=== block 1 ===
`src/rtl/vending_machine_multi.sv`:
```
// Multi-product vending controller: saturating coin credit, per-item prices,
// dime-first change, cancel/refund and a thanks-or-timeout wait after a sale.
module vending_machine_multi #(
  parameter int unsigned N_ITEMS = 4,
  parameter int unsigned CREDIT_W = 8,
  parameter logic [N_ITEMS*CREDIT_W-1:0] PRICES = {8'd25, 8'd20, 8'd15, 8'd10},
  parameter int unsigned MAX_CREDIT = 95,
  parameter int unsigned THANKS_TIMEOUT = 16,
  localparam int unsigned IDX_W = (N_ITEMS > 1) ? $clog2(N_ITEMS) : 1
) (
  input  logic                clk,
  input  logic                rst_n,
  input  logic                nickel_in,
  input  logic                dime_in,
  input  logic                quarter_in,
  input  logic                sel_valid,
  input  logic [IDX_W-1:0]    sel_idx,
  input  logic                cancel_in,
  input  logic                thanks_in,
  output logic                item_out,
  output logic [IDX_W-1:0]    item_idx_out,
  output logic                nickel_out,
  output logic                dime_out,
  output logic                coin_reject,
  output logic                deny_out,
  output logic [CREDIT_W-1:0] credit,
  output logic                busy
);

  localparam int unsigned SUM_W = CREDIT_W + 1;
  localparam int unsigned TMO_W = (THANKS_TIMEOUT > 1) ? $clog2(THANKS_TIMEOUT) : 1;

  // Coin accounting relies on every amount being a whole number of nickels.
  for (genvar g = 0; g < N_ITEMS; g++) begin : g_price_chk
    if ((int'(PRICES[g*CREDIT_W +: CREDIT_W]) % 5) != 0) begin : g_bad_price
      $error("vending_machine_multi: price of item %0d is not a multiple of 5", g);
    end
  end
  if ((MAX_CREDIT % 5) != 0) begin : g_bad_max
    $error("vending_machine_multi: MAX_CREDIT is not a multiple of 5");
  end

  typedef enum logic [1:0] {
    ST_IDLE,
    ST_VEND,
    ST_CHANGE,
    ST_DONE
  } state_t;

  state_t             state;
  logic               refund;
  logic [TMO_W-1:0]   tmo_cnt;

  logic [SUM_W-1:0]    coin_sum;
  logic [SUM_W-1:0]    coin_total;
  logic                any_coin;
  logic [CREDIT_W-1:0] sel_price;
  logic                sel_known;
  logic                sel_ok;
  logic                cancel_ok;
  logic                give_dime;
  logic                give_nickel;
  logic [CREDIT_W-1:0] credit_after_coin;

  // Coin sum is one bit wider than credit so the limit compare cannot wrap.
  always_comb begin
    coin_sum = '0;
    if (nickel_in)  coin_sum = coin_sum + SUM_W'(5);
    if (dime_in)    coin_sum = coin_sum + SUM_W'(10);
    if (quarter_in) coin_sum = coin_sum + SUM_W'(25);
    coin_total = SUM_W'(credit) + coin_sum;
    any_coin   = nickel_in | dime_in | quarter_in;
  end

  // Price lookup; indices at or above N_ITEMS are unknown and get denied.
  always_comb begin
    sel_price = '0;
    sel_known = 1'b0;
    for (int i = 0; i < int'(N_ITEMS); i++) begin
      if (sel_idx == IDX_W'(i)) begin
        sel_price = PRICES[i*CREDIT_W +: CREDIT_W];
        sel_known = 1'b1;
      end
    end
    sel_ok    = sel_valid && sel_known && (credit >= sel_price);
    cancel_ok = cancel_in && (credit != '0);
  end

  // Next change coin for the current credit, dimes first.
  always_comb begin
    give_dime         = credit >= CREDIT_W'(10);
    give_nickel       = !give_dime && (credit >= CREDIT_W'(5));
    credit_after_coin = credit;
    if (give_dime) begin
      credit_after_coin = credit - CREDIT_W'(10);
    end else if (give_nickel) begin
      credit_after_coin = credit - CREDIT_W'(5);
    end
  end

  always_ff @(posedge clk or negedge rst_n) begin
    if (!rst_n) begin
      state        <= ST_IDLE;
      refund       <= 1'b0;
      tmo_cnt      <= '0;
      credit       <= '0;
      item_out     <= 1'b0;
      item_idx_out <= '0;
      nickel_out   <= 1'b0;
      dime_out     <= 1'b0;
      coin_reject  <= 1'b0;
      deny_out     <= 1'b0;
      busy         <= 1'b0;
    end else begin
      item_out    <= 1'b0;
      nickel_out  <= 1'b0;
      dime_out    <= 1'b0;
      coin_reject <= 1'b0;
      deny_out    <= 1'b0;

      case (state)
        ST_IDLE: begin
          if (cancel_ok) begin
            // Refund starts paying out on the same edge the cancel is seen.
            state       <= ST_CHANGE;
            refund      <= 1'b1;
            busy        <= 1'b1;
            dime_out    <= give_dime;
            nickel_out  <= give_nickel;
            credit      <= credit_after_coin;
            coin_reject <= any_coin;
          end else if (sel_valid) begin
            if (sel_ok) begin
              state        <= ST_VEND;
              refund       <= 1'b0;
              busy         <= 1'b1;
              credit       <= credit - sel_price;
              item_out     <= 1'b1;
              item_idx_out <= sel_idx;
            end else begin
              deny_out <= 1'b1;
            end
            coin_reject <= any_coin;
          end else if (any_coin) begin
            if (coin_total <= SUM_W'(MAX_CREDIT)) begin
              credit <= CREDIT_W'(coin_total);
            end else begin
              coin_reject <= 1'b1;
            end
          end
        end

        ST_VEND: begin
          coin_reject <= any_coin;
          if (credit != '0) begin
            state      <= ST_CHANGE;
            refund     <= 1'b0;
            dime_out   <= give_dime;
            nickel_out <= give_nickel;
            credit     <= credit_after_coin;
          end else begin
            state   <= ST_DONE;
            tmo_cnt <= '0;
          end
        end

        ST_CHANGE: begin
          coin_reject <= any_coin;
          if (give_dime || give_nickel) begin
            dime_out   <= give_dime;
            nickel_out <= give_nickel;
            credit     <= credit_after_coin;
          end else if (refund) begin
            state  <= ST_IDLE;
            refund <= 1'b0;
            busy   <= 1'b0;
          end else begin
            state   <= ST_DONE;
            tmo_cnt <= '0;
          end
        end

        ST_DONE: begin
          coin_reject <= any_coin;
          if (thanks_in || (tmo_cnt == TMO_W'(THANKS_TIMEOUT - 1))) begin
            state   <= ST_IDLE;
            busy    <= 1'b0;
            tmo_cnt <= '0;
          end else begin
            tmo_cnt <= tmo_cnt + TMO_W'(1);
          end
        end

        default: begin
          state <= ST_IDLE;
          busy  <= 1'b0;
        end
      endcase
    end
  end

endmodule

```
`config.mk`:
```
export PLATFORM = sky130hd
export DESIGN_NAME = vending_machine_multi
export DESIGN_NICKNAME = d
export VERILOG_FILES = /design/src/rtl/vending_machine_multi.sv
export SDC_FILE = /design/constraint.sdc
export NUM_CORES = 1
export LEC_CHECK = 0
export ABC_CLOCK_PERIOD_IN_PS = 3400
export CAP_MARGIN = 40
export CORE_AREA = 2 2 94 96
export CTS_BUF_LIST = sky130_fd_sc_hd__clkbuf_4 sky130_fd_sc_hd__clkbuf_8
export DETAILED_ROUTE_END_ITERATION = 7
export DIE_AREA = 0 0 96 98
export PLACE_DENSITY_LB_ADDON = 0.3
export REMOVE_ABC_BUFFERS = 1
export SYNTH_ARGS = -nofsm -noshare
export SYNTH_HDL_FRONTEND = slang
export SYNTH_SLANG_ARGS = --single-unit
```
`constraint.sdc`:
```
create_clock -name clk -period 3.4 [get_ports clk]
set_clock_uncertainty 0.1 [all_clocks]
set_input_delay 0.68 -clock clk [delete_from_list [all_inputs] [get_ports clk]]
set_output_delay 0.68 -clock clk [all_outputs]
set_load 0.05 [all_outputs]
```
Block 1, routed metal, one color a layer:
(4 px per um) Only two layers are drawn.
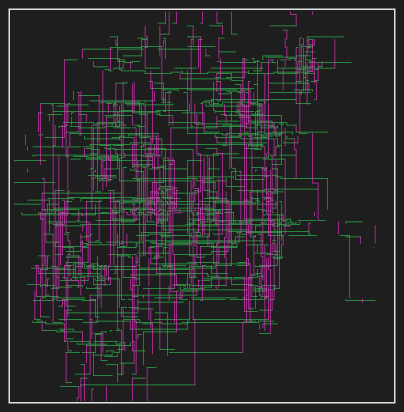
Key: green = M1 [wire length 3240 um]; magenta = M2 [wire length 3340 um]

Block 1, cell placement:
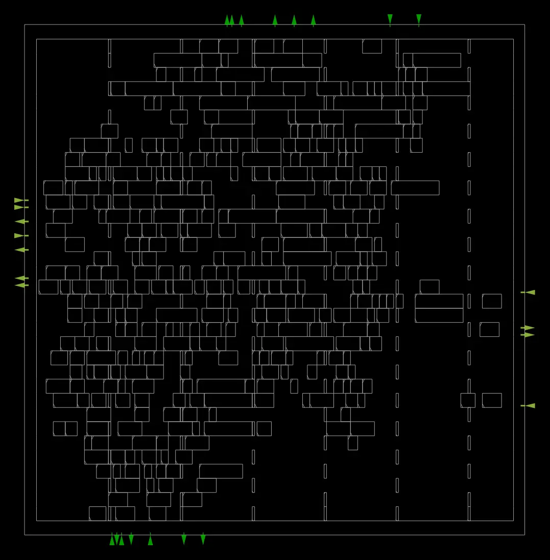
fin util: 39.3%
Filler Cells Inserted: 880

==> run notes <==
run metrics: number of buffers created by CTS=3, total stage count of the critical path=14, post-synthesis cell count from yosys=293, chip area estimate from yosys synthesis=2460 um2, hold slack final=0.391 ns, number of global-route vias before repair=2402, HPWL after detailed placement=5390 um, reported clock group power=177 uW, main area contributors after synthesis=dfrtp_1, ha_1, o21ai_0, TritonCTS clock tree=done, power share of the clock group=5.4%, global routing usage summed across all routing layers=15.5%, launching instance or port of the critical path=sel_idx[1], Largest Register=credit, data arrival time at the worst-slack endpoint=3.28 ns, critical path, cell by cell=clkdlybuf4s50_1, buf_4, ha_1, nor2_1, o21ai_2, ha_1, nor2b_1, o31a_1, o21a_1, nor3_1, buf_4, a221o_1, nand4_1, xnor2_1, buffers from clock root to sink, at most=2, flop count=23, leading cell type in the layout, fill and taps excluded=buf_4, initial standard-cell utilization of the core=29.1%, portion of total power attributed to sequential cells=16.2%, leading registers by flop count=credit: 8 flops, tmo_cnt: 4 flops, switching share of power=50.4%, Max Cap Violations=0, buffer count excluding the clock tree in the final layout=82, combinational fraction of the cell area=53.8%, count of final max-slew check failures=0, number of tap cells inserted=108, detailed-route wire length per cell=14.5 um, depth of the CTS H-tree=1, Post-CTS Setup Inserts=3, crit path max-delay cell type=clkdlybuf4s50_1, first drt pass iteration count=6, most frequent cells in the layout=buf_4, ha_1, nor2_1, sum of negative setup slack=0 ns, peak supply drop=0.672 mV, count of clock buffers in the final design=3, final RePlAce weighted congestion=0.863, fraction of layout cells with a size suffix above 1=24.1%, result of the run=complete, no violations, overall chip area=9410 um2, element type at the critical path end=register, clock latency reported for the late side of the worst-skew pair=0.27 ns
## logic make-up after synthesis
family	synth area share, %
AOI/OAI and AO/OA	26.7
xor gates and xnor gates	2.49
adders and majority gates	17.9
buffers and inverters	5.54
DFF	23.4
muxes	1.88
and+or+nand+nor	22.1
## layer usage
metal	global-route usage [%]	up-vias	wire length (um)
met5	0	-	0
met4	3.74	0	82
met3	0.772	4	244
met2	25.9	42	3340
met1	21.7	1108	3240
li1	-	1217	-

=== block 2 ===
Block 2, cell placement:
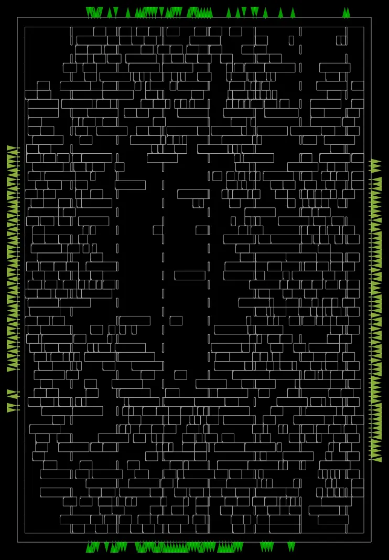
Block 2, the metal 2 layer:
(2 px per um) Cells faint in the background.
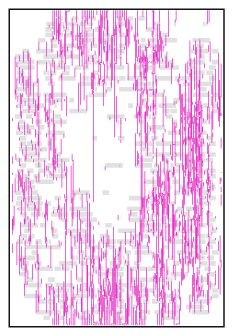
[config.mk]
export PLATFORM = sky130hd
export DESIGN_NAME = mem_lsu
export DESIGN_NICKNAME = d
export VERILOG_FILES = /design/src/rtl/mem_lsu.sv
export SDC_FILE = /design/constraint.sdc
export NUM_CORES = 1
export LEC_CHECK = 0
export CORE_ASPECT_RATIO = 1.5
export CORE_MARGIN = 2
export CORE_UTILIZATION = 32
export DETAILED_ROUTE_END_ITERATION = 12
export SKIP_LAST_GASP = 1
export SYNTH_ARGS = -nofsm -noshare
export SYNTH_HDL_FRONTEND = slang
export SYNTH_SLANG_ARGS = --single-unit
[constraint.sdc]
create_clock -name clk -period 9.3 [get_ports clk]
set_input_delay 1.395 -clock clk [delete_from_list [all_inputs] [get_ports clk]]
set_output_delay 1.395 -clock clk [all_outputs]
set_load 0.01 [all_outputs]
[src/rtl/mem_lsu.sv]
// mem_lsu: memory-stage load/store unit for an RV32I pipeline.
// Runs one req/gnt/rvalid bus transaction per load or store, formats store
// data and byte enables, and extracts and extends load data.
// Optional feature macro: LSU_MISALIGN_TRAP_EN. When it is defined, a
// misaligned access is trapped. When it is undefined, the offending low
// address bits are forced to zero.
module mem_lsu (
  input  logic        clk,
  input  logic        rst,
  input  logic        rden_i,
  input  logic        wren_i,
  input  logic [31:0] addr_i,
  input  logic [31:0] sdata_i,
  input  logic [2:0]  rwsel_i,
  output logic        bus_req_o,
  output logic        bus_we_o,
  output logic [31:0] bus_addr_o,
  output logic [3:0]  bus_be_o,
  output logic [31:0] bus_wdata_o,
  input  logic        bus_gnt_i,
  input  logic        bus_rvalid_i,
  input  logic [31:0] bus_rdata_i,
  output logic [31:0] ldata_o,
  output logic        stall_o,
  output logic        misalign_o
);

  typedef enum logic [1:0] {S_IDLE, S_REQ, S_WAIT, S_DONE} state_t;

  state_t      r_state, w_next;
  logic        r_req, r_we;
  logic [31:0] r_addr, r_wdata, r_ldata;
  logic [3:0]  r_be;
  logic [1:0]  r_off, r_sz;
  logic        r_uns;

  logic        w_op, w_byte, w_half, w_trap;
  logic [1:0]  w_off;
  logic [3:0]  w_be;
  logic [31:0] w_wdata, w_sh, w_ext;

  assign w_op   = rden_i | wren_i;
  assign w_byte = (rwsel_i[1:0] == 2'b00);
  assign w_half = (rwsel_i[1:0] == 2'b01);

  // Byte offset with misaligned low bits dropped. In trap mode a misaligned
  // op never reaches the bus, so the same offset works in both builds.
  assign w_off = w_byte ? addr_i[1:0] : (w_half ? {addr_i[1], 1'b0} : 2'b00);

`ifdef LSU_MISALIGN_TRAP_EN
  logic w_mis;
  logic r_misalign;
  assign w_mis  = (w_half & addr_i[0]) | (!w_byte & !w_half & (|addr_i[1:0]));
  assign w_trap = w_mis;

  // Trap flag: raised for the DONE cycle of a misaligned op only.
  always_ff @(posedge clk or posedge rst) begin
    if (rst)                                 r_misalign <= 1'b0;
    else if (r_state == S_IDLE && w_op && w_trap) r_misalign <= 1'b1;
    else                                     r_misalign <= 1'b0;
  end
  assign misalign_o = r_misalign;
`else
  assign w_trap     = 1'b0;
  assign misalign_o = 1'b0;
`endif

  // Store formatting: replicate data across lanes, enable the addressed bytes.
  always_comb begin
    w_be    = 4'b0000;
    w_wdata = sdata_i;
    if (wren_i) begin
      if (w_byte) begin
        w_be    = 4'b0001 << w_off;
        w_wdata = {4{sdata_i[7:0]}};
      end else if (w_half) begin
        w_be    = 4'b0011 << w_off;
        w_wdata = {2{sdata_i[15:0]}};
      end else begin
        w_be    = 4'b1111;
      end
    end
  end

  // Load extraction: shift the addressed lane down, then extend.
  assign w_sh = bus_rdata_i >> {r_off, 3'b000};
  always_comb begin
    w_ext = w_sh;
    case (r_sz)
      2'b00:   w_ext = {{24{w_sh[7]  & ~r_uns}}, w_sh[7:0]};
      2'b01:   w_ext = {{16{w_sh[15] & ~r_uns}}, w_sh[15:0]};
      default: w_ext = w_sh;
    endcase
  end

  // State register.
  always_ff @(posedge clk or posedge rst) begin
    if (rst) r_state <= S_IDLE;
    else     r_state <= w_next;
  end

  // Next state and pipeline stall.
  always_comb begin
    w_next  = r_state;
    stall_o = 1'b0;
    case (r_state)
      S_IDLE: begin
        stall_o = w_op;
        if (w_op) w_next = w_trap ? S_DONE : S_REQ;
      end
      S_REQ: begin
        stall_o = 1'b1;
        if (bus_gnt_i) w_next = (r_we || bus_rvalid_i) ? S_DONE : S_WAIT;
      end
      S_WAIT: begin
        stall_o = 1'b1;
        if (bus_rvalid_i) w_next = S_DONE;
      end
      default: w_next = S_IDLE;
    endcase
  end

  // Bus request fields and load result register.
  always_ff @(posedge clk or posedge rst) begin
    if (rst) begin
      r_req   <= 1'b0;
      r_we    <= 1'b0;
      r_addr  <= '0;
      r_be    <= '0;
      r_wdata <= '0;
      r_ldata <= '0;
      r_off   <= '0;
      r_sz    <= '0;
      r_uns   <= 1'b0;
    end else begin
      case (r_state)
        S_IDLE: if (w_op) begin
          if (w_trap) begin
            r_ldata <= '0;
          end else begin
            r_req   <= 1'b1;
            r_we    <= wren_i;
            r_addr  <= {addr_i[31:2], 2'b00};
            r_be    <= w_be;
            r_wdata <= w_wdata;
            r_off   <= w_off;
            r_sz    <= rwsel_i[1:0];
            r_uns   <= rwsel_i[2];
          end
        end
        S_REQ: if (bus_gnt_i) begin
          r_req <= 1'b0;
          if (!r_we && bus_rvalid_i) r_ldata <= w_ext;
        end
        S_WAIT: if (bus_rvalid_i) r_ldata <= w_ext;
        default: ;
      endcase
    end
  end

  assign bus_req_o   = r_req;
  assign bus_we_o    = r_we;
  assign bus_addr_o  = r_addr;
  assign bus_be_o    = r_be;
  assign bus_wdata_o = r_wdata;
  assign ldata_o     = r_ldata;

endmodule

==> run notes <==
run metrics: buffer count excluding the clock tree in the final layout=212, peak supply drop=0.185 mV, clock latency reported for the late side of the worst-skew pair=0.34 ns, XOR/XNOR Area Share=0%, path category of the worst min-delay check=reg -> reg, reported clock group power=405 uW, total power after layout=2.51 mW, dominant non-sequential cell family after synthesis=multiplexers, cell type with the largest total area after synthesis=dfrtp_1, FF-to-FF path depth=6, group drawing the most power=combinational cells, clock sink total=107, met3 wire length=1120 um, cell count after placement=836, DRT iter0 DRCs=152, fin util=48.8%, clock skew after layout=0.00904 ns, TritonCTS clock tree=done, initial antenna violation count=0, launching instance or port of the critical path=wren_i, switching share of power=34.6%, ant diodes=0, Net Sw Power=871 uW, global-route track usage on met1=19.3%, max frequency=215 MHz, classification of the worst setup path=in -> out, most frequent cells in the layout=clkdlybuf4s50_1, dfrtp_1, mux2_2, data arrival time at the worst-slack endpoint=3.25 ns, simple-gate portion of the synthesized area=8.22%, clock buffer and inverter area fraction after layout=4.07%, Post-Place Setup Slack=4.65 ns, depth of the CTS H-tree=3, met1 wire length=5570 um, I/O pins=209, result of the run=complete, no violations, clock period minus worst slack=4.64 ns, met2 demand-to-capacity share in global routing=31.8%, buffers from clock root to sink, at most=2
About 'cell placement' of block 2:
# rows: 56
flop count: 107
number of tap cells inserted: 203
share of the final layout cell area in sequential cells: 35.3%

About 'the metal 2 layer' of block 2:
The layer holds 52% of the routed length. The longest straight run is 69.0 um. 656 nets have wire on it.

==> cell usage after synthesis, drive strengths merged, types with 2 or more instances <==
cell / number
a21oi: 32
o22a: 8
nor2b: 9
a211oi: 7
mux2: 50
buf: 21
a31oi: 2
dfrtp: 107
inv: 8
o21ai: 44
nor2: 33
o2bb2ai: 2
mux2i: 40
ha: 5
a22o: 7
nand2: 48
nand2b: 5
clkbuf: 10
==> worst max-delay path, cell delays in order <==
cell             delay, ns
clkdlybuf4s50_1       0.60
o21ai_4               0.21
buf_4                 0.41
a21oi_1               0.13
clkdlybuf4s50_1       0.50

=== block 3 ===
Block 3, supply network:
(8 px per um) Pins as bars on the die edge. Tap cells in gray.
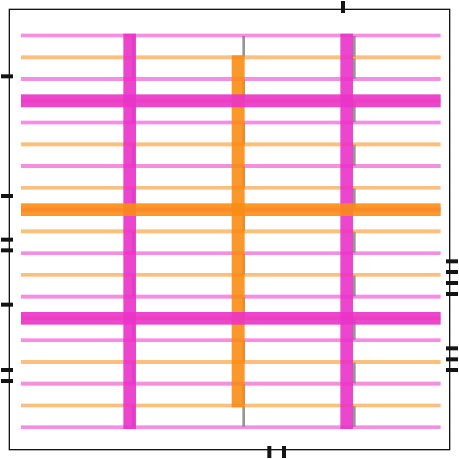
Block 3, cell placement:
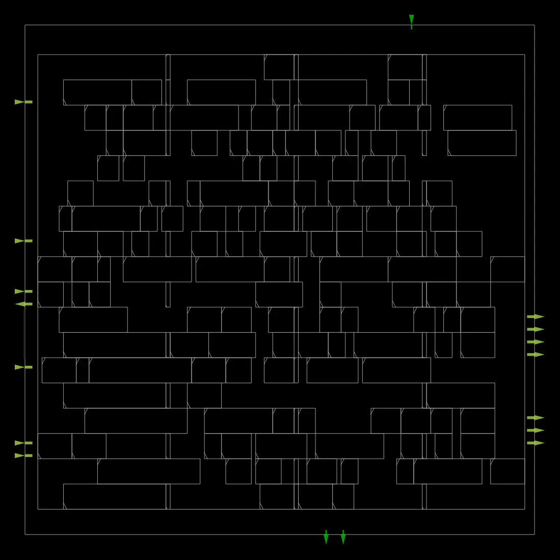
$ cat config.mk
export PLATFORM = sky130hd
export DESIGN_NAME = decodificador_3a8_sec
export DESIGN_NICKNAME = d
export VERILOG_FILES = /design/src/rtl/decodificador_pkg.sv /design/src/rtl/fifo_sincrona.sv /design/src/rtl/decodificador_3a8_sec.sv
export SDC_FILE = /design/constraint.sdc
export NUM_CORES = 1
export LEC_CHECK = 0
export ABC_AREA = 0
export CAP_MARGIN = 20
export CELL_PAD_IN_SITES_DETAIL_PLACEMENT = 0
export CELL_PAD_IN_SITES_GLOBAL_PLACEMENT = 1
export CORE_UTILIZATION = 47
export CTS_BUF_LIST = sky130_fd_sc_hd__clkbuf_8
export CTS_CLUSTER_DIAMETER = 60
export CTS_CLUSTER_SIZE = 40
export DETAILED_ROUTE_END_ITERATION = 8
export PLACE_DENSITY_LB_ADDON = 0.1
export SLEW_MARGIN = 10
export SYNTH_ARGS = -nofsm -noshare
export SYNTH_HDL_FRONTEND = slang
export SYNTH_SLANG_ARGS = --single-unit
export TNS_END_PERCENT = 50
$ cat constraint.sdc
create_clock -name clk -period 5.4 [get_ports clk]
set_input_delay 1.62 -clock clk [delete_from_list [all_inputs] [get_ports clk]]
set_output_delay 1.62 -clock clk [all_outputs]
set_load 0.1 [all_outputs]
$ cat src/rtl/decodificador_pkg.sv
// Shared widths, state encoding and one-hot helper
// for the sequential 3-to-8 decoder.
package decodificador_pkg;

  localparam int ANCHO_CODIGO = 3;
  localparam int ANCHO_SALIDA = 8;

  typedef enum logic {
    REPOSO = 1'b0,
    ACTIVO = 1'b1
  } estado_t;

  function automatic logic [ANCHO_SALIDA-1:0] one_hot(
    input logic [ANCHO_CODIGO-1:0] c
  );
    one_hot = ANCHO_SALIDA'(1) << c;
  endfunction

endpackage

$ cat src/rtl/fifo_sincrona.sv
// Synchronous first-word-fall-through FIFO;
// push/pop are ignored when full/empty respectively.
module fifo_sincrona #(
  parameter int ANCHO       = 3,
  parameter int PROFUNDIDAD = 2
) (
  input  logic             clk,
  input  logic             rst,
  input  logic             push,
  input  logic [ANCHO-1:0] dato,
  input  logic             pop,
  output logic [ANCHO-1:0] cabeza,
  output logic             lleno,
  output logic             vacio
);

  localparam int AP = $clog2(PROFUNDIDAD);

  logic [ANCHO-1:0] mem [PROFUNDIDAD];
  logic [AP-1:0]    wr;
  logic [AP-1:0]    rd;
  logic [AP:0]      cuenta;
  logic             hace_push;
  logic             hace_pop;

  assign lleno     = cuenta == (AP+1)'(PROFUNDIDAD);
  assign vacio     = cuenta == '0;
  assign hace_push = push && !lleno;
  assign hace_pop  = pop && !vacio;
  assign cabeza    = mem[rd];

  always_ff @(posedge clk) begin
    if (rst) begin
      wr     <= '0;
      rd     <= '0;
      cuenta <= '0;
    end else begin
      if (hace_push) wr <= wr + AP'(1);
      if (hace_pop)  rd <= rd + AP'(1);
      unique case ({hace_push, hace_pop})
        2'b10:   cuenta <= cuenta + (AP+1)'(1);
        2'b01:   cuenta <= cuenta - (AP+1)'(1);
        default: cuenta <= cuenta;
      endcase
    end
  end

  // Storage needs no reset: occupancy alone says what is valid.
  always_ff @(posedge clk) begin
    if (hace_push) mem[wr] <= dato;
  end

endmodule

$ cat src/rtl/decodificador_3a8_sec.sv
// Sequential 3-to-8 decoder: queued codes replayed as
// registered one-hot strobes held DURACION enabled cycles.
module decodificador_3a8_sec
  import decodificador_pkg::*;
#(
  parameter int DURACION    = 4,
  parameter int PROFUNDIDAD = 2
) (
  input  logic                    clk,
  input  logic                    rst,
  input  logic                    en,
  input  logic [ANCHO_CODIGO-1:0] e,
  input  logic                    valido,
  output logic                    listo,
  output logic [ANCHO_SALIDA-1:0] s,
  output logic                    ocupado
);

  localparam int CW = (DURACION > 1) ? $clog2(DURACION) : 1;
  localparam logic [CW-1:0] CARGA = CW'(DURACION - 1);

  estado_t                 estado;
  logic [CW-1:0]           cuenta;
  logic [ANCHO_CODIGO-1:0] codigo;
  logic [ANCHO_CODIGO-1:0] cabeza;
  logic                    lleno;
  logic                    vacio;
  logic                    push;
  logic                    pop;

  assign listo   = !lleno && !rst;
  assign push    = valido && listo;
  assign ocupado = (estado == ACTIVO) || !vacio;

  // Pop only when idle or the current code has used its last cycle.
  assign pop = en && !vacio &&
               ((estado == REPOSO) || (cuenta == '0));

  fifo_sincrona #(
    .ANCHO      (ANCHO_CODIGO),
    .PROFUNDIDAD(PROFUNDIDAD)
  ) u_fifo (
    .clk   (clk),
    .rst   (rst),
    .push  (push),
    .dato  (e),
    .pop   (pop),
    .cabeza(cabeza),
    .lleno (lleno),
    .vacio (vacio)
  );

  always_ff @(posedge clk) begin
    if (rst) begin
      estado <= REPOSO;
      cuenta <= '0;
      codigo <= '0;
      s      <= '0;
    end else if (!en) begin
      s <= '0;
    end else begin
      unique case (estado)
        REPOSO: begin
          if (pop) begin
            codigo <= cabeza;
            s      <= one_hot(cabeza);
            cuenta <= CARGA;
            estado <= ACTIVO;
          end
        end
        ACTIVO: begin
          if (cuenta != '0) begin
            // Reload also restores s after an enable pause.
            cuenta <= cuenta - CW'(1);
            s      <= one_hot(codigo);
          end else if (pop) begin
            codigo <= cabeza;
            s      <= one_hot(cabeza);
            cuenta <= CARGA;
          end else begin
            s      <= '0;
            estado <= REPOSO;
          end
        end
        default: estado <= REPOSO;
      endcase
    end
  end

endmodule
==> run notes <==
run metrics: main flop type=dfxtp_1, most frequent cells in the layout=dfxtp_1, clkdlybuf4s50_1, a22oi_1, leading registers by flop count=s: 8 flops, u_fifo.mem: 6 flops, codigo: 3 flops, leftover overflow at the end of global routing=0, Post-Synthesis Cell Area=1310 um2, hold violation count in the final report=0, die extent in y=54.9 um, result of the run=complete, no violations, inverter tally of the final layout excluding the clock network=3, Critical Path Start Type=register, Multi-Input Combinational=95, Post-CTS Setup Inserts=0, Largest Register=s, Post-synth EDFFs=6, sum of negative setup slack=0 ns, via count=1116, clock latency reported for the late side of the worst-skew pair=0.26 ns, leakage power of the design=0.536 nW, sequential group power=296 uW, tally of non-filler cells in the final layout=175, count of clock buffers in the final design=3, met3 wire length=86 um, buffers from clock root to sink, at most=2, group drawing the most power=combinational cells, data arrival time at the worst-slack endpoint=2.60 ns, Net Sw Power=437 uW, flop count=25
## Picture notes: 'supply network' of block 3
Key: orange = VDD; magenta = VSS
30 tap cells. 19 met1 rails follow the rows. The core has 18 rows. 17 signal pins sit on the boundary.

## Picture notes: 'cell placement' of block 3
Placeable Area: 2570 um2
Filler Cells Inserted: 233

==> final timing paths <==
kind                            startpoint                       endpoint  slack (ns)  cells past startpoint
max                    estado$_SDFFE_PP0P_                        ocupado        1.18                      2
min                 u_fifo.wr$_SDFFE_PP0P_         u_fifo.wr$_SDFFE_PP0P_        0.49                      2
max reg2reg  u_fifo.cuenta[0]$_SDFFE_PP0P_  u_fifo.cuenta[1]$_SDFFE_PP0P_        3.48                      6
min reg2reg         u_fifo.wr$_SDFFE_PP0P_         u_fifo.wr$_SDFFE_PP0P_        0.49                      2

=== block 4 ===
Block 4, the metal 2 layer:
(3 px per um) Cells faint in the background.
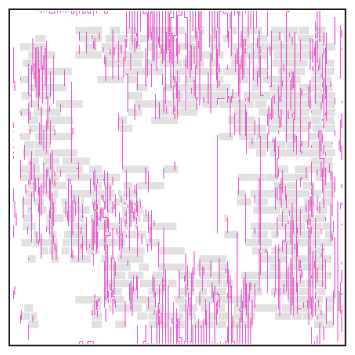
Block 4, layout detail:
Window x 36 to 76, y 36 to 76 um. Cells in gray, sequential cells in the stronger gray; small squares are vias.
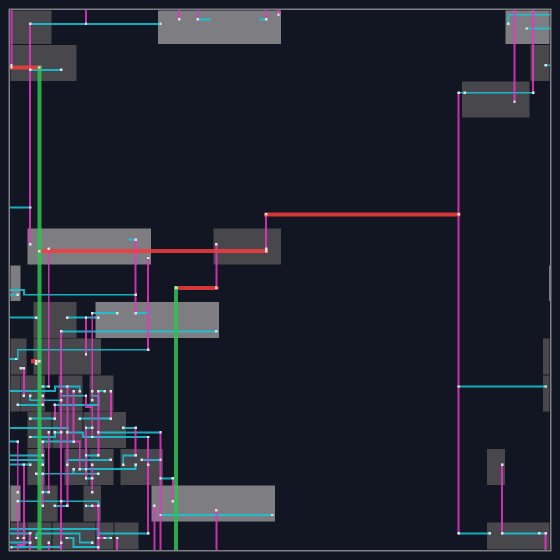
Block 4, cell placement:
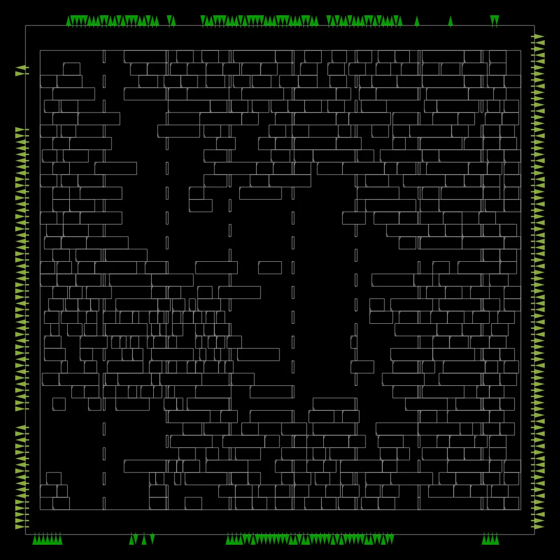
--- config.mk ---
export PLATFORM = sky130hd
export DESIGN_NAME = mem_stage_unit
export DESIGN_NICKNAME = d
export VERILOG_FILES = /design/src/rtl/mem_stage_unit.sv
export SDC_FILE = /design/constraint.sdc
export NUM_CORES = 1
export LEC_CHECK = 0
export ABC_CLOCK_PERIOD_IN_PS = 2500
export CORE_MARGIN = 3
export CORE_UTILIZATION = 36
export CTS_CLUSTER_DIAMETER = 30
export DETAILED_ROUTE_END_ITERATION = 6
export PLACE_DENSITY = 0.81
export SYNTH_ARGS = -nofsm -noshare
export SYNTH_HDL_FRONTEND = slang
export SYNTH_SLANG_ARGS = --single-unit
--- constraint.sdc ---
create_clock -name clk -period 2.5 [get_ports clk]
set_input_delay 0.75 -clock clk [delete_from_list [all_inputs] [get_ports clk]]
set_output_delay 0.75 -clock clk [all_outputs]
set_load 0.01 [all_outputs]
--- src/rtl/mem_stage_unit.sv ---
// mem_stage_unit: MEM pipeline stage with a req/ready data port, a wait-state timeout, branch resolve and the MEM/WB latch
module mem_stage_unit #(
    parameter int TIMEOUT = 16
) (
    input  logic        clk,
    input  logic        rst_n,
    input  logic [1:0]  WB,
    input  logic [2:0]  M,
    input  logic [7:0]  jump_address,
    input  logic [7:0]  ALU_status,
    input  logic [31:0] ALU_result,
    input  logic [31:0] write_data,
    input  logic [4:0]  RegDst_address,
    output logic        mem_req,
    output logic        mem_we,
    output logic [31:0] mem_addr,
    output logic [31:0] mem_wdata,
    input  logic        mem_ready,
    input  logic [31:0] mem_rdata,
    output logic        stall,
    output logic        pc_src,
    output logic [7:0]  branch_target,
    output logic [1:0]  wb_out,
    output logic [31:0] read_data_out,
    output logic [31:0] alu_result_out,
    output logic [4:0]  reg_dst_out,
    output logic [1:0]  mem_err
);
    typedef enum logic {IDLE, WAIT} state_t;
    localparam logic [7:0] LAST = 8'(TIMEOUT - 1);
    state_t     state;
    logic [7:0] count;
    logic       op, misaligned, access, abort, complete;
    logic       unused_status;
    assign unused_status = ^ALU_status[7:1];
    assign op            = M[1] | M[0];
    assign misaligned    = op & (ALU_result[1:0] != 2'b00);
    assign access        = op & ~misaligned;
    // Request is dropped the instant reset asserts, even mid-access
    assign mem_req       = rst_n & ((state == WAIT) | access);
    assign abort         = (state == WAIT) & ~mem_ready & (count == LAST);
    assign stall         = mem_req & ~mem_ready & ~abort;
    assign complete      = mem_req & mem_ready;
    assign mem_we        = M[0];
    assign mem_addr      = ALU_result;
    assign mem_wdata     = write_data;
    assign pc_src        = M[2] & ALU_status[0];
    assign branch_target = jump_address;
    // Access sequencer: count holds the number of request cycles already spent
    always_ff @(posedge clk or negedge rst_n) begin
        if (!rst_n) begin
            state <= IDLE;
            count <= '0;
        end else if (state == IDLE) begin
            if (access & ~mem_ready) begin
                state <= WAIT;
                count <= 8'd1;
            end
        end else if (mem_ready | abort) begin
            state <= IDLE;
            count <= '0;
        end else begin
            count <= count + 8'd1;
        end
    end
    // MEM/WB latch advances whenever upstream is not frozen; aborts and misaligned ops become bubbles
    always_ff @(posedge clk or negedge rst_n) begin
        if (!rst_n) begin
            wb_out         <= '0;
            read_data_out  <= '0;
            alu_result_out <= '0;
            reg_dst_out    <= '0;
            mem_err        <= '0;
        end else if (stall) begin
            mem_err <= '0;
        end else begin
            wb_out         <= (abort | misaligned) ? 2'b00 : WB;
            alu_result_out <= ALU_result;
            reg_dst_out    <= RegDst_address;
            read_data_out  <= (complete & ~M[0]) ? mem_rdata : read_data_out;
            mem_err        <= {misaligned, abort};
        end
    end
endmodule

==> run notes <==
run metrics: data arrival time at the worst-slack endpoint=1.66 ns, mean instance size in the synthesized netlist=13.7 um2, result of the run=complete, no violations, portion of total power attributed to sequential cells=40.7%, count of clock buffers in the final design=11, chip area estimate from yosys synthesis=4010 um2, element type at the critical path end=output port, endpoint of the worst hold-timing path=read_data_out[13]$_DFFE_PN0P_, synthesized netlist cell count=293, R2R Path Start=count[4]$_DFFE_PN0P_, worst setup margin=0.0859 ns, main area contributors after synthesis=dfrtp_1, mux2_4, buf_4, TritonCTS clock tree=done, leading cell type in the layout, fill and taps excluded=clkdlybuf4s50_1, PostCTS Resize Cnt=49, via count=2713, leading registers by flop count=alu_result_out: 32 flops, read_data_out: 32 flops, count: 8 flops, R2R Path End=alu_result_out[10]$_DFFE_PN0N_, buffer count excluding the clock tree in the final layout=227, number of global-route vias before repair=2977, most frequent cells in the layout=clkdlybuf4s50_1, dfrtp_1, buf_4, Post-Place Setup Slack=-0.577 ns, internal cell power=3.33 mW, Min-Delay Path Depth=1, number of failing setup endpoints in the final timing report=0, clock sink total=82
Notes on 'the metal 2 layer' of block 4 above:
The layer holds 50% of the routed length. The wires run mostly vertical. 523 nets have wire on it.

Notes on 'layout detail' of block 4 above:
Key: cyan = M1; green = M4; magenta = M2; red = M3
Most frequent: clkbuf_8 (5), dfrtp_1 (4). Netlist names of flops here include count (3), read_data_out (1). 30 logic cells have their middle in the window. Sequential cells in the window: 4.

Notes on 'cell placement' of block 4 above:
Filler Cells Inserted: 892
Placeable Area: 10600 um2
flop count: 82
tally of non-filler cells in the final layout: 591

==> layer usage <==
layer | GRT usage [%] | vias up
li1 | - | 1237
met1 | 17.9 | 1295
met2 | 25.5 | 159
met3 | 4.51 | 22
met4 | 6.24 | 0
met5 | 0 | -
==> power groups by stage <==
stage	Combinational (mW)	Sequential, mW	Clock [mW]
floorplan	0.664	2.06	0
global placement	1.79	1.90	0
detailed placement	1.83	1.92	0
CTS	1.81	1.89	1.01
global route	1.91	1.94	1.07
finish	1.80	1.89	0.962

=== block 5 ===
**config.mk**
```make
export PLATFORM = sky130hd
export DESIGN_NAME = intra_neighbor_buffer
export DESIGN_NICKNAME = d
export VERILOG_FILES = /design/src/rtl/intra_neighbor_buffer.sv
export SDC_FILE = /design/constraint.sdc
export NUM_CORES = 1
export LEC_CHECK = 0
export CAP_MARGIN = 15
export CORE_UTILIZATION = 58
export CTS_CLUSTER_SIZE = 16
export DETAILED_ROUTE_END_ITERATION = 8
export PLACE_DENSITY = 0.82
export SYNTH_ARGS = -nofsm -noshare
export SYNTH_HDL_FRONTEND = slang
export SYNTH_SLANG_ARGS = --single-unit
```
**constraint.sdc**
```tcl
create_clock -name clk -period 10 [get_ports clk]
set_input_delay 2.5 -clock clk [delete_from_list [all_inputs] [get_ports clk]]
set_output_delay 2.5 -clock clk [all_outputs]
set_load 0.01 [all_outputs]
```
**src/rtl/intra_neighbor_buffer.sv**
```systemverilog
// Intra-prediction neighbour buffer: walks a frame of 4x4 blocks in raster order,
// presenting top/left reconstructed neighbours and storing each reconstructed block's edges.
module intra_neighbor_buffer #(
  parameter int FRAME_W_BLKS = 8,
  parameter int FRAME_H_BLKS = 8,
  localparam int XW = (FRAME_W_BLKS > 1) ? $clog2(FRAME_W_BLKS) : 1,
  localparam int YW = (FRAME_H_BLKS > 1) ? $clog2(FRAME_H_BLKS) : 1
) (
  input  logic          clk,
  input  logic          rst,
  input  logic          frame_start,
  output logic          nbr_valid,
  input  logic          nbr_ready,
  output logic [31:0]   top_neighbors,
  output logic [31:0]   left_neighbors,
  output logic          top_available,
  output logic          left_available,
  input  logic          recon_valid,
  output logic          recon_ready,
  input  logic [127:0]  recon_block,
  output logic [XW-1:0] blk_x,
  output logic [YW-1:0] blk_y,
  output logic          frame_done,
  output logic [2:0]    dbg_state
);

  // Handshakes: a transfer happens on a rising edge where valid and ready are both high;
  // nbr_valid holds with stable data until taken, recon_ready is high only while waiting.

  typedef enum logic [2:0] {
    S_IDLE       = 3'd0,
    S_FETCH      = 3'd1,
    S_PRESENT    = 3'd2,
    S_WAIT_RECON = 3'd3,
    S_DONE       = 3'd4
  } state_t;

  localparam logic [XW-1:0] X_LAST = XW'(FRAME_W_BLKS - 1);
  localparam logic [YW-1:0] Y_LAST = YW'(FRAME_H_BLKS - 1);
  localparam logic [31:0]   NBR_DEFAULT = {4{8'd128}};

  state_t        r_state;
  state_t        w_next;
  logic [XW-1:0] r_blk_x;
  logic [YW-1:0] r_blk_y;
  logic [31:0]   r_top_nbr;
  logic [31:0]   r_left_nbr;
  logic          r_top_av;
  logic          r_left_av;
  logic [31:0]   r_line_buf [FRAME_W_BLKS];
  logic [31:0]   r_left_col;

  logic          w_capture;
  logic          w_last_x;
  logic          w_last_y;
  logic [31:0]   w_left_col;

  assign w_capture = (r_state == S_WAIT_RECON) && recon_valid && !frame_start;
  assign w_last_x  = (r_blk_x == X_LAST);
  assign w_last_y  = (r_blk_y == Y_LAST);
  // Column 3 of the block, row 0 in the low byte.
  assign w_left_col = {recon_block[127:120], recon_block[95:88],
                       recon_block[63:56],   recon_block[31:24]};

  always_ff @(posedge clk or posedge rst) begin
    if (rst) r_state <= S_IDLE;
    else     r_state <= w_next;
  end

  always_comb begin
    w_next      = r_state;
    nbr_valid   = 1'b0;
    recon_ready = 1'b0;
    frame_done  = 1'b0;
    case (r_state)
      S_IDLE:    w_next = r_state;
      S_FETCH:   w_next = S_PRESENT;
      S_PRESENT: begin
        nbr_valid = 1'b1;
        if (nbr_ready) w_next = S_WAIT_RECON;
      end
      S_WAIT_RECON: begin
        recon_ready = 1'b1;
        if (recon_valid) w_next = (w_last_x && w_last_y) ? S_DONE : S_FETCH;
      end
      S_DONE: begin
        frame_done = !frame_start;
        w_next     = S_IDLE;
      end
      default: w_next = S_IDLE;
    endcase
    // A new frame start overrides everything, including an in-flight capture.
    if (frame_start) w_next = S_FETCH;
  end

  always_ff @(posedge clk or posedge rst) begin
    if (rst) begin
      r_blk_x    <= '0;
      r_blk_y    <= '0;
      r_top_nbr  <= '0;
      r_left_nbr <= '0;
      r_top_av   <= 1'b0;
      r_left_av  <= 1'b0;
    end else if (frame_start) begin
      r_blk_x <= '0;
      r_blk_y <= '0;
    end else begin
      if (r_state == S_FETCH) begin
        r_top_av   <= (r_blk_y != '0);
        r_left_av  <= (r_blk_x != '0);
        r_top_nbr  <= (r_blk_y != '0) ? r_line_buf[r_blk_x] : NBR_DEFAULT;
        r_left_nbr <= (r_blk_x != '0) ? r_left_col : NBR_DEFAULT;
      end
      if (w_capture) begin
        if (w_last_x) begin
          r_blk_x <= '0;
          if (!w_last_y) r_blk_y <= r_blk_y + 1'b1;
        end else begin
          r_blk_x <= r_blk_x + 1'b1;
        end
      end
    end
  end

  // Edge storage is never cleared; availability masking hides stale contents.
  always_ff @(posedge clk) begin
    if (w_capture) begin
      r_line_buf[r_blk_x] <= recon_block[127:96];
      r_left_col          <= w_left_col;
    end
  end

  assign top_neighbors  = r_top_nbr;
  assign left_neighbors = r_left_nbr;
  assign top_available  = r_top_av;
  assign left_available = r_left_av;
  assign blk_x          = r_blk_x;
  assign blk_y          = r_blk_y;
  assign dbg_state      = r_state;

endmodule

```
==> run notes <==
run metrics: Max Cap Violations=0, Post-Synthesis Cell Area=13500 um2, Critical Path Start Type=input port, count of hold buffers inserted by post-cts repair=0, detailed-route vias per instance=6.00, worst setup margin=3.41 ns, Horiz. Die Dim=155 um, cell count after placement=1111, area share of buffers outside the clock network=9.20%, fraction of layout cells with a size suffix above 1=16.1%, Slew Limit Headroom=22.8%, buffer count excluding the clock tree in the final layout=153, PostCTS Resize Cnt=0, result of the run=complete, no violations, leftover overflow at the end of global routing=0, TritonCTS clock tree=done, first-pass GRT wire length=43500 um, dominant non-sequential cell family after synthesis=multiplexers, sum of negative setup slack=0 ns, element type at the critical path end=output port, Tool Warnings=100, DRT iter0 DRCs=652, cell area reported after detailed placement=15300 um2, overall chip area=24000 um2, Dominant cell area share=63.9%, FF-to-FF path depth=4
-- worst register-to-register path, stage by stage (launching register included) --
cell,delay (ns)
dfrtp_1,0.70
inv_2,1.02
nand3_1,0.56
nor3_2,0.62
buf_4,0.54
-- metal layers --
metal	global-route usage, %	up-vias
li1	-	3040
met1	33.3	3668
met2	41.9	295
met3	5.35	49
met4	7.07	0
met5	0	-
-- report_power, final --
| part | switching [mW] | total [mW] | internal, mW |
|---|---|---|---|
| clock network | 0.531 | 1.29 | 0.759 |
| registers | 0.0142 | 1.66 | 1.65 |
| logic | 0.0680 | 0.141 | 0.0734 |
| total | 0.613 | 3.09 | 2.48 |
Block 5, the metal 2 layer:
(2 px per um) Cells faint in the background.
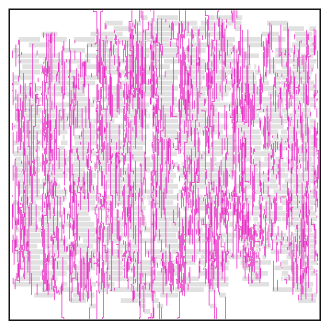
The longest straight run is 48.3 um. 822 nets have wire on it. The layer carries 14200 um of wire. The wires run mostly vertical. The layer holds 50% of the routed length.

Block 5, ports around the boundary:
(3 px per um) Pins as bars across the die edge, other pins in gray.
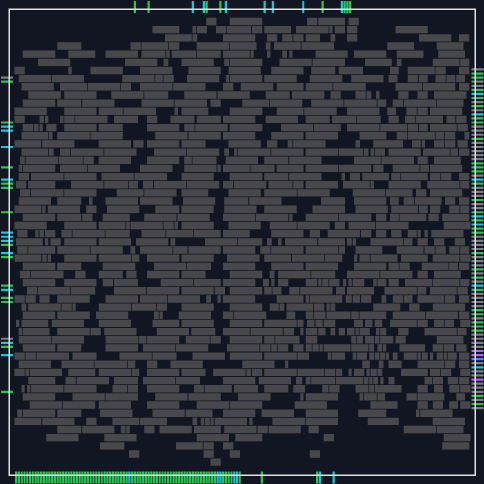
Key: purple = dbg_state [pins 3, direction output, edge east]; green = recon_block [pins 128, direction input, edge 79 south, 28 east, 13 west, 8 north]; cyan = top_neighbors [pins 32, direction output, edge 11 west, 7 south, 7 north, 7 east]; blue = recon_ready [pins 1, direction output, edge east]
All pins by edge: 86 south, 84 east, 26 west, 15 north.


=== block 6 ===
Block 6, supply network:
(10 px per um) Pins as bars on the die edge. Tap cells in gray.
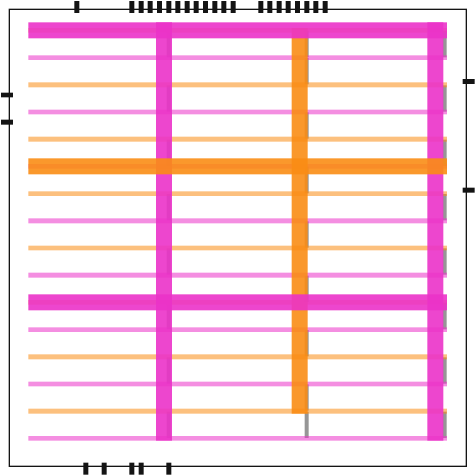
Block 6, routed metal, one color a layer:
(8 px per um) Only two layers are drawn.
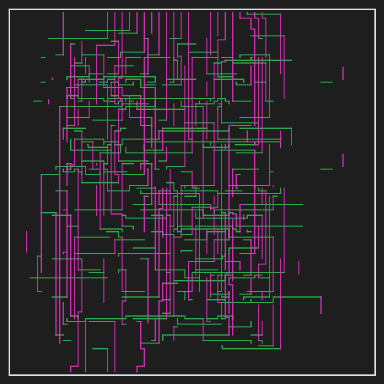
Block 6, the metal 2 layer:
(8 px per um) Cells faint in the background.
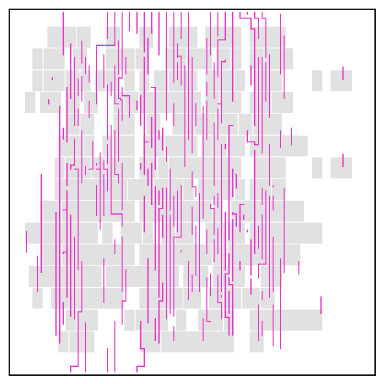
<file path="config.mk">
export PLATFORM = sky130hd
export DESIGN_NAME = pipeline_hazard_controller
export DESIGN_NICKNAME = d
export VERILOG_FILES = /design/src/rtl/pipeline_ctrl_pkg.sv /design/src/rtl/pipeline_hazard_controller_wait_timer.sv /design/src/rtl/pipeline_hazard_controller.sv
export SDC_FILE = /design/constraint.sdc
export NUM_CORES = 1
export LEC_CHECK = 0
export CAP_MARGIN = 10
export CORE_MARGIN = 1.5
export CORE_UTILIZATION = 42
export CTS_BUF_LIST = sky130_fd_sc_hd__clkbuf_16
export CTS_CLUSTER_DIAMETER = 50
export CTS_CLUSTER_SIZE = 14
export DETAILED_ROUTE_END_ITERATION = 8
export GPL_TIMING_DRIVEN = 0
export PLACE_DENSITY = 0.83
export SYNTH_ARGS = -nofsm -noshare
export SYNTH_HDL_FRONTEND = slang
export SYNTH_SLANG_ARGS = --single-unit
</file>
<file path="constraint.sdc">
create_clock -name clk -period 2.7 [get_ports clk]
set_clock_uncertainty 0.15 [all_clocks]
set_input_delay 0.405 -clock clk [delete_from_list [all_inputs] [get_ports clk]]
set_output_delay 0.405 -clock clk [all_outputs]
set_load 0.01 [all_outputs]
</file>
<file path="src/rtl/pipeline_ctrl_pkg.sv">
// Shared types and register indices for the pipeline hazard controller.
// Purely declarative: no logic, no latency, no flow control.
package pipeline_ctrl_pkg;

  typedef enum logic [1:0] {
    RUN      = 2'd0,
    MEM_WAIT = 2'd1,
    DRAIN    = 2'd2
  } ctrl_state_t;

  typedef enum logic [1:0] {
    RK_BRANCH    = 2'd0,
    RK_EXCEPTION = 2'd1,
    RK_ERET      = 2'd2,
    RK_TIMEOUT   = 2'd3
  } redirect_kind_t;

  localparam int NUM_REGS  = 4;
  localparam int REG_IFID  = 0;
  localparam int REG_IDEX  = 1;
  localparam int REG_EXMEM = 2;
  localparam int REG_MEMWB = 3;

  // Counter width able to hold values 0..v-1, never narrower than one bit.
  function automatic int width_min1(input int v);
    return (v <= 2) ? 1 : $clog2(v);
  endfunction

endpackage

</file>
<file path="src/rtl/pipeline_hazard_controller_wait_timer.sv">
// Counts consecutive memory-wait cycles; expired is high on the last permitted cycle.
// Zero-cycle output from the count register; LIMIT of 0 disables it entirely.
module wait_timer #(
  parameter int LIMIT = 256,
  parameter int WIDTH = 9
) (
  input  logic clk,
  input  logic reset,
  input  logic clear,
  input  logic enable,
  output logic expired
);

  localparam logic [WIDTH-1:0] LAST = (LIMIT > 0) ? WIDTH'(LIMIT - 1) : '0;

  logic [WIDTH-1:0] cnt;

  always_ff @(posedge clk or negedge reset) begin
    if (!reset) begin
      cnt <= '0;
    end else if (clear) begin
      cnt <= '0;
    end else if (enable && (LIMIT > 0) && (cnt != LAST)) begin
      cnt <= cnt + WIDTH'(1);
    end
  end

  assign expired = (LIMIT > 0) && (cnt == LAST);

endmodule

</file>
<file path="src/rtl/pipeline_hazard_controller.sv">
// Turns hazard/event requests into per-register hold/nullify controls and PC redirects.
// Outputs are combinational from state and requests; DRAIN ignores every request.
module pipeline_hazard_controller
  import pipeline_ctrl_pkg::*;
#(
  parameter int WAIT_TIMEOUT = 256,
  parameter int DRAIN_CYCLES = 2
) (
  input  logic                clk,
  input  logic                reset,
  input  logic                load_use_hazard,
  input  logic                mdu_busy,
  input  logic                mdu_use,
  input  logic                mem_wait,
  input  logic                branch_redirect,
  input  logic                exception_req,
  input  logic                eret_req,
  output logic [NUM_REGS-1:0] stall,
  output logic [NUM_REGS-1:0] bubble,
  output logic [NUM_REGS-1:0] nullify,
  output logic [NUM_REGS-1:0] keep_exception,
  output logic                pc_stall,
  output logic                redirect_valid,
  output logic [1:0]          redirect_kind,
  output logic                timeout_exc
);

  localparam int TW = width_min1(WAIT_TIMEOUT + 1);
  localparam int DW = width_min1(DRAIN_CYCLES);
  localparam logic [DW-1:0] DRAIN_LAST = DW'(DRAIN_CYCLES - 1);

  ctrl_state_t    state;
  logic [DW-1:0]  drain_cnt;
  redirect_kind_t kind;
  logic           to_drain;
  logic           hold_mem;
  logic           expired;

  wait_timer #(
    .LIMIT (WAIT_TIMEOUT),
    .WIDTH (TW)
  ) u_timer (
    .clk     (clk),
    .reset   (reset),
    .clear   (!hold_mem),
    .enable  (hold_mem),
    .expired (expired)
  );

  always_comb begin
    stall          = '0;
    bubble         = '0;
    nullify        = '0;
    keep_exception = '0;
    pc_stall       = 1'b0;
    redirect_valid = 1'b0;
    kind           = RK_BRANCH;
    timeout_exc    = 1'b0;
    to_drain       = 1'b0;
    hold_mem       = 1'b0;
    if (!reset) begin
      pc_stall = 1'b1;
    end else if (state != DRAIN) begin
      if (exception_req || (mem_wait && expired)) begin
        nullify                   = '1;
        keep_exception[REG_MEMWB] = 1'b1;
        redirect_valid            = 1'b1;
        kind                      = exception_req ? RK_EXCEPTION : RK_TIMEOUT;
        timeout_exc               = !exception_req;
        to_drain                  = 1'b1;
      end else if (eret_req) begin
        // ERET itself sits in MEM/WB and must commit, so that register is left alone.
        nullify[REG_IDEX]  = 1'b1;
        nullify[REG_IFID]  = 1'b1;
        nullify[REG_EXMEM] = 1'b1;
        redirect_valid     = 1'b1;
        kind               = RK_ERET;
        to_drain           = 1'b1;
      end else if (mem_wait) begin
        bubble[REG_EXMEM]  = 1'b1;
        stall[REG_IDEX]    = 1'b1;
        stall[REG_IFID]    = 1'b1;
        nullify[REG_MEMWB] = 1'b1;
        pc_stall           = 1'b1;
        hold_mem           = 1'b1;
      end else if (mdu_busy && mdu_use) begin
        bubble[REG_IDEX]   = 1'b1;
        stall[REG_IFID]    = 1'b1;
        nullify[REG_EXMEM] = 1'b1;
        pc_stall           = 1'b1;
      end else begin
        if (load_use_hazard) begin
          bubble[REG_IFID]  = 1'b1;
          nullify[REG_IDEX] = 1'b1;
          pc_stall          = 1'b1;
        end
        // With a load-use hold, IF/ID keeps the delay slot, so the fetched word is simply dropped.
        if (branch_redirect) begin
          redirect_valid    = 1'b1;
          pc_stall          = 1'b0;
          nullify[REG_IFID] = !load_use_hazard;
        end
      end
    end
  end

  assign redirect_kind = kind;

  always_ff @(posedge clk or negedge reset) begin
    if (!reset) begin
      state     <= RUN;
      drain_cnt <= '0;
    end else begin
      case (state)
        RUN, MEM_WAIT: begin
          drain_cnt <= '0;
          if (to_drain)      state <= DRAIN;
          else if (hold_mem) state <= MEM_WAIT;
          else               state <= RUN;
        end
        DRAIN: begin
          if (drain_cnt == DRAIN_LAST) begin
            state     <= RUN;
            drain_cnt <= '0;
          end else begin
            drain_cnt <= drain_cnt + DW'(1);
          end
        end
        default: begin
          state     <= RUN;
          drain_cnt <= '0;
        end
      endcase
    end
  end

endmodule

</file>
==> run notes <==
run metrics: max FFs per register=9, total power after layout=634 uW, Adder Area Share=3.29%, part of the power in combinational logic=26.2%, peak supply drop=0.811 mV, dominant non-sequential cell family after synthesis=simple AND/OR/NAND/NOR gates, buffers from clock root to sink, at most=2, Post-Synthesis Cell Area=761 um2, first drt pass iteration count=4, crit path max fanout=9, final RePlAce weighted congestion=0.694, classification of the worst setup path=reg -> out, ant diodes=0, detailed-route vias per instance=4.95, sum of negative setup slack=0 ns, internal cell power=464 uW, global-route track usage on met1=23.2%, Synth Warn #=0, Critical Path Start Type=register, DRT iter0 DRCs=24, main area contributors after synthesis=dfrtp_1, buf_4, a21oi_1, chip area estimate from yosys synthesis=761 um2, leakage power of the design=0.571 nW, pin count of the biggest net entering global routing=18, end point of the critical path=bubble[1], hold violation count in the final report=0, result of the run=complete, no violations, power share of the clock group=41.2%, cell type with the largest total area after synthesis=dfrtp_1, Data required, critical path=2.14 ns, kind of cell with the highest combined delay on the critical path=buffers and inverters, overall chip area=2080 um2, mean instance size in the synthesized netlist=8.74 um2, PostCTS Resize Cnt=21, R2R Path Start=u_timer.cnt[0]$_DFFE_PN0P_, TritonCTS clock tree=done, reported clock group power=261 uW, depth of the CTS H-tree=1, R2R Path End=u_timer.cnt[6]$_DFFE_PN0P_
About 'supply network' of block 6:
Key: magenta = VSS; orange = VDD
16 met1 rails follow the rows. 30 signal pins sit on the boundary. 3 straps on met4. 3 straps on met5. The core has 15 rows.

About 'routed metal, one color a layer' of block 6:
Key: green = M1 [wire length 776 um]; magenta = M2 [wire length 1040 um]

About 'the metal 2 layer' of block 6:
The longest straight run is 29.6 um. The wires run mostly vertical.

==> metal layers <==
layer	vias to the layer above	part of all wire, %
li1	369	-
met1	365	40
met2	22	54
met3	2	4.6
met4	0	0.83
met5	-	0
==> layout make-up <==
| class | instances | area (um2) |
|---|---|---|
| tap | 25 | 31.3 |
| timing repair buffer | 33 | 270 |
| clock buffer | 3 | 75.1 |
| sequential | 12 | 300 |
| fill | 131 | 549 |
| inverter | 5 | 18.8 |
| buffer | 10 | 78.8 |
| multi-input combinational | 65 | 384 |

=== block 7 ===
Block 7, cell placement:
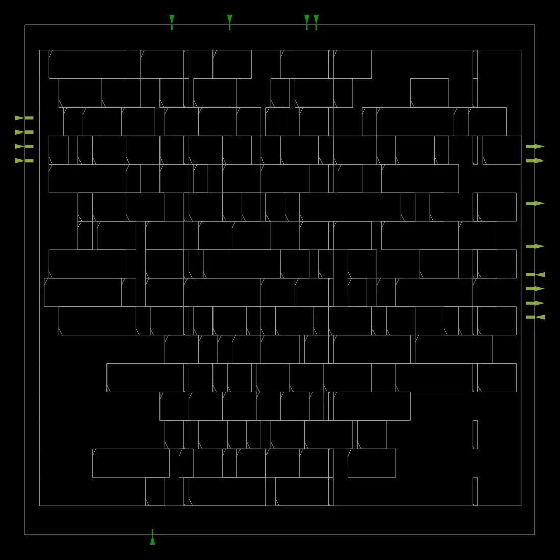
Block 7, routed metal, one color a layer:
(8 px per um) Only two layers are drawn.
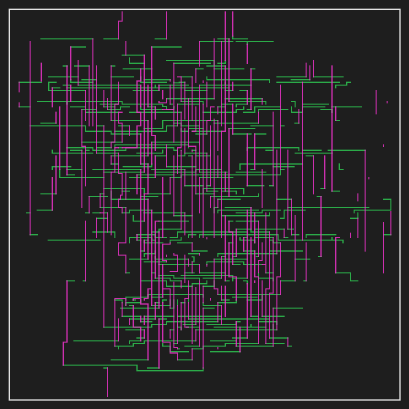
Block 7, the metal 2 layer:
(8 px per um) Cells faint in the background.
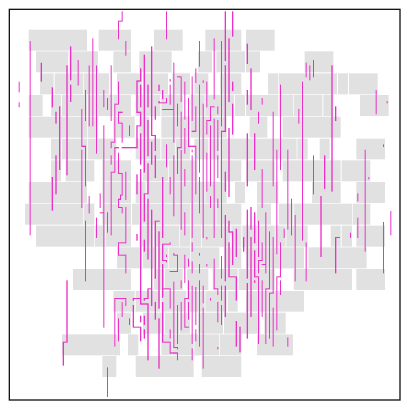
`src/rtl/ucsbece152a_ssd_pkg.sv`:
```
`default_nettype none
// ============================================================================
// Module      : ucsbece152a_ssd_pkg
// Description : Seven-segment pattern constants and the state encodings used
//               by the segment stream decoder.
// Revision    : 1.0 - initial release
// ============================================================================
package ucsbece152a_ssd_pkg;

    // Segment order {a,b,c,d,e,f,g}, bit 6 = a, active-high
    localparam logic [6:0] SEG_0     = 7'b1111110;
    localparam logic [6:0] SEG_1     = 7'b0110000;
    localparam logic [6:0] SEG_2     = 7'b1101101;
    localparam logic [6:0] SEG_3     = 7'b1111001;
    localparam logic [6:0] SEG_4     = 7'b0110011;
    localparam logic [6:0] SEG_5     = 7'b1011011;
    localparam logic [6:0] SEG_6     = 7'b1011111;
    localparam logic [6:0] SEG_7     = 7'b1110000;
    localparam logic [6:0] SEG_BLANK = 7'b0000000;

    // Pattern tracker: still counting repeats, or already reported
    typedef enum logic [0:0] {
        TRK_ACQUIRE = 1'b0,
        TRK_LOCKED  = 1'b1
    } trk_state_t;

    // One-entry output holding register
    typedef enum logic [0:0] {
        OUT_EMPTY = 1'b0,
        OUT_FULL  = 1'b1
    } out_state_t;

endpackage : ucsbece152a_ssd_pkg
`default_nettype wire

```
`src/rtl/ucsbece152a_ssd_pattern_decode.sv`:
```
`default_nettype none
// ============================================================================
// Module      : ucsbece152a_ssd_pattern_decode
// Description : Combinational seven-segment pattern classifier. Reports
//               whether a pattern is a legal digit 0..7, whether it is
//               blank, and the digit value for legal patterns.
// Revision    : 1.0 - initial release
// ============================================================================
module ucsbece152a_ssd_pattern_decode
    import ucsbece152a_ssd_pkg::*;
(
    input  logic [6:0] i_seg,
    output logic       o_legal,
    output logic       o_blank,
    output logic [2:0] o_digit
);

    // Pattern lookup; anything unlisted is neither legal nor blank
    always_comb begin
        o_legal = 1'b1;
        o_blank = 1'b0;
        o_digit = 3'd0;
        case (i_seg)
            SEG_0:     o_digit = 3'd0;
            SEG_1:     o_digit = 3'd1;
            SEG_2:     o_digit = 3'd2;
            SEG_3:     o_digit = 3'd3;
            SEG_4:     o_digit = 3'd4;
            SEG_5:     o_digit = 3'd5;
            SEG_6:     o_digit = 3'd6;
            SEG_7:     o_digit = 3'd7;
            SEG_BLANK: begin
                o_legal = 1'b0;
                o_blank = 1'b1;
            end
            default:   o_legal = 1'b0;
        endcase
    end

endmodule : ucsbece152a_ssd_pattern_decode
`default_nettype wire

```
`src/rtl/ucsbece152a_ssdr.sv`:
```
`default_nettype none
// ============================================================================
// Module      : ucsbece152a_ssdr
// Description : Seven-segment stream reader. Debounces a sampled segment
//               pattern (STABLE_CNT identical accepted samples lock it),
//               decodes locked digits into a one-entry valid/ready output
//               register, flags illegal patterns and sticky overflow.
//               Optional feature macro: SSDR_ERR_CNT_EN adds err_cnt_o, a
//               saturating count of err_o pulses.
// Revision    : 1.0 - initial release
// ============================================================================
module ucsbece152a_ssdr
    import ucsbece152a_ssd_pkg::*;
#(
    parameter int STABLE_CNT = 4
) (
    input  logic       clk,
    input  logic       rst_n,
    input  logic       sample_valid_i,
    input  logic [6:0] seg_i,
    output logic [2:0] data_o,
    output logic       valid_o,
    input  logic       ready_i,
    output logic       err_o,
    output logic       overflow_o
`ifdef SSDR_ERR_CNT_EN
    ,
    output logic [7:0] err_cnt_o
`endif
);

    localparam logic [3:0] C_STABLE = 4'(STABLE_CNT);

    // Tracker state
    trk_state_t r_trk_state;
    trk_state_t w_trk_state_nxt;
    logic [3:0] r_count;
    logic [3:0] w_count_nxt;
    logic [6:0] r_last_seg;
    logic [6:0] w_last_seg_nxt;
    logic       w_lock;

    // Output register state
    out_state_t r_out_state;
    out_state_t w_out_state_nxt;
    logic [2:0] r_data;
    logic [2:0] w_data_nxt;
    logic       r_ovf;
    logic       w_ovf_nxt;
    logic       r_err;

    // Classification of the pattern currently being sampled
    logic       w_legal;
    logic       w_blank;
    logic [2:0] w_digit;
    logic       w_push;
    logic       w_err_set;

    ucsbece152a_ssd_pattern_decode u_decode (
        .i_seg   (seg_i),
        .o_legal (w_legal),
        .o_blank (w_blank),
        .o_digit (w_digit)
    );

    // A lock event always refers to seg_i, since a locking sample matches last_seg
    assign w_push    = w_lock & w_legal;
    assign w_err_set = w_lock & ~w_legal & ~w_blank;

    // Tracker registers
    always_ff @(posedge clk) begin
        if (!rst_n) begin
            r_trk_state <= TRK_ACQUIRE;
            r_count     <= 4'd0;
            r_last_seg  <= SEG_BLANK;
        end else begin
            r_trk_state <= w_trk_state_nxt;
            r_count     <= w_count_nxt;
            r_last_seg  <= w_last_seg_nxt;
        end
    end

    // Tracker next state: restart on change, count repeats, lock once
    always_comb begin
        w_trk_state_nxt = r_trk_state;
        w_count_nxt     = r_count;
        w_last_seg_nxt  = r_last_seg;
        w_lock          = 1'b0;
        if (sample_valid_i) begin
            if (seg_i != r_last_seg) begin
                w_last_seg_nxt  = seg_i;
                w_count_nxt     = 4'd1;
                w_trk_state_nxt = TRK_ACQUIRE;
            end else if (r_trk_state == TRK_ACQUIRE) begin
                w_count_nxt = r_count + 4'd1;
                if (r_count + 4'd1 == C_STABLE) begin
                    w_trk_state_nxt = TRK_LOCKED;
                    w_lock          = 1'b1;
                end
            end
        end
    end

    // Output holding register, overflow flag and error pulse
    always_ff @(posedge clk) begin
        if (!rst_n) begin
            r_out_state <= OUT_EMPTY;
            r_data      <= 3'd0;
            r_ovf       <= 1'b0;
            r_err       <= 1'b0;
        end else begin
            r_out_state <= w_out_state_nxt;
            r_data      <= w_data_nxt;
            r_ovf       <= w_ovf_nxt;
            r_err       <= w_err_set;
        end
    end

    // Output next state: a push into a full register only lands if it is popped this cycle
    always_comb begin
        w_out_state_nxt = r_out_state;
        w_data_nxt      = r_data;
        w_ovf_nxt       = r_ovf;
        case (r_out_state)
            OUT_EMPTY: begin
                if (w_push) begin
                    w_out_state_nxt = OUT_FULL;
                    w_data_nxt      = w_digit;
                end
            end
            OUT_FULL: begin
                if (w_push) begin
                    if (ready_i) begin
                        w_data_nxt = w_digit;
                    end else begin
                        w_ovf_nxt = 1'b1;
                    end
                end else if (ready_i) begin
                    w_out_state_nxt = OUT_EMPTY;
                end
            end
            default: w_out_state_nxt = OUT_EMPTY;
        endcase
    end

    assign data_o     = r_data;
    assign valid_o    = (r_out_state == OUT_FULL);
    assign err_o      = r_err;
    assign overflow_o = r_ovf;

`ifdef SSDR_ERR_CNT_EN
    logic [7:0] r_err_cnt;

    // Count rises together with the err_o pulse it accounts for
    always_ff @(posedge clk) begin
        if (!rst_n) begin
            r_err_cnt <= 8'd0;
        end else if (w_err_set && (r_err_cnt != 8'hFF)) begin
            r_err_cnt <= r_err_cnt + 8'd1;
        end
    end

    assign err_cnt_o = r_err_cnt;
`endif

endmodule : ucsbece152a_ssdr
`default_nettype wire

```
`config.mk`:
```
export PLATFORM = sky130hd
export DESIGN_NAME = ucsbece152a_ssdr
export DESIGN_NICKNAME = d
export VERILOG_FILES = /design/src/rtl/ucsbece152a_ssd_pkg.sv /design/src/rtl/ucsbece152a_ssd_pattern_decode.sv /design/src/rtl/ucsbece152a_ssdr.sv
export SDC_FILE = /design/constraint.sdc
export NUM_CORES = 1
export LEC_CHECK = 0
export CAP_MARGIN = 20
export CORE_UTILIZATION = 53
export CTS_BUF_LIST = sky130_fd_sc_hd__clkbuf_4 sky130_fd_sc_hd__clkbuf_8 sky130_fd_sc_hd__clkbuf_16
export DETAILED_ROUTE_END_ITERATION = 8
export GPL_TIMING_DRIVEN = 0
export PLACE_DENSITY = 0.84
export SLEW_MARGIN = 20
export SYNTH_ARGS = -nofsm -noshare
export SYNTH_HDL_FRONTEND = slang
export SYNTH_SLANG_ARGS = --single-unit
```
`constraint.sdc`:
```
create_clock -name clk -period 2.3 [get_ports clk]
set_input_delay 0.69 -clock clk [delete_from_list [all_inputs] [get_ports clk]]
set_output_delay 0.69 -clock clk [all_outputs]
set_load 0.03 [all_outputs]
```
==> run notes <==
run metrics: simple-gate portion of the synthesized area=31.2%, result of the run=complete, no violations, Adder Area Share=2.17%, buffers from clock root to sink, at most=2, detailed-route wire length per cell=13.6 um, number of failing setup endpoints in the final timing report=0, chip area estimate from yosys synthesis=1150 um2, depth of the CTS H-tree=1, reg2reg setup slack=0.51 ns, final RePlAce weighted congestion=0.780, synthesized netlist cell count=128, Compound Share, Synth=15.1%, most crowded layer after global routing=met2, TritonCTS clock tree=done, routed wl met2=1110 um, met3 wire length=87 um, number of tap cells inserted=27, Pwr Density=468 nW/um2, crit path max-delay cell type=clkdlybuf4s50_1, buffer count excluding the clock tree in the final layout=21
Notes on 'cell placement' of block 7 above:
fin util: 66.6%
tally of non-filler cells in the final layout: 170
flop count: 18
# rows: 16
Placeable Area: 2000 um2

Notes on 'routed metal, one color a layer' of block 7 above:
Key: magenta = M2 [wire length 1110 um]; green = M1 [wire length 1040 um]

Notes on 'the metal 2 layer' of block 7 above:
128 nets have wire on it. The wires run mostly vertical. The layer carries 1110 um of wire. The layer holds 48% of the routed length.

[power by group]
part / leakage (nW) / total, mW / switching, mW / internal (mW)
Combinational: 0.360 / 0.0986 / 0.0533 / 0.0453
Clock: 0.0210 / 0.198 / 0.101 / 0.0966
Sequential: 0.147 / 0.327 / 0.00722 / 0.320
Total: 0.527 / 0.624 / 0.161 / 0.462
[repair_timing]
item | CTS | global route
gates resized | 0 | 1
setup buffers | 0 | 1
hold endpoints to repair | 0 | 0
setup endpoints to repair | 0 | 9

=== block 8 ===
Block 8, cell placement:
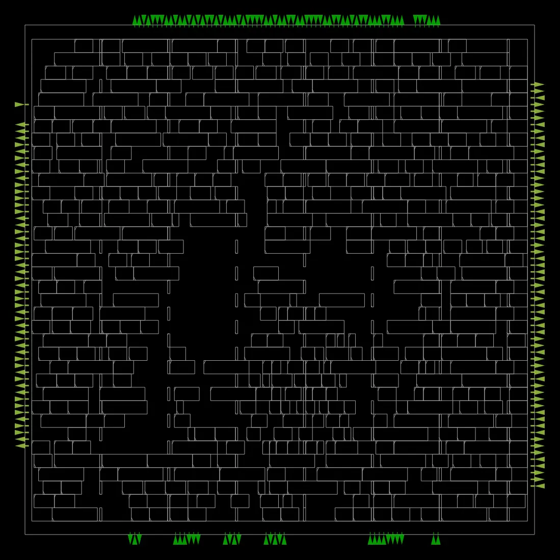
Block 8, routed metal, one color a layer:
(4 px per um) Only two layers are drawn.
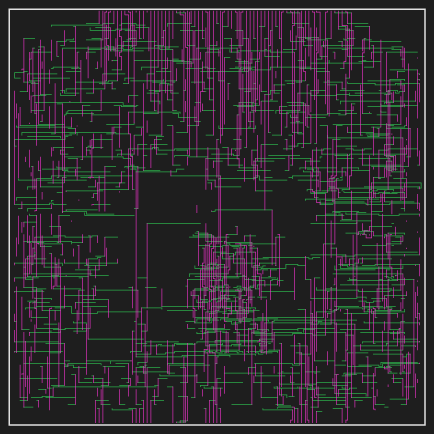
Block 8, layout detail:
Window x 32 to 72, y 32 to 72 um. Cells in gray, sequential cells in the stronger gray; small squares are vias.
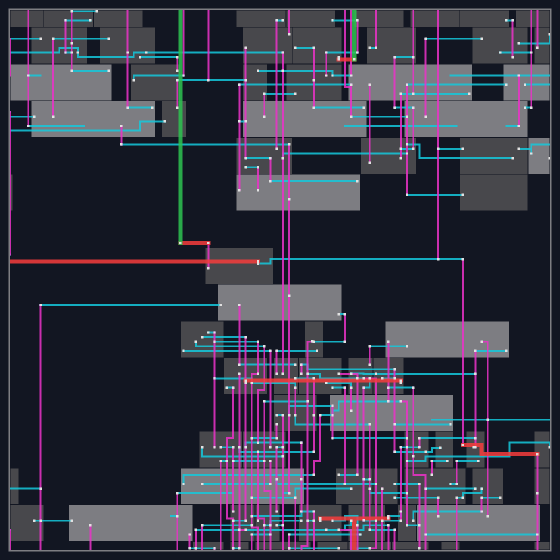
File: src/rtl/fpu_issue_ctrl_if.sv
// rtl/fpu_issue_ctrl_if.sv - request, response and FPU operand/result bundle for fpu_issue_ctrl
interface fpu_issue_ctrl_if;
    logic        req_valid;
    logic        req_ready;
    logic [1:0]  req_funct;
    logic [31:0] req_a;
    logic [31:0] req_b;
    logic [1:0]  fpu_funct;
    logic [31:0] fpu_a;
    logic [31:0] fpu_b;
    logic [31:0] fpu_o;
    logic        fpu_div_fin;
    logic        rsp_valid;
    logic        rsp_ready;
    logic [31:0] rsp_o;
    logic        rsp_timeout;
    logic        busy;

    // slave: the issue controller itself
    modport slave (
        input  req_valid, req_funct, req_a, req_b, fpu_o, fpu_div_fin, rsp_ready,
        output req_ready, fpu_funct, fpu_a, fpu_b, rsp_valid, rsp_o, rsp_timeout, busy
    );

    // master: sequencer plus FPU surrounding the controller
    modport master (
        output req_valid, req_funct, req_a, req_b, fpu_o, fpu_div_fin, rsp_ready,
        input  req_ready, fpu_funct, fpu_a, fpu_b, rsp_valid, rsp_o, rsp_timeout, busy
    );
endinterface

File: src/rtl/fpu_issue_ctrl.sv
// rtl/fpu_issue_ctrl.sv - serialising issue controller for the shared FPU datapath
module fpu_issue_ctrl #(
    parameter int SETTLE      = 2,
    parameter int DIV_TIMEOUT = 64
) (
    input  logic               clk,
    input  logic               rst,
    fpu_issue_ctrl_if.slave    bus
);
    localparam int CNT_MAX = (SETTLE > DIV_TIMEOUT) ? SETTLE : DIV_TIMEOUT;
    localparam int CW      = (CNT_MAX > 1) ? $clog2(CNT_MAX) : 1;
    localparam logic [CW-1:0] SETTLE_LD = CW'(SETTLE - 1);
    localparam logic [CW-1:0] DIV_LD    = CW'(DIV_TIMEOUT - 1);
    localparam logic [CW-1:0] CNT_ONE   = CW'(1);
    localparam logic [1:0]    FUNCT_DIV = 2'd2;
    localparam logic [31:0]   QNAN      = 32'h7FC0_0000;

    typedef enum logic [1:0] {
        ST_IDLE = 2'd0,
        ST_WAIT = 2'd1,
        ST_RESP = 2'd2
    } state_t;

    state_t      state_q, state_d;
    logic [1:0]  fpu_funct_q, fpu_funct_d;
    logic [31:0] fpu_a_q, fpu_a_d;
    logic [31:0] fpu_b_q, fpu_b_d;
    logic [CW-1:0] cnt_q, cnt_d;
    logic        armed_q, armed_d;
    logic [31:0] rsp_o_q, rsp_o_d;
    logic        rsp_timeout_q, rsp_timeout_d;

    always_ff @(posedge clk or posedge rst) begin
        if (rst) begin
            state_q       <= ST_IDLE;
            fpu_funct_q   <= 2'd0;
            fpu_a_q       <= 32'd0;
            fpu_b_q       <= 32'd0;
            cnt_q         <= '0;
            armed_q       <= 1'b0;
            rsp_o_q       <= 32'd0;
            rsp_timeout_q <= 1'b0;
        end else begin
            state_q       <= state_d;
            fpu_funct_q   <= fpu_funct_d;
            fpu_a_q       <= fpu_a_d;
            fpu_b_q       <= fpu_b_d;
            cnt_q         <= cnt_d;
            armed_q       <= armed_d;
            rsp_o_q       <= rsp_o_d;
            rsp_timeout_q <= rsp_timeout_d;
        end
    end

    always_comb begin
        state_d       = state_q;
        fpu_funct_d   = fpu_funct_q;
        fpu_a_d       = fpu_a_q;
        fpu_b_d       = fpu_b_q;
        cnt_d         = cnt_q;
        armed_d       = armed_q;
        rsp_o_d       = rsp_o_q;
        rsp_timeout_d = rsp_timeout_q;

        case (state_q)
            ST_IDLE: begin
                if (bus.req_valid) begin
                    fpu_funct_d = bus.req_funct;
                    fpu_a_d     = bus.req_a;
                    fpu_b_d     = bus.req_b;
                    cnt_d       = (bus.req_funct == FUNCT_DIV) ? DIV_LD : SETTLE_LD;
                    armed_d     = 1'b0;
                    state_d     = ST_WAIT;
                end
            end
            ST_WAIT: begin
                if (fpu_funct_q != FUNCT_DIV) begin
                    if (cnt_q == '0) begin
                        rsp_o_d       = bus.fpu_o;
                        rsp_timeout_d = 1'b0;
                        state_d       = ST_RESP;
                    end else begin
                        cnt_d = cnt_q - CNT_ONE;
                    end
                end else if (!armed_q) begin
                    // A finish flag still high from the previous divide is not trusted here
                    armed_d = 1'b1;
                    if (cnt_q != '0) begin
                        cnt_d = cnt_q - CNT_ONE;
                    end
                end else if (bus.fpu_div_fin) begin
                    rsp_o_d       = bus.fpu_o;
                    rsp_timeout_d = 1'b0;
                    state_d       = ST_RESP;
                end else if (cnt_q == '0) begin
                    rsp_o_d       = QNAN;
                    rsp_timeout_d = 1'b1;
                    state_d       = ST_RESP;
                end else begin
                    cnt_d = cnt_q - CNT_ONE;
                end
            end
            ST_RESP: begin
                if (bus.rsp_ready) begin
                    state_d = ST_IDLE;
                end
            end
            default: begin
                state_d = ST_IDLE;
            end
        endcase
    end

    assign bus.req_ready   = (state_q == ST_IDLE) & ~rst;
    assign bus.rsp_valid   = (state_q == ST_RESP);
    assign bus.busy        = (state_q != ST_IDLE);
    assign bus.fpu_funct   = fpu_funct_q;
    assign bus.fpu_a       = fpu_a_q;
    assign bus.fpu_b       = fpu_b_q;
    assign bus.rsp_o       = rsp_o_q;
    assign bus.rsp_timeout = rsp_timeout_q;
endmodule

File: src/flat_wrapper.sv
// flat-port wrapper written by rule: the top's interface ports become plain ports
module fpu_issue_ctrl_flat 
#(
    parameter int SETTLE      = 2,
    parameter int DIV_TIMEOUT = 64
)
  (clk, rst, bus_req_valid, bus_req_funct, bus_req_a, bus_req_b, bus_fpu_o, bus_fpu_div_fin, bus_rsp_ready, bus_req_ready, bus_fpu_funct, bus_fpu_a, bus_fpu_b, bus_rsp_valid, bus_rsp_o, bus_rsp_timeout, bus_busy);
  fpu_issue_ctrl_if bus_i ();
  input  logic clk;
  input  logic rst;
  input wire logic [$bits(bus_i.req_valid)-1:0] bus_req_valid;
  input wire logic [$bits(bus_i.req_funct)-1:0] bus_req_funct;
  input wire logic [$bits(bus_i.req_a)-1:0] bus_req_a;
  input wire logic [$bits(bus_i.req_b)-1:0] bus_req_b;
  input wire logic [$bits(bus_i.fpu_o)-1:0] bus_fpu_o;
  input wire logic [$bits(bus_i.fpu_div_fin)-1:0] bus_fpu_div_fin;
  input wire logic [$bits(bus_i.rsp_ready)-1:0] bus_rsp_ready;
  output wire logic [$bits(bus_i.req_ready)-1:0] bus_req_ready;
  output wire logic [$bits(bus_i.fpu_funct)-1:0] bus_fpu_funct;
  output wire logic [$bits(bus_i.fpu_a)-1:0] bus_fpu_a;
  output wire logic [$bits(bus_i.fpu_b)-1:0] bus_fpu_b;
  output wire logic [$bits(bus_i.rsp_valid)-1:0] bus_rsp_valid;
  output wire logic [$bits(bus_i.rsp_o)-1:0] bus_rsp_o;
  output wire logic [$bits(bus_i.rsp_timeout)-1:0] bus_rsp_timeout;
  output wire logic [$bits(bus_i.busy)-1:0] bus_busy;
  assign bus_i.req_valid = bus_req_valid;
  assign bus_i.req_funct = bus_req_funct;
  assign bus_i.req_a = bus_req_a;
  assign bus_i.req_b = bus_req_b;
  assign bus_i.fpu_o = bus_fpu_o;
  assign bus_i.fpu_div_fin = bus_fpu_div_fin;
  assign bus_i.rsp_ready = bus_rsp_ready;
  assign bus_req_ready = bus_i.req_ready;
  assign bus_fpu_funct = bus_i.fpu_funct;
  assign bus_fpu_a = bus_i.fpu_a;
  assign bus_fpu_b = bus_i.fpu_b;
  assign bus_rsp_valid = bus_i.rsp_valid;
  assign bus_rsp_o = bus_i.rsp_o;
  assign bus_rsp_timeout = bus_i.rsp_timeout;
  assign bus_busy = bus_i.busy;
  fpu_issue_ctrl #(.SETTLE(SETTLE), .DIV_TIMEOUT(DIV_TIMEOUT)) u_core (.clk(clk), .rst(rst), .bus(bus_i));
endmodule
File: config.mk
export PLATFORM = sky130hd
export DESIGN_NAME = fpu_issue_ctrl_flat
export DESIGN_NICKNAME = d
export VERILOG_FILES = /design/src/rtl/fpu_issue_ctrl_if.sv /design/src/rtl/fpu_issue_ctrl.sv /design/src/flat_wrapper.sv
export SDC_FILE = /design/constraint.sdc
export NUM_CORES = 1
export LEC_CHECK = 0
export CORE_UTILIZATION = 41
export DETAILED_ROUTE_END_ITERATION = 10
export GPL_TIMING_DRIVEN = 0
export PLACE_DENSITY = 0.81
export RECOVER_POWER = 50
export SLEW_MARGIN = 40
export SYNTH_ARGS = -nofsm -noshare
export SYNTH_HDL_FRONTEND = slang
export SYNTH_SLANG_ARGS = --single-unit
File: constraint.sdc
create_clock -name clk -period 4.15 [get_ports clk]
set_input_delay 0.83 -clock clk [delete_from_list [all_inputs] [get_ports clk]]
set_output_delay 0.83 -clock clk [all_outputs]
set_load 0.005 [all_outputs]
==> run notes <==
run metrics: first-pass GRT wire length=17300 um, flops & latches, synth=108, cell area reported after detailed placement=6470 um2, result of the run=finished, violations left, ant diodes=0, internal cell power=3.21 mW, max frequency=354 MHz, # rows=36, met3 wire length=763 um, count of final max-slew check failures=52, number of tap cells inserted=133, clock latency reported for the late side of the worst-skew pair=0.35 ns, clock buffer and inverter area fraction after layout=3.17%, cell type with the largest total area after synthesis=dfrtp_1, failing checks=capacitance limit, slew limit, share of synthesized area occupied by flip-flops and latches=63.9%, cell count after placement=622, switching share of power=29.9%, detailed-route vias per instance=5.10, Max Cap Violations=1, kind of cell with the highest combined delay on the critical path=buffers and inverters, chip area estimate from yosys synthesis=4230 um2
Notes on 'cell placement' of block 8 above:
Placeable Area: 9860 um2
fin util: 67.6%
flop count: 108
share of the final layout cell area in sequential cells: 40.5%
tally of non-filler cells in the final layout: 638

Notes on 'routed metal, one color a layer' of block 8 above:
Key: magenta = M2 [wire length 5300 um]; green = M1 [wire length 4200 um]

Notes on 'layout detail' of block 8 above:
Key: green = M4; red = M3; magenta = M2; cyan = M1
Sequential cells in the window: 12. Most frequent: dfrtp_1 (12), mux2_2 (6). Netlist names of flops here include u_core.bus.fpu_b (6), u_core.cnt_q (5). 51 logic cells have their middle in the window.

## worst paths after layout
kind	endpoint	slack [ns]
worst max-delay path	bus_req_ready	1.32
min in group asynchronous	u_core.state_q[0]$_DFFE_PP0P_	1.55
worst max register to register	u_core.bus.rsp_o[0]$_DFFE_PP0P_	1.78
worst min-delay path	u_core.cnt_q[5]$_DFFE_PP0P_	0.50
worst min register to register	u_core.cnt_q[5]$_DFFE_PP0P_	0.50
max in group asynchronous	u_core.bus.fpu_b[13]$_DFFE_PP0P_	1.58

=== block 9 ===
Block 9, routed metal, one color a layer:
(4 px per um) Only two layers are drawn.
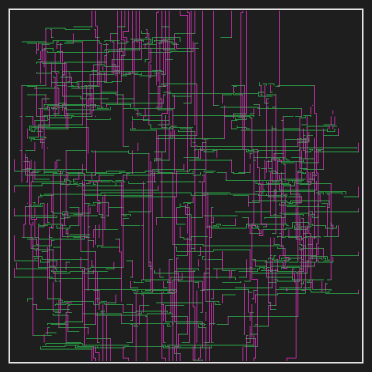
==> src/rtl/mem_bus_pkg.sv <==
// Shared encodings for the byte-wide memory bus: FSM states, bus direction and strobe levels.
package mem_bus_pkg;

  typedef enum logic [1:0] {
    ST_IDLE   = 2'd0,
    ST_SETUP  = 2'd1,
    ST_STROBE = 2'd2
  } state_t;

  localparam logic DIR_TO_MEM   = 1'b0;
  localparam logic DIR_FROM_MEM = 1'b1;

  localparam logic STROBE_OFF = 1'b1;
  localparam logic STROBE_ON  = 1'b0;

endpackage

==> src/rtl/mem_master.sv <==
// Byte/word bus initiator: one request in flight, rsp_valid 1+beats*(WAIT_STATES+1) cycles after accept.
// Backpressure: req_ready is high only in IDLE, including the rsp_valid cycle; no queueing.
module mem_master #(
  parameter int WIDTH_ADDR  = 16,
  parameter int WIDTH       = 8,
  parameter int WAIT_STATES = 0
) (
  input  logic                  clk,
  input  logic                  reset,
  input  logic                  req_valid,
  output logic                  req_ready,
  input  logic                  req_write,
  input  logic                  req_wide,
  input  logic [WIDTH_ADDR-1:0] req_addr,
  input  logic [2*WIDTH-1:0]    req_wdata,
  output logic                  rsp_valid,
  output logic [2*WIDTH-1:0]    rsp_rdata,
  output logic                  rsp_err,
  output logic [WIDTH_ADDR-1:0] addr_out,
  output logic                  bus_dir,
  output logic                  load_main_n,
  output logic                  assert_main_n,
  output logic [WIDTH-1:0]      main_out,
  input  logic [WIDTH-1:0]      main_in,
  input  logic                  main_en
);
  import mem_bus_pkg::*;

  localparam logic [3:0] WS_LAST  = 4'((WAIT_STATES == 0) ? 0 : WAIT_STATES - 1);
  localparam state_t     BEAT_ST  = (WAIT_STATES > 0) ? ST_SETUP : ST_STROBE;

  state_t                state;
  state_t                state_nxt;
  logic                  beat;
  logic [3:0]            wait_cnt;
  logic                  r_write;
  logic                  r_wide;
  logic [WIDTH_ADDR-1:0] r_addr;
  logic [2*WIDTH-1:0]    r_wdata;
  logic                  accept;
  logic                  last_beat;

  assign accept    = req_valid && req_ready;
  assign last_beat = !r_wide || beat;

  always_ff @(posedge clk) begin
    if (reset) state <= ST_IDLE;
    else       state <= state_nxt;
  end

  always_comb begin
    state_nxt     = state;
    req_ready     = 1'b0;
    addr_out      = '0;
    bus_dir       = DIR_FROM_MEM;
    load_main_n   = STROBE_OFF;
    assert_main_n = STROBE_OFF;
    main_out      = '0;

    case (state)
      ST_IDLE: begin
        req_ready = 1'b1;
        if (req_valid) state_nxt = BEAT_ST;
      end
      ST_SETUP: begin
        if (wait_cnt == WS_LAST) state_nxt = ST_STROBE;
      end
      ST_STROBE: begin
        state_nxt = last_beat ? ST_IDLE : BEAT_ST;
      end
      default: state_nxt = ST_IDLE;
    endcase

    if (state != ST_IDLE) begin
      addr_out = r_addr + WIDTH_ADDR'(beat);
      if (r_write) begin
        bus_dir  = DIR_TO_MEM;
        main_out = beat ? r_wdata[2*WIDTH-1:WIDTH] : r_wdata[WIDTH-1:0];
        // Gate with reset so a strobe cannot land in the cycle the block is being reset.
        if (state == ST_STROBE && !reset) load_main_n = STROBE_ON;
      end else begin
        assert_main_n = STROBE_ON;
      end
    end
  end

  always_ff @(posedge clk) begin
    if (reset) begin
      beat      <= 1'b0;
      wait_cnt  <= '0;
      r_write   <= 1'b0;
      r_wide    <= 1'b0;
      r_addr    <= '0;
      r_wdata   <= '0;
      rsp_valid <= 1'b0;
      rsp_rdata <= '0;
      rsp_err   <= 1'b0;
    end else begin
      rsp_valid <= 1'b0;
      if (accept) begin
        r_write   <= req_write;
        r_wide    <= req_wide;
        r_addr    <= req_addr;
        r_wdata   <= req_wdata;
        beat      <= 1'b0;
        wait_cnt  <= '0;
        rsp_rdata <= '0;
        rsp_err   <= 1'b0;
      end
      if (state == ST_SETUP) wait_cnt <= wait_cnt + 4'd1;
      if (state == ST_STROBE) begin
        wait_cnt <= '0;
        if (!r_write) begin
          if (beat) rsp_rdata[2*WIDTH-1:WIDTH] <= main_in;
          else      rsp_rdata[WIDTH-1:0]       <= main_in;
          rsp_err <= rsp_err | !main_en;
        end
        if (last_beat) rsp_valid <= 1'b1;
        else           beat      <= 1'b1;
      end
    end
  end

endmodule

==> config.mk <==
export PLATFORM = sky130hd
export DESIGN_NAME = mem_master
export DESIGN_NICKNAME = d
export VERILOG_FILES = /design/src/rtl/mem_bus_pkg.sv /design/src/rtl/mem_master.sv
export SDC_FILE = /design/constraint.sdc
export NUM_CORES = 1
export LEC_CHECK = 0
export ABC_AREA = 1
export CAP_MARGIN = 5
export CELL_PAD_IN_SITES_DETAIL_PLACEMENT = 0
export CELL_PAD_IN_SITES_GLOBAL_PLACEMENT = 1
export CORE_MARGIN = 2
export CORE_UTILIZATION = 35
export DETAILED_ROUTE_END_ITERATION = 8
export DONT_BUFFER_PORTS = 1
export PLACE_DENSITY = 0.73
export SYNTH_ARGS = -nofsm -noshare
export SYNTH_HDL_FRONTEND = slang
export SYNTH_SLANG_ARGS = --single-unit
==> constraint.sdc <==
create_clock -name clk -period 4.75 [get_ports clk]
set_input_delay 1.425 -clock clk [delete_from_list [all_inputs] [get_ports clk]]
set_output_delay 1.425 -clock clk [all_outputs]
set_load 0.02 [all_outputs]
==> run notes <==
run metrics: leftover overflow at the end of global routing=0, Max Cap Violations=0, met3 global-route usage=4.71%, reg2reg setup slack=2.04 ns, most frequent cells in the layout=nor2_1, dfxtp_1, nand2_1, PostCTS Resize Cnt=0, number of failing setup endpoints in the final timing report=0, total power after layout=866 uW, detailed-route wire length per cell=14.6 um, launching instance or port of the critical path=beat$_SDFF_PP0_, first drt pass iteration count=4, count of hold buffers inserted by post-cts repair=0, fin util=37.8%, final routed DRC violation total=0, DRT iter0 DRCs=77, Post-synth EDFFs=0, Multi-Input Combinational=261, result of the run=complete, no violations
Notes on 'routed metal, one color a layer' of block 9 above:
Key: green = M1 [wire length 2880 um]; magenta = M2 [wire length 3150 um]

flip-flops by register name (all words and copies together), names as in the netlist:
name	flops
r_addr	16
r_wdata	16
rsp_rdata	16
beat	1
r_wide	1
r_write	1
rsp_err	1
rsp_valid	1
state	1
worst register-to-register path, cell delays in order, from the launching register on:
cell and delay (ns):
dfxtp_1 0.60, inv_1 0.43, nand2_2 0.86, inv_2 0.43, nor2_1 0.21, nor2_1 0.06
power by group:
part           total, mW  internal [mW]  switching (mW)
logic             0.0981         0.0274          0.0707
registers          0.508          0.481          0.0268
clock network      0.260          0.118           0.142

=== block 10 ===
Block 10, routed metal, one color a layer:
(2 px per um) Only two layers are drawn.
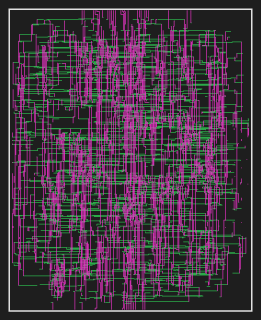
Block 10, the metal 2 layer:
(2 px per um) Cells faint in the background.
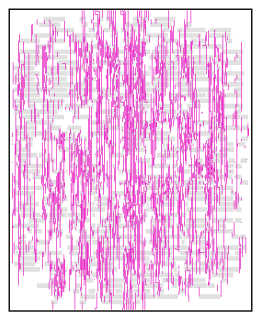
File: config.mk
export PLATFORM = sky130hd
export DESIGN_NAME = hex_entry_stack
export DESIGN_NICKNAME = d
export VERILOG_FILES = /design/src/rtl/hex_entry_stack_pkg.sv /design/src/rtl/hex_entry_stack_undo.sv /design/src/rtl/hex_entry_stack.sv
export SDC_FILE = /design/constraint.sdc
export NUM_CORES = 1
export LEC_CHECK = 0
export CAP_MARGIN = 10
export CELL_PAD_IN_SITES_DETAIL_PLACEMENT = 0
export CELL_PAD_IN_SITES_GLOBAL_PLACEMENT = 1
export CORE_ASPECT_RATIO = 1.25
export CORE_UTILIZATION = 47
export CTS_CLUSTER_SIZE = 20
export DETAILED_ROUTE_END_ITERATION = 8
export GPL_TIMING_DRIVEN = 0
export PLACE_DENSITY_LB_ADDON = 0.1
export SLEW_MARGIN = 20
export SYNTH_ARGS = -nofsm -noshare
export SYNTH_HDL_FRONTEND = slang
export SYNTH_HIERARCHICAL = 1
export SYNTH_SLANG_ARGS = --single-unit
File: constraint.sdc
create_clock -name clk -period 3.39 [get_ports clk]
set_clock_uncertainty 0.1 [all_clocks]
set_input_delay 0.339 -clock clk [delete_from_list [all_inputs] [get_ports clk]]
set_output_delay 0.339 -clock clk [all_outputs]
set_load 0.1 [all_outputs]
File: src/rtl/hex_entry_stack_pkg.sv
// pdu_pkg: shared constants and command encoding for the PDU hex entry register
//   OVF_SHIFT / OVF_SAT : overflow policy selectors for hex_entry_stack
//   cmd_e               : single command selected per cycle after priority encoding
package pdu_pkg;
    localparam int OVF_SHIFT = 0;
    localparam int OVF_SAT   = 1;
    typedef enum logic [2:0] {
        CMD_NONE,
        CMD_SET,
        CMD_CLR,
        CMD_ADD,
        CMD_DEL,
        CMD_UNDO
    } cmd_e;
endpackage

File: src/rtl/hex_entry_stack_undo.sv
// undo_stack: circular LIFO history that overwrites its oldest entry when full
//   clk, rst    : clock, synchronous active-high reset (clears occupancy)
//   push, pop   : store wdata / drop newest entry (never both in one cycle)
//   wdata       : entry to store
//   rdata       : newest stored entry
//   empty       : no entries held
module undo_stack #(
    parameter int ENTRY_W = 36,
    parameter int DEPTH   = 4
) (
    input  logic               clk,
    input  logic               rst,
    input  logic               push,
    input  logic               pop,
    input  logic [ENTRY_W-1:0] wdata,
    output logic [ENTRY_W-1:0] rdata,
    output logic               empty
);
    localparam int PW = DEPTH > 1 ? $clog2(DEPTH) : 1;
    localparam int OW = $clog2(DEPTH + 1);
    logic [ENTRY_W-1:0] mem [DEPTH];
    logic [PW-1:0] wp, wp_nxt, wp_prv;
    logic [OW-1:0] occ;
    // Pointer wrap is explicit so non-power-of-two depths stay circular.
    assign wp_nxt = wp == PW'(DEPTH - 1) ? '0 : wp + PW'(1);
    assign wp_prv = wp == '0 ? PW'(DEPTH - 1) : wp - PW'(1);
    assign rdata  = mem[wp_prv];
    assign empty  = occ == '0;
    always_ff @(posedge clk) begin
        if (rst) begin
            wp  <= '0;
            occ <= '0;
        end else if (push) begin
            mem[wp] <= wdata;
            wp      <= wp_nxt;
            occ     <= occ == OW'(DEPTH) ? occ : occ + OW'(1);
        end else if (pop) begin
            wp  <= wp_prv;
            occ <= occ - OW'(1);
        end
    end
endmodule

File: src/rtl/hex_entry_stack.sv
// hex_entry_stack: front-panel hex digit entry register with edge-detected commands and undo
//   clk, rst                  : clock, synchronous active-high reset
//   din, hex                  : parallel load value, switch digit
//   set, clr, add, del, undo  : debounced command levels, act on rising edge
//   dout, count, full, empty  : current value and entered-digit count with status
//   changed, err              : one-cycle pulses for accepted / rejected commands
module hex_entry_stack
    import pdu_pkg::*;
#(
    parameter int DIGITS     = 8,
    parameter int DIGIT_W    = 4,
    parameter int OVF_MODE   = OVF_SHIFT,
    parameter int UNDO_DEPTH = 4,
    localparam int W  = DIGITS * DIGIT_W,
    localparam int CW = $clog2(DIGITS + 1)
) (
    input  logic               clk,
    input  logic               rst,
    input  logic [W-1:0]       din,
    input  logic [DIGIT_W-1:0] hex,
    input  logic               add,
    input  logic               del,
    input  logic               set,
    input  logic               clr,
    input  logic               undo,
    output logic [W-1:0]       dout,
    output logic [CW-1:0]      count,
    output logic               full,
    output logic               empty,
    output logic               changed,
    output logic               err
);
    logic [4:0] btn, prev, edg;
    cmd_e cmd;
    logic [W-1:0] nxt_dout;
    logic [CW-1:0] nxt_count, set_cnt;
    logic acc, rej, hist_empty;
    logic [W+CW-1:0] hist_rdata;
    assign btn = {set, clr, add, del, undo};
    assign edg = btn & ~prev;
    assign cmd = edg[4] ? CMD_SET :
                 edg[3] ? CMD_CLR :
                 edg[2] ? CMD_ADD :
                 edg[1] ? CMD_DEL :
                 edg[0] ? CMD_UNDO : CMD_NONE;
    // Digit count for a parallel load: position of the highest nonzero digit plus one.
    always_comb begin
        set_cnt = '0;
        for (int i = 0; i < DIGITS; i++)
            if (din[i*DIGIT_W +: DIGIT_W] != '0) set_cnt = CW'(i + 1);
    end
    always_comb begin
        nxt_dout  = dout;
        nxt_count = count;
        acc       = 1'b0;
        case (cmd)
            CMD_SET: begin
                nxt_dout  = din;
                nxt_count = set_cnt;
                acc       = 1'b1;
            end
            CMD_CLR: begin
                nxt_dout  = '0;
                nxt_count = '0;
                acc       = !empty;
            end
            CMD_ADD: begin
                nxt_dout  = (dout << DIGIT_W) | W'(hex);
                nxt_count = full ? count : count + CW'(1);
                acc       = !full || OVF_MODE == OVF_SHIFT;
            end
            CMD_DEL: begin
                nxt_dout  = dout >> DIGIT_W;
                nxt_count = count - CW'(1);
                acc       = !empty;
            end
            CMD_UNDO: begin
                {nxt_dout, nxt_count} = hist_rdata;
                acc                   = !hist_empty;
            end
            default: ;
        endcase
    end
    assign rej = cmd != CMD_NONE && !acc;
    undo_stack #(.ENTRY_W(W + CW), .DEPTH(UNDO_DEPTH)) u_hist (
        .clk   (clk),
        .rst   (rst),
        .push  (acc && cmd != CMD_UNDO),
        .pop   (acc && cmd == CMD_UNDO),
        .wdata ({dout, count}),
        .rdata (hist_rdata),
        .empty (hist_empty)
    );
    // Edge registers track the inputs during reset so a held button stays silent afterwards.
    always_ff @(posedge clk) begin
        prev <= btn;
        if (rst) begin
            dout    <= '0;
            count   <= '0;
            full    <= 1'b0;
            empty   <= 1'b1;
            changed <= 1'b0;
            err     <= 1'b0;
        end else begin
            changed <= acc;
            err     <= rej;
            if (acc) begin
                dout  <= nxt_dout;
                count <= nxt_count;
                full  <= nxt_count == CW'(DIGITS);
                empty <= nxt_count == '0;
            end
        end
    end
endmodule
==> run notes <==
run metrics: result of the run=complete, no violations, top cell class by occupied area=flip-flops and latches, number of failing setup endpoints in the final timing report=0, Post-CTS Setup Inserts=0, TritonCTS clock tree=done, tally of non-filler cells in the final layout=925, endpoint of the worst hold-timing path=prev[0]$_DFF_P_, Adder Area Share=1.15%, Net Sw Power=2.23 mW, most frequent cells in the layout=edfxtp_1, clkdlybuf4s50_1, dfxtp_1, switching share of power=34.4%, synthesized netlist cell count=587, count of final max-slew check failures=0, count of hold buffers inserted by post-cts repair=0, root buffer cell=clkbuf_16, ant diodes=0, flops & latches, synth=194, via count=5743, Multi-Input Combinational=343, final RePlAce weighted congestion=0.888, fraction of registers with async set or reset after synthesis=0%, overall chip area=18100 um2
Notes on 'routed metal, one color a layer' of block 10 above:
Key: green = M1 [wire length 8990 um]; magenta = M2 [wire length 11100 um]

Notes on 'the metal 2 layer' of block 10 above:
The wires run mostly vertical. The layer holds 50% of the routed length.

-- metal layers --
| layer | vias to the layer above | track usage [%] | wire length [um] |
|---|---|---|---|
| met5 | - | 0 | 0 |
| met4 | 0 | 10.1 | 652 |
| met3 | 44 | 5.37 | 1500 |
| met2 | 254 | 43.5 | 11100 |
| met1 | 2874 | 32.4 | 8990 |
| li1 | 2571 | - | - |
-- stage by stage --
step,TNS (ns),util (%)
floorplan,0,-
global placement,-205.11,55.0
detailed placement,-61.89,55.6
CTS,-4.32,58.9
global route,-2.57,58.9
finish,0,58.9

=== block 11 ===
Block 11, the metal 2 layer:
(3 px per um) Cells faint in the background.
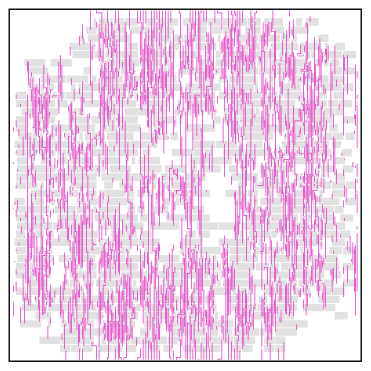
$ cat src/rtl/pipe_pkg.sv
// Purpose: shared types and constants for the elastic pipeline-stage registers.
// Latency: n/a (package only).
// Backpressure: n/a (package only).
//
// Contents:
//   stage_state_t   occupancy state of one elastic stage (EMPTY / FULL / SKID)
//   CTRL_W_DEFAULT  control-word width shared by every stage and the control unit
//   CTRL_NOP        all-zero control word used as the bubble when no entry is valid
package pipe_pkg;

    typedef enum logic [1:0] {
        EMPTY = 2'd0,   // no entry held
        FULL  = 2'd1,   // main slot valid, skid slot empty
        SKID  = 2'd2    // both slots valid, upstream is being held off
    } stage_state_t;

    localparam int CTRL_W_DEFAULT = 21;

    localparam logic [CTRL_W_DEFAULT-1:0] CTRL_NOP = '0;

endpackage : pipe_pkg

$ cat src/rtl/pipe_slot.sv
// Purpose: one storage entry (valid + control word + payload) of an elastic stage.
// Latency: load/clear take effect on the next rising clk edge.
// Backpressure: none; the owning stage decides when to load or clear.
//
// Ports:
//   clk, reset        clock and synchronous active-high reset
//   load              capture in_data/in_ctrl and mark the entry valid
//   clear             invalidate the entry; ctrl becomes NOP, data zeroed only if CLR_DATA
//   in_data, in_ctrl  value to capture on load
//   valid, data, ctrl stored entry; ctrl is NOP whenever valid is 0
module pipe_slot
    import pipe_pkg::*;
#(
    parameter int DATA_W   = 64,
    parameter int CTRL_W   = CTRL_W_DEFAULT,
    parameter bit CLR_DATA = 1'b1
) (
    input  logic              clk,
    input  logic              reset,
    input  logic              load,
    input  logic              clear,
    input  logic [DATA_W-1:0] in_data,
    input  logic [CTRL_W-1:0] in_ctrl,
    output logic              valid,
    output logic [DATA_W-1:0] data,
    output logic [CTRL_W-1:0] ctrl
);

    // Clear wins over load so a squash can never be overridden by a
    // same-cycle capture.
    always_ff @(posedge clk) begin
        if (reset) begin
            valid <= 1'b0;
            data  <= '0;
            ctrl  <= CTRL_W'(CTRL_NOP);
        end else if (clear) begin
            valid <= 1'b0;
            ctrl  <= CTRL_W'(CTRL_NOP);
            // With CLR_DATA=0 the payload register is left alone so that an
            // emptied stage does not toggle its wide data bus.
            if (CLR_DATA) begin
                data <= '0;
            end
        end else if (load) begin
            valid <= 1'b1;
            data  <= in_data;
            ctrl  <= in_ctrl;
        end
    end

endmodule : pipe_slot

$ cat src/rtl/pipe_stage_elastic.sv
// Purpose: elastic valid/ready pipeline-stage register with 2-entry skid and per-stage flush.
// Latency: 1 cycle from accept to out_valid; sustains 1 entry/cycle.
// Backpressure: in_ready is registered; the skid slot absorbs the one in-flight entry after out_ready drops.
//
// Ports:
//   clk, reset                 clock, synchronous active-high reset
//   flush                      squash everything held; the in_valid entry of that cycle is dropped
//   in_valid/in_ready          upstream handshake (in_ready is a pure flop output)
//   in_data/in_ctrl            upstream payload and control word
//   out_valid/out_ready        downstream handshake
//   out_data/out_ctrl          registered payload and control; out_ctrl is NOP while out_valid=0
//   stall_cnt/flush_cnt        only when PIPE_STAGE_STATS_EN is defined: saturating counters of
//                              stalled cycles and of flushes that squashed at least one entry
module pipe_stage_elastic
    import pipe_pkg::*;
#(
    parameter int DATA_W   = 64,
    parameter int CTRL_W   = CTRL_W_DEFAULT,
    parameter bit CLR_DATA = 1'b1,
    parameter int CNT_W    = 16
) (
    input  logic              clk,
    input  logic              reset,
    input  logic              flush,
    input  logic              in_valid,
    output logic              in_ready,
    input  logic [DATA_W-1:0] in_data,
    input  logic [CTRL_W-1:0] in_ctrl,
    output logic              out_valid,
    input  logic              out_ready,
    output logic [DATA_W-1:0] out_data,
    output logic [CTRL_W-1:0] out_ctrl
`ifdef PIPE_STAGE_STATS_EN
    ,
    output logic [CNT_W-1:0]  stall_cnt,
    output logic [CNT_W-1:0]  flush_cnt
`endif
);

    if (DATA_W < 1 || CTRL_W < 1 || CNT_W < 1) begin : g_bad_width
        $error("pipe_stage_elastic: DATA_W, CTRL_W and CNT_W must all be >= 1");
    end

    stage_state_t state;
    stage_state_t state_nxt;

    logic accept;
    logic drain;

    logic main_load;
    logic main_from_skid;
    logic main_clear;
    logic skid_load;
    logic skid_clear;

    logic              main_valid;
    logic [DATA_W-1:0] main_data;
    logic [CTRL_W-1:0] main_ctrl;
    logic              skid_valid;
    logic [DATA_W-1:0] skid_data;
    logic [CTRL_W-1:0] skid_ctrl;

    logic [DATA_W-1:0] main_in_data;
    logic [CTRL_W-1:0] main_in_ctrl;

    assign accept = in_valid && in_ready;
    assign drain  = out_valid && out_ready;

    // The main slot is the output register; the skid slot only ever feeds it.
    assign main_in_data = main_from_skid ? skid_data : in_data;
    assign main_in_ctrl = main_from_skid ? skid_ctrl : in_ctrl;

    assign out_valid = main_valid;
    assign out_data  = main_data;
    assign out_ctrl  = main_ctrl;

    // ------------------------------------------------------------------
    // State register and registered in_ready
    // ------------------------------------------------------------------
    always_ff @(posedge clk) begin
        if (reset) begin
            state    <= EMPTY;
            in_ready <= 1'b1;
        end else begin
            state    <= state_nxt;
            // in_ready is decoded from the next state so it is available as a
            // flop output with no path back from in_valid or out_ready.
            in_ready <= (state_nxt != SKID);
        end
    end

    // ------------------------------------------------------------------
    // Next-state and slot control
    // ------------------------------------------------------------------
    always_comb begin
        state_nxt      = state;
        main_load      = 1'b0;
        main_from_skid = 1'b0;
        main_clear     = 1'b0;
        skid_load      = 1'b0;
        skid_clear     = 1'b0;

        if (flush) begin
            state_nxt  = EMPTY;
            main_clear = 1'b1;
            skid_clear = 1'b1;
        end else begin
            unique case (state)
                EMPTY: begin
                    if (accept) begin
                        main_load = 1'b1;
                        state_nxt = FULL;
                    end
                end
                FULL: begin
                    if (accept && drain) begin
                        main_load = 1'b1;
                    end else if (accept) begin
                        // Downstream stalled while upstream still had one in flight.
                        skid_load = 1'b1;
                        state_nxt = SKID;
                    end else if (drain) begin
                        main_clear = 1'b1;
                        state_nxt  = EMPTY;
                    end
                end
                SKID: begin
                    // skid_valid is always set here; gating on it keeps a
                    // corrupted state from promoting a stale entry.
                    if (drain && skid_valid) begin
                        main_load      = 1'b1;
                        main_from_skid = 1'b1;
                        skid_clear     = 1'b1;
                        state_nxt      = FULL;
                    end
                end
                default: begin
                    state_nxt  = EMPTY;
                    main_clear = 1'b1;
                    skid_clear = 1'b1;
                end
            endcase
        end
    end

    // ------------------------------------------------------------------
    // Storage
    // ------------------------------------------------------------------
    pipe_slot #(
        .DATA_W   (DATA_W),
        .CTRL_W   (CTRL_W),
        .CLR_DATA (CLR_DATA)
    ) u_main (
        .clk     (clk),
        .reset   (reset),
        .load    (main_load),
        .clear   (main_clear),
        .in_data (main_in_data),
        .in_ctrl (main_in_ctrl),
        .valid   (main_valid),
        .data    (main_data),
        .ctrl    (main_ctrl)
    );

    pipe_slot #(
        .DATA_W   (DATA_W),
        .CTRL_W   (CTRL_W),
        .CLR_DATA (CLR_DATA)
    ) u_skid (
        .clk     (clk),
        .reset   (reset),
        .load    (skid_load),
        .clear   (skid_clear),
        .in_data (in_data),
        .in_ctrl (in_ctrl),
        .valid   (skid_valid),
        .data    (skid_data),
        .ctrl    (skid_ctrl)
    );

`ifdef PIPE_STAGE_STATS_EN
    // ------------------------------------------------------------------
    // Saturating statistics; a flush squashes entries but keeps the history.
    // ------------------------------------------------------------------
    always_ff @(posedge clk) begin
        if (reset) begin
            stall_cnt <= '0;
            flush_cnt <= '0;
        end else begin
            if (out_valid && !out_ready && (stall_cnt != '1)) begin
                stall_cnt <= stall_cnt + 1'b1;
            end
            if (flush && (main_valid || skid_valid) && (flush_cnt != '1)) begin
                flush_cnt <= flush_cnt + 1'b1;
            end
        end
    end
`endif

endmodule : pipe_stage_elastic

$ cat config.mk
export PLATFORM = sky130hd
export DESIGN_NAME = pipe_stage_elastic
export DESIGN_NICKNAME = d
export VERILOG_FILES = /design/src/rtl/pipe_pkg.sv /design/src/rtl/pipe_slot.sv /design/src/rtl/pipe_stage_elastic.sv
export SDC_FILE = /design/constraint.sdc
export NUM_CORES = 1
export LEC_CHECK = 0
export CORE_UTILIZATION = 48
export DETAILED_ROUTE_END_ITERATION = 7
export GPL_ROUTABILITY_DRIVEN = 0
export PLACE_DENSITY = 0.8
export SLEW_MARGIN = 5
export SYNTH_ARGS = -nofsm -noshare
export SYNTH_HDL_FRONTEND = slang
export SYNTH_SLANG_ARGS = --single-unit
$ cat constraint.sdc
create_clock -name clk -period 2 [get_ports clk]
set_input_delay 0.6 -clock clk [delete_from_list [all_inputs] [get_ports clk]]
set_output_delay 0.6 -clock clk [all_outputs]
set_load 0.02 [all_outputs]
==> run notes <==
run metrics: clock period minus worst slack=1.97 ns, end point of the critical path=out_ctrl[17], fin util=72.8%, Area growth syn-to-layout=46.3%, detailed-route wire length per cell=16.0 um, count of hold buffers inserted by post-cts repair=0, cell count after placement=1106, tally of non-filler cells in the final layout=1137, PostCTS Resize Cnt=20, pin count of the biggest net entering global routing=59, Critical Path Start Type=register, cell area reported after detailed placement=8530 um2, synth unique cells=25, hold slack final=0.455 ns, clock buffer and inverter area fraction after layout=6.50%, synthesized netlist cell count=781, data arrival time at the worst-slack endpoint=1.37 ns, result of the run=complete, no violations, I/O pins=177, flop count=175, element type at the critical path end=output port, most frequent cells in the layout=dfxtp_1, nand2_1, clkdlybuf4s50_1, worst setup margin=0.0266 ns, final routed DRC violation total=0
About 'the metal 2 layer' of block 11:
The wires run mostly vertical. The longest straight run is 68.3 um. The layer holds 49% of the routed length.

power groups by stage:
stage          logic (mW)  clock network (mW)  registers [mW]
3_5_place_dp        0.961                   0            3.72
2_1_floorplan       0.322                   0            3.82
5_1_grt              1.02                3.56            3.66
6_report            0.955                3.36            3.65
4_1_cts             0.954                3.38            3.65
3_3_place_gp        0.948                   0            3.72
cells by family after synthesis:
family                 Yosys count  synth area share (%)
and+or+nand+nor                274                  16.8
AOI/OAI and AO/OA              265                  23.1
DFF                            175                  55.3
buffers and inverters           67                  4.80

=== block 12 ===
Block 12, supply network:
(10 px per um) Pins as bars on the die edge. Tap cells in gray.
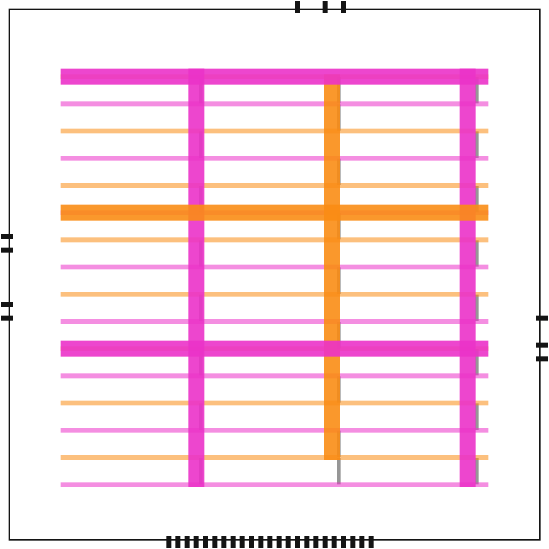
Block 12, the metal 2 layer:
(8 px per um) Cells faint in the background.
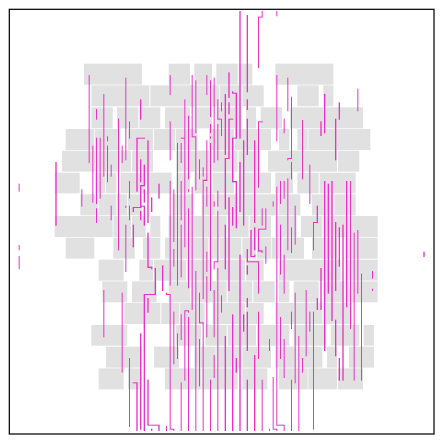
==> src/rtl/pipeline_hazard_ctrl_pkg.sv <==
// pipeline_hazard_ctrl_pkg: state encodings and register-address constants shared by the hazard controller
package pipeline_hazard_ctrl_pkg;
  typedef enum logic [1:0] {
    ST_RUN       = 2'd0,
    ST_MDIV_WAIT = 2'd1
  } state_e;
  localparam logic [4:0] X0_ADDR = 5'd0;
endpackage

==> src/rtl/pipeline_hazard_ctrl_load_use.sv <==
// load_use_detect: flags an ID-stage read of a register an EX-stage load is about to write
module load_use_detect
  import pipeline_hazard_ctrl_pkg::*;
(
  input  logic [4:0] id_rs1_addr,
  input  logic [4:0] id_rs2_addr,
  input  logic       id_rs1_used,
  input  logic       id_rs2_used,
  input  logic [4:0] ex_rd_addr,
  input  logic       ex_mem_read,
  output logic       load_use
);
  assign load_use = ex_mem_read && (ex_rd_addr != X0_ADDR) &&
                    ((id_rs1_used && (id_rs1_addr == ex_rd_addr)) ||
                     (id_rs2_used && (id_rs2_addr == ex_rd_addr)));
endmodule

==> src/rtl/pipeline_hazard_ctrl.sv <==
// pipeline_hazard_ctrl: stall/flush sequencer for the 5-stage pipeline; HAZARD_PERF_EN adds perf counters
module pipeline_hazard_ctrl
  import pipeline_hazard_ctrl_pkg::*;
#(
  parameter int MDIV_MAX_LAT = 34,
  parameter int CNT_W        = 6
) (
  input  logic        clk,
  input  logic        rst,
  input  logic [4:0]  id_rs1_addr,
  input  logic [4:0]  id_rs2_addr,
  input  logic        id_rs1_used,
  input  logic        id_rs2_used,
  input  logic [4:0]  ex_rd_addr,
  input  logic        ex_mem_read,
  input  logic        ex_redirect,
  input  logic        ex_mdiv_start,
  input  logic        mdiv_done,
  input  logic        mem_stall,
  output logic        pc_enable,
  output logic        if_id_enable,
  output logic        if_id_flush,
  output logic        id_ex_enable,
  output logic        id_ex_flush,
  output logic        ex_mem_enable,
  output logic        ex_mem_flush,
  output logic        mdiv_busy,
`ifdef HAZARD_PERF_EN
  output logic [31:0] perf_stall_cycles,
  output logic [31:0] perf_flush_events,
`endif
  output logic        mdiv_timeout
);
  state_e             state_q, state_d;
  logic [CNT_W-1:0]   cnt_q, cnt_d;
  logic               timeout_q, timeout_d;
  logic               load_use;
  logic               mdiv_release;

  load_use_detect u_lud (
    .id_rs1_addr (id_rs1_addr),
    .id_rs2_addr (id_rs2_addr),
    .id_rs1_used (id_rs1_used),
    .id_rs2_used (id_rs2_used),
    .ex_rd_addr  (ex_rd_addr),
    .ex_mem_read (ex_mem_read),
    .load_use    (load_use)
  );

  assign mdiv_release = mdiv_done || (cnt_q == CNT_W'(MDIV_MAX_LAT - 1));
  assign mdiv_busy    = (state_q == ST_MDIV_WAIT);
  assign mdiv_timeout = timeout_q;

  // Next state and stage controls, resolved in priority order: reset, mem_stall, M-unit, redirect, load-use
  always_comb begin
    state_d       = state_q;
    cnt_d         = cnt_q;
    timeout_d     = timeout_q;
    pc_enable     = 1'b1;
    if_id_enable  = 1'b1;
    if_id_flush   = 1'b0;
    id_ex_enable  = 1'b1;
    id_ex_flush   = 1'b0;
    ex_mem_enable = 1'b1;
    ex_mem_flush  = 1'b0;
    if (!rst || mem_stall) begin
      pc_enable     = 1'b0;
      if_id_enable  = 1'b0;
      id_ex_enable  = 1'b0;
      ex_mem_enable = 1'b0;
    end else if (state_q == ST_MDIV_WAIT) begin
      if (mdiv_release) begin
        state_d   = ST_RUN;
        cnt_d     = '0;
        timeout_d = timeout_q || !mdiv_done;
      end else begin
        pc_enable    = 1'b0;
        if_id_enable = 1'b0;
        id_ex_enable = 1'b0;
        ex_mem_flush = 1'b1;
        cnt_d        = cnt_q + CNT_W'(1);
      end
    end else if (ex_mdiv_start) begin
      if (!mdiv_done) begin
        pc_enable    = 1'b0;
        if_id_enable = 1'b0;
        id_ex_enable = 1'b0;
        ex_mem_flush = 1'b1;
        state_d      = ST_MDIV_WAIT;
        cnt_d        = CNT_W'(1);
      end
    end else if (ex_redirect) begin
      if_id_flush = 1'b1;
      id_ex_flush = 1'b1;
    end else if (load_use) begin
      pc_enable    = 1'b0;
      if_id_enable = 1'b0;
      id_ex_flush  = 1'b1;
    end
  end

  // FSM state, M-unit watchdog and sticky timeout flag
  always_ff @(posedge clk) begin
    if (!rst) begin
      state_q   <= ST_RUN;
      cnt_q     <= '0;
      timeout_q <= 1'b0;
    end else begin
      state_q   <= state_d;
      cnt_q     <= cnt_d;
      timeout_q <= timeout_d;
    end
  end

`ifdef HAZARD_PERF_EN
  // Free-running stall-cycle and redirect-flush counters
  always_ff @(posedge clk) begin
    if (!rst) begin
      perf_stall_cycles <= '0;
      perf_flush_events <= '0;
    end else begin
      if (!pc_enable) perf_stall_cycles <= perf_stall_cycles + 32'd1;
      if (if_id_flush) perf_flush_events <= perf_flush_events + 32'd1;
    end
  end
`endif
endmodule

==> config.mk <==
export PLATFORM = sky130hd
export DESIGN_NAME = pipeline_hazard_ctrl
export DESIGN_NICKNAME = d
export VERILOG_FILES = /design/src/rtl/pipeline_hazard_ctrl_pkg.sv /design/src/rtl/pipeline_hazard_ctrl_load_use.sv /design/src/rtl/pipeline_hazard_ctrl.sv
export SDC_FILE = /design/constraint.sdc
export NUM_CORES = 1
export LEC_CHECK = 0
export CAP_MARGIN = 10
export CORE_MARGIN = 5
export CORE_UTILIZATION = 35
export CTS_CLUSTER_DIAMETER = 80
export DETAILED_ROUTE_END_ITERATION = 12
export GPL_TIMING_DRIVEN = 1
export PLACE_DENSITY = 0.75
export SLEW_MARGIN = 10
export SYNTH_ARGS = -nofsm -noshare
export SYNTH_HDL_FRONTEND = slang
export SYNTH_SLANG_ARGS = --single-unit
==> constraint.sdc <==
create_clock -name clk -period 1.8 [get_ports clk]
set_input_delay 0.36 -clock clk [delete_from_list [all_inputs] [get_ports clk]]
set_output_delay 0.36 -clock clk [all_outputs]
set_load 0.02 [all_outputs]
==> run notes <==
run metrics: count of final max-slew check failures=0, switching share of power=28.8%, count of hold buffers inserted by post-cts repair=0, hold violation count in the final report=0, sum of negative setup slack=-1.18 ns, mux share=0%, leading cell type in the layout, fill and taps excluded=buf_4, fin util=72.4%, worst setup margin=-0.289 ns, part of the power in combinational logic=37.1%, number of nets in the layout=161, portion of total power attributed to sequential cells=34.4%, path category of the worst min-delay check=reg -> reg, critical path, cell by cell=inv_2, ha_4, nor4b_4, a311oi_2, nor2b_2, a21boi_4, buf_6, chip area estimate from yosys synthesis=644 um2, first drt pass iteration count=4, failing checks=setup timing, area share of buffers outside the clock network=40.5%, result of the run=finished, violations left, number of failing setup endpoints in the final timing report=5, initial antenna violation count=0, list of most frequent post-synthesis cells=xnor2_1, nor2_1, dfxtp_1
Notes on 'supply network' of block 12 above:
Key: orange = VDD; magenta = VSS
33 signal pins sit on the boundary. 3 straps on met5. 3 straps on met4. 25 tap cells. 16 met1 rails follow the rows.

Notes on 'the metal 2 layer' of block 12 above:
141 nets have wire on it. The longest straight run is 29.8 um. The layer holds 54% of the routed length.

-- worst min-delay path, stage by stage, from the launching register on --
cell and delay [ns]:
dfxtp_1 0.33, a31oi_1 0.05, nor2b_1 0.09
-- flip-flops by register name, summed over array words and instances, names as in the netlist --
signal and flops:
cnt_q 6, mdiv_timeout 1, state_q 1
-- layer usage --
| metal | vias to the layer above | track usage, % |
|---|---|---|
| met5 | - | 0 |
| met1 | 359 | 21.6 |
| met2 | 20 | 34.3 |
| li1 | 387 | - |
| met4 | 0 | 1.28 |
| met3 | 0 | 3.66 |

=== block 13 ===
$ cat config.mk
export PLATFORM = sky130hd
export DESIGN_NAME = sample_buffer
export DESIGN_NICKNAME = d
export VERILOG_FILES = /design/src/rtl/sample_buffer.sv
export SDC_FILE = /design/constraint.sdc
export NUM_CORES = 1
export LEC_CHECK = 0
export ABC_AREA = 1
export CAP_MARGIN = 25
export CELL_PAD_IN_SITES_DETAIL_PLACEMENT = 1
export CELL_PAD_IN_SITES_GLOBAL_PLACEMENT = 1
export CORE_ASPECT_RATIO = 0.7
export CORE_MARGIN = 2
export CORE_UTILIZATION = 48
export DETAILED_ROUTE_END_ITERATION = 16
export PLACE_DENSITY_LB_ADDON = 0.1
export SLEW_MARGIN = 20
export SYNTH_ARGS = -nofsm -noshare
export SYNTH_HDL_FRONTEND = slang
export SYNTH_SLANG_ARGS = --single-unit
$ cat constraint.sdc
create_clock -name clk -period 2.8 [get_ports clk]
set_clock_uncertainty 0.2 [all_clocks]
set_input_delay 0.84 -clock clk [delete_from_list [all_inputs] [get_ports clk]]
set_output_delay 0.84 -clock clk [all_outputs]
set_load 0.02 [all_outputs]
$ cat src/rtl/sample_buffer.sv
// 16 x 4-bit sample buffer: key-driven writes, drain reads into a running sum.
// Optional ACC_SAT_EN macro makes disp_out saturate instead of wrapping.
module sample_buffer #(
  parameter int DEPTH_LOG2 = 4,
  parameter int DATA_W     = 4,
  parameter int ACC_W      = 12
) (
  input  logic                  clk,
  input  logic                  rst_n,
  input  logic                  key_wr_n,
  input  logic                  key_rd_n,
  input  logic                  clr,
  input  logic [DATA_W-1:0]     sw,
  output logic [DEPTH_LOG2-1:0] count_w,
  output logic [DEPTH_LOG2-1:0] count_r,
  output logic [DATA_W-1:0]     ram_out,
  output logic [ACC_W-1:0]      disp_out,
  output logic                  full,
  output logic                  empty
);

  localparam int DEPTH = 1 << DEPTH_LOG2;
  localparam logic [DEPTH_LOG2:0]   OCC_FULL = (DEPTH_LOG2+1)'(DEPTH);
  localparam logic [DEPTH_LOG2:0]   OCC_ONE  = (DEPTH_LOG2+1)'(1);
  localparam logic [DEPTH_LOG2-1:0] PTR_ONE  = DEPTH_LOG2'(1);

  typedef enum logic [1:0] {IDLE, RD_ADDR, RD_ACC} state_t;

  state_t                state_q, state_d;
  logic                  key_wr_q, key_rd_q;
  logic                  wr_req, rd_req;
  logic                  pend_wr_q, pend_wr_d;
  logic                  pend_rd_q, pend_rd_d;
  logic [DEPTH_LOG2-1:0] count_w_q, count_w_d;
  logic [DEPTH_LOG2-1:0] count_r_q, count_r_d;
  logic [DEPTH_LOG2:0]   occ_q, occ_d;
  logic [DATA_W-1:0]     ram_out_q, ram_out_d;
  logic [ACC_W-1:0]      disp_q, disp_d;
  logic                  mem_we;
  logic [DATA_W-1:0]     mem [DEPTH];
  logic [DATA_W-1:0]     rd_data_q;

  function automatic logic [ACC_W-1:0] acc_add(input logic [ACC_W-1:0]  acc,
                                                input logic [DATA_W-1:0] smp);
`ifdef ACC_SAT_EN
    logic [ACC_W:0] sum;
    sum = {1'b0, acc} + {{(ACC_W+1-DATA_W){1'b0}}, smp};
    acc_add = sum[ACC_W] ? {ACC_W{1'b1}} : sum[ACC_W-1:0];
`else
    acc_add = acc + {{(ACC_W-DATA_W){1'b0}}, smp};
`endif
  endfunction

  // A request is a released-to-pressed transition seen at the clock edge.
  assign wr_req = key_wr_q & ~key_wr_n;
  assign rd_req = key_rd_q & ~key_rd_n;

  assign full  = (occ_q == OCC_FULL);
  assign empty = (occ_q == '0);

  always_comb begin
    state_d   = state_q;
    pend_wr_d = pend_wr_q;
    pend_rd_d = pend_rd_q;
    count_w_d = count_w_q;
    count_r_d = count_r_q;
    occ_d     = occ_q;
    ram_out_d = ram_out_q;
    disp_d    = disp_q;
    mem_we    = 1'b0;
    if (clr) begin
      state_d   = IDLE;
      pend_wr_d = 1'b0;
      pend_rd_d = 1'b0;
      count_w_d = '0;
      count_r_d = '0;
      occ_d     = '0;
      ram_out_d = '0;
      disp_d    = '0;
    end else begin
      case (state_q)
        IDLE: begin
          if (wr_req || pend_wr_q) begin
            pend_wr_d = 1'b0;
            if (!full) begin
              mem_we    = 1'b1;
              count_w_d = count_w_q + PTR_ONE;
              occ_d     = occ_q + OCC_ONE;
            end
            // A read arriving alongside a write waits for the next IDLE cycle.
            if (rd_req) pend_rd_d = 1'b1;
          end else if (rd_req || pend_rd_q) begin
            pend_rd_d = 1'b0;
            if (!empty) state_d = RD_ADDR;
          end
        end
        RD_ADDR: begin
          ram_out_d = rd_data_q;
          count_r_d = count_r_q + PTR_ONE;
          occ_d     = occ_q - OCC_ONE;
          state_d   = RD_ACC;
          if (wr_req) pend_wr_d = 1'b1;
          if (rd_req) pend_rd_d = 1'b1;
        end
        RD_ACC: begin
          disp_d  = acc_add(disp_q, ram_out_q);
          state_d = IDLE;
          if (wr_req) pend_wr_d = 1'b1;
          if (rd_req) pend_rd_d = 1'b1;
        end
        default: state_d = IDLE;
      endcase
    end
  end

  always_ff @(posedge clk or negedge rst_n) begin
    if (!rst_n) begin
      state_q   <= IDLE;
      key_wr_q  <= 1'b1;
      key_rd_q  <= 1'b1;
      pend_wr_q <= 1'b0;
      pend_rd_q <= 1'b0;
      count_w_q <= '0;
      count_r_q <= '0;
      occ_q     <= '0;
      ram_out_q <= '0;
      disp_q    <= '0;
    end else begin
      state_q   <= state_d;
      key_wr_q  <= key_wr_n;
      key_rd_q  <= key_rd_n;
      pend_wr_q <= pend_wr_d;
      pend_rd_q <= pend_rd_d;
      count_w_q <= count_w_d;
      count_r_q <= count_r_d;
      occ_q     <= occ_d;
      ram_out_q <= ram_out_d;
      disp_q    <= disp_d;
    end
  end

  // Storage is not reset; the read port registers mem[count_r] every cycle.
  always_ff @(posedge clk) begin
    if (mem_we) mem[count_w_q] <= sw;
    rd_data_q <= mem[count_r_q];
  end

  assign count_w  = count_w_q;
  assign count_r  = count_r_q;
  assign ram_out  = ram_out_q;
  assign disp_out = disp_q;

endmodule

Block 13, the metal 2 layer:
(3 px per um) Cells faint in the background.
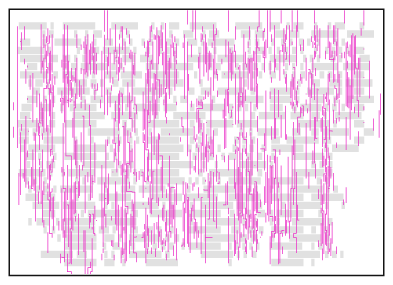
The layer carries 5670 um of wire. The layer holds 47% of the routed length. 470 nets have wire on it.

Block 13, routed metal, one color a layer:
(3 px per um) Only two layers are drawn.
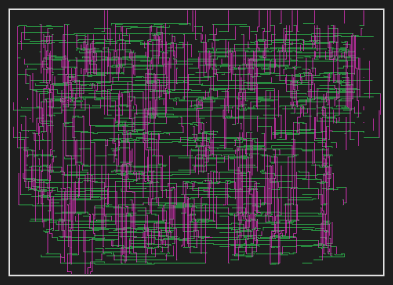
Key: green = M1 [wire length 5650 um]; magenta = M2 [wire length 5670 um]

Block 13, ports around the boundary:
(4 px per um) Pins as bars across the die edge, other pins in gray.
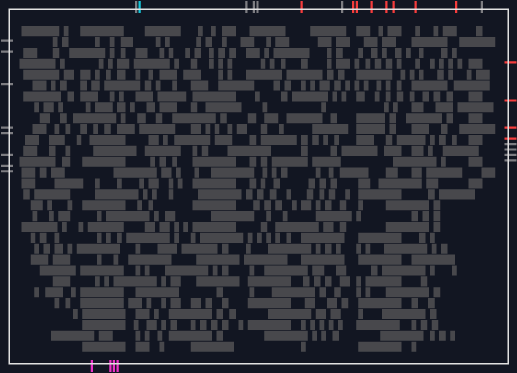
Key: cyan = empty [pins 1, direction output, edge north]; red = disp_out [pins 12, direction output, edge 8 north, 4 east]; magenta = sw [pins 4, direction input, edge south]

==> path summary, 6_finish.rpt <==
path,end
worst max-delay path,count_r[2]
worst min-delay path,ram_out[0]$_DFFE_PN0N_
worst max register to register,occ_q[4]$_DFFE_PN0P_
worst min register to register,ram_out[0]$_DFFE_PN0N_
max in group asynchronous,count_w[1]$_DFFE_PN0P_
min in group asynchronous,disp_out[3]$_DFFE_PN0P_
==> timing repair <==
item	CTS	global route
gates resized	2	0
endpoints found under the setup margin	2	0
hold endpoints to repair	0	0
setup buffers	0	0
==> run notes <==
run metrics: result of the run=complete, no violations, synthesized netlist cell count=494, cell type with the largest total area after synthesis=edfxtp_1, die extent in y=88.3 um, total power after layout=4.42 mW, chip area estimate from yosys synthesis=4870 um2, routed wl met2=5670 um, post-synth net total=521, combinational logic power=1.31 mW, launching instance or port of the critical path=count_r[2]$_DFFE_PN0N_, max FFs per register=64, synth unique cells=34, Min-Delay Path Depth=1, sequential group power=1.85 mW, Largest Register=mem, fraction of layout cells with a size suffix above 1=7.50%, fin util=57.5%, main flop type=edfxtp_1, main area contributors after synthesis=edfxtp_1, dfrtp_1, nand2_1, routed wire length=12000 um, detailed-route vias per instance=5.39, Synth Warn #=0, initial antenna violation count=0, fraction of registers with async set or reset after synthesis=34.0%, number of failing setup endpoints in the final timing report=0, Hold Crit Start=rd_data_q[0]$_DFF_P_, FF-to-FF path depth=12, Horiz. Die Dim=124 um, global-route track usage on met1=31.9%, clock latency reported for the late side of the worst-skew pair=0.35 ns, clock sink total=103, Pwr Density=788 nW/um2, met3 wire length=534 um, first drt pass iteration count=4, share of synthesized area occupied by flip-flops and latches=59.2%, crit path max-delay cell type=clkdlybuf4s50_1, Post-Place Setup Slack=0.171 ns, Dominant cell area share=39.5%, group drawing the most power=registers, area of all sequential standard cells=2880 um2, TritonCTS clock tree=done, clock period minus worst slack=2.61 ns, simple-gate portion of the synthesized area=17.6%, power share of the clock group=28.6%, final RePlAce weighted congestion=0.766

=== block 14 ===
$ cat src/rtl/fetch_sequencer.sv
// fetch_sequencer: instruction-fetch controller for a word-indexed instruction memory
//   clk/reset     : clock, asynchronous active-high reset
//   start         : begin fetching at RESET_PC (IDLE or HALT only)
//   readAddress   : registered PC driven to memory; Instruccion is its combinational read data
//   instr_o/pc_o  : captured instruction and its address, qualified by instr_valid/instr_ready
//   branch_valid/branch_target : redirect request
//   halted/fault  : FSM in HALT / sticky out-of-range fetch
//   FETCH_PERF_EN : adds saturating fetch_count and stall_count outputs
module fetch_sequencer #(
  parameter int          DEPTH     = 32,
  parameter logic [31:0] RESET_PC  = 32'd0,
  parameter logic [31:0] HALT_WORD = 32'hFFFF_FFFF
) (
  input  logic        clk,
  input  logic        reset,
  input  logic        start,
  output logic [31:0] readAddress,
  input  logic [31:0] Instruccion,
  output logic [31:0] instr_o,
  output logic [31:0] pc_o,
  output logic        instr_valid,
  input  logic        instr_ready,
  input  logic        branch_valid,
  input  logic [31:0] branch_target,
  output logic        halted,
  output logic        fault
`ifdef FETCH_PERF_EN
  ,
  output logic [31:0] fetch_count,
  output logic [31:0] stall_count
`endif
);
  typedef enum logic [1:0] {IDLE, RUN, HALT} state_t;
  state_t      state_q, state_d;
  logic [31:0] pc_q, pc_d, instr_q, instr_d, pco_q, pco_d;
  logic        valid_q, valid_d, fault_q, fault_d;
  logic        restart, slot_free;
  assign restart   = start && state_q != RUN;
  assign slot_free = !valid_q || instr_ready;
  always_comb begin
    state_d = state_q;
    pc_d    = pc_q;
    instr_d = instr_q;
    pco_d   = pco_q;
    valid_d = valid_q;
    fault_d = fault_q;
    if (restart) begin
      state_d = RUN;
      pc_d    = RESET_PC;
      valid_d = 1'b0;
      fault_d = 1'b0;
    end else if (state_q == RUN) begin
      if (branch_valid) begin
        pc_d    = branch_target;
        valid_d = 1'b0;
      end else if (slot_free && pc_q >= 32'(DEPTH)) begin
        valid_d = 1'b0;
        fault_d = 1'b1;
        state_d = HALT;
      end else if (slot_free) begin
        instr_d = Instruccion;
        pco_d   = pc_q;
        valid_d = 1'b1;
        state_d = Instruccion == HALT_WORD ? HALT : RUN;
        pc_d    = Instruccion == HALT_WORD ? pc_q : pc_q + 32'd1;
      end
    end else if (state_q == HALT && valid_q && instr_ready) begin
      valid_d = 1'b0;
    end
  end
  always_ff @(posedge clk or posedge reset) begin
    if (reset) begin
      state_q <= IDLE;
      pc_q    <= RESET_PC;
      instr_q <= '0;
      pco_q   <= '0;
      valid_q <= 1'b0;
      fault_q <= 1'b0;
    end else begin
      state_q <= state_d;
      pc_q    <= pc_d;
      instr_q <= instr_d;
      pco_q   <= pco_d;
      valid_q <= valid_d;
      fault_q <= fault_d;
    end
  end
  assign readAddress = pc_q;
  assign instr_o     = instr_q;
  assign pc_o        = pco_q;
  assign instr_valid = valid_q;
  assign halted      = state_q == HALT;
  assign fault       = fault_q;
`ifdef FETCH_PERF_EN
  logic [31:0] fcnt_q, fcnt_d, scnt_q, scnt_d;
  always_comb begin
    fcnt_d = restart ? '0 : (valid_q && instr_ready && fcnt_q != '1) ? fcnt_q + 32'd1 : fcnt_q;
    scnt_d = restart ? '0 : (valid_q && !instr_ready && scnt_q != '1) ? scnt_q + 32'd1 : scnt_q;
  end
  always_ff @(posedge clk or posedge reset) begin
    if (reset) begin
      fcnt_q <= '0;
      scnt_q <= '0;
    end else begin
      fcnt_q <= fcnt_d;
      scnt_q <= scnt_d;
    end
  end
  assign fetch_count = fcnt_q;
  assign stall_count = scnt_q;
`endif
endmodule

$ cat config.mk
export PLATFORM = sky130hd
export DESIGN_NAME = fetch_sequencer
export DESIGN_NICKNAME = d
export VERILOG_FILES = /design/src/rtl/fetch_sequencer.sv
export SDC_FILE = /design/constraint.sdc
export NUM_CORES = 1
export LEC_CHECK = 0
export CAP_MARGIN = 20
export CORE_MARGIN = 2
export CORE_UTILIZATION = 39
export DETAILED_ROUTE_END_ITERATION = 16
export PLACE_DENSITY = 0.78
export SYNTH_ARGS = -nofsm -noshare
export SYNTH_HDL_FRONTEND = slang
export SYNTH_SLANG_ARGS = --single-unit
$ cat constraint.sdc
create_clock -name clk -period 2.9 [get_ports clk]
set_input_delay 0.435 -clock clk [delete_from_list [all_inputs] [get_ports clk]]
set_output_delay 0.435 -clock clk [all_outputs]
set_load 0.05 [all_outputs]
Block 14, cell placement:
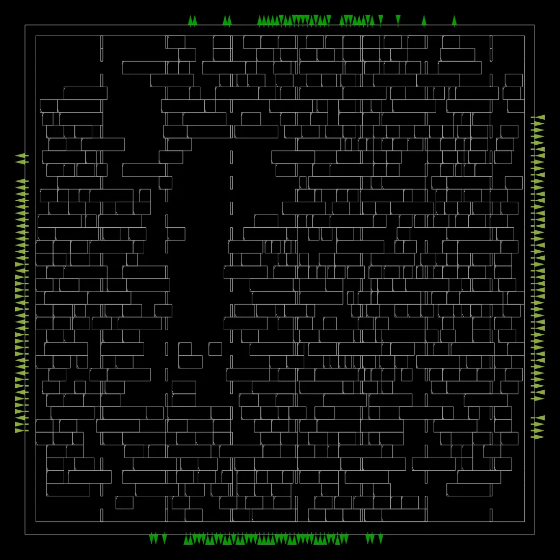
Placeable Area: 10700 um2
number of tap cells inserted: 140
# rows: 38
flop count: 100
fin util: 59.3%

Block 14, layout detail:
Window x 34 to 74, y 34 to 74 um. Cells in gray, sequential cells in the stronger gray; small squares are vias.
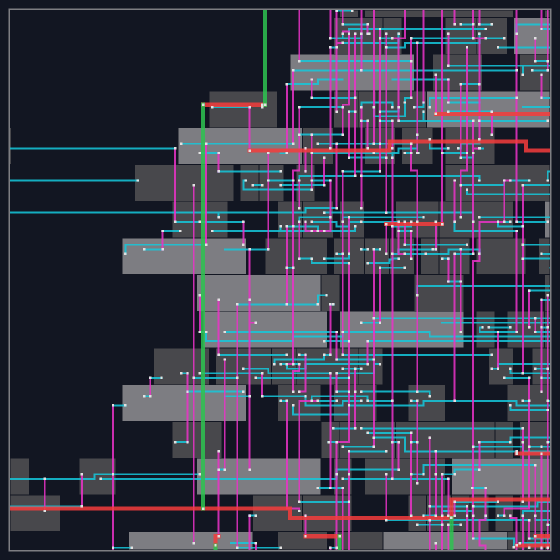
Key: red = M3; magenta = M2; cyan = M1; green = M4
81 logic cells have their middle in the window. Sequential cells in the window: 12. Most frequent: dfrtp_1 (12), clkdlybuf4s50_1 (8), nor2_1 (7). Netlist names of flops here include readAddress (6), pc_o (3), instr_o (2).

==> run notes <==
run metrics: result of the run=complete, no violations, met3 global-route usage=6.51%, Post-Synthesis Cell Area=4250 um2, max frequency=423 MHz, inverter tally of the final layout excluding the clock network=9, remaining antenna violation count after routing=0, Combinational Area=1640 um2, leakage power of the design=2.73 nW, Dominant cell area share=58.9%, chip area estimate from yosys synthesis=4250 um2, reg2reg setup slack=0.54 ns, Post-synth EDFFs=0, fraction of registers with async set or reset after synthesis=100%, Hold Crit Start=pc_o[29]$_DFFE_PP0P_, pin count of the biggest net entering global routing=42, combinational fraction of the cell area=25.8%, area share of buffers outside the clock network=28.4%, top cell class by occupied area=flip-flops and latches, total power after layout=6.06 mW, data arrival time at the worst-slack endpoint=2.61 ns, DRT iter0 DRCs=188, worst setup margin=0.538 ns, detailed-route vias per instance=5.36, peak supply drop=0.552 mV, main area contributors after synthesis=dfrtp_1, mux2_2, nor2b_1, final RePlAce weighted congestion=0.848, synth unique cells=42, Max Cap Violations=0, clock latency reported for the late side of the worst-skew pair=0.36 ns, simple-gate portion of the synthesized area=12.8%, endpoint of the worst hold-timing path=pc_o[29]$_DFFE_PP0P_, TritonCTS clock tree=done, FF-to-FF path depth=5, R2R Path Start=readAddress[21]$_DFFE_PP0P_, ant diodes=0, launching instance or port of the critical path=readAddress[21]$_DFFE_PP0P_, number of global-route vias before repair=3806
## critical path: stages, from the launching register on
cell,delay [ns]
dfrtp_1,0.46
nor4_1,0.36
nand4_1,0.38
nor3_4,0.33
buf_4,0.35
mux2_2,0.37
## power breakdown
part	switching, mW	leakage (nW)	internal [mW]
combinational	1.95	1.30	1.06
clock	0.472	0.0959	0.448
sequential	0.377	1.33	1.75
## state kept, by name, summed over array words and instances (netlist names)
signal / count
instr_o: 32
readAddress: 32
pc_o: 32
instr_valid: 1
fault: 1
state_q: 2

=== block 15 ===
<file path="config.mk">
export PLATFORM = sky130hd
export DESIGN_NAME = reg_unit_wb
export DESIGN_NICKNAME = d
export VERILOG_FILES = /design/src/rtl/reg_unit_wb.sv
export SDC_FILE = /design/constraint.sdc
export NUM_CORES = 2
export LEC_CHECK = 0
export CAP_MARGIN = 20
export CORE_UTILIZATION = 35
export CTS_CLUSTER_SIZE = 16
export DETAILED_ROUTE_END_ITERATION = 10
export PLACE_DENSITY = 0.59
export SLEW_MARGIN = 20
export SYNTH_ARGS = -nofsm -noshare
export SYNTH_HDL_FRONTEND = slang
export SYNTH_SLANG_ARGS = --single-unit
export TNS_END_PERCENT = 10
</file>
<file path="constraint.sdc">
create_clock -name clk -period 87.1 [get_ports clk]
set_input_delay 17.42 -clock clk [delete_from_list [all_inputs] [get_ports clk]]
set_output_delay 17.42 -clock clk [all_outputs]
set_load 0.02 [all_outputs]
</file>
<file path="src/rtl/reg_unit_wb.sv">
// Register unit for the single-cycle RV32I core: 32x32 array, write-back source mux,
// asynchronous operand/debug reads and a committed-write counter.
module reg_unit_wb #(
    parameter int XLEN  = 32,
    parameter int NREGS = 32
) (
    input  logic                     clk,
    input  logic                     rst,
    input  logic [$clog2(NREGS)-1:0] rs1,
    input  logic [$clog2(NREGS)-1:0] rs2,
    input  logic [$clog2(NREGS)-1:0] rd,
    input  logic                     RUWr,
    input  logic [1:0]               RUDataWrSrc,
    input  logic [XLEN-1:0]          ALURes,
    input  logic [XLEN-1:0]          DataRd,
    input  logic [XLEN-1:0]          PcInc,
    input  logic [$clog2(NREGS)-1:0] DbgAddr,
    output logic [XLEN-1:0]          RUrs1,
    output logic [XLEN-1:0]          RUrs2,
    output logic [XLEN-1:0]          DbgData,
    output logic [XLEN-1:0]          WbData,
    output logic [31:0]              WrCount
);

    logic [XLEN-1:0] regs [NREGS];
    logic [31:0]     wr_count;
    logic            commit;

    always_comb begin
        WbData = '0;
        unique case (RUDataWrSrc)
            2'b00:   WbData = ALURes;
            2'b01:   WbData = DataRd;
            2'b10:   WbData = PcInc;
            default: WbData = '0;
        endcase
    end

    assign commit = RUWr && (rd != '0);

    always_ff @(posedge clk or posedge rst) begin
        if (rst) begin
            for (int unsigned i = 0; i < NREGS; i++) begin
                regs[i] <= '0;
            end
            wr_count <= '0;
        end else if (commit) begin
            regs[rd] <= WbData;
            wr_count <= wr_count + 32'd1;
        end
    end

    // x0 is forced to zero on the read side so it never depends on array contents.
    assign RUrs1   = (rs1 == '0)     ? '0 : regs[rs1];
    assign RUrs2   = (rs2 == '0)     ? '0 : regs[rs2];
    assign DbgData = (DbgAddr == '0) ? '0 : regs[DbgAddr];
    assign WrCount = wr_count;

endmodule

</file>
Block 15, ports around the boundary:
(1 px per um) Pins as bars across the die edge, other pins in gray.
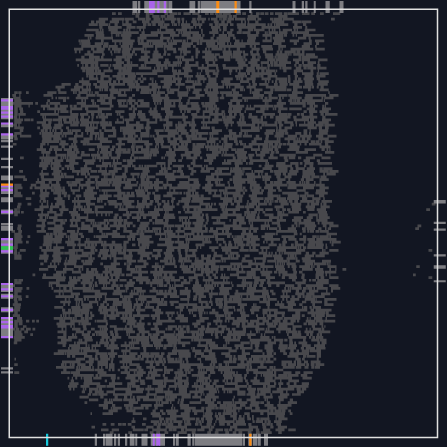
Key: purple = PcInc [pins 32, direction input, edge 22 west, 6 north, 4 south]; orange = rs1 [pins 5, direction input, edge 3 north, 1 west, 1 south]; green = RUDataWrSrc [pins 2, direction input, edge west]; cyan = clk [pins 1, direction input, edge south]
All pins by edge: 101 south, 86 north, 86 west, 8 east.

==> run notes <==
run metrics: Horiz. Die Dim=427 um, depth of the CTS H-tree=3, number of nets in the layout=5814, Max Cap Violations=0, end point of the critical path=RUrs2[19], maximum single-stage delay on the critical path=0.84 ns, clock latency reported for the late side of the worst-skew pair=0.74 ns, leakage power of the design=29.5 nW, result of the run=complete, no violations, Post-Place Setup Slack=47.41 ns, global-route track usage on met1=35.7%, launching instance or port of the critical path=rs2[0], post-synthesis cell count from yosys=5782, cell type with the largest total area after synthesis=dfrtp_1, R2R Path Start=WrCount[8]$_DFFE_PP0P_, met3 global-route usage=4.60%, most crowded layer after global routing=met2, fin util=40.2%, initial antenna violation count=11, mean instance size in the synthesized netlist=10.9 um2, I/O pins=281, PostCTS Resize Cnt=0, count of buffering cells on the critical path with inverters included=6, Tool Warnings=36, count of final max-slew check failures=0, routed wire length=245000 um, via count=51.4k, R2R Path End=WrCount[25]$_DFFE_PP0P_, simple-gate portion of the synthesized area=9.55%, fraction of registers with async set or reset after synthesis=100%, list of most frequent post-synthesis cells=dfrtp_1, nand2_1, mux4_2, max FFs per register=1024, clock transition at the registers of the reported paths=0.06 ns
Block 15, the metal 2 layer:
(1 px per um) Cells faint in the background.
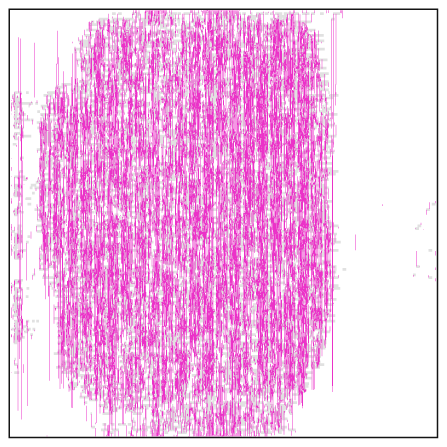
The layer holds 46% of the routed length. The layer carries 112 mm of wire.

final cells by class:
type / count / area [um2] / share of cell area, %
Tap cell: 2355 / 2950 / 4.10
Sequential cell: 1056 / 26400 / 36.8
Multi-Input combinational cell: 4041 / 34200 / 47.6
Inverter: 35 / 139 / 0.193
Antenna cell: 6 / 15.0 / 0.0209
Timing Repair Buffer: 447 / 4180 / 5.82
Clock buffer: 140 / 3040 / 4.23
Clock inverter: 69 / 928 / 1.29
power by group:
part,internal (mW),switching (mW)
Combinational,0.205,0.198
Clock,0.307,0.217
Sequential,0.582,0.0989

=== block 16 ===
Block 16, ports around the boundary:
(4 px per um) Pins as bars across the die edge, other pins in gray.
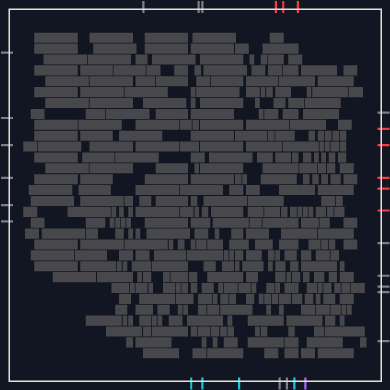
Block 16, layout detail:
Window x 26 to 66, y 26 to 66 um. Cells in gray, sequential cells in the stronger gray; small squares are vias.
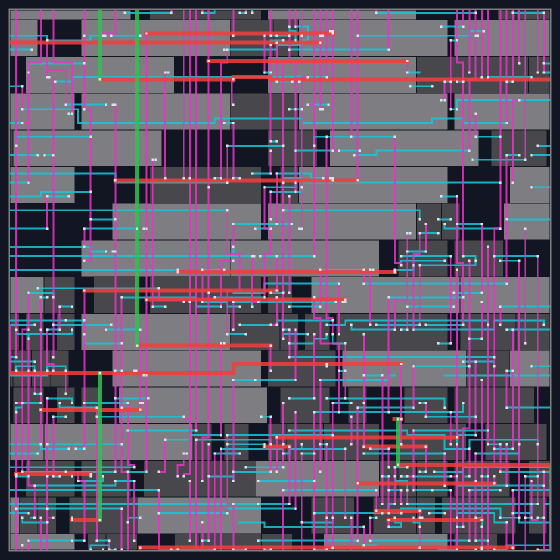
Block 16, routed metal, one color a layer:
(4 px per um) Only two layers are drawn.
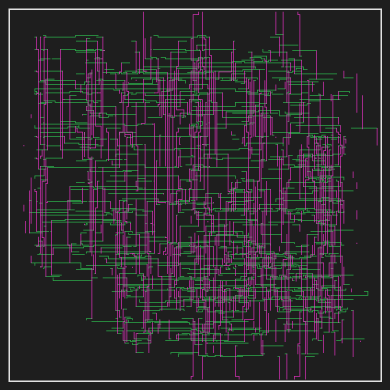
==> src/rtl/instr_sequencer.sv <==
// instr_sequencer: captures a short program of 8-bit instructions from
// board switches and replays it, one instruction per Done handshake, into
// the 4-bit processor's instruction/execute inputs.
//
// Optional build feature (macro INSTR_SEQUENCER_LOOP_EN):
//   defined   - replay loops forever; a second run pulse while busy stops
//               the loop once the current instruction completes.
//   undefined - single pass per run; run pulses while busy are ignored.
module instr_sequencer #(
    parameter int DEPTH   = 8,   // instruction slots, power of 2, 2..16
    parameter int TIMEOUT = 15   // max cycles waiting for Done, 1..255
) (
    input  logic       clk,
    input  logic       reset,        // asynchronous, active-low
    input  logic       load,
    input  logic [7:0] sw_instr,
    input  logic       run,
    input  logic       clear,
    input  logic       Done,
    output logic [7:0] instruction,
    output logic       execute,
    output logic [3:0] count,
    output logic       busy,
    output logic       overflow,
    output logic       timeout_err
);

    localparam int AW = (DEPTH > 1) ? $clog2(DEPTH) : 1;

    localparam logic [2:0] S_IDLE      = 3'd0;
    localparam logic [2:0] S_ISSUE     = 3'd1;
    localparam logic [2:0] S_WAIT_DONE = 3'd2;
    localparam logic [2:0] S_WAIT_LOW  = 3'd3;
    localparam logic [2:0] S_ERROR     = 3'd4;

    localparam logic [4:0]    DEPTH_C  = 5'(DEPTH);
    localparam logic [7:0]    TMO_LAST = 8'(TIMEOUT - 1);
    localparam logic [AW-1:0] PTR_ZERO = AW'(0);
    localparam logic [AW-1:0] PTR_ONE  = AW'(1);

    // The stored count is 5 bits so DEPTH=16 can be represented; the
    // 4-bit port saturates at 15.
    function automatic logic [3:0] sat_count(input logic [4:0] c);
        if (c > 5'd15) begin
            sat_count = 4'd15;
        end else begin
            sat_count = c[3:0];
        end
    endfunction

    logic [7:0]    r_mem [DEPTH];
    logic [2:0]    r_state;
    logic [AW-1:0] r_wr_ptr;
    logic [AW-1:0] r_rd_ptr;
    logic [4:0]    r_count;
    logic [7:0]    r_tcnt;
    logic [7:0]    r_instr;
    logic          r_execute;
    logic [3:0]    r_count_o;
    logic          r_busy;
    logic          r_overflow;
    logic          r_timeout_err;
    logic          r_stop_req;

    logic [2:0]    w_state;
    logic [AW-1:0] w_wr_ptr;
    logic [AW-1:0] w_rd_ptr;
    logic [4:0]    w_count;
    logic [7:0]    w_tcnt;
    logic [7:0]    w_instr;
    logic          w_execute;
    logic          w_busy;
    logic          w_overflow;
    logic          w_timeout_err;
    logic          w_stop_req;
    logic          w_mem_we;
    logic          w_last;

    assign w_last = (5'(r_rd_ptr) == (r_count - 5'd1));

    // Next-state logic: clear beats run, run beats load.  Execute is raised
    // together with the instruction word on every transition into ISSUE so
    // both are registered and valid for the whole ISSUE cycle.
    always_comb begin
        w_state       = r_state;
        w_wr_ptr      = r_wr_ptr;
        w_rd_ptr      = r_rd_ptr;
        w_count       = r_count;
        w_tcnt        = r_tcnt;
        w_instr       = r_instr;
        w_execute     = 1'b0;
        w_busy        = r_busy;
        w_overflow    = r_overflow;
        w_timeout_err = r_timeout_err;
        w_stop_req    = r_stop_req;
        w_mem_we      = 1'b0;

`ifdef INSTR_SEQUENCER_LOOP_EN
        if (run && r_busy) begin
            w_stop_req = 1'b1;
        end else begin
            w_stop_req = r_stop_req;
        end
`endif

        if (clear) begin
            w_state       = S_IDLE;
            w_wr_ptr      = PTR_ZERO;
            w_rd_ptr      = PTR_ZERO;
            w_count       = 5'd0;
            w_busy        = 1'b0;
            w_overflow    = 1'b0;
            w_timeout_err = 1'b0;
            w_stop_req    = 1'b0;
        end else begin
            case (r_state)
                S_IDLE: begin
                    if (run) begin
                        if (r_count != 5'd0) begin
                            w_state       = S_ISSUE;
                            w_rd_ptr      = PTR_ZERO;
                            w_instr       = r_mem[PTR_ZERO];
                            w_execute     = 1'b1;
                            w_busy        = 1'b1;
                            w_timeout_err = 1'b0;
                            w_stop_req    = 1'b0;
                        end else begin
                            w_state = S_IDLE;
                        end
                    end else if (load) begin
                        if (r_count < DEPTH_C) begin
                            w_mem_we = 1'b1;
                            w_wr_ptr = r_wr_ptr + PTR_ONE;
                            w_count  = r_count + 5'd1;
                        end else begin
                            w_overflow = 1'b1;
                        end
                    end else begin
                        w_state = S_IDLE;
                    end
                end
                S_ISSUE: begin
                    w_tcnt  = 8'd0;
                    w_state = S_WAIT_DONE;
                end
                S_WAIT_DONE: begin
                    if (Done) begin
                        w_state = S_WAIT_LOW;
                    end else if (r_tcnt == TMO_LAST) begin
                        w_state       = S_ERROR;
                        w_timeout_err = 1'b1;
                        w_busy        = 1'b0;
                        w_stop_req    = 1'b0;
                    end else begin
                        w_tcnt = r_tcnt + 8'd1;
                    end
                end
                S_WAIT_LOW: begin
                    if (!Done) begin
                        if (w_stop_req) begin
                            w_state    = S_IDLE;
                            w_busy     = 1'b0;
                            w_stop_req = 1'b0;
                        end else if (w_last) begin
`ifdef INSTR_SEQUENCER_LOOP_EN
                            w_state   = S_ISSUE;
                            w_rd_ptr  = PTR_ZERO;
                            w_instr   = r_mem[PTR_ZERO];
                            w_execute = 1'b1;
`else
                            w_state = S_IDLE;
                            w_busy  = 1'b0;
`endif
                        end else begin
                            w_state   = S_ISSUE;
                            w_rd_ptr  = r_rd_ptr + PTR_ONE;
                            w_instr   = r_mem[r_rd_ptr + PTR_ONE];
                            w_execute = 1'b1;
                        end
                    end else begin
                        w_state = S_WAIT_LOW;
                    end
                end
                S_ERROR: begin
                    // A run restarts straight away when there is a program;
                    // otherwise it just returns to IDLE.
                    if (run) begin
                        if (r_count != 5'd0) begin
                            w_state       = S_ISSUE;
                            w_rd_ptr      = PTR_ZERO;
                            w_instr       = r_mem[PTR_ZERO];
                            w_execute     = 1'b1;
                            w_busy        = 1'b1;
                            w_timeout_err = 1'b0;
                            w_stop_req    = 1'b0;
                        end else begin
                            w_state = S_IDLE;
                        end
                    end else begin
                        w_state = S_ERROR;
                    end
                end
                default: begin
                    w_state    = S_IDLE;
                    w_busy     = 1'b0;
                    w_stop_req = 1'b0;
                end
            endcase
        end
    end

    // Program buffer: contents are don't-care after reset, so no reset term.
    always_ff @(posedge clk) begin
        if (w_mem_we) begin
            r_mem[r_wr_ptr] <= sw_instr;
        end
    end

    // Control and output registers; reset aborts any run immediately.
    always_ff @(posedge clk or negedge reset) begin
        if (!reset) begin
            r_state       <= S_IDLE;
            r_wr_ptr      <= PTR_ZERO;
            r_rd_ptr      <= PTR_ZERO;
            r_count       <= 5'd0;
            r_tcnt        <= 8'd0;
            r_instr       <= 8'h00;
            r_execute     <= 1'b0;
            r_count_o     <= 4'd0;
            r_busy        <= 1'b0;
            r_overflow    <= 1'b0;
            r_timeout_err <= 1'b0;
            r_stop_req    <= 1'b0;
        end else begin
            r_state       <= w_state;
            r_wr_ptr      <= w_wr_ptr;
            r_rd_ptr      <= w_rd_ptr;
            r_count       <= w_count;
            r_tcnt        <= w_tcnt;
            r_instr       <= w_instr;
            r_execute     <= w_execute;
            r_count_o     <= sat_count(w_count);
            r_busy        <= w_busy;
            r_overflow    <= w_overflow;
            r_timeout_err <= w_timeout_err;
            r_stop_req    <= w_stop_req;
        end
    end

    assign instruction = r_instr;
    assign execute     = r_execute;
    assign count       = r_count_o;
    assign busy        = r_busy;
    assign overflow    = r_overflow;
    assign timeout_err = r_timeout_err;

endmodule

==> config.mk <==
export PLATFORM = sky130hd
export DESIGN_NAME = instr_sequencer
export DESIGN_NICKNAME = d
export VERILOG_FILES = /design/src/rtl/instr_sequencer.sv
export SDC_FILE = /design/constraint.sdc
export NUM_CORES = 1
export LEC_CHECK = 0
export CORE_MARGIN = 3
export CORE_UTILIZATION = 60
export DETAILED_ROUTE_END_ITERATION = 6
export GPL_TIMING_DRIVEN = 0
export PLACE_DENSITY = 0.85
export SLEW_MARGIN = 20
export SYNTH_ARGS = -nofsm -noshare
export SYNTH_HDL_FRONTEND = slang
export SYNTH_SLANG_ARGS = --single-unit
==> constraint.sdc <==
create_clock -name clk -period 7.97 [get_ports clk]
set_input_delay 1.594 -clock clk [delete_from_list [all_inputs] [get_ports clk]]
set_output_delay 1.594 -clock clk [all_outputs]
set_load 0.02 [all_outputs]
==> run notes <==
run metrics: area share of buffers outside the clock network=7.04%, die extent in y=92.6 um, worst setup margin=3.98 ns, hold slack final=0.510 ns, post-synth net total=336, area of all sequential standard cells=2870 um2, combinational fraction of the cell area=30.2%, Max Cap Violations=0, group drawing the most power=registers, fraction of registers with async set or reset after synthesis=37.3%, R2R Path End=r_mem[2][4]$_DFFE_PP_, clock period minus worst slack=3.99 ns, count of clock buffers in the final design=9, remaining antenna violation count after routing=0, depth of the CTS H-tree=3, number of nets in the layout=377, slew at the pin with the worst max-slew slack=1.08 ns, FF-to-FF path depth=5, most frequent cells in the layout=edfxtp_1, dfrtp_1, clkdlybuf4s50_1, top cell class by occupied area=flip-flops and latches, portion of total power attributed to sequential cells=56.3%, inverter tally of the final layout excluding the clock network=10, count of hold buffers inserted by post-cts repair=0, clock transition at the registers of the reported paths=0.10 ns, data arrival time at the worst-slack endpoint=3.99 ns, Slew Limit Headroom=28.0%, list of most frequent post-synthesis cells=edfxtp_1, dfrtp_1, nand2_1, global routing usage summed across all routing layers=21.5%, Critical Path Start Type=input port, Post-CTS Setup Inserts=0, Filler Cells Inserted=448, Hold Crit Start=overflow$_DFFE_PN0P_, tally of non-filler cells in the final layout=458, Min-Delay Path Depth=2, fraction of layout cells with a size suffix above 1=16.3%, XOR/XNOR Area Share=1.17%, reg2reg setup slack=5.07 ns, result of the run=complete, no violations, Dominant cell area share=42.7%, first drt pass iteration count=5, leftover overflow at the end of global routing=0, PostCTS Resize Cnt=0, sequential group power=616 uW
## Picture notes: 'ports around the boundary' of block 16
Key: cyan = count [pins 4, direction output, edge south]; red = instruction [pins 8, direction output, edge 5 east, 3 north]; purple = timeout_err [pins 1, direction output, edge south]

## Picture notes: 'layout detail' of block 16
Key: magenta = M2; red = M3; green = M4; cyan = M1
Sequential cells in the window: 24. Most frequent: edfxtp_1 (19), nand2_1 (10). 84 logic cells have their middle in the window. Netlist names of flops here include r_mem (19), r_rd_ptr (3), instruction (2).

## Picture notes: 'routed metal, one color a layer' of block 16
Key: magenta = M2 [wire length 4130 um]; green = M1 [wire length 3600 um]

[state kept, by name, summed over array words and instances, names as in the netlist]
name and count:
r_state 3, r_rd_ptr 3, busy 1, r_mem 64
timeout_err 1, r_wr_ptr 3, overflow 1, r_tcnt 8
instruction 8, execute 1, count 4, r_count 5
[layer usage]
layer	track usage, %	vias to the layer above	part of all wire, %
met5	0	-	0
met2	34.9	92	49
li1	-	1291	-
met3	5.44	11	6.5
met1	29.4	1388	43
met4	5.49	0	1.1
[critical path, cell delays in order]
cell             delay [ns]
clkdlybuf4s50_1        0.48
or4b_1                 0.56
nand2b_1               0.26
or3_1                  0.43
nor2_1                 0.66

=== block 17 ===
===== src/rtl/lsu_pkg.sv =====
// Shared types and funct3 encodings for the load/store unit.
package lsu_pkg;

  typedef enum logic [1:0] {
    IDLE = 2'd0,
    BUS  = 2'd1,
    DONE = 2'd2
  } state_t;

  localparam logic [2:0] F3_B  = 3'b000;
  localparam logic [2:0] F3_H  = 3'b001;
  localparam logic [2:0] F3_W  = 3'b010;
  localparam logic [2:0] F3_BU = 3'b100;
  localparam logic [2:0] F3_HU = 3'b101;

endpackage


===== src/rtl/lsu_align.sv =====
// Byte-lane logic: store-side enables/replication/alignment check and
// load-side lane select with sign or zero extension.
module lsu_align
  import lsu_pkg::*;
(
  input  logic [2:0]  stFunct3,
  input  logic [1:0]  stOff,
  input  logic [31:0] storeData,
  output logic [3:0]  be,
  output logic [31:0] wdata,
  output logic        misaligned,
  input  logic [2:0]  ldFunct3,
  input  logic [1:0]  ldOff,
  input  logic [31:0] rdata,
  output logic [31:0] ldWord
);

  logic [31:0] shifted;

  always_comb begin
    be         = 4'b0000;
    wdata      = storeData;
    misaligned = 1'b0;
    case (stFunct3)
      F3_B, F3_BU: begin
        be    = 4'b0001 << stOff;
        wdata = {4{storeData[7:0]}};
      end
      F3_H, F3_HU: begin
        be         = stOff[1] ? 4'b1100 : 4'b0011;
        wdata      = {2{storeData[15:0]}};
        misaligned = stOff[0];
      end
      F3_W: begin
        be         = 4'b1111;
        misaligned = |stOff;
      end
      default: begin
        be = 4'b0000;
      end
    endcase
  end

  // Halfword offsets are always 0 or 2 here, so one shift serves both sizes.
  always_comb begin
    shifted = rdata >> {ldOff, 3'b000};
    case (ldFunct3)
      F3_B:    ldWord = {{24{shifted[7]}}, shifted[7:0]};
      F3_BU:   ldWord = {24'b0, shifted[7:0]};
      F3_H:    ldWord = {{16{shifted[15]}}, shifted[15:0]};
      F3_HU:   ldWord = {16'b0, shifted[15:0]};
      F3_W:    ldWord = rdata;
      default: ldWord = 32'b0;
    endcase
  end

endmodule


===== src/rtl/lsu.sv =====
// Load/store unit: latches a legal access, runs one req/ready bus transfer
// with a wait-cycle abort, and stalls the core until the DONE cycle.
module lsu
  import lsu_pkg::*;
#(
  parameter int TIMEOUT = 255
) (
  input  logic        clk,
  input  logic        reset,
  input  logic        memRead,
  input  logic        memWrite,
  input  logic [2:0]  funct3,
  input  logic [31:0] addr,
  input  logic [31:0] storeData,
  output logic [31:0] loadData,
  output logic        stall,
  output logic        lsuError,
  output logic        memReq,
  output logic        memWe,
  output logic [31:0] memAddr,
  output logic [3:0]  memBe,
  output logic [31:0] memWdata,
  input  logic [31:0] memRdata,
  input  logic        memReady,
  output logic [1:0]  dbgState
);

  localparam int CW = $clog2(TIMEOUT + 1);

  // Handshake: memReq holds with stable latched bus fields from the first
  // BUS cycle until the cycle in which memReady is sampled high (or abort).
  state_t        state;
  logic [CW-1:0] waitCnt;
  logic          timedOut;
  logic [31:0]   addrQ;
  logic [31:0]   wdataQ;
  logic [3:0]    beQ;
  logic [2:0]    f3Q;
  logic          weQ;

  logic [3:0]    beNext;
  logic [31:0]   wdataNext;
  logic [31:0]   ldWord;
  logic          misaligned;
  logic          anyOp;
  logic          f3Ok;
  logic          legal;
  logic          onBus;

  lsu_align u_align (
    .stFunct3   (funct3),
    .stOff      (addr[1:0]),
    .storeData  (storeData),
    .be         (beNext),
    .wdata      (wdataNext),
    .misaligned (misaligned),
    .ldFunct3   (f3Q),
    .ldOff      (addrQ[1:0]),
    .rdata      (memRdata),
    .ldWord     (ldWord)
  );

  always_comb begin
    anyOp = memRead | memWrite;
    f3Ok  = memWrite ? (funct3 inside {F3_B, F3_H, F3_W})
                     : (funct3 inside {F3_B, F3_H, F3_W, F3_BU, F3_HU});
    legal = (memRead ^ memWrite) && f3Ok && !misaligned;
  end

  always_comb begin
    stall    = 1'b0;
    lsuError = 1'b0;
    case (state)
      IDLE: begin
        if (anyOp) begin
          stall    = legal;
          lsuError = !legal;
        end
      end
      BUS:     stall    = 1'b1;
      DONE:    lsuError = timedOut;
      default: stall    = 1'b0;
    endcase
  end

  assign onBus    = (state == BUS);
  assign memReq   = onBus;
  assign memWe    = onBus & weQ;
  assign memAddr  = onBus ? {addrQ[31:2], 2'b00} : 32'b0;
  assign memBe    = onBus ? beQ : 4'b0000;
  assign memWdata = (onBus && weQ) ? wdataQ : 32'b0;
  assign dbgState = state;

  always_ff @(posedge clk) begin
    if (reset) begin
      state    <= IDLE;
      waitCnt  <= '0;
      timedOut <= 1'b0;
      loadData <= 32'b0;
      addrQ    <= 32'b0;
      wdataQ   <= 32'b0;
      beQ      <= 4'b0000;
      f3Q      <= 3'b000;
      weQ      <= 1'b0;
    end else begin
      case (state)
        IDLE: begin
          if (anyOp && legal) begin
            addrQ  <= addr;
            f3Q    <= funct3;
            weQ    <= memWrite;
            beQ    <= beNext;
            wdataQ <= wdataNext;
            state  <= BUS;
          end
        end
        BUS: begin
          if (memReady) begin
            if (!weQ) loadData <= ldWord;
            state <= DONE;
          end else if (waitCnt == CW'(TIMEOUT - 1)) begin
            timedOut <= 1'b1;
            if (!weQ) loadData <= 32'b0;
            state <= DONE;
          end else begin
            waitCnt <= waitCnt + CW'(1);
          end
        end
        DONE: begin
          waitCnt  <= '0;
          timedOut <= 1'b0;
          state    <= IDLE;
        end
        default: state <= IDLE;
      endcase
    end
  end

endmodule


===== config.mk =====
export PLATFORM = sky130hd
export DESIGN_NAME = lsu
export DESIGN_NICKNAME = d
export VERILOG_FILES = /design/src/rtl/lsu_pkg.sv /design/src/rtl/lsu_align.sv /design/src/rtl/lsu.sv
export SDC_FILE = /design/constraint.sdc
export NUM_CORES = 1
export LEC_CHECK = 0
export CORE_UTILIZATION = 42
export CTS_CLUSTER_SIZE = 40
export DETAILED_ROUTE_END_ITERATION = 12
export PLACE_DENSITY = 0.77
export SLEW_MARGIN = 20
export SYNTH_ARGS = -nofsm -noshare
export SYNTH_HDL_FRONTEND = slang
export SYNTH_HIERARCHICAL = 1
export SYNTH_SLANG_ARGS = --single-unit

===== constraint.sdc =====
create_clock -name clk -period 1.9 [get_ports clk]
set_input_delay 0.38 -clock clk [delete_from_list [all_inputs] [get_ports clk]]
set_output_delay 0.38 -clock clk [all_outputs]
set_load 0.01 [all_outputs]

==> run notes <==
run metrics: worst setup margin=-0.142 ns, mean instance size in the synthesized netlist=8.20 um2, area of all sequential standard cells=2310 um2, met3 global-route usage=9.73%, count of final max-slew check failures=0, list of most frequent post-synthesis cells=nand2_1, dfxtp_1, a21oi_1, Post-synth EDFFs=0, total power after layout=7.64 mW, pin count of the biggest net entering global routing=75, Area growth syn-to-layout=62.1%, Min-Delay Path Depth=2, DRT iter0 DRCs=712, HPWL after detailed placement=13100 um, buffers from clock root to sink, at most=2, Post-Place Setup Slack=-0.774 ns, synthesized netlist cell count=749, root buffer cell=clkbuf_16, result of the run=finished, violations left, failing checks=setup timing, remaining antenna violation count after routing=0, inverter tally of the final layout excluding the clock network=10, routed wl met2=10400 um, clock period minus worst slack=2.04 ns, Compound Share, Synth=22.2%, number of failing setup endpoints in the final timing report=57, combinational logic power=1.75 mW
## worst register-to-register path, cell delays in order, from the launching register on
cell and delay, ns:
dfxtp_2 0.33, inv_2 0.05, ha_4 0.19, buf_12 0.15, buf_6 0.13, nand4_2 0.14
o21ai_2 0.10, or4b_1 0.53, a21oi_2 0.14
## sequential cells by signal, summed over array words and instances (netlist names)
signal / flops
beQ: 4
weQ: 1
wdataQ: 32
waitCnt: 8
loadData: 32
timedOut: 1
f3Q: 3
addrQ: 32
dbgState: 2
Block 17, routed metal, one color a layer:
(3 px per um) Only two layers are drawn.
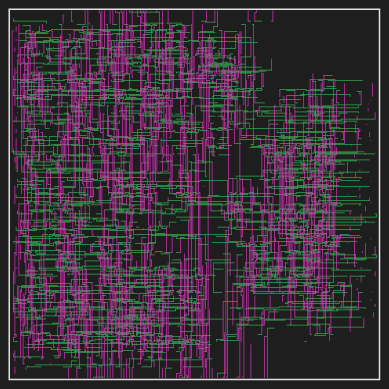
Key: magenta = M2 [wire length 10400 um]; green = M1 [wire length 8520 um]

Block 17, the metal 2 layer:
(3 px per um) Cells faint in the background.
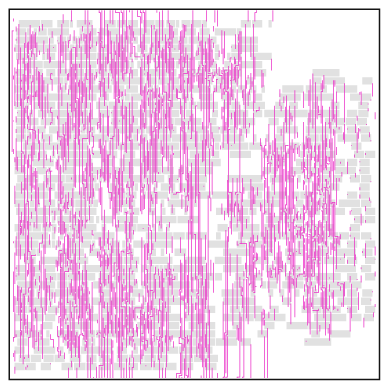
The wires run mostly vertical. The layer holds 48% of the routed length.


=== block 18 ===
**src/rtl/seq_trace_decoder_pkg.sv**
```systemverilog
// Shared definitions for the lab6 sequencer trace decoder: state codes, monitor states, step legality.
// Optional error capture is enabled with SEQ_TRACE_ERR_CAPTURE_EN (see seq_trace_decoder).
package seq_trace_pkg;

    localparam logic [3:0] Y0 = 4'd0;
    localparam logic [3:0] Y1 = 4'd1;
    localparam logic [3:0] Y2 = 4'd2;
    localparam logic [3:0] Y3 = 4'd3;
    localparam logic [3:0] Y4 = 4'd4;
    localparam logic [3:0] Y5 = 4'd5;
    localparam logic [3:0] Y6 = 4'd6;
    localparam logic [3:0] Y7 = 4'd7;
    localparam logic [3:0] Y8 = 4'd8;
    localparam logic [3:0] Y9 = 4'd9;

    typedef enum logic [1:0] {
        SYNC  = 2'd0,
        TRACK = 2'd1,
        ERR   = 2'd2
    } monitor_state_e;

    // Edges of the sequencer graph; repeats and codes 10..15 fall through to illegal.
    function automatic logic is_legal_step(input logic [3:0] prev, input logic [3:0] cur);
        logic ok;
        ok = 1'b0;
        case ({prev, cur})
            {Y0, Y1}, {Y1, Y2}, {Y1, Y4}, {Y2, Y3},
            {Y3, Y7}, {Y4, Y5}, {Y5, Y6}, {Y5, Y4},
            {Y6, Y8}, {Y7, Y8}, {Y8, Y9}, {Y9, Y0}: ok = 1'b1;
            default:                                ok = 1'b0;
        endcase
        return ok;
    endfunction

endpackage

```
**src/rtl/seq_trace_decoder_if.sv**
```systemverilog
// Sample/result bundle between the sequencer side and the trace decoder.
// Capture ports exist only when SEQ_TRACE_ERR_CAPTURE_EN is defined.
interface seq_trace_decoder_if #(parameter int LOOP_W = 8);

    logic              i_valid;
    logic [3:0]        i_code;
    logic              i_err_clr;
    logic              o_x1;
    logic              o_x1_vld;
    logic              o_x2;
    logic              o_x2_vld;
    logic              o_done;
    logic              o_abort;
    logic              o_err;
    logic [LOOP_W-1:0] o_loop_cnt;
    logic              o_loop_ovf;
    logic [1:0]        o_state;
`ifdef SEQ_TRACE_ERR_CAPTURE_EN
    logic [3:0]        o_err_prev;
    logic [3:0]        o_err_cur;

    modport master (
        output i_valid, i_code, i_err_clr,
        input  o_x1, o_x1_vld, o_x2, o_x2_vld, o_done, o_abort, o_err,
               o_loop_cnt, o_loop_ovf, o_state, o_err_prev, o_err_cur
    );

    modport slave (
        input  i_valid, i_code, i_err_clr,
        output o_x1, o_x1_vld, o_x2, o_x2_vld, o_done, o_abort, o_err,
               o_loop_cnt, o_loop_ovf, o_state, o_err_prev, o_err_cur
    );
`else
    modport master (
        output i_valid, i_code, i_err_clr,
        input  o_x1, o_x1_vld, o_x2, o_x2_vld, o_done, o_abort, o_err,
               o_loop_cnt, o_loop_ovf, o_state
    );

    modport slave (
        input  i_valid, i_code, i_err_clr,
        output o_x1, o_x1_vld, o_x2, o_x2_vld, o_done, o_abort, o_err,
               o_loop_cnt, o_loop_ovf, o_state
    );
`endif

endinterface

```
**src/rtl/seq_trace_decoder_step_checker.sv**
```systemverilog
// Combinational classifier for one prev->cur step of the sequencer trace.
module seq_step_checker
    import seq_trace_pkg::*;
(
    input  logic [3:0] prev_i,
    input  logic [3:0] cur_i,
    output logic       legal_o,
    output logic       early_zero_o,
    output logic       x1_step_o,
    output logic       x2_step_o,
    output logic       loop_step_o,
    output logic       done_step_o
);

    always_comb begin
        legal_o      = is_legal_step(prev_i, cur_i);
        // A return to Y0 from anywhere but Y9 means the sequencer was reset upstream.
        early_zero_o = (cur_i == Y0) && (prev_i != Y9);
        x1_step_o    = legal_o && (prev_i == Y1);
        x2_step_o    = legal_o && (prev_i == Y5);
        loop_step_o  = (prev_i == Y5) && (cur_i == Y4);
        done_step_o  = (prev_i == Y8) && (cur_i == Y9);
    end

endmodule

```
**src/rtl/seq_trace_decoder.sv**
```systemverilog
// Monitor for the lab6 sequencer code stream: recovers X1/X2, counts Y5->Y4 retries, flags illegal steps.
// Define SEQ_TRACE_ERR_CAPTURE_EN to latch {prev, cur} of the first illegal step.
module seq_trace_decoder
    import seq_trace_pkg::*;
#(
    parameter int LOOP_W    = 8,
    parameter int MAX_LOOPS = 200
) (
    input  logic                i_clk,
    input  logic                i_rst,
    seq_trace_decoder_if.slave  bus
);

    localparam logic [LOOP_W-1:0] MAX_LOOPS_W = LOOP_W'(MAX_LOOPS);

    monitor_state_e    state_q;
    logic [3:0]        prevCode_q;
    logic [LOOP_W-1:0] loopCnt_q;
    logic              x1_q, x1Vld_q, x2_q, x2Vld_q;
    logic              done_q, abort_q, err_q, loopOvf_q;
`ifdef SEQ_TRACE_ERR_CAPTURE_EN
    logic [3:0]        errPrev_q;
    logic [3:0]        errCur_q;
`endif

    logic              legal, earlyZero, x1Step, x2Step, loopStep, doneStep;
    logic [LOOP_W-1:0] loopCnt_d;
    logic              ovfHit;

    seq_step_checker u_checker (
        .prev_i       (prevCode_q),
        .cur_i        (bus.i_code),
        .legal_o      (legal),
        .early_zero_o (earlyZero),
        .x1_step_o    (x1Step),
        .x2_step_o    (x2Step),
        .loop_step_o  (loopStep),
        .done_step_o  (doneStep)
    );

    // Saturating retry increment; overflow only fires on a real increment landing on MAX_LOOPS.
    always_comb begin
        loopCnt_d = loopCnt_q;
        ovfHit    = 1'b0;
        if (loopCnt_q != {LOOP_W{1'b1}}) begin
            loopCnt_d = loopCnt_q + 1'b1;
            ovfHit    = (loopCnt_d == MAX_LOOPS_W);
        end
    end

    always_ff @(posedge i_clk or posedge i_rst) begin
        if (i_rst) begin
            state_q    <= SYNC;
            prevCode_q <= Y0;
            loopCnt_q  <= '0;
            x1_q       <= 1'b0;
            x1Vld_q    <= 1'b0;
            x2_q       <= 1'b0;
            x2Vld_q    <= 1'b0;
            done_q     <= 1'b0;
            abort_q    <= 1'b0;
            err_q      <= 1'b0;
            loopOvf_q  <= 1'b0;
`ifdef SEQ_TRACE_ERR_CAPTURE_EN
            errPrev_q  <= 4'd0;
            errCur_q   <= 4'd0;
`endif
        end else begin
            x1Vld_q <= 1'b0;
            x2Vld_q <= 1'b0;
            done_q  <= 1'b0;
            abort_q <= 1'b0;
            // Clear comes first so that a same-cycle set below takes priority.
            if (bus.i_err_clr) begin
                err_q     <= 1'b0;
                loopOvf_q <= 1'b0;
            end
            case (state_q)
                SYNC: begin
                    if (bus.i_valid && (bus.i_code == Y0)) begin
                        prevCode_q <= Y0;
                        loopCnt_q  <= '0;
                        state_q    <= TRACK;
                    end
                end
                TRACK: begin
                    if (bus.i_valid) begin
                        if (legal) begin
                            prevCode_q <= bus.i_code;
                            if (x1Step) begin
                                x1_q    <= (bus.i_code == Y4);
                                x1Vld_q <= 1'b1;
                            end
                            if (x2Step) begin
                                x2_q    <= (bus.i_code == Y6);
                                x2Vld_q <= 1'b1;
                            end
                            if (loopStep) begin
                                loopCnt_q <= loopCnt_d;
                                if (ovfHit) begin
                                    loopOvf_q <= 1'b1;
                                end
                            end
                            if (doneStep) begin
                                done_q <= 1'b1;
                            end
                            if (bus.i_code == Y0) begin
                                loopCnt_q <= '0;
                            end
                        end else if (earlyZero) begin
                            abort_q    <= 1'b1;
                            loopCnt_q  <= '0;
                            prevCode_q <= Y0;
                        end else begin
                            err_q   <= 1'b1;
                            state_q <= ERR;
`ifdef SEQ_TRACE_ERR_CAPTURE_EN
                            if (!err_q || bus.i_err_clr) begin
                                errPrev_q <= prevCode_q;
                                errCur_q  <= bus.i_code;
                            end
`endif
                        end
                    end
                end
                ERR: begin
                    state_q <= SYNC;
                end
                default: begin
                    state_q <= SYNC;
                end
            endcase
        end
    end

    assign bus.o_x1       = x1_q;
    assign bus.o_x1_vld   = x1Vld_q;
    assign bus.o_x2       = x2_q;
    assign bus.o_x2_vld   = x2Vld_q;
    assign bus.o_done     = done_q;
    assign bus.o_abort    = abort_q;
    assign bus.o_err      = err_q;
    assign bus.o_loop_cnt = loopCnt_q;
    assign bus.o_loop_ovf = loopOvf_q;
    assign bus.o_state    = state_q;
`ifdef SEQ_TRACE_ERR_CAPTURE_EN
    assign bus.o_err_prev = errPrev_q;
    assign bus.o_err_cur  = errCur_q;
`endif

endmodule

```
**src/flat_wrapper.sv**
```systemverilog
// flat-port wrapper written by rule: the top's interface ports become plain ports
module seq_trace_decoder_flat import seq_trace_pkg::*;
#(
    parameter int LOOP_W    = 8,
    parameter int MAX_LOOPS = 200
)
  (i_clk, i_rst, bus_i_valid, bus_i_code, bus_i_err_clr, bus_o_x1, bus_o_x1_vld, bus_o_x2, bus_o_x2_vld, bus_o_done, bus_o_abort, bus_o_err, bus_o_loop_cnt, bus_o_loop_ovf, bus_o_state);
  seq_trace_decoder_if #(.LOOP_W(LOOP_W)) bus_i ();
  input  logic i_clk;
  input  logic i_rst;
  input wire logic [$bits(bus_i.i_valid)-1:0] bus_i_valid;
  input wire logic [$bits(bus_i.i_code)-1:0] bus_i_code;
  input wire logic [$bits(bus_i.i_err_clr)-1:0] bus_i_err_clr;
  output wire logic [$bits(bus_i.o_x1)-1:0] bus_o_x1;
  output wire logic [$bits(bus_i.o_x1_vld)-1:0] bus_o_x1_vld;
  output wire logic [$bits(bus_i.o_x2)-1:0] bus_o_x2;
  output wire logic [$bits(bus_i.o_x2_vld)-1:0] bus_o_x2_vld;
  output wire logic [$bits(bus_i.o_done)-1:0] bus_o_done;
  output wire logic [$bits(bus_i.o_abort)-1:0] bus_o_abort;
  output wire logic [$bits(bus_i.o_err)-1:0] bus_o_err;
  output wire logic [$bits(bus_i.o_loop_cnt)-1:0] bus_o_loop_cnt;
  output wire logic [$bits(bus_i.o_loop_ovf)-1:0] bus_o_loop_ovf;
  output wire logic [$bits(bus_i.o_state)-1:0] bus_o_state;
  assign bus_i.i_valid = bus_i_valid;
  assign bus_i.i_code = bus_i_code;
  assign bus_i.i_err_clr = bus_i_err_clr;
  assign bus_o_x1 = bus_i.o_x1;
  assign bus_o_x1_vld = bus_i.o_x1_vld;
  assign bus_o_x2 = bus_i.o_x2;
  assign bus_o_x2_vld = bus_i.o_x2_vld;
  assign bus_o_done = bus_i.o_done;
  assign bus_o_abort = bus_i.o_abort;
  assign bus_o_err = bus_i.o_err;
  assign bus_o_loop_cnt = bus_i.o_loop_cnt;
  assign bus_o_loop_ovf = bus_i.o_loop_ovf;
  assign bus_o_state = bus_i.o_state;
  seq_trace_decoder #(.LOOP_W(LOOP_W), .MAX_LOOPS(MAX_LOOPS)) u_core (.i_clk(i_clk), .i_rst(i_rst), .bus(bus_i));
endmodule
```
**config.mk**
```make
export PLATFORM = sky130hd
export DESIGN_NAME = seq_trace_decoder_flat
export DESIGN_NICKNAME = d
export VERILOG_FILES = /design/src/rtl/seq_trace_decoder_pkg.sv /design/src/rtl/seq_trace_decoder_if.sv /design/src/rtl/seq_trace_decoder_step_checker.sv /design/src/rtl/seq_trace_decoder.sv /design/src/flat_wrapper.sv
export SDC_FILE = /design/constraint.sdc
export NUM_CORES = 1
export LEC_CHECK = 0
export CAP_MARGIN = 20
export CORE_ASPECT_RATIO = 1.75
export CORE_UTILIZATION = 40
export CTS_BUF_LIST = sky130_fd_sc_hd__clkbuf_4
export DETAILED_ROUTE_END_ITERATION = 6
export HOLD_SLACK_MARGIN = 0.06
export PLACE_DENSITY = 0.73
export REMOVE_ABC_BUFFERS = 1
export SKIP_CTS_REPAIR_TIMING = 1
export SLEW_MARGIN = 20
export SYNTH_ARGS = -nofsm -noshare
export SYNTH_HDL_FRONTEND = slang
export SYNTH_SLANG_ARGS = --single-unit
```
**constraint.sdc**
```tcl
create_clock -name i_clk -period 1.9 [get_ports i_clk]
set_clock_uncertainty 0.15 [all_clocks]
set_input_delay 0.285 -clock i_clk [delete_from_list [all_inputs] [get_ports i_clk]]
set_output_delay 0.285 -clock i_clk [all_outputs]
set_load 0.1 [all_outputs]
```
Block 18, supply network:
(8 px per um) Pins as bars on the die edge. Tap cells in gray.
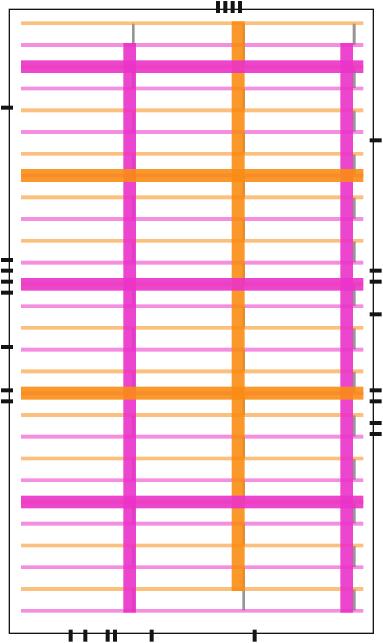
Key: orange = VDD; magenta = VSS
26 signal pins sit on the boundary. 28 met1 rails follow the rows. 5 straps on met5.

Block 18, the metal 2 layer:
(6 px per um) Cells faint in the background.
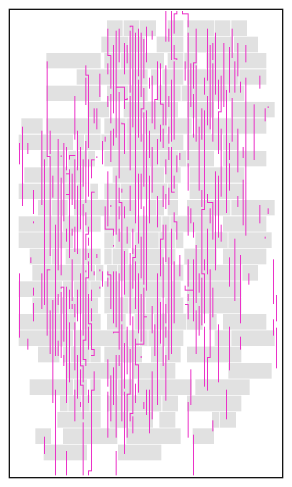
184 nets have wire on it. The layer carries 2120 um of wire. The layer holds 54% of the routed length.

==> run notes <==
run metrics: result of the run=finished, violations left, failing checks=setup timing, initial antenna violation count=0, overall chip area=3530 um2, Placeable Area=3140 um2, inverter tally of the final layout excluding the clock network=3, internal cell power=601 uW, met3 global-route usage=1.86%, fraction of layout cells with a size suffix above 1=50.5%, element type at the critical path end=register, launching instance or port of the critical path=u_core.prevCode_q[0]$_DFFE_PP0P_, final RePlAce weighted congestion=0.877, group drawing the most power=registers, clock transition at the registers of the reported paths=0.13 ns, sum of negative setup slack=-0.850 ns, worst setup margin=-0.150 ns, count of buffering cells on the critical path with inverters included=1, detailed-route wire length per cell=16.2 um, top cell class by occupied area=combinational gates, fraction of the cycle the final worst path needs=108%, final routed DRC violation total=0, global-route track usage on met1=27.8%, Adder Area Share=1.90%, met3 wire length=89 um, DRT iter0 DRCs=44, classification of the worst setup path=reg -> reg, remaining antenna violation count after routing=0, Compound Share, Synth=22.3%, combinational logic power=117 uW, # rows=27, flops & latches, synth=22, global routing usage summed across all routing layers=21.9%, chip area estimate from yosys synthesis=1310 um2, synthesized netlist cell count=131, pin count of the biggest net entering global routing=23, mux share=3.33%, I/O pins=26, Critical Path Start Type=register, Dominant cell area share=41.9%, number of failing setup endpoints in the final timing report=8, hold violation count in the final report=0, Multi-Input Combinational=102
## placed cells by master (no fill, tap or decap), drive strengths merged, types with 2 or more instances in the layout
master and n:
a211oi 3, a21oi 6, a22o 3, a32o 5, and3 4, buf 60, clkbuf 3, clkdlybuf4s50 3
dfrtp 22, dlymetal6s2s 4, ha 2, inv 3, mux2 3, nand2 16, nand2b 2, nor2 6
nor2b 2, nor3 5, nor3b 3, nor4 2, nor4b 2, o21ai 13, o31ai 3, or3 3
xor2 2

=== block 19 ===
Block 19, ports around the boundary:
(6 px per um) Pins as bars across the die edge, other pins in gray.
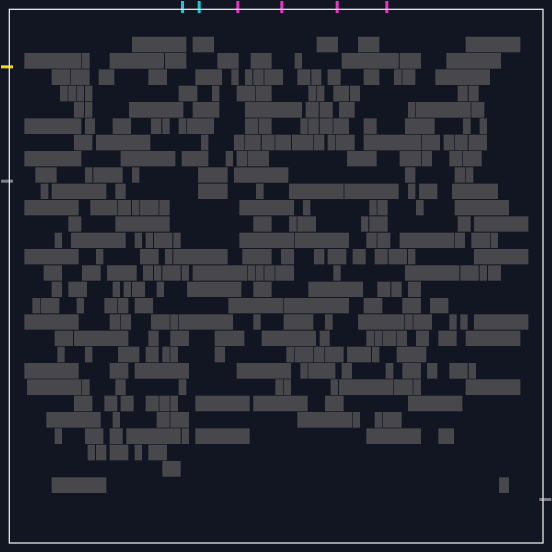
`config.mk`:
```
export PLATFORM = sky130hd
export DESIGN_NAME = led_mode_ctrl
export DESIGN_NICKNAME = d
export VERILOG_FILES = /design/src/rtl/led_mode_ctrl_pkg.sv /design/src/rtl/led_mode_ctrl_key_debounce.sv /design/src/rtl/led_mode_ctrl.sv
export SDC_FILE = /design/constraint.sdc
export NUM_CORES = 1
export LEC_CHECK = 0
export ABC_AREA = 0
export CAP_MARGIN = 10
export CORE_MARGIN = 2
export CORE_UTILIZATION = 40
export DETAILED_ROUTE_END_ITERATION = 8
export MAX_ROUTING_LAYER = met4
export PLACE_DENSITY = 0.56
export SLEW_MARGIN = 20
export SYNTH_ARGS = -nofsm -noshare
export SYNTH_HDL_FRONTEND = slang
export SYNTH_SLANG_ARGS = --single-unit
```
`constraint.sdc`:
```
create_clock -name clk -period 5.3 [get_ports clk]
set_input_delay 1.325 -clock clk [delete_from_list [all_inputs] [get_ports clk]]
set_output_delay 1.325 -clock clk [all_outputs]
set_load 0.03 [all_outputs]
```
`src/rtl/led_mode_ctrl_pkg.sv`:
```
// rtl/led_mode_ctrl_pkg.sv - shared mode encodings and LED seed patterns
//
// Purpose: pattern identifiers and the LED value each pattern starts from.
// LED vectors are active-low: a 0 bit lights the LED.
package led_mode_ctrl_pkg;

  typedef enum logic [1:0] {
    MODE_ROT_L = 2'd0,
    MODE_ROT_R = 2'd1,
    MODE_BLINK = 2'd2,
    MODE_PONG  = 2'd3
  } mode_t;

  localparam logic [3:0] LED_OFF    = 4'b1111;
  localparam logic [3:0] SEED_ROT_L = 4'b1110;
  localparam logic [3:0] SEED_ROT_R = 4'b0111;
  localparam logic [3:0] SEED_BLINK = 4'b0000;
  localparam logic [3:0] SEED_PONG  = 4'b1110;

  function automatic logic [3:0] mode_seed(input mode_t m);
    logic [3:0] s;
    s = LED_OFF;
    case (m)
      MODE_ROT_L: s = SEED_ROT_L;
      MODE_ROT_R: s = SEED_ROT_R;
      MODE_BLINK: s = SEED_BLINK;
      MODE_PONG:  s = SEED_PONG;
      default:    s = LED_OFF;
    endcase
    return s;
  endfunction

endpackage

```
`src/rtl/led_mode_ctrl_key_debounce.sv`:
```
// rtl/led_mode_ctrl_key_debounce.sv - push-button synchronizer, debouncer and press pulse
//
// Purpose: turn the raw bouncing key into a clean level and a single-cycle
// press pulse on each debounced 1->0 edge.
// Ports:
//   clk       system clock
//   rst       asynchronous active-low reset
//   key_n     raw push button, active-low, asynchronous
//   key_level debounced key level (1 = released)
//   press     one-cycle pulse on a debounced press
module key_debounce #(
  parameter logic [19:0] DEB_MAX = 20'd999_999
) (
  input  logic clk,
  input  logic rst,
  input  logic key_n,
  output logic key_level,
  output logic press
);

  logic        sync1;
  logic        sync2;
  logic        armed;
  logic [19:0] cnt;

  // After reset the debouncer is disarmed: it silently adopts whatever level
  // the key settles to, so a button held through reset never yields a press.
  // It arms once the key has been seen stably released.
  always_ff @(posedge clk or negedge rst) begin
    if (!rst) begin
      sync1     <= 1'b1;
      sync2     <= 1'b1;
      key_level <= 1'b1;
      armed     <= 1'b0;
      cnt       <= '0;
      press     <= 1'b0;
    end else begin
      sync1 <= key_n;
      sync2 <= sync1;
      press <= 1'b0;
      if (!armed) begin
        // Count cycles of a stable synced level, whatever it is.
        if (sync1 != sync2) begin
          cnt <= '0;
        end else if (cnt == DEB_MAX) begin
          cnt       <= '0;
          key_level <= sync2;
          armed     <= sync2;
        end else begin
          cnt <= cnt + 20'd1;
        end
      end else if (sync2 == key_level) begin
        cnt <= '0;
      end else if (cnt == DEB_MAX) begin
        cnt       <= '0;
        key_level <= sync2;
        press     <= ~sync2;
      end else begin
        cnt <= cnt + 20'd1;
      end
    end
  end

endmodule

```
`src/rtl/led_mode_ctrl.sv`:
```
// rtl/led_mode_ctrl.sv - 4-LED pattern sequencer with push-button mode select
//
// Purpose: step one of four LED patterns on a periodic tick; each debounced
// key press advances to the next pattern and restarts it from its seed.
// Ports:
//   clk    system clock (50 MHz)
//   rst    asynchronous active-low reset
//   key_n  raw push button, active-low
//   led    LED drive, active-low, registered
//   mode   current pattern: 0 ROT_L, 1 ROT_R, 2 BLINK, 3 PONG
module led_mode_ctrl
  import led_mode_ctrl_pkg::*;
#(
  parameter logic [24:0] CNT_MAX = 25'd24_999_999,
  parameter logic [19:0] DEB_MAX = 20'd999_999
) (
  input  logic       clk,
  input  logic       rst,
  input  logic       key_n,
  output logic [3:0] led,
  output logic [1:0] mode
);

  logic [24:0] cnt_q, cnt_d;
  mode_t       mode_q, mode_d;
  logic [3:0]  led_q, led_d;
  logic        dir_q, dir_d;   // PONG direction: 0 toward bit 3, 1 toward bit 0
  logic        tick;
  logic        press;
  logic        key_level_unused;

  key_debounce #(.DEB_MAX(DEB_MAX)) u_key (
    .clk       (clk),
    .rst       (rst),
    .key_n     (key_n),
    .key_level (key_level_unused),
    .press     (press)
  );

  assign tick = (cnt_q == CNT_MAX);

  always_ff @(posedge clk or negedge rst) begin
    if (!rst) begin
      cnt_q  <= '0;
      mode_q <= MODE_ROT_L;
      led_q  <= SEED_ROT_L;
      dir_q  <= 1'b0;
    end else begin
      cnt_q  <= cnt_d;
      mode_q <= mode_d;
      led_q  <= led_d;
      dir_q  <= dir_d;
    end
  end

  always_comb begin
    cnt_d  = tick ? '0 : cnt_q + 25'd1;
    mode_d = mode_q;
    led_d  = led_q;
    dir_d  = dir_q;
    // A press outranks a coincident tick and restarts the step period.
    if (press) begin
      mode_d = mode_t'(mode_q + 2'd1);
      led_d  = mode_seed(mode_d);
      dir_d  = 1'b0;
      cnt_d  = '0;
    end else if (tick) begin
      case (mode_q)
        MODE_ROT_L: led_d = {led_q[2:0], led_q[3]};
        MODE_ROT_R: led_d = {led_q[0], led_q[3:1]};
        MODE_BLINK: led_d = ~led_q;
        MODE_PONG: begin
          // Shifts fill with 1 so exactly one LED stays lit; turn around
          // as soon as the lit bit lands on an end.
          if (!dir_q) begin
            led_d = {led_q[2:0], 1'b1};
            if (!led_d[3]) dir_d = 1'b1;
          end else begin
            led_d = {1'b1, led_q[3:1]};
            if (!led_d[0]) dir_d = 1'b0;
          end
        end
        default: led_d = LED_OFF;
      endcase
    end
  end

  assign led  = led_q;
  assign mode = mode_q;

endmodule
```
==> run notes <==
run metrics: leftover overflow at the end of global routing=0, Combinational Area=1370 um2, endpoint of the worst hold-timing path=u_key.sync2$_DFF_PN1_, reported clock group power=400 uW, Port Buf Inserts=8, clock sink total=57, tally of non-filler cells in the final layout=404, clock transition at the registers of the reported paths=0.07 ns, leading cell type in the layout, fill and taps excluded=nor2_1, internal cell power=672 uW, share of synthesized area occupied by flip-flops and latches=50.0%, root buffer cell=clkbuf_8, result of the run=complete, no violations, power share of the clock group=46.2%, element type at the critical path end=output port, clock buffer and inverter area fraction after layout=6.05%, Post-Place Setup Slack=2.52 ns
Notes on 'ports around the boundary' of block 19 above:
Key: cyan = mode [pins 2, direction output, edge north]; yellow = clk [pins 1, direction input, edge west]; magenta = led [pins 4, direction output, edge north]
All pins by edge: 6 north, 2 west, 1 east.

-- routing by layer --
layer / track usage (%) / share of wire [%]
met1: 18.9 / 49
met2: 24.6 / 48
met3: 4.76 / 2.1
met4: 4.96 / 0.85
met5: - / 0
-- sequential cells by signal (all words and copies together) (netlist names) --
register,count
u_key.armed,1
u_key.sync2,1
u_key.key_level,1
u_key.sync1,1
cnt_q,25
dir_q,1
u_key.cnt,20
led,4
mode,2
u_key.press,1

=== block 20 ===
Block 20, the metal 2 layer:
(6 px per um) Cells faint in the background.
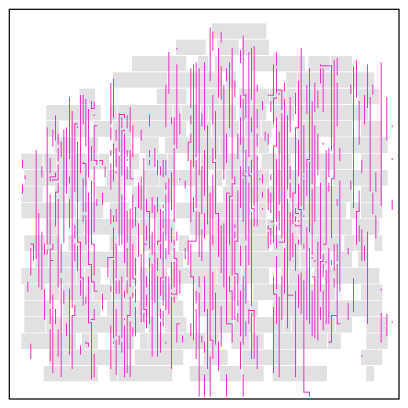
### src/rtl/vote_pkg.sv
// Shared types and helpers for the sequential vote tally.
//   vote_state_e : session state (IDLE, OPEN, DECIDE, DONE)
//   clog2_min1   : ceil(log2(n)), never less than 1, for deriving port widths
package vote_pkg;

  typedef enum logic [1:0] {
    IDLE   = 2'd0,
    OPEN   = 2'd1,
    DECIDE = 2'd2,
    DONE   = 2'd3
  } vote_state_e;

  // Width needed to index n items; a single item still needs one bit.
  function automatic int unsigned clog2_min1(input int unsigned n);
    return (n <= 32'd2) ? 32'd1 : 32'($clog2(n));
  endfunction

endpackage

### src/rtl/vote_argmax_scan.sv
// Sequential arg-max over the tally array, one candidate per clock.
//   clk, rst : clock, asynchronous active-high reset
//   start    : pulse; resets the running max and begins at candidate 0
//   tally    : per-candidate tallies, held stable for the duration of the scan
//   winner   : one-hot of the best candidate (ties go to the highest index)
//   tie      : final maximum is shared by two or more candidates
//   done     : 1-cycle pulse after the last candidate has been examined
module vote_argmax_scan
  import vote_pkg::*;
#(
  parameter  int unsigned NUM_CAND = 3,
  parameter  int unsigned CNT_W    = 3,
  localparam int unsigned IDX_W    = clog2_min1(NUM_CAND)
) (
  input  logic                           clk,
  input  logic                           rst,
  input  logic                           start,
  input  logic [NUM_CAND-1:0][CNT_W-1:0] tally,
  output logic [NUM_CAND-1:0]            winner,
  output logic                           tie,
  output logic                           done
);

  logic             active;
  logic [IDX_W-1:0] index;
  logic [CNT_W-1:0] max_val;
  logic [CNT_W-1:0] cur_c;
  logic             take_c;
  logic             last_c;

  assign cur_c  = tally[index];
  // >= so a later equal tally overtakes: ties resolve to the highest index.
  assign take_c = (cur_c >= max_val);
  assign last_c = (index == IDX_W'(NUM_CAND - 1));

  // Running max / winner / tie update, one candidate per cycle.
  always_ff @(posedge clk or posedge rst) begin
    if (rst) begin
      active  <= 1'b0;
      index   <= '0;
      max_val <= '0;
      winner  <= '0;
      tie     <= 1'b0;
      done    <= 1'b0;
    end else begin
      done <= 1'b0;
      if (start) begin
        active  <= 1'b1;
        index   <= '0;
        max_val <= '0;
        winner  <= '0;
        tie     <= 1'b0;
      end else if (active) begin
        if (take_c) begin
          max_val <= cur_c;
          winner  <= NUM_CAND'(1) << index;
          // A strictly larger tally clears the tie; an equal one after the
          // first candidate sets it.
          tie     <= (index != '0) && (cur_c == max_val);
        end
        if (last_c) begin
          active <= 1'b0;
          done   <= 1'b1;
        end else begin
          index <= index + IDX_W'(1);
        end
      end
    end
  end

endmodule

### src/rtl/vote_tally_seq.sv
// Sequential approval-vote tally with duplicate/out-of-range voter blocking
// and a per-cycle winner scan.
//   clk, rst     : clock, asynchronous active-high reset
//   start        : open a fresh session (accepted in IDLE or DONE)
//   close        : end the voting window early (OPEN only)
//   ballot_valid : ballot present; ballot_ready high only while OPEN
//   ballot_vid   : voter ID
//   ballot_sel   : approval bits, one per candidate
//   reject       : 1-cycle pulse after a discarded ballot
//   busy         : OPEN or DECIDE
//   result_valid : DONE; winner/tie/voted_cnt are final
//   winner, tie  : one-hot winner and shared-maximum flag
//   voted_cnt    : ballots accepted this session
module vote_tally_seq
  import vote_pkg::*;
#(
  parameter  int unsigned NUM_VOTERS = 5,
  parameter  int unsigned NUM_CAND   = 3,
  localparam int unsigned VID_W      = clog2_min1(NUM_VOTERS),
  localparam int unsigned CNT_W      = clog2_min1(NUM_VOTERS + 1)
) (
  input  logic                clk,
  input  logic                rst,
  input  logic                start,
  input  logic                close,
  input  logic                ballot_valid,
  output logic                ballot_ready,
  input  logic [VID_W-1:0]    ballot_vid,
  input  logic [NUM_CAND-1:0] ballot_sel,
  output logic                reject,
  output logic                busy,
  output logic                result_valid,
  output logic [NUM_CAND-1:0] winner,
  output logic                tie,
  output logic [CNT_W-1:0]    voted_cnt
);

  vote_state_e                    state_q;
  vote_state_e                    state_d;
  logic [NUM_CAND-1:0][CNT_W-1:0] tally_q;
  logic [NUM_VOTERS-1:0]          voted_q;

  logic                hs_c;
  logic                vid_ok_c;
  logic                seen_c;
  logic                accept_c;
  logic                last_voter_c;
  logic                open_start_c;
  logic                scan_start_c;
  logic                scan_done;
  logic                scan_tie;
  logic [NUM_CAND-1:0] scan_winner;

  assign hs_c = ballot_valid && (state_q == OPEN);

  // Range check and voter-record lookup in one pass; IDs past NUM_VOTERS never match.
  always_comb begin
    vid_ok_c = 1'b0;
    seen_c   = 1'b0;
    for (int unsigned v = 0; v < NUM_VOTERS; v++) begin
      if (ballot_vid == VID_W'(v)) begin
        vid_ok_c = 1'b1;
        seen_c   = voted_q[v];
      end
    end
  end

  assign accept_c     = hs_c && vid_ok_c && !seen_c;
  assign last_voter_c = (voted_cnt == CNT_W'(NUM_VOTERS - 1));

  // Session state register.
  always_ff @(posedge clk or posedge rst) begin
    if (rst) state_q <= IDLE;
    else     state_q <= state_d;
  end

  // Next-state logic; a ballot on the closing edge is still processed.
  always_comb begin
    state_d      = state_q;
    open_start_c = 1'b0;
    scan_start_c = 1'b0;
    case (state_q)
      IDLE: begin
        if (start) begin
          state_d      = OPEN;
          open_start_c = 1'b1;
        end
      end
      OPEN: begin
        if (close || (accept_c && last_voter_c)) begin
          state_d      = DECIDE;
          scan_start_c = 1'b1;
        end
      end
      DECIDE: begin
        if (scan_done) state_d = DONE;
      end
      DONE: begin
        if (start) begin
          state_d      = OPEN;
          open_start_c = 1'b1;
        end
      end
      default: state_d = IDLE;
    endcase
  end

  // Tallies, voter record, counters and registered status outputs.
  always_ff @(posedge clk or posedge rst) begin
    if (rst) begin
      tally_q      <= '0;
      voted_q      <= '0;
      voted_cnt    <= '0;
      reject       <= 1'b0;
      winner       <= '0;
      tie          <= 1'b0;
      ballot_ready <= 1'b0;
      busy         <= 1'b0;
      result_valid <= 1'b0;
    end else begin
      reject <= hs_c && !accept_c;
      if (open_start_c) begin
        tally_q   <= '0;
        voted_q   <= '0;
        voted_cnt <= '0;
        winner    <= '0;
        tie       <= 1'b0;
      end else if (accept_c) begin
        for (int unsigned c = 0; c < NUM_CAND; c++) begin
          if (ballot_sel[c]) tally_q[c] <= tally_q[c] + CNT_W'(1);
        end
        for (int unsigned v = 0; v < NUM_VOTERS; v++) begin
          if (ballot_vid == VID_W'(v)) voted_q[v] <= 1'b1;
        end
        voted_cnt <= voted_cnt + CNT_W'(1);
      end
      if ((state_q == DECIDE) && scan_done) begin
        winner <= scan_winner;
        tie    <= scan_tie;
      end
      ballot_ready <= (state_d == OPEN);
      busy         <= (state_d == OPEN) || (state_d == DECIDE);
      result_valid <= (state_d == DONE);
    end
  end

  vote_argmax_scan #(
    .NUM_CAND (NUM_CAND),
    .CNT_W    (CNT_W)
  ) u_scan (
    .clk    (clk),
    .rst    (rst),
    .start  (scan_start_c),
    .tally  (tally_q),
    .winner (scan_winner),
    .tie    (scan_tie),
    .done   (scan_done)
  );

endmodule

### config.mk
export PLATFORM = sky130hd
export DESIGN_NAME = vote_tally_seq
export DESIGN_NICKNAME = d
export VERILOG_FILES = /design/src/rtl/vote_pkg.sv /design/src/rtl/vote_argmax_scan.sv /design/src/rtl/vote_tally_seq.sv
export SDC_FILE = /design/constraint.sdc
export NUM_CORES = 1
export LEC_CHECK = 0
export ABC_CLOCK_PERIOD_IN_PS = 6100
export CAP_MARGIN = 20
export CORE_MARGIN = 1.5
export CORE_UTILIZATION = 61
export CTS_CLUSTER_DIAMETER = 120
export DETAILED_ROUTE_END_ITERATION = 10
export GPL_TIMING_DRIVEN = 0
export PLACE_DENSITY = 0.95
export SLEW_MARGIN = 5
export SYNTH_ARGS = -nofsm -noshare
export SYNTH_HDL_FRONTEND = slang
export SYNTH_SLANG_ARGS = --single-unit
### constraint.sdc
create_clock -name clk -period 6.1 [get_ports clk]
set_clock_uncertainty 0.15 [all_clocks]
set_input_delay 1.525 -clock clk [delete_from_list [all_inputs] [get_ports clk]]
set_output_delay 1.525 -clock clk [all_outputs]
set_load 0.1 [all_outputs]
==> run notes <==
run metrics: result of the run=complete, no violations, global routing usage summed across all routing layers=27.7%, ant diodes=0, XOR/XNOR Area Share=0.377%, reported clock group power=172 uW, final RePlAce weighted congestion=0.907, number of failing setup endpoints in the final timing report=0, I/O pins=22, first-pass GRT wire length=8740 um, pin count of the biggest net entering global routing=39, tally of non-filler cells in the final layout=310, Post-Place Setup Slack=2.21 ns, Dominant cell area share=40.9%, end point of the critical path=voted_cnt[2], Critical Path Start Type=register, sequential group power=393 uW, leftover overflow at the end of global routing=0, group drawing the most power=combinational cells, most frequent cells in the layout=dfrtp_1, clkdlybuf4s50_1, nand2_1, leakage power of the design=1.25 nW, Slew Limit Headroom=34.4%, crit path max-delay cell type=clkdlybuf4s50_1, depth of the CTS H-tree=2, main area contributors after synthesis=dfrtp_1, ha_1, a21oi_1
Notes on 'the metal 2 layer' of block 20 above:
The wires run mostly vertical. The layer holds 52% of the routed length.

==> sequential cells by signal (all words and copies together) (netlist names), 2 cells and up <==
signal          flops
u_scan.max_val      3
winner              3
u_scan.index        2
voted_cnt           3
voted_q             5
u_scan.winner       3
state_q             2
tally_q             9
==> final cells by class <==
| cell class | count | area [um2] |
|---|---|---|
| timing repair buffer | 19 | 190 |
| multi-input combinational | 171 | 1240 |
| clock buffer | 6 | 82.6 |
| tap | 48 | 60.1 |
| inverter | 16 | 60.1 |
| fill | 267 | 1010 |
| sequential | 38 | 951 |
| buffer | 12 | 71.3 |

=== block 21 ===
===== src/rtl/wash_pkg.sv =====
// Shared types and tables for the wash sequencer: state encoding, prices,
// per-mode phase durations and a small binary-to-BCD helper.
package wash_pkg;

  typedef enum logic [2:0] {
    IDLE   = 3'd0,
    CHECK  = 3'd1,
    WASH   = 3'd2,
    RINSE  = 3'd3,
    SPIN   = 3'd4,
    PAUSE  = 3'd5,
    FINISH = 3'd6
  } state_t;

  // Indexed by mode; element 0 is the rightmost entry.
  localparam logic [3:0][4:0] PRICE     = {5'd8,  5'd15, 5'd10, 5'd5};
  localparam logic [3:0][4:0] DUR_WASH  = {5'd15, 5'd30, 5'd20, 5'd10};
  localparam logic [3:0][4:0] DUR_RINSE = {5'd10, 5'd15, 5'd10, 5'd5};
  localparam logic [3:0][4:0] DUR_SPIN  = {5'd0,  5'd15, 5'd10, 5'd5};

  // Cost never exceeds 15+31, so two BCD digits carry the value.
  function automatic logic [11:0] bin2bcd(input logic [5:0] v);
    return {4'd0, 4'(v / 6'd10), 4'(v % 6'd10)};
  endfunction

endpackage


===== src/rtl/bcd_sub3.sv =====
// Three-digit BCD subtractor a-b; borrow set when b > a.
module bcd_sub3 (
  input  logic [11:0] a,
  input  logic [11:0] b,
  output logic [11:0] diff,
  output logic        borrow
);

  logic [3:0] bw;

  assign bw[0] = 1'b0;

  for (genvar i = 0; i < 3; i++) begin : g_dig
    logic [4:0] raw;
    assign raw               = {1'b0, a[4*i +: 4]} - {1'b0, b[4*i +: 4]} - {4'd0, bw[i]};
    assign bw[i+1]           = raw[4];
    assign diff[4*i +: 4]    = raw[4] ? 4'(raw + 5'd10) : raw[3:0];
  end

  assign borrow = bw[3];

endmodule


===== src/rtl/wash_seq.sv =====
// Washing-machine cycle sequencer with BCD pay-per-cycle balance.
// Optional WASH_SEQ_REFUND_EN: stop during WASH restores the paid balance.
module wash_seq
  import wash_pkg::*;
#(
  parameter int TICK_DIV   = 100000000,
  parameter int MAX_WEIGHT = 20
) (
  input  logic        clk,
  input  logic        rst,
  input  logic        start,
  input  logic [1:0]  mode,
  input  logic [4:0]  weight,
  input  logic [11:0] bal_in,
  input  logic        lid_open,
  input  logic        pause_btn,
  input  logic        stop_btn,
  output logic        busy,
  output logic [2:0]  phase,
  output logic [9:0]  remain_s,
  output logic [11:0] bal_out,
  output logic        done,
  output logic        err_funds,
  output logic        motor_on,
  output logic        water_in,
  output logic        drain
);

  localparam int PW = $clog2(TICK_DIV + 1);

  state_t        state, nxt, saved;
  logic [PW-1:0] presc;
  logic [1:0]    mode_l;
  logic [4:0]    weight_l;
  logic [11:0]   bal_l;
  logic          pause_flag;
  logic [5:0]    cost;
  logic [11:0]   cost_bcd, diff;
  logic          borrow, reject, tick, load, run, running;
  logic [9:0]    load_val, dw, dr, ds;

  assign cost     = 6'(PRICE[mode_l]) + 6'(weight_l);
  assign cost_bcd = bin2bcd(cost);
  assign reject   = borrow || (int'(weight_l) > MAX_WEIGHT);
  assign dw       = 10'(DUR_WASH[mode_l]) + 10'(weight_l);
  assign dr       = 10'(DUR_RINSE[mode_l]);
  assign ds       = 10'(DUR_SPIN[mode_l]);
  assign tick     = (presc == PW'(TICK_DIV - 1));
  assign running  = (state == WASH) || (state == RINSE) || (state == SPIN);

  bcd_sub3 u_sub (.a(bal_l), .b(cost_bcd), .diff(diff), .borrow(borrow));

  always_ff @(posedge clk or posedge rst)
    if (rst) state <= IDLE;
    else     state <= nxt;

  always_comb begin
    nxt      = state;
    load     = 1'b0;
    load_val = '0;
    run      = 1'b0;
    case (state)
      IDLE:  if (start) nxt = CHECK;
      CHECK: if (reject) nxt = IDLE;
             else begin nxt = WASH; load = 1'b1; load_val = dw; end
      WASH, RINSE, SPIN: begin
        if (lid_open || pause_btn) nxt = PAUSE;
        else begin
          run = 1'b1;
          // Last tick of a phase: move on, skipping any zero-length phase.
          if (tick && remain_s == 10'd1) begin
            load = 1'b1;
            if (state == WASH && dr != 10'd0) begin
              nxt = RINSE; load_val = dr;
            end else if (state != SPIN && ds != 10'd0) begin
              nxt = SPIN; load_val = ds;
            end else nxt = FINISH;
          end
        end
      end
      PAUSE:  if (!lid_open && !pause_flag) nxt = saved;
      FINISH: begin nxt = IDLE; load = 1'b1; end
      default: nxt = IDLE;
    endcase
    if (stop_btn && state != IDLE) begin
      nxt = IDLE; load = 1'b1; load_val = '0; run = 1'b0;
    end
  end

  always_comb begin
    busy      = (state != IDLE);
    phase     = state;
    done      = (state == FINISH);
    err_funds = (state == CHECK) && reject;
    motor_on  = running;
    drain     = (state == SPIN);
    water_in  = ((state == WASH)  && (remain_s > (dw >> 1))) ||
                ((state == RINSE) && (remain_s > (dr >> 1)));
  end

  always_ff @(posedge clk or posedge rst)
    if (rst) begin
      presc      <= '0;
      remain_s   <= '0;
      bal_out    <= '0;
      pause_flag <= 1'b0;
      saved      <= IDLE;
      mode_l     <= '0;
      weight_l   <= '0;
      bal_l      <= '0;
    end else begin
      if (state == IDLE && start) begin
        mode_l   <= mode;
        weight_l <= weight;
        bal_l    <= bal_in;
      end
      if (load) begin
        remain_s <= load_val;
        presc    <= '0;
      end else if (run) begin
        if (tick) begin
          presc    <= '0;
          remain_s <= remain_s - 10'd1;
        end else presc <= presc + 1'b1;
      end
      if (state == CHECK && !reject) bal_out <= diff;
      if (running && nxt == PAUSE) saved <= state;
      if (pause_btn && (running || state == PAUSE)) pause_flag <= ~pause_flag;
      if (stop_btn && state != IDLE) begin
        pause_flag <= 1'b0;
`ifdef WASH_SEQ_REFUND_EN
        if (state == WASH) bal_out <= bal_l;
`endif
      end
    end

endmodule


===== config.mk =====
export PLATFORM = sky130hd
export DESIGN_NAME = wash_seq
export DESIGN_NICKNAME = d
export VERILOG_FILES = /design/src/rtl/wash_pkg.sv /design/src/rtl/bcd_sub3.sv /design/src/rtl/wash_seq.sv
export SDC_FILE = /design/constraint.sdc
export NUM_CORES = 1
export LEC_CHECK = 0
export CELL_PAD_IN_SITES_DETAIL_PLACEMENT = 0
export CELL_PAD_IN_SITES_GLOBAL_PLACEMENT = 2
export CORE_MARGIN = 8
export CORE_UTILIZATION = 36
export DETAILED_ROUTE_END_ITERATION = 10
export PLACE_DENSITY_LB_ADDON = 0.05
export SLEW_MARGIN = 20
export SYNTH_ARGS = -nofsm -noshare
export SYNTH_HDL_FRONTEND = slang
export SYNTH_SLANG_ARGS = --single-unit

===== constraint.sdc =====
create_clock -name clk -period 9.1 [get_ports clk]
set_input_delay 1.82 -clock clk [delete_from_list [all_inputs] [get_ports clk]]
set_output_delay 1.82 -clock clk [all_outputs]
set_load 0.01 [all_outputs]

Block 21, routed metal, one color a layer:
(3 px per um) Only two layers are drawn.
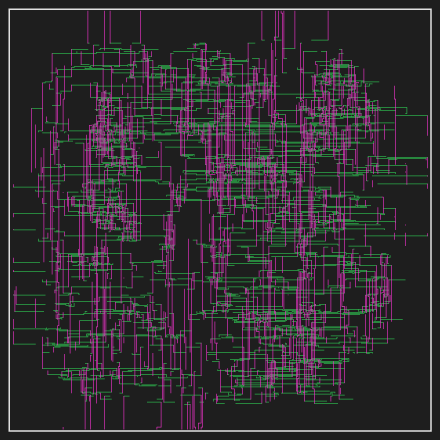
Key: magenta = M2 [wire length 7540 um]; green = M1 [wire length 7430 um]

Block 21, cell placement:
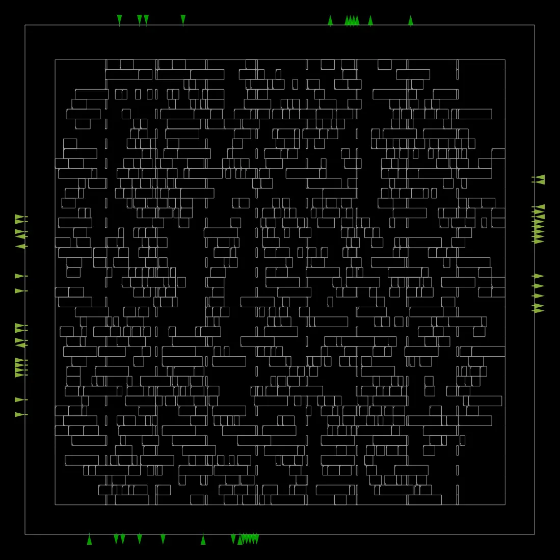
# rows: 45
Placeable Area: 15100 um2

Block 21, ports around the boundary:
(3 px per um) Pins as bars across the die edge, other pins in gray.
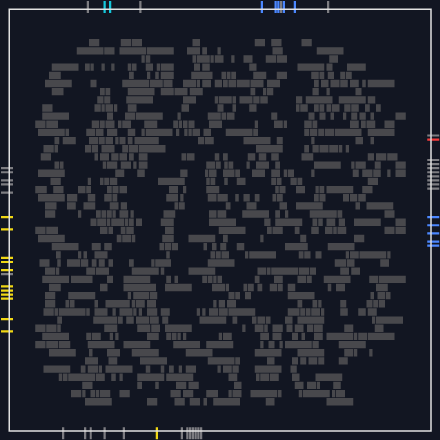
Key: blue = remain_s [pins 10, direction output, edge 5 north, 5 east]; yellow = bal_in [pins 12, direction input, edge 11 west, 1 south]; red = pause_btn [pins 1, direction input, edge east]; cyan = mode [pins 2, direction input, edge north]
All pins by edge: 17 west, 15 east, 13 south, 11 north.

==> run notes <==
run metrics: data arrival time at the worst-slack endpoint=6.77 ns, clock sink total=75, inverter tally of the final layout excluding the clock network=42, fraction of registers with async set or reset after synthesis=100%, Compound Share, Synth=20.5%, overall chip area=19600 um2, result of the run=complete, no violations, tally of non-filler cells in the final layout=881, number of tap cells inserted=188, top cell class by occupied area=combinational gates, most crowded layer after global routing=met2, synthesized netlist cell count=626, path category of the worst min-delay check=reg -> reg, total stage count of the critical path=33, met2 demand-to-capacity share in global routing=27.6%, maximum single-stage delay on the critical path=0.41 ns, leading registers by flop count=presc: 27 flops, bal_l: 12 flops, bal_out: 12 flops, chip area estimate from yosys synthesis=5540 um2, Area growth syn-to-layout=21.7%, area share of buffers outside the clock network=9.90%, I/O pins=56, Post-Place Setup Slack=-0.0639 ns, detailed-route vias per instance=5.60, fraction of layout cells with a size suffix above 1=11.8%, Dominant cell area share=33.9%, flops & latches, synth=75, DRT iter0 DRCs=250, clock buffer and inverter area fraction after layout=4.45%, Data required, critical path=7.28 ns, main flop type=dfrtp_1, hold violation count in the final report=0, first-pass GRT wire length=26300 um, HPWL after detailed placement=11700 um, pin count of the biggest net entering global routing=76, mux share=2.60%, reg2reg setup slack=1.39 ns, Filler Cells Inserted=1496, clock skew after layout=0.00819 ns
timing repair:
action,CTS,global route
hold buffers,0,0
setup buffers,0,2
gates resized,8,17
endpoints found under the setup margin,1,1
pin swaps,1,4

=== block 22 ===
===== src/rtl/traffic_ctrl_if.sv =====
// Signal bundle between the intersection controller, its interval timer,
// the vehicle sensor and the lamp drivers.
interface traffic_ctrl_if;
    logic       car_req;
    logic       flash_req;
    logic       tmr_done_g;
    logic       tmr_done_y;
    logic       tmr_load;
    logic       tmr_sel;
    logic       tmr_en_h;
    logic       tmr_en_n;
    logic [2:0] hwy_light;
    logic [2:0] side_light;

    modport slave (
        input  car_req, flash_req, tmr_done_g, tmr_done_y,
        output tmr_load, tmr_sel, tmr_en_h, tmr_en_n,
        output hwy_light, side_light
    );

    modport master (
        output car_req, flash_req, tmr_done_g, tmr_done_y,
        input  tmr_load, tmr_sel, tmr_en_h, tmr_en_n,
        input  hwy_light, side_light
    );
endinterface


===== src/rtl/traffic_ctrl.sv =====
// Highway / side-road intersection controller with all-red clearance,
// demand-driven side-road service and a flashing night/fault mode.
module traffic_ctrl #(
    parameter int unsigned ALLRED_CYC = 2,
    parameter logic [25:0] BLINK_DIV  = 26'd24_999_999
) (
    input  logic           clk,
    input  logic           rst_n,
    traffic_ctrl_if.slave  bus
);
    typedef enum logic [2:0] {
        AR_H, HG, HY, AR_N, NG, NY, FLASH
    } state_e;

    localparam logic [7:0] AR_LAST = 8'(ALLRED_CYC - 1);

    state_e      state_q, state_d;
    logic [7:0]  ar_cnt_q, ar_cnt_d;
    logic [25:0] blink_q, blink_d;
    logic        phase_q, phase_d;
    logic [1:0]  sync_q;
    logic        req_pend_q, req_pend_d;
    logic        g_exp_q, g_exp_d;
    logic        load_q, load_d;
    logic        sel_q, sel_d;
    logic        en_h_q, en_h_d;
    logic        en_n_q, en_n_d;
    logic [2:0]  hwy_q, hwy_d;
    logic [2:0]  side_q, side_d;
    logic        done_g, done_y, entering;

    // The timer is being (re)loaded this cycle, so any done pulse is stale.
    assign done_g = bus.tmr_done_g & ~load_q;
    assign done_y = bus.tmr_done_y & ~load_q;

    always_comb begin
        state_d = state_q;
        unique case (state_q)
            AR_H:  if (ar_cnt_q == AR_LAST)
                       state_d = bus.flash_req ? FLASH : HG;
            AR_N:  if (ar_cnt_q == AR_LAST)
                       state_d = bus.flash_req ? FLASH : NG;
            HG:    if ((g_exp_q | done_g) & req_pend_q)
                       state_d = HY;
            HY:    if (done_y) state_d = AR_N;
            NG:    if (done_g) state_d = NY;
            NY:    if (done_y) state_d = AR_H;
            FLASH: if (!bus.flash_req) state_d = AR_H;
            default: state_d = AR_H;
        endcase
    end

    always_comb begin
        entering = (state_d != state_q);

        ar_cnt_d = '0;
        if (!entering && (state_q == AR_H || state_q == AR_N))
            ar_cnt_d = ar_cnt_q + 8'd1;

        blink_d = '0;
        phase_d = 1'b0;
        if (state_d == FLASH) begin
            if (entering) begin
                phase_d = 1'b1;
            end else if (blink_q == BLINK_DIV) begin
                phase_d = ~phase_q;
            end else begin
                blink_d = blink_q + 26'd1;
                phase_d = phase_q;
            end
        end

        // Clearing on NG entry outranks a still-present vehicle.
        req_pend_d = req_pend_q | sync_q[1];
        if (entering && state_d == NG)
            req_pend_d = 1'b0;

        g_exp_d = 1'b0;
        if (state_q == HG && state_d == HG)
            g_exp_d = g_exp_q | done_g;

        load_d = entering &&
                 (state_d == HG || state_d == HY ||
                  state_d == NG || state_d == NY);
        sel_d  = (state_d == HY || state_d == NY);
        en_h_d = (state_d == HG || state_d == HY);
        en_n_d = (state_d == NG || state_d == NY);

        hwy_d  = 3'b100;
        side_d = 3'b100;
        unique case (state_d)
            HG: hwy_d  = 3'b001;
            HY: hwy_d  = 3'b010;
            NG: side_d = 3'b001;
            NY: side_d = 3'b010;
            FLASH: begin
                hwy_d  = phase_d ? 3'b010 : 3'b000;
                side_d = phase_d ? 3'b100 : 3'b000;
            end
            default: ;
        endcase
    end

    always_ff @(posedge clk or negedge rst_n) begin
        if (!rst_n) begin
            state_q    <= AR_H;
            ar_cnt_q   <= '0;
            blink_q    <= '0;
            phase_q    <= 1'b0;
            sync_q     <= '0;
            req_pend_q <= 1'b0;
            g_exp_q    <= 1'b0;
            load_q     <= 1'b0;
            sel_q      <= 1'b0;
            en_h_q     <= 1'b0;
            en_n_q     <= 1'b0;
            hwy_q      <= 3'b100;
            side_q     <= 3'b100;
        end else begin
            state_q    <= state_d;
            ar_cnt_q   <= ar_cnt_d;
            blink_q    <= blink_d;
            phase_q    <= phase_d;
            sync_q     <= {sync_q[0], bus.car_req};
            req_pend_q <= req_pend_d;
            g_exp_q    <= g_exp_d;
            load_q     <= load_d;
            sel_q      <= sel_d;
            en_h_q     <= en_h_d;
            en_n_q     <= en_n_d;
            hwy_q      <= hwy_d;
            side_q     <= side_d;
        end
    end

    assign bus.tmr_load   = load_q;
    assign bus.tmr_sel    = sel_q;
    assign bus.tmr_en_h   = en_h_q;
    assign bus.tmr_en_n   = en_n_q;
    assign bus.hwy_light  = hwy_q;
    assign bus.side_light = side_q;
endmodule


===== src/flat_wrapper.sv =====
// flat-port wrapper written by rule: the top's interface ports become plain ports
module traffic_ctrl_flat 
#(
    parameter int unsigned ALLRED_CYC = 2,
    parameter logic [25:0] BLINK_DIV  = 26'd24_999_999
)
  (clk, rst_n, bus_car_req, bus_flash_req, bus_tmr_done_g, bus_tmr_done_y, bus_tmr_load, bus_tmr_sel, bus_tmr_en_h, bus_tmr_en_n, bus_hwy_light, bus_side_light);
  traffic_ctrl_if bus_i ();
  input  logic clk;
  input  logic rst_n;
  input wire logic [$bits(bus_i.car_req)-1:0] bus_car_req;
  input wire logic [$bits(bus_i.flash_req)-1:0] bus_flash_req;
  input wire logic [$bits(bus_i.tmr_done_g)-1:0] bus_tmr_done_g;
  input wire logic [$bits(bus_i.tmr_done_y)-1:0] bus_tmr_done_y;
  output wire logic [$bits(bus_i.tmr_load)-1:0] bus_tmr_load;
  output wire logic [$bits(bus_i.tmr_sel)-1:0] bus_tmr_sel;
  output wire logic [$bits(bus_i.tmr_en_h)-1:0] bus_tmr_en_h;
  output wire logic [$bits(bus_i.tmr_en_n)-1:0] bus_tmr_en_n;
  output wire logic [$bits(bus_i.hwy_light)-1:0] bus_hwy_light;
  output wire logic [$bits(bus_i.side_light)-1:0] bus_side_light;
  assign bus_i.car_req = bus_car_req;
  assign bus_i.flash_req = bus_flash_req;
  assign bus_i.tmr_done_g = bus_tmr_done_g;
  assign bus_i.tmr_done_y = bus_tmr_done_y;
  assign bus_tmr_load = bus_i.tmr_load;
  assign bus_tmr_sel = bus_i.tmr_sel;
  assign bus_tmr_en_h = bus_i.tmr_en_h;
  assign bus_tmr_en_n = bus_i.tmr_en_n;
  assign bus_hwy_light = bus_i.hwy_light;
  assign bus_side_light = bus_i.side_light;
  traffic_ctrl #(.ALLRED_CYC(ALLRED_CYC), .BLINK_DIV(BLINK_DIV)) u_core (.clk(clk), .rst_n(rst_n), .bus(bus_i));
endmodule

===== config.mk =====
export PLATFORM = sky130hd
export DESIGN_NAME = traffic_ctrl_flat
export DESIGN_NICKNAME = d
export VERILOG_FILES = /design/src/rtl/traffic_ctrl_if.sv /design/src/rtl/traffic_ctrl.sv /design/src/flat_wrapper.sv
export SDC_FILE = /design/constraint.sdc
export NUM_CORES = 1
export LEC_CHECK = 0
export CAP_MARGIN = 10
export CORE_MARGIN = 2
export CORE_UTILIZATION = 40
export CTS_BUF_LIST = sky130_fd_sc_hd__clkbuf_4
export DETAILED_ROUTE_END_ITERATION = 7
export SLEW_MARGIN = 5
export SYNTH_ARGS = -nofsm -noshare
export SYNTH_HDL_FRONTEND = slang
export SYNTH_SLANG_ARGS = --single-unit

===== constraint.sdc =====
create_clock -name clk -period 2.8 [get_ports clk]
set_input_delay 0.56 -clock clk [delete_from_list [all_inputs] [get_ports clk]]
set_output_delay 0.56 -clock clk [all_outputs]
set_load 0.01 [all_outputs]

Block 22, routed metal, one color a layer:
(4 px per um) Only two layers are drawn.
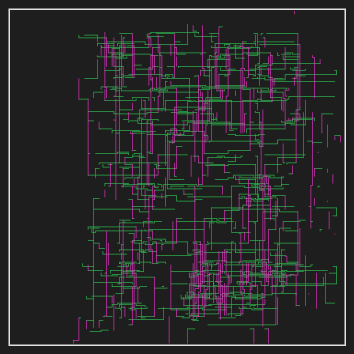
Key: green = M1 [wire length 2260 um]; magenta = M2 [wire length 2050 um]

Block 22, cell placement:
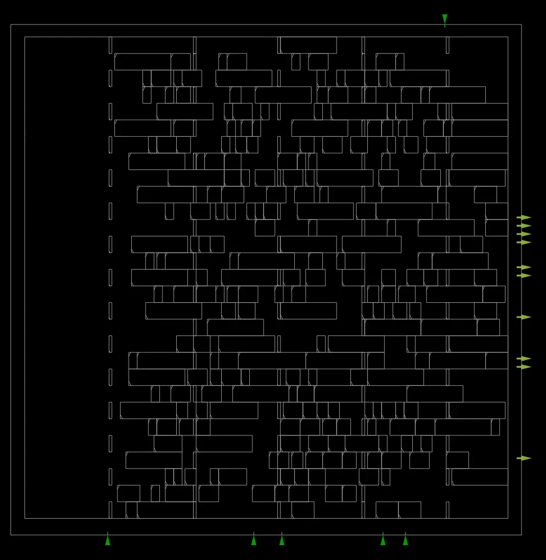
# rows: 29
fin util: 45.5%
flop count: 52

==> run notes <==
run metrics: path category of the worst min-delay check=reg -> reg, end point of the critical path=u_core.bus.tmr_load$_DFF_PN0_, Tool Warnings=27, Filler Cells Inserted=600, Largest Register=u_core.blink_q, max FFs per register=26, tally of non-filler cells in the final layout=344, maximum single-stage delay on the critical path=0.47 ns, R2R Path Start=u_core.ar_cnt_q[1]$_DFF_PN0_, pin count of the biggest net entering global routing=27, clock sink total=52, via count=1772, leading registers by flop count=u_core.blink_q: 26 flops, u_core.ar_cnt_q: 8 flops, critical path, cell by cell=inv_1, ha_1, nor3b_2, a21boi_0, o21ai_0, nand4_1, or3_1, a21oi_1, Horiz. Die Dim=83.6 um, crit path max-delay cell type=or3_1, final routed DRC violation total=0, global routing usage summed across all routing layers=14.0%, clock transition at the registers of the reported paths=0.13 ns, group drawing the most power=registers, number of tap cells inserted=77, part of the power in combinational logic=31.4%, mux share=0%, FF-to-FF path depth=8, top cell class by occupied area=flip-flops and latches, leftover overflow at the end of global routing=0, detailed-route vias per instance=5.15, crit path max fanout=8, mean instance size in the synthesized netlist=10.3 um2, XOR/XNOR Area Share=10.7%, DRT iter0 DRCs=115, total power after layout=2.02 mW, leading cell type in the layout, fill and taps excluded=dfrtp_1, share of the final layout cell area in sequential cells=45.9%, data arrival time at the worst-slack endpoint=2.58 ns, Pwr Density=710 nW/um2, depth of the CTS H-tree=2, clock skew after layout=0.0157 ns, Hold Crit Start=u_core.sync_q[0]$_DFF_PN0_, combinational fraction of the cell area=40.8%, result of the run=complete, no violations, worst setup margin=0.516 ns, Post-Place Setup Slack=0.155 ns
Block 22, the metal 2 layer:
(4 px per um) Cells faint in the background.
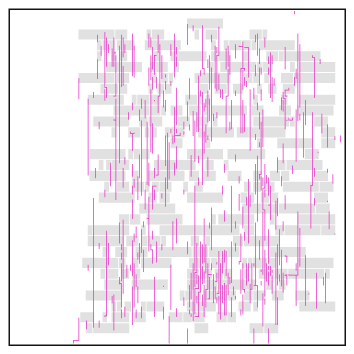
The layer carries 2050 um of wire. The longest straight run is 32.3 um. The wires run mostly vertical.

## worst register-to-register path, stage by stage, from the launching register on
cell	delay (ns)
dfrtp_1	0.44
inv_1	0.07
ha_1	0.13
nor3b_2	0.34
a21boi_0	0.16
o21ai_0	0.19
nand4_1	0.27
or3_1	0.47
a21oi_1	0.15
## cell families after synthesis
family          count (synthesis)
flops                          52
xor+xnor                       31
buf+inv                        13
compound gates                 25
fa+ha+maj                       3
simple gates                  123
## metal layers
layer	vias to the layer above	track usage, %	wire length [um]
li1	884	-	-
met1	850	19.6	2260
met2	34	21.7	2050
met3	4	3.07	185
met4	0	4.40	58
met5	-	0	0

=== block 23 ===
Block 23, cell placement:
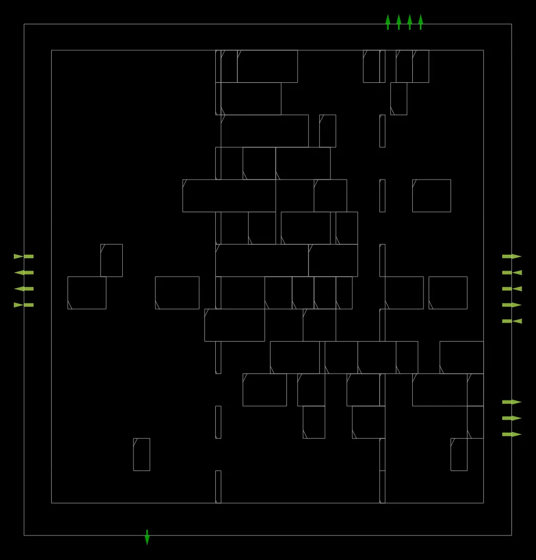
Block 23, ports around the boundary:
(12 px per um) Pins as bars across the die edge, other pins in gray.
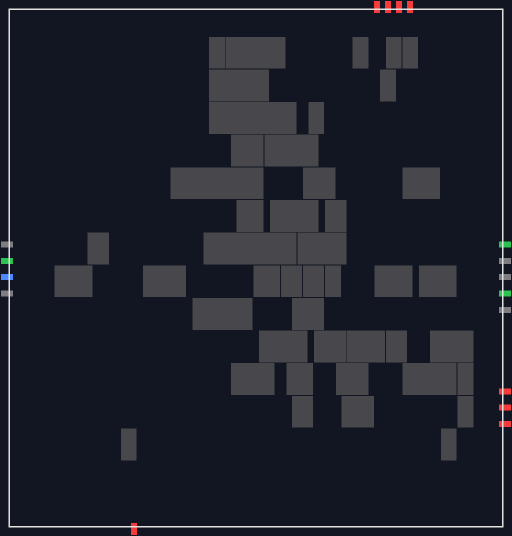
Block 23, routed metal, one color a layer:
(8 px per um) Only two layers are drawn.
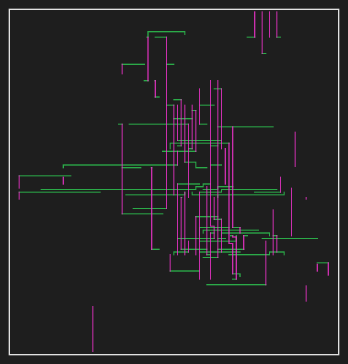
`src/rtl/moore_seq_detect.sv`:
```
// Moore serial pattern detector; KMP next-state table is derived from PATTERN at elaboration.
// Optional saturating match counter is built only when MOORE_SEQ_COUNT_EN is defined.
module moore_seq_detect #(
    parameter int unsigned     PLEN    = 4,
    parameter logic [PLEN-1:0] PATTERN = 4'b1011,
    parameter int unsigned     CNT_W   = 8
) (
    input  logic                         clk,
    input  logic                         reset,
    input  logic                         en,
    input  logic                         x,
    input  logic                         overlap,
    output logic                         z,
    output logic [$clog2(PLEN+1)-1:0]    state,
    output logic [CNT_W-1:0]             match_cnt
);

    localparam int unsigned   SW    = $clog2(PLEN + 1);
    localparam logic [SW-1:0] SFULL = SW'(PLEN);

    // Longest pattern prefix that is a suffix of (first k pattern bits, xb).
    function automatic int unsigned kmp_next(input int unsigned k, input logic xb);
        logic [PLEN:0]   seq;
        logic [PLEN:0]   mask;
        logic [PLEN:0]   pre;
        logic [PLEN-1:0] sh;
        int unsigned     best;
        seq  = '0;
        best = 0;
        for (int unsigned i = 0; i < k; i++) begin
            sh  = PATTERN >> (PLEN - 1 - i);
            seq = {seq[PLEN-1:0], sh[0]};
        end
        seq = {seq[PLEN-1:0], xb};
        for (int unsigned j = 1; j <= PLEN; j++) begin
            if (j <= k + 1) begin
                mask = {(PLEN + 1){1'b1}} >> (PLEN + 1 - j);
                pre  = {1'b0, PATTERN} >> (PLEN - j);
                if ((seq & mask) == (pre & mask)) best = j;
            end
        end
        return best;
    endfunction

    logic [SW-1:0] nxt0 [PLEN+1];
    logic [SW-1:0] nxt1 [PLEN+1];

    for (genvar k = 0; k <= PLEN; k++) begin : g_kmp
        assign nxt0[k] = SW'(kmp_next(k, 1'b0));
        assign nxt1[k] = SW'(kmp_next(k, 1'b1));
    end

    logic [SW-1:0] state_q, state_d, kidx;

    always_comb begin
        state_d = state_q;
        kidx    = state_q;
        if (state_q > SFULL) begin
            state_d = '0;
        end else if (en) begin
            // Non-overlapping mode restarts from S0 after a full match.
            if (state_q == SFULL && !overlap) kidx = '0;
            state_d = x ? nxt1[kidx] : nxt0[kidx];
        end
    end

    always_ff @(posedge clk) begin
        if (!reset) state_q <= '0;
        else        state_q <= state_d;
    end

    assign state = state_q;
    assign z     = (state_q == SFULL);

`ifdef MOORE_SEQ_COUNT_EN
    logic [CNT_W-1:0] cnt_q, cnt_d;

    always_comb begin
        cnt_d = cnt_q;
        if (en && (state_q <= SFULL) && (state_d == SFULL) && (cnt_q != '1)) begin
            cnt_d = cnt_q + CNT_W'(1);
        end
    end

    always_ff @(posedge clk) begin
        if (!reset) cnt_q <= '0;
        else        cnt_q <= cnt_d;
    end

    assign match_cnt = cnt_q;
`else
    assign match_cnt = '0;
`endif

endmodule

```
`config.mk`:
```
export PLATFORM = sky130hd
export DESIGN_NAME = moore_seq_detect
export DESIGN_NICKNAME = d
export VERILOG_FILES = /design/src/rtl/moore_seq_detect.sv
export SDC_FILE = /design/constraint.sdc
export NUM_CORES = 1
export LEC_CHECK = 0
export CORE_AREA = 2 2 39 41
export CTS_BUF_LIST = sky130_fd_sc_hd__clkbuf_8
export CTS_CLUSTER_SIZE = 14
export DETAILED_ROUTE_END_ITERATION = 10
export DIE_AREA = 0 0 41 43
export PLACE_DENSITY_LB_ADDON = 0.15
export SLEW_MARGIN = 20
export SYNTH_ARGS = -nofsm -noshare
export SYNTH_HDL_FRONTEND = slang
export SYNTH_SLANG_ARGS = --single-unit
```
`constraint.sdc`:
```
create_clock -name clk -period 1.25 [get_ports clk]
set_input_delay 0.3125 -clock clk [delete_from_list [all_inputs] [get_ports clk]]
set_output_delay 0.3125 -clock clk [all_outputs]
set_load 0.005 [all_outputs]
```
==> run notes <==
run metrics: met1 wire length=247 um, Max Cap Violations=0, final routed DRC violation total=0, part of the power in combinational logic=13.3%, classification of the worst setup path=reg -> out, total power after layout=430 uW, global-route track usage on met1=8.65%, inverter tally of the final layout excluding the clock network=0, count of clock buffers in the final design=3, final RePlAce weighted congestion=0.627, fraction of layout cells with a size suffix above 1=28.9%, Data required, critical path=0.94 ns, routed wire length=628 um, initial antenna violation count=0, PostCTS Resize Cnt=12, hold slack final=0.642 ns, Area growth syn-to-layout=69.2%, end point of the critical path=state[0], Net Sw Power=89.8 uW, result of the run=complete, no violations, pin count of the biggest net entering global routing=8, Compound Share, Synth=23.2%, post-synthesis cell count from yosys=29, Dominant cell area share=25.9%, leakage power of the design=0.213 nW, max layer used=met4, kind of cell with the highest combined delay on the critical path=buffers and inverters, launching instance or port of the critical path=state[0]$_SDFFE_PP0P_, clock period minus worst slack=1.22 ns
About 'cell placement' of block 23:
flop count: 3
number of tap cells inserted: 16
# rows: 14
share of the final layout cell area in sequential cells: 16.0%
Placeable Area: 1380 um2

About 'ports around the boundary' of block 23:
Key: green = state [pins 3, direction output, edge 2 east, 1 west]; blue = z [pins 1, direction output, edge west]; red = match_cnt [pins 8, direction output, edge 4 north, 3 east, 1 south]
All pins by edge: 8 east, 4 west, 4 north, 1 south.

About 'routed metal, one color a layer' of block 23:
Key: green = M1 [wire length 247 um]; magenta = M2 [wire length 314 um]

[synth_stat cells]
master / instances
o21ai_0: 1
nand2_1: 2
or2b_1: 1
nor3b_1: 1
nor3_1: 1
a21boi_1: 1
a31oi_1: 1
buf_4: 8
nand3_1: 1
o21a_1: 1
a21oi_1: 2
or3b_1: 1
a22oi_1: 1
and3_1: 1
conb_1: 1
nor2b_1: 1
o211a_1: 1
dfxtp_1: 3
[cell usage in the layout, fill, tap and decap left out, drive strengths merged, types with 2 or more instances in the layout]
cell,count
a21oi,2
buf,6
clkbuf,3
clkdlybuf4s50,2
conb,8
dfxtp,3
dlygate4sd2,4
nand2,2

=== block 24 ===
Block 24, supply network:
(12 px per um) Pins as bars on the die edge. Tap cells in gray.
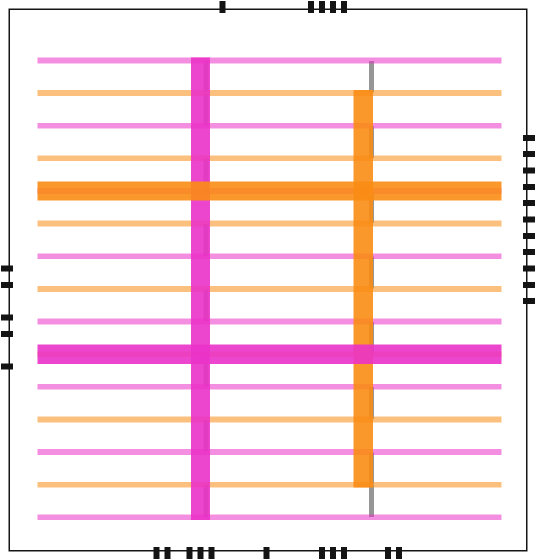
Block 24, ports around the boundary:
(12 px per um) Pins as bars across the die edge, other pins in gray.
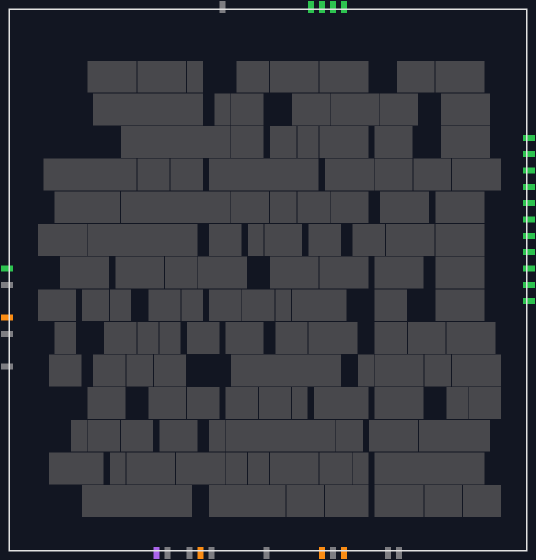
### src/rtl/timing_seq_counter_pkg.sv
// ---------------------------------------------------------------------------
// timing_seq_counter_pkg
// Shared control definitions for the timing-sequence counter.
//   - default WIDTH/MODULUS for the basic computer (4-bit count, 16 states)
//   - index names T0..T15 for the control timing vector
//   - the per-edge command encoding used by the counter
//   - a helper that counts how many command inputs are asserted together
// No ports (package).
// ---------------------------------------------------------------------------
package timing_seq_counter_pkg;

    localparam int DEF_WIDTH   = 4;
    localparam int DEF_MODULUS = 16;

    // Control timing names; t[T<n>] is high while seq == n.
    localparam int T0  = 0;
    localparam int T1  = 1;
    localparam int T2  = 2;
    localparam int T3  = 3;
    localparam int T4  = 4;
    localparam int T5  = 5;
    localparam int T6  = 6;
    localparam int T7  = 7;
    localparam int T8  = 8;
    localparam int T9  = 9;
    localparam int T10 = 10;
    localparam int T11 = 11;
    localparam int T12 = 12;
    localparam int T13 = 13;
    localparam int T14 = 14;
    localparam int T15 = 15;

    // What the counter does on a given falling edge, after priority resolution.
    typedef enum logic [2:0] {
        CMD_HOLD   = 3'd0,
        CMD_INC    = 3'd1,
        CMD_WRAP   = 3'd2,
        CMD_LOAD   = 3'd3,
        CMD_REJECT = 3'd4,
        CMD_CLEAR  = 3'd5
    } seq_cmd_e;

    function automatic logic [1:0] active_count(input logic inc, input logic clr,
                                                input logic ld);
        return {1'b0, inc} + {1'b0, clr} + {1'b0, ld};
    endfunction

endpackage

### src/rtl/timing_seq_counter_if.sv
// ---------------------------------------------------------------------------
// timing_seq_counter_if
// Command/status bundle of the timing-sequence counter.
// Parameters: WIDTH (count width), MODULUS (count length).
// Signals:
//   inc, clr, ld, ld_val   commands from the controller (master -> slave)
//   seq                    current count
//   t                      one-hot timing vector, t[i] = (seq == i)
//   tc                     terminal count level (seq == MODULUS-1)
//   wrap                   one-cycle pulse after a MODULUS-1 -> 0 increment
//   err                    sticky conflict flag (0 unless SEQ_CONFLICT_CHECK_EN)
// Modports: master (controller side), slave (counter side).
// ---------------------------------------------------------------------------
interface timing_seq_counter_if
    import timing_seq_counter_pkg::*;
#(
    parameter int WIDTH   = DEF_WIDTH,
    parameter int MODULUS = DEF_MODULUS
);

    logic               inc;
    logic               clr;
    logic               ld;
    logic [WIDTH-1:0]   ld_val;
    logic [WIDTH-1:0]   seq;
    logic [MODULUS-1:0] t;
    logic               tc;
    logic               wrap;
    logic               err;

    modport master (
        output inc, clr, ld, ld_val,
        input  seq, t, tc, wrap, err
    );

    modport slave (
        input  inc, clr, ld, ld_val,
        output seq, t, tc, wrap, err
    );

endinterface

### src/rtl/timing_seq_counter_dec.sv
// ---------------------------------------------------------------------------
// seq_onehot_dec
// Binary-to-one-hot decoder for the timing vector.
// Parameters: WIDTH (input width), MODULUS (number of outputs).
// Ports:
//   seq  in  WIDTH    binary count, always < MODULUS
//   t    out MODULUS  t[i] = 1 iff seq == i
// ---------------------------------------------------------------------------
module seq_onehot_dec
    import timing_seq_counter_pkg::*;
#(
    parameter int WIDTH   = DEF_WIDTH,
    parameter int MODULUS = DEF_MODULUS
) (
    input  logic [WIDTH-1:0]   seq,
    output logic [MODULUS-1:0] t
);

    // Compare per output rather than shifting, so a non-power-of-two MODULUS
    // never indexes past the top of t.
    always_comb begin
        t = '0;
        for (int i = 0; i < MODULUS; i++) begin
            t[i] = (seq == WIDTH'(i));
        end
    end

endmodule

### src/rtl/timing_seq_counter.sv
// ---------------------------------------------------------------------------
// timing_seq_counter
// Parametrised timing-sequence counter (generalised T-counter). Counts
// 0..MODULUS-1 and wraps, with synchronous clear, parallel load and hold.
// All state changes on the falling edge of clk; reset is asynchronous,
// active-high. Priority per edge: clr > ld > inc > hold.
// Parameters: WIDTH (count width), MODULUS (2 .. 2**WIDTH).
// Ports:
//   clk    in   system clock (falling-edge active)
//   reset  in   async active-high reset
//   bus    slave modport of timing_seq_counter_if (commands in; seq, t, tc,
//          wrap, err out)
// Build option: define SEQ_CONFLICT_CHECK_EN to enable the sticky err flag
// (set on simultaneous commands or a rejected load); otherwise err is 0.
// ---------------------------------------------------------------------------
module timing_seq_counter
    import timing_seq_counter_pkg::*;
#(
    parameter int WIDTH   = DEF_WIDTH,
    parameter int MODULUS = DEF_MODULUS
) (
    input logic                clk,
    input logic                reset,
    timing_seq_counter_if.slave bus
);

    if (MODULUS < 2 || MODULUS > (1 << WIDTH)) begin : g_bad_modulus
        $error("timing_seq_counter: MODULUS must lie in 2..2**WIDTH");
    end

    localparam logic [WIDTH-1:0] LAST    = WIDTH'(MODULUS - 1);
    // One extra bit so MODULUS == 2**WIDTH is representable.
    localparam logic [WIDTH:0]   MOD_EXT = (WIDTH + 1)'(MODULUS);

    logic [WIDTH-1:0]   seq_q;
    logic [WIDTH-1:0]   seq_d;
    logic               wrap_q;
    logic               wrap_d;
    logic [MODULUS-1:0] t_w;
    seq_cmd_e           cmd;

    always_comb begin
        cmd = CMD_HOLD;
        if (bus.clr) begin
            cmd = CMD_CLEAR;
        end else if (bus.ld) begin
            cmd = ({1'b0, bus.ld_val} < MOD_EXT) ? CMD_LOAD : CMD_REJECT;
        end else if (bus.inc) begin
            cmd = (seq_q == LAST) ? CMD_WRAP : CMD_INC;
        end
    end

    // A rejected load falls through the default and holds the count.
    always_comb begin
        seq_d  = seq_q;
        wrap_d = 1'b0;
        case (cmd)
            CMD_CLEAR: seq_d = '0;
            CMD_LOAD:  seq_d = bus.ld_val;
            CMD_WRAP: begin
                seq_d  = '0;
                wrap_d = 1'b1;
            end
            CMD_INC:   seq_d = seq_q + WIDTH'(1);
            default:   seq_d = seq_q;
        endcase
    end

    always_ff @(negedge clk or posedge reset) begin
        if (reset) begin
            seq_q  <= '0;
            wrap_q <= 1'b0;
        end else begin
            seq_q  <= seq_d;
            wrap_q <= wrap_d;
        end
    end

`ifdef SEQ_CONFLICT_CHECK_EN
    logic err_q;
    logic conflict;

    assign conflict = (active_count(bus.inc, bus.clr, bus.ld) >= 2'd2)
                    || (cmd == CMD_REJECT);

    always_ff @(negedge clk or posedge reset) begin
        if (reset) begin
            err_q <= 1'b0;
        end else if (conflict) begin
            err_q <= 1'b1;
        end
    end

`ifndef SYNTHESIS
    always @(negedge clk) begin
        if (!reset && conflict) begin
            $display("timing_seq_counter %m: command conflict inc=%b clr=%b ld=%b ld_val=%0d",
                     bus.inc, bus.clr, bus.ld, bus.ld_val);
        end
    end
`endif

    assign bus.err = err_q;
`else
    assign bus.err = 1'b0;
`endif

    seq_onehot_dec #(
        .WIDTH   (WIDTH),
        .MODULUS (MODULUS)
    ) u_dec (
        .seq (seq_q),
        .t   (t_w)
    );

    assign bus.seq  = seq_q;
    assign bus.t    = t_w;
    assign bus.tc   = (seq_q == LAST);
    assign bus.wrap = wrap_q;

endmodule

### src/flat_wrapper.sv
// flat-port wrapper written by rule: the top's interface ports become plain ports
module timing_seq_counter_flat import timing_seq_counter_pkg::*;
#(
    parameter int WIDTH   = DEF_WIDTH,
    parameter int MODULUS = DEF_MODULUS
)
  (clk, reset, bus_inc, bus_clr, bus_ld, bus_ld_val, bus_seq, bus_t, bus_tc, bus_wrap, bus_err);
  timing_seq_counter_if #(.WIDTH(WIDTH), .MODULUS(MODULUS)) bus_i ();
  input logic clk;
  input logic reset;
  input wire logic [$bits(bus_i.inc)-1:0] bus_inc;
  input wire logic [$bits(bus_i.clr)-1:0] bus_clr;
  input wire logic [$bits(bus_i.ld)-1:0] bus_ld;
  input wire logic [$bits(bus_i.ld_val)-1:0] bus_ld_val;
  output wire logic [$bits(bus_i.seq)-1:0] bus_seq;
  output wire logic [$bits(bus_i.t)-1:0] bus_t;
  output wire logic [$bits(bus_i.tc)-1:0] bus_tc;
  output wire logic [$bits(bus_i.wrap)-1:0] bus_wrap;
  output wire logic [$bits(bus_i.err)-1:0] bus_err;
  assign bus_i.inc = bus_inc;
  assign bus_i.clr = bus_clr;
  assign bus_i.ld = bus_ld;
  assign bus_i.ld_val = bus_ld_val;
  assign bus_seq = bus_i.seq;
  assign bus_t = bus_i.t;
  assign bus_tc = bus_i.tc;
  assign bus_wrap = bus_i.wrap;
  assign bus_err = bus_i.err;
  timing_seq_counter #(.WIDTH(WIDTH), .MODULUS(MODULUS)) u_core (.clk(clk), .reset(reset), .bus(bus_i));
endmodule
### config.mk
export PLATFORM = sky130hd
export DESIGN_NAME = timing_seq_counter_flat
export DESIGN_NICKNAME = d
export VERILOG_FILES = /design/src/rtl/timing_seq_counter_pkg.sv /design/src/rtl/timing_seq_counter_if.sv /design/src/rtl/timing_seq_counter_dec.sv /design/src/rtl/timing_seq_counter.sv /design/src/flat_wrapper.sv
export SDC_FILE = /design/constraint.sdc
export NUM_CORES = 1
export LEC_CHECK = 0
export ABC_CLOCK_PERIOD_IN_PS = 1600
export CORE_AREA = 2 2 41 43
export CTS_CLUSTER_DIAMETER = 150
export DETAILED_ROUTE_END_ITERATION = 6
export DIE_AREA = 0 0 43 45
export HOLD_SLACK_MARGIN = 0.02
export PLACE_DENSITY = 0.75
export SLEW_MARGIN = 0
export SYNTH_ARGS = -nofsm -noshare
export SYNTH_HDL_FRONTEND = slang
export SYNTH_SLANG_ARGS = --single-unit
### constraint.sdc
create_clock -name clk -period 1.6 [get_ports clk]
set_input_delay 0.32 -clock clk [delete_from_list [all_inputs] [get_ports clk]]
set_output_delay 0.32 -clock clk [all_outputs]
set_load 0.01 [all_outputs]
==> run notes <==
run metrics: share of synthesized area occupied by flip-flops and latches=25.1%, synth unique cells=24, leakage power of the design=0.620 nW, peak supply drop=0.394 mV, maximum single-stage delay on the critical path=0.50 ns, count of final max-slew check failures=0, fraction of registers with async set or reset after synthesis=100%, fin util=83.8%, via count=700, list of most frequent post-synthesis cells=and2_1, inv_1, dfrtn_1, internal cell power=398 uW, number of failing setup endpoints in the final timing report=22, Design Area, Final=1230 um2, leading cell type in the layout, fill and taps excluded=buf_6, crit path max fanout=4, worst setup margin=-0.969 ns, dominant non-sequential cell family after synthesis=simple AND/OR/NAND/NOR gates, end point of the critical path=bus_tc, R2R Path Start=u_core.bus.seq[0]$_DFFE_NP0P_, clock transition at the registers of the reported paths=0.04 ns, reported clock group power=161 uW, result of the run=finished, violations left, remaining antenna violation count after routing=0, Tool Warnings=32, detailed-route vias per instance=5.07, Area growth syn-to-layout=148%, detailed-route wire length per cell=16.3 um, Horiz. Die Dim=43 um, failing checks=setup timing, XOR/XNOR Area Share=3.52%
About 'supply network' of block 24:
Key: magenta = VSS; orange = VDD
16 tap cells. 32 signal pins sit on the boundary.

About 'ports around the boundary' of block 24:
Key: green = bus_t [pins 16, direction output, edge 11 east, 4 north, 1 west]; orange = bus_ld_val [pins 4, direction input, edge 3 south, 1 west]; purple = bus_clr [pins 1, direction input, edge south]
All pins by edge: 11 south, 11 east, 5 north, 5 west.

-- worst reg2reg max path, stage by stage, from the launching register on --
cell and delay (ns):
dfrtn_1 0.50, buf_6 0.13, ha_4 0.13, buf_6 0.10, buf_6 0.10, nand3_4 0.08
buf_4 0.17, nand3b_1 0.09, o22ai_1 0.08
-- cell type report --
cell class	count	area, um2
inverter	7	28.8
fill	85	238
tap	16	20.0
multi-input combinational	43	438
timing repair buffer	63	596
sequential	5	125
clock buffer	4	26.3

=== block 25 ===
Block 25, routed metal, one color a layer:
(3 px per um) Only two layers are drawn.
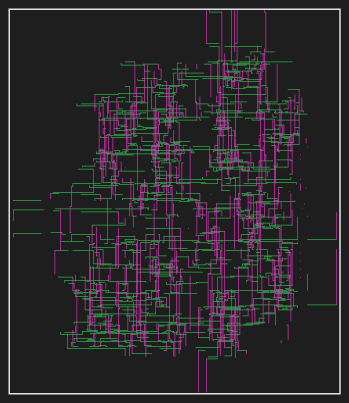
Block 25, layout detail:
Window x 35 to 75, y 44 to 84 um. Cells in gray, sequential cells in the stronger gray; small squares are vias.
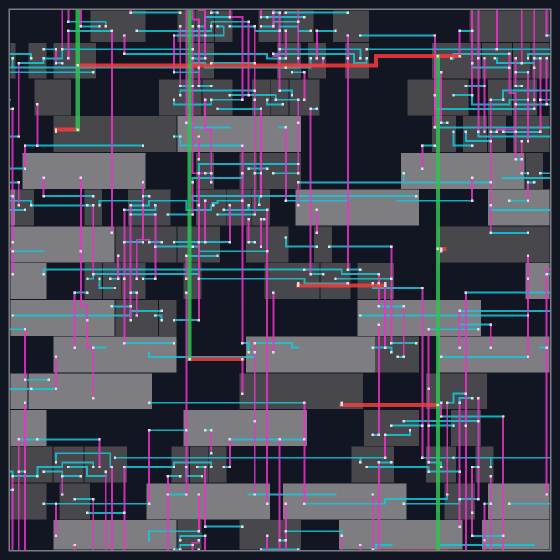
Block 25, cell placement:
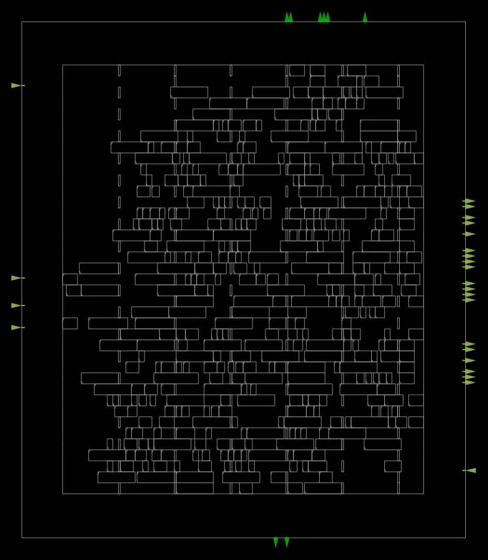
--- config.mk ---
export PLATFORM = sky130hd
export DESIGN_NAME = stopwatch_bcd
export DESIGN_NICKNAME = d
export VERILOG_FILES = /design/src/rtl/stopwatch_bcd.sv
export SDC_FILE = /design/constraint.sdc
export NUM_CORES = 1
export LEC_CHECK = 0
export CORE_ASPECT_RATIO = 1.2
export CORE_MARGIN = 10
export CORE_UTILIZATION = 40
export DETAILED_ROUTE_END_ITERATION = 16
export SLEW_MARGIN = 40
export SYNTH_ARGS = -nofsm -noshare
export SYNTH_HDL_FRONTEND = slang
export SYNTH_SLANG_ARGS = --single-unit
--- constraint.sdc ---
create_clock -name clkin -period 5 [get_ports clkin]
set_input_delay 1 -clock clkin [delete_from_list [all_inputs] [get_ports clkin]]
set_output_delay 1 -clock clkin [all_outputs]
set_load 0.005 [all_outputs]
--- src/rtl/stopwatch_bcd.sv ---
// BCD stopwatch (MM:SS.cc) advanced by rising edges of an external tick, with debounced start/stop and clear keys.
// Optional lap/freeze display enabled by defining STOPWATCH_LAP_EN.
module stopwatch_bcd #(
  parameter int DEBOUNCE_CYCLES = 500000,
  parameter int SYNC_STAGES     = 2
) (
  input  logic       clkin,
  input  logic       rst_n,
  input  logic       tick_in,
  input  logic       key_startstop_n,
  input  logic       key_clear_n,
`ifdef STOPWATCH_LAP_EN
  input  logic       key_lap_n,
  output logic       lap_active,
`endif
  output logic       running,
  output logic [7:0] cs_bcd,
  output logic [7:0] sec_bcd,
  output logic [7:0] min_bcd,
  output logic       tick_seen,
  output logic       overflow
);

  localparam int DBW = $clog2(DEBOUNCE_CYCLES + 1);
  localparam logic [DBW-1:0] DB_LAST = DBW'(DEBOUNCE_CYCLES - 1);
  // Per-digit terminal values, packed {min_t, min_u, sec_t, sec_u, cs_t, cs_u}.
  localparam logic [23:0] DIGIT_MAX = 24'h595999;

`ifdef STOPWATCH_LAP_EN
  localparam int NKEYS = 3;
  logic [NKEYS-1:0] key_raw;
  assign key_raw = {key_lap_n, key_clear_n, key_startstop_n};
`else
  localparam int NKEYS = 2;
  logic [NKEYS-1:0] key_raw;
  assign key_raw = {key_clear_n, key_startstop_n};
`endif

  typedef enum logic [1:0] {IDLE, RUN, PAUSE} state_t;

  state_t           state_reg, state_next;
  logic [NKEYS-1:0] key_press;
  logic [SYNC_STAGES-1:0] tick_sync_reg;
  logic             tick_prev_reg;
  logic             tick_edge;
  logic             tick_seen_reg;
  logic [23:0]      cnt_reg, cnt_next;
  logic             overflow_reg, overflow_next;
  logic             do_clear;
  logic             carry;
  logic [23:0]      display;

  genvar gi;
  generate
    for (gi = 0; gi < NKEYS; gi++) begin : g_key
      logic [SYNC_STAGES-1:0] sync_reg;
      logic                   accepted_reg;
      logic [DBW-1:0]         cnt_reg;
      logic                   level;

      assign level = sync_reg[SYNC_STAGES-1];

      always_ff @(posedge clkin or negedge rst_n) begin
        if (!rst_n) begin
          sync_reg     <= '1;
          accepted_reg <= 1'b1;
          cnt_reg      <= '0;
        end else begin
          sync_reg <= {sync_reg[SYNC_STAGES-2:0], key_raw[gi]};
          if (level == accepted_reg) begin
            cnt_reg <= '0;
          end else if (cnt_reg == DB_LAST) begin
            accepted_reg <= level;
            cnt_reg      <= '0;
          end else begin
            cnt_reg <= cnt_reg + DBW'(1);
          end
        end
      end

      // Pulses on the cycle the accepted level falls; releases produce nothing.
      assign key_press[gi] = (level != accepted_reg) && (cnt_reg == DB_LAST) && !level;
    end
  endgenerate

  assign tick_edge = tick_sync_reg[SYNC_STAGES-1] & ~tick_prev_reg;

  always_ff @(posedge clkin or negedge rst_n) begin
    if (!rst_n) begin
      tick_sync_reg <= '0;
      tick_prev_reg <= 1'b0;
      tick_seen_reg <= 1'b0;
      state_reg     <= IDLE;
      cnt_reg       <= '0;
      overflow_reg  <= 1'b0;
    end else begin
      tick_sync_reg <= {tick_sync_reg[SYNC_STAGES-2:0], tick_in};
      tick_prev_reg <= tick_sync_reg[SYNC_STAGES-1];
      tick_seen_reg <= tick_edge;
      state_reg     <= state_next;
      cnt_reg       <= cnt_next;
      overflow_reg  <= overflow_next;
    end
  end

  // Clear wins over start/stop in the same cycle, but only outside RUN.
  always_comb begin
    state_next = state_reg;
    do_clear   = 1'b0;
    if (key_press[1] && (state_reg != RUN)) begin
      state_next = IDLE;
      do_clear   = 1'b1;
    end else if (key_press[0]) begin
      case (state_reg)
        IDLE:    state_next = RUN;
        RUN:     state_next = PAUSE;
        PAUSE:   state_next = RUN;
        default: state_next = IDLE;
      endcase
    end
  end

  // Ripple carry across digits; any out-of-range nibble is treated as terminal and wraps.
  always_comb begin
    cnt_next      = cnt_reg;
    overflow_next = overflow_reg;
    carry         = 1'b0;
    if (do_clear) begin
      cnt_next      = '0;
      overflow_next = 1'b0;
    end else if (tick_edge && (state_reg == RUN)) begin
      carry = 1'b1;
      for (int i = 0; i < 6; i++) begin
        if (carry) begin
          if (cnt_reg[4*i +: 4] >= DIGIT_MAX[4*i +: 4]) begin
            cnt_next[4*i +: 4] = 4'd0;
          end else begin
            cnt_next[4*i +: 4] = cnt_reg[4*i +: 4] + 4'd1;
            carry              = 1'b0;
          end
        end
      end
      if (carry) overflow_next = 1'b1;
    end
  end

`ifdef STOPWATCH_LAP_EN
  logic        lap_reg;
  logic [23:0] frozen_reg;

  always_ff @(posedge clkin or negedge rst_n) begin
    if (!rst_n) begin
      lap_reg    <= 1'b0;
      frozen_reg <= '0;
    end else if (do_clear) begin
      lap_reg <= 1'b0;
    end else if (key_press[2] && (state_reg != IDLE)) begin
      if (lap_reg) begin
        lap_reg <= 1'b0;
      end else if (state_reg == RUN) begin
        lap_reg    <= 1'b1;
        frozen_reg <= cnt_reg;
      end
    end
  end

  assign lap_active = lap_reg;
  assign display    = lap_reg ? frozen_reg : cnt_reg;
`else
  assign display = cnt_reg;
`endif

  assign running   = (state_reg == RUN);
  assign tick_seen = tick_seen_reg;
  assign overflow  = overflow_reg;
  assign cs_bcd    = display[7:0];
  assign sec_bcd   = display[15:8];
  assign min_bcd   = display[23:16];

endmodule

==> run notes <==
run metrics: result of the run=complete, no violations, post-synth net total=414, critical path, cell by cell=nor2b_1, clkdlybuf4s50_1, portion of total power attributed to sequential cells=46.6%, Critical Path Start Type=register, Post-Synthesis Cell Area=3860 um2, count of buffering cells on the critical path with inverters included=1, initial standard-cell utilization of the core=40.8%, element type at the critical path end=output port, number of global-route vias before repair=2741, via count=2767, detailed-route vias per instance=5.02, group drawing the most power=the clock network, R2R Path End=cnt_reg[21]$_DFFE_PN0P_, kind of cell with the highest combined delay on the critical path=buffers and inverters, Min-Delay Path Depth=0, number of nets in the layout=448, leakage power of the design=1.96 nW, list of most frequent post-synthesis cells=nor2_1, dfrtp_1, nand2_1, dominant non-sequential cell family after synthesis=simple AND/OR/NAND/NOR gates, crit path max-delay cell type=clkdlybuf4s50_1, count of hold buffers inserted by post-cts repair=0, Net Sw Power=275 uW, die extent in y=128 um, remaining antenna violation count after routing=0, clock skew after layout=0.00671 ns, combinational logic power=28.7 uW, Post-synth EDFFs=0, TritonCTS clock tree=done, simple-gate portion of the synthesized area=25.5%, final RePlAce weighted congestion=0.792, peak supply drop=0.154 mV, Post-Place Setup Slack=2.63 ns
## Picture notes: 'routed metal, one color a layer' of block 25
Key: green = M1 [wire length 3400 um]; magenta = M2 [wire length 3510 um]

## Picture notes: 'layout detail' of block 25
Key: magenta = M2; green = M4; cyan = M1; red = M3
Netlist names of flops here include g_key.cnt_reg (9), cnt_reg (4), state_reg (2). Sequential cells in the window: 19. 93 logic cells have their middle in the window. Most frequent: dfrtp_1 (18), nor2_1 (16), nand3_1 (6).

## Picture notes: 'cell placement' of block 25
tally of non-filler cells in the final layout: 551
flop count: 75
Filler Cells Inserted: 871
Placeable Area: 9470 um2
share of the final layout cell area in sequential cells: 41.1%

## final cells by class
type	instances	area, um2	area share, %
multi-input cells	287	1850	40.3
flip-flops and latches	75	1880	41.1
well taps	123	154	3.36
repair buffers	31	312	6.79
inverters	19	71.3	1.56
clock inverters	7	92.6	2.02
clock buffers	9	225	4.91
## stage by stage
stage / total power [mW] / cell area (um2)
after floorplan: 0.646 / 3860
after global placement: 0.662 / 4260
final: 1.33 / 4590
after global routing: 1.38 / 4590
after detailed placement: 0.663 / 4270
after CTS: 1.35 / 4580


==> screenshots <==
Cell placement.
shot_01.png
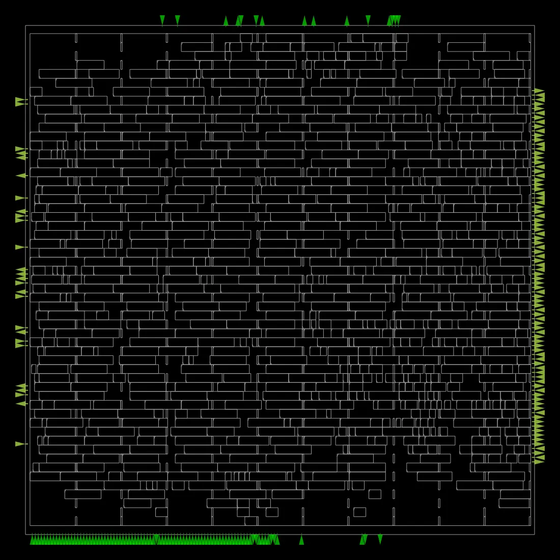
shot_02.png
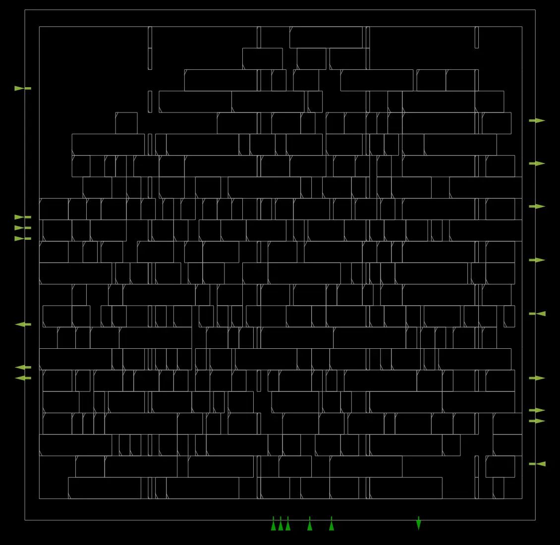
shot_03.png
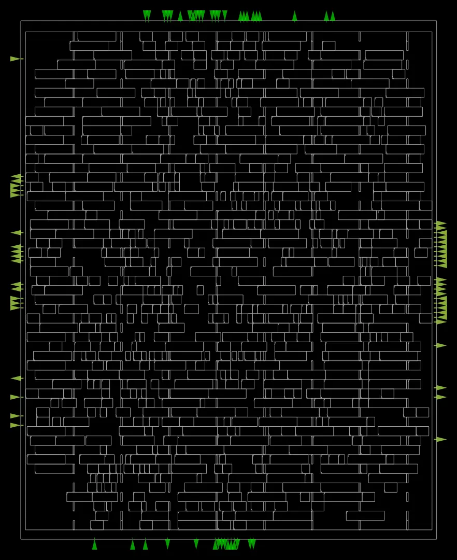
shot_04.png
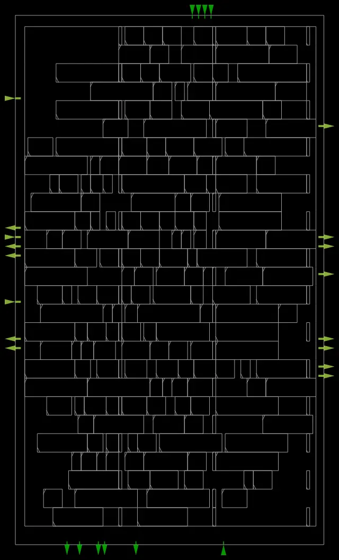
shot_05.png
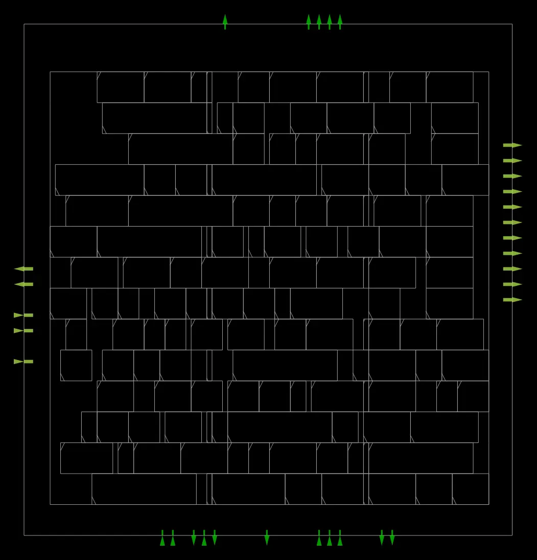
shot_06.png
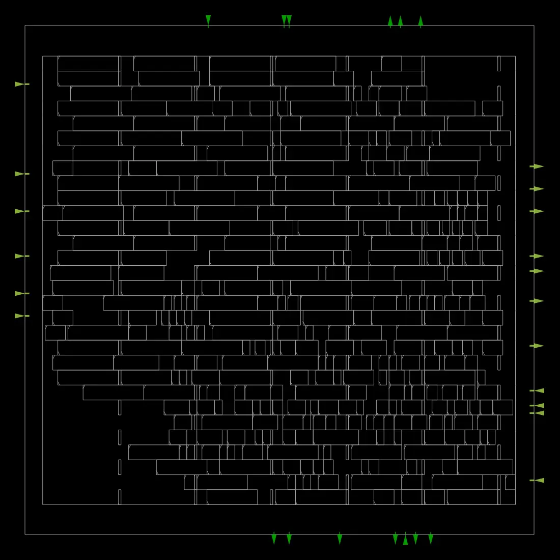
The one with the lowest utilization is shot_03.png.
The one with the most sequential cells is shot_01.png.
- shot_05.png = block 24
- shot_03.png = block 10
- shot_02.png = block 20
- shot_04.png = block 18
- shot_06.png = block 16
- shot_01.png = block 5


==> gallery <==
Routed metal, one color a layer.
Plate I
(6 px per um) Only two layers are drawn.
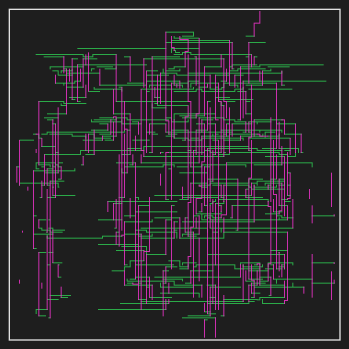
Plate II
(6 px per um) Only two layers are drawn.
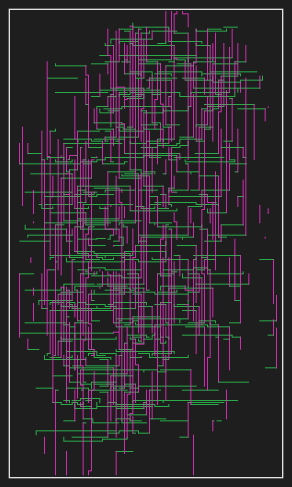
Plate III
(4 px per um) Only two layers are drawn.
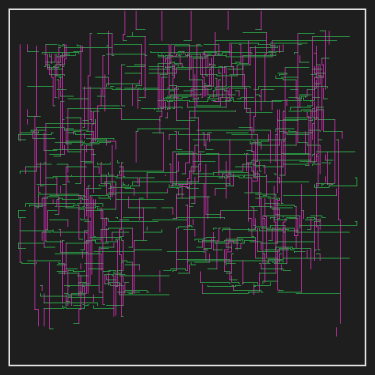
Plate IV
(2 px per um) Only two layers are drawn.
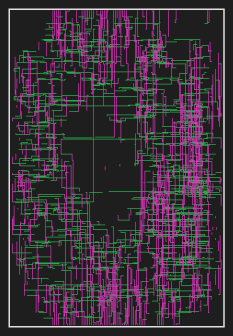
Plate V
(1 px per um) Only two layers are drawn.
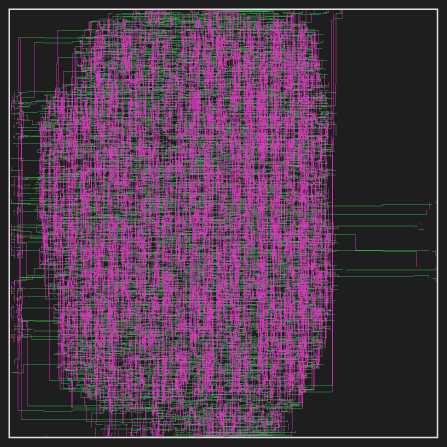
Plate VI
(8 px per um) Only two layers are drawn.
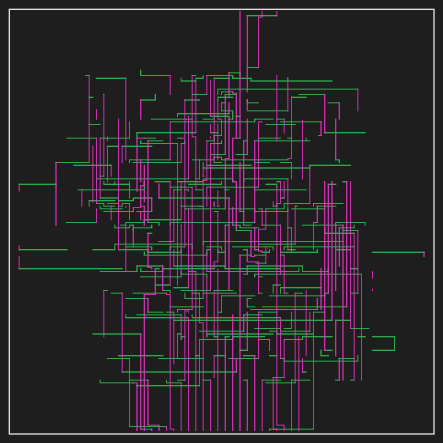
block 12: Plate VI
block 15: Plate V
block 18: Plate II
block 3: Plate I
block 19: Plate III
block 2: Plate IV
- largest die: Plate V
- least wire: Plate VI

Key to Plate I:
Key: magenta = M2 [wire length 1270 um]; green = M1 [wire length 1380 um]

Power figures rest on the tool's default switching activity, not on a simulated workload.
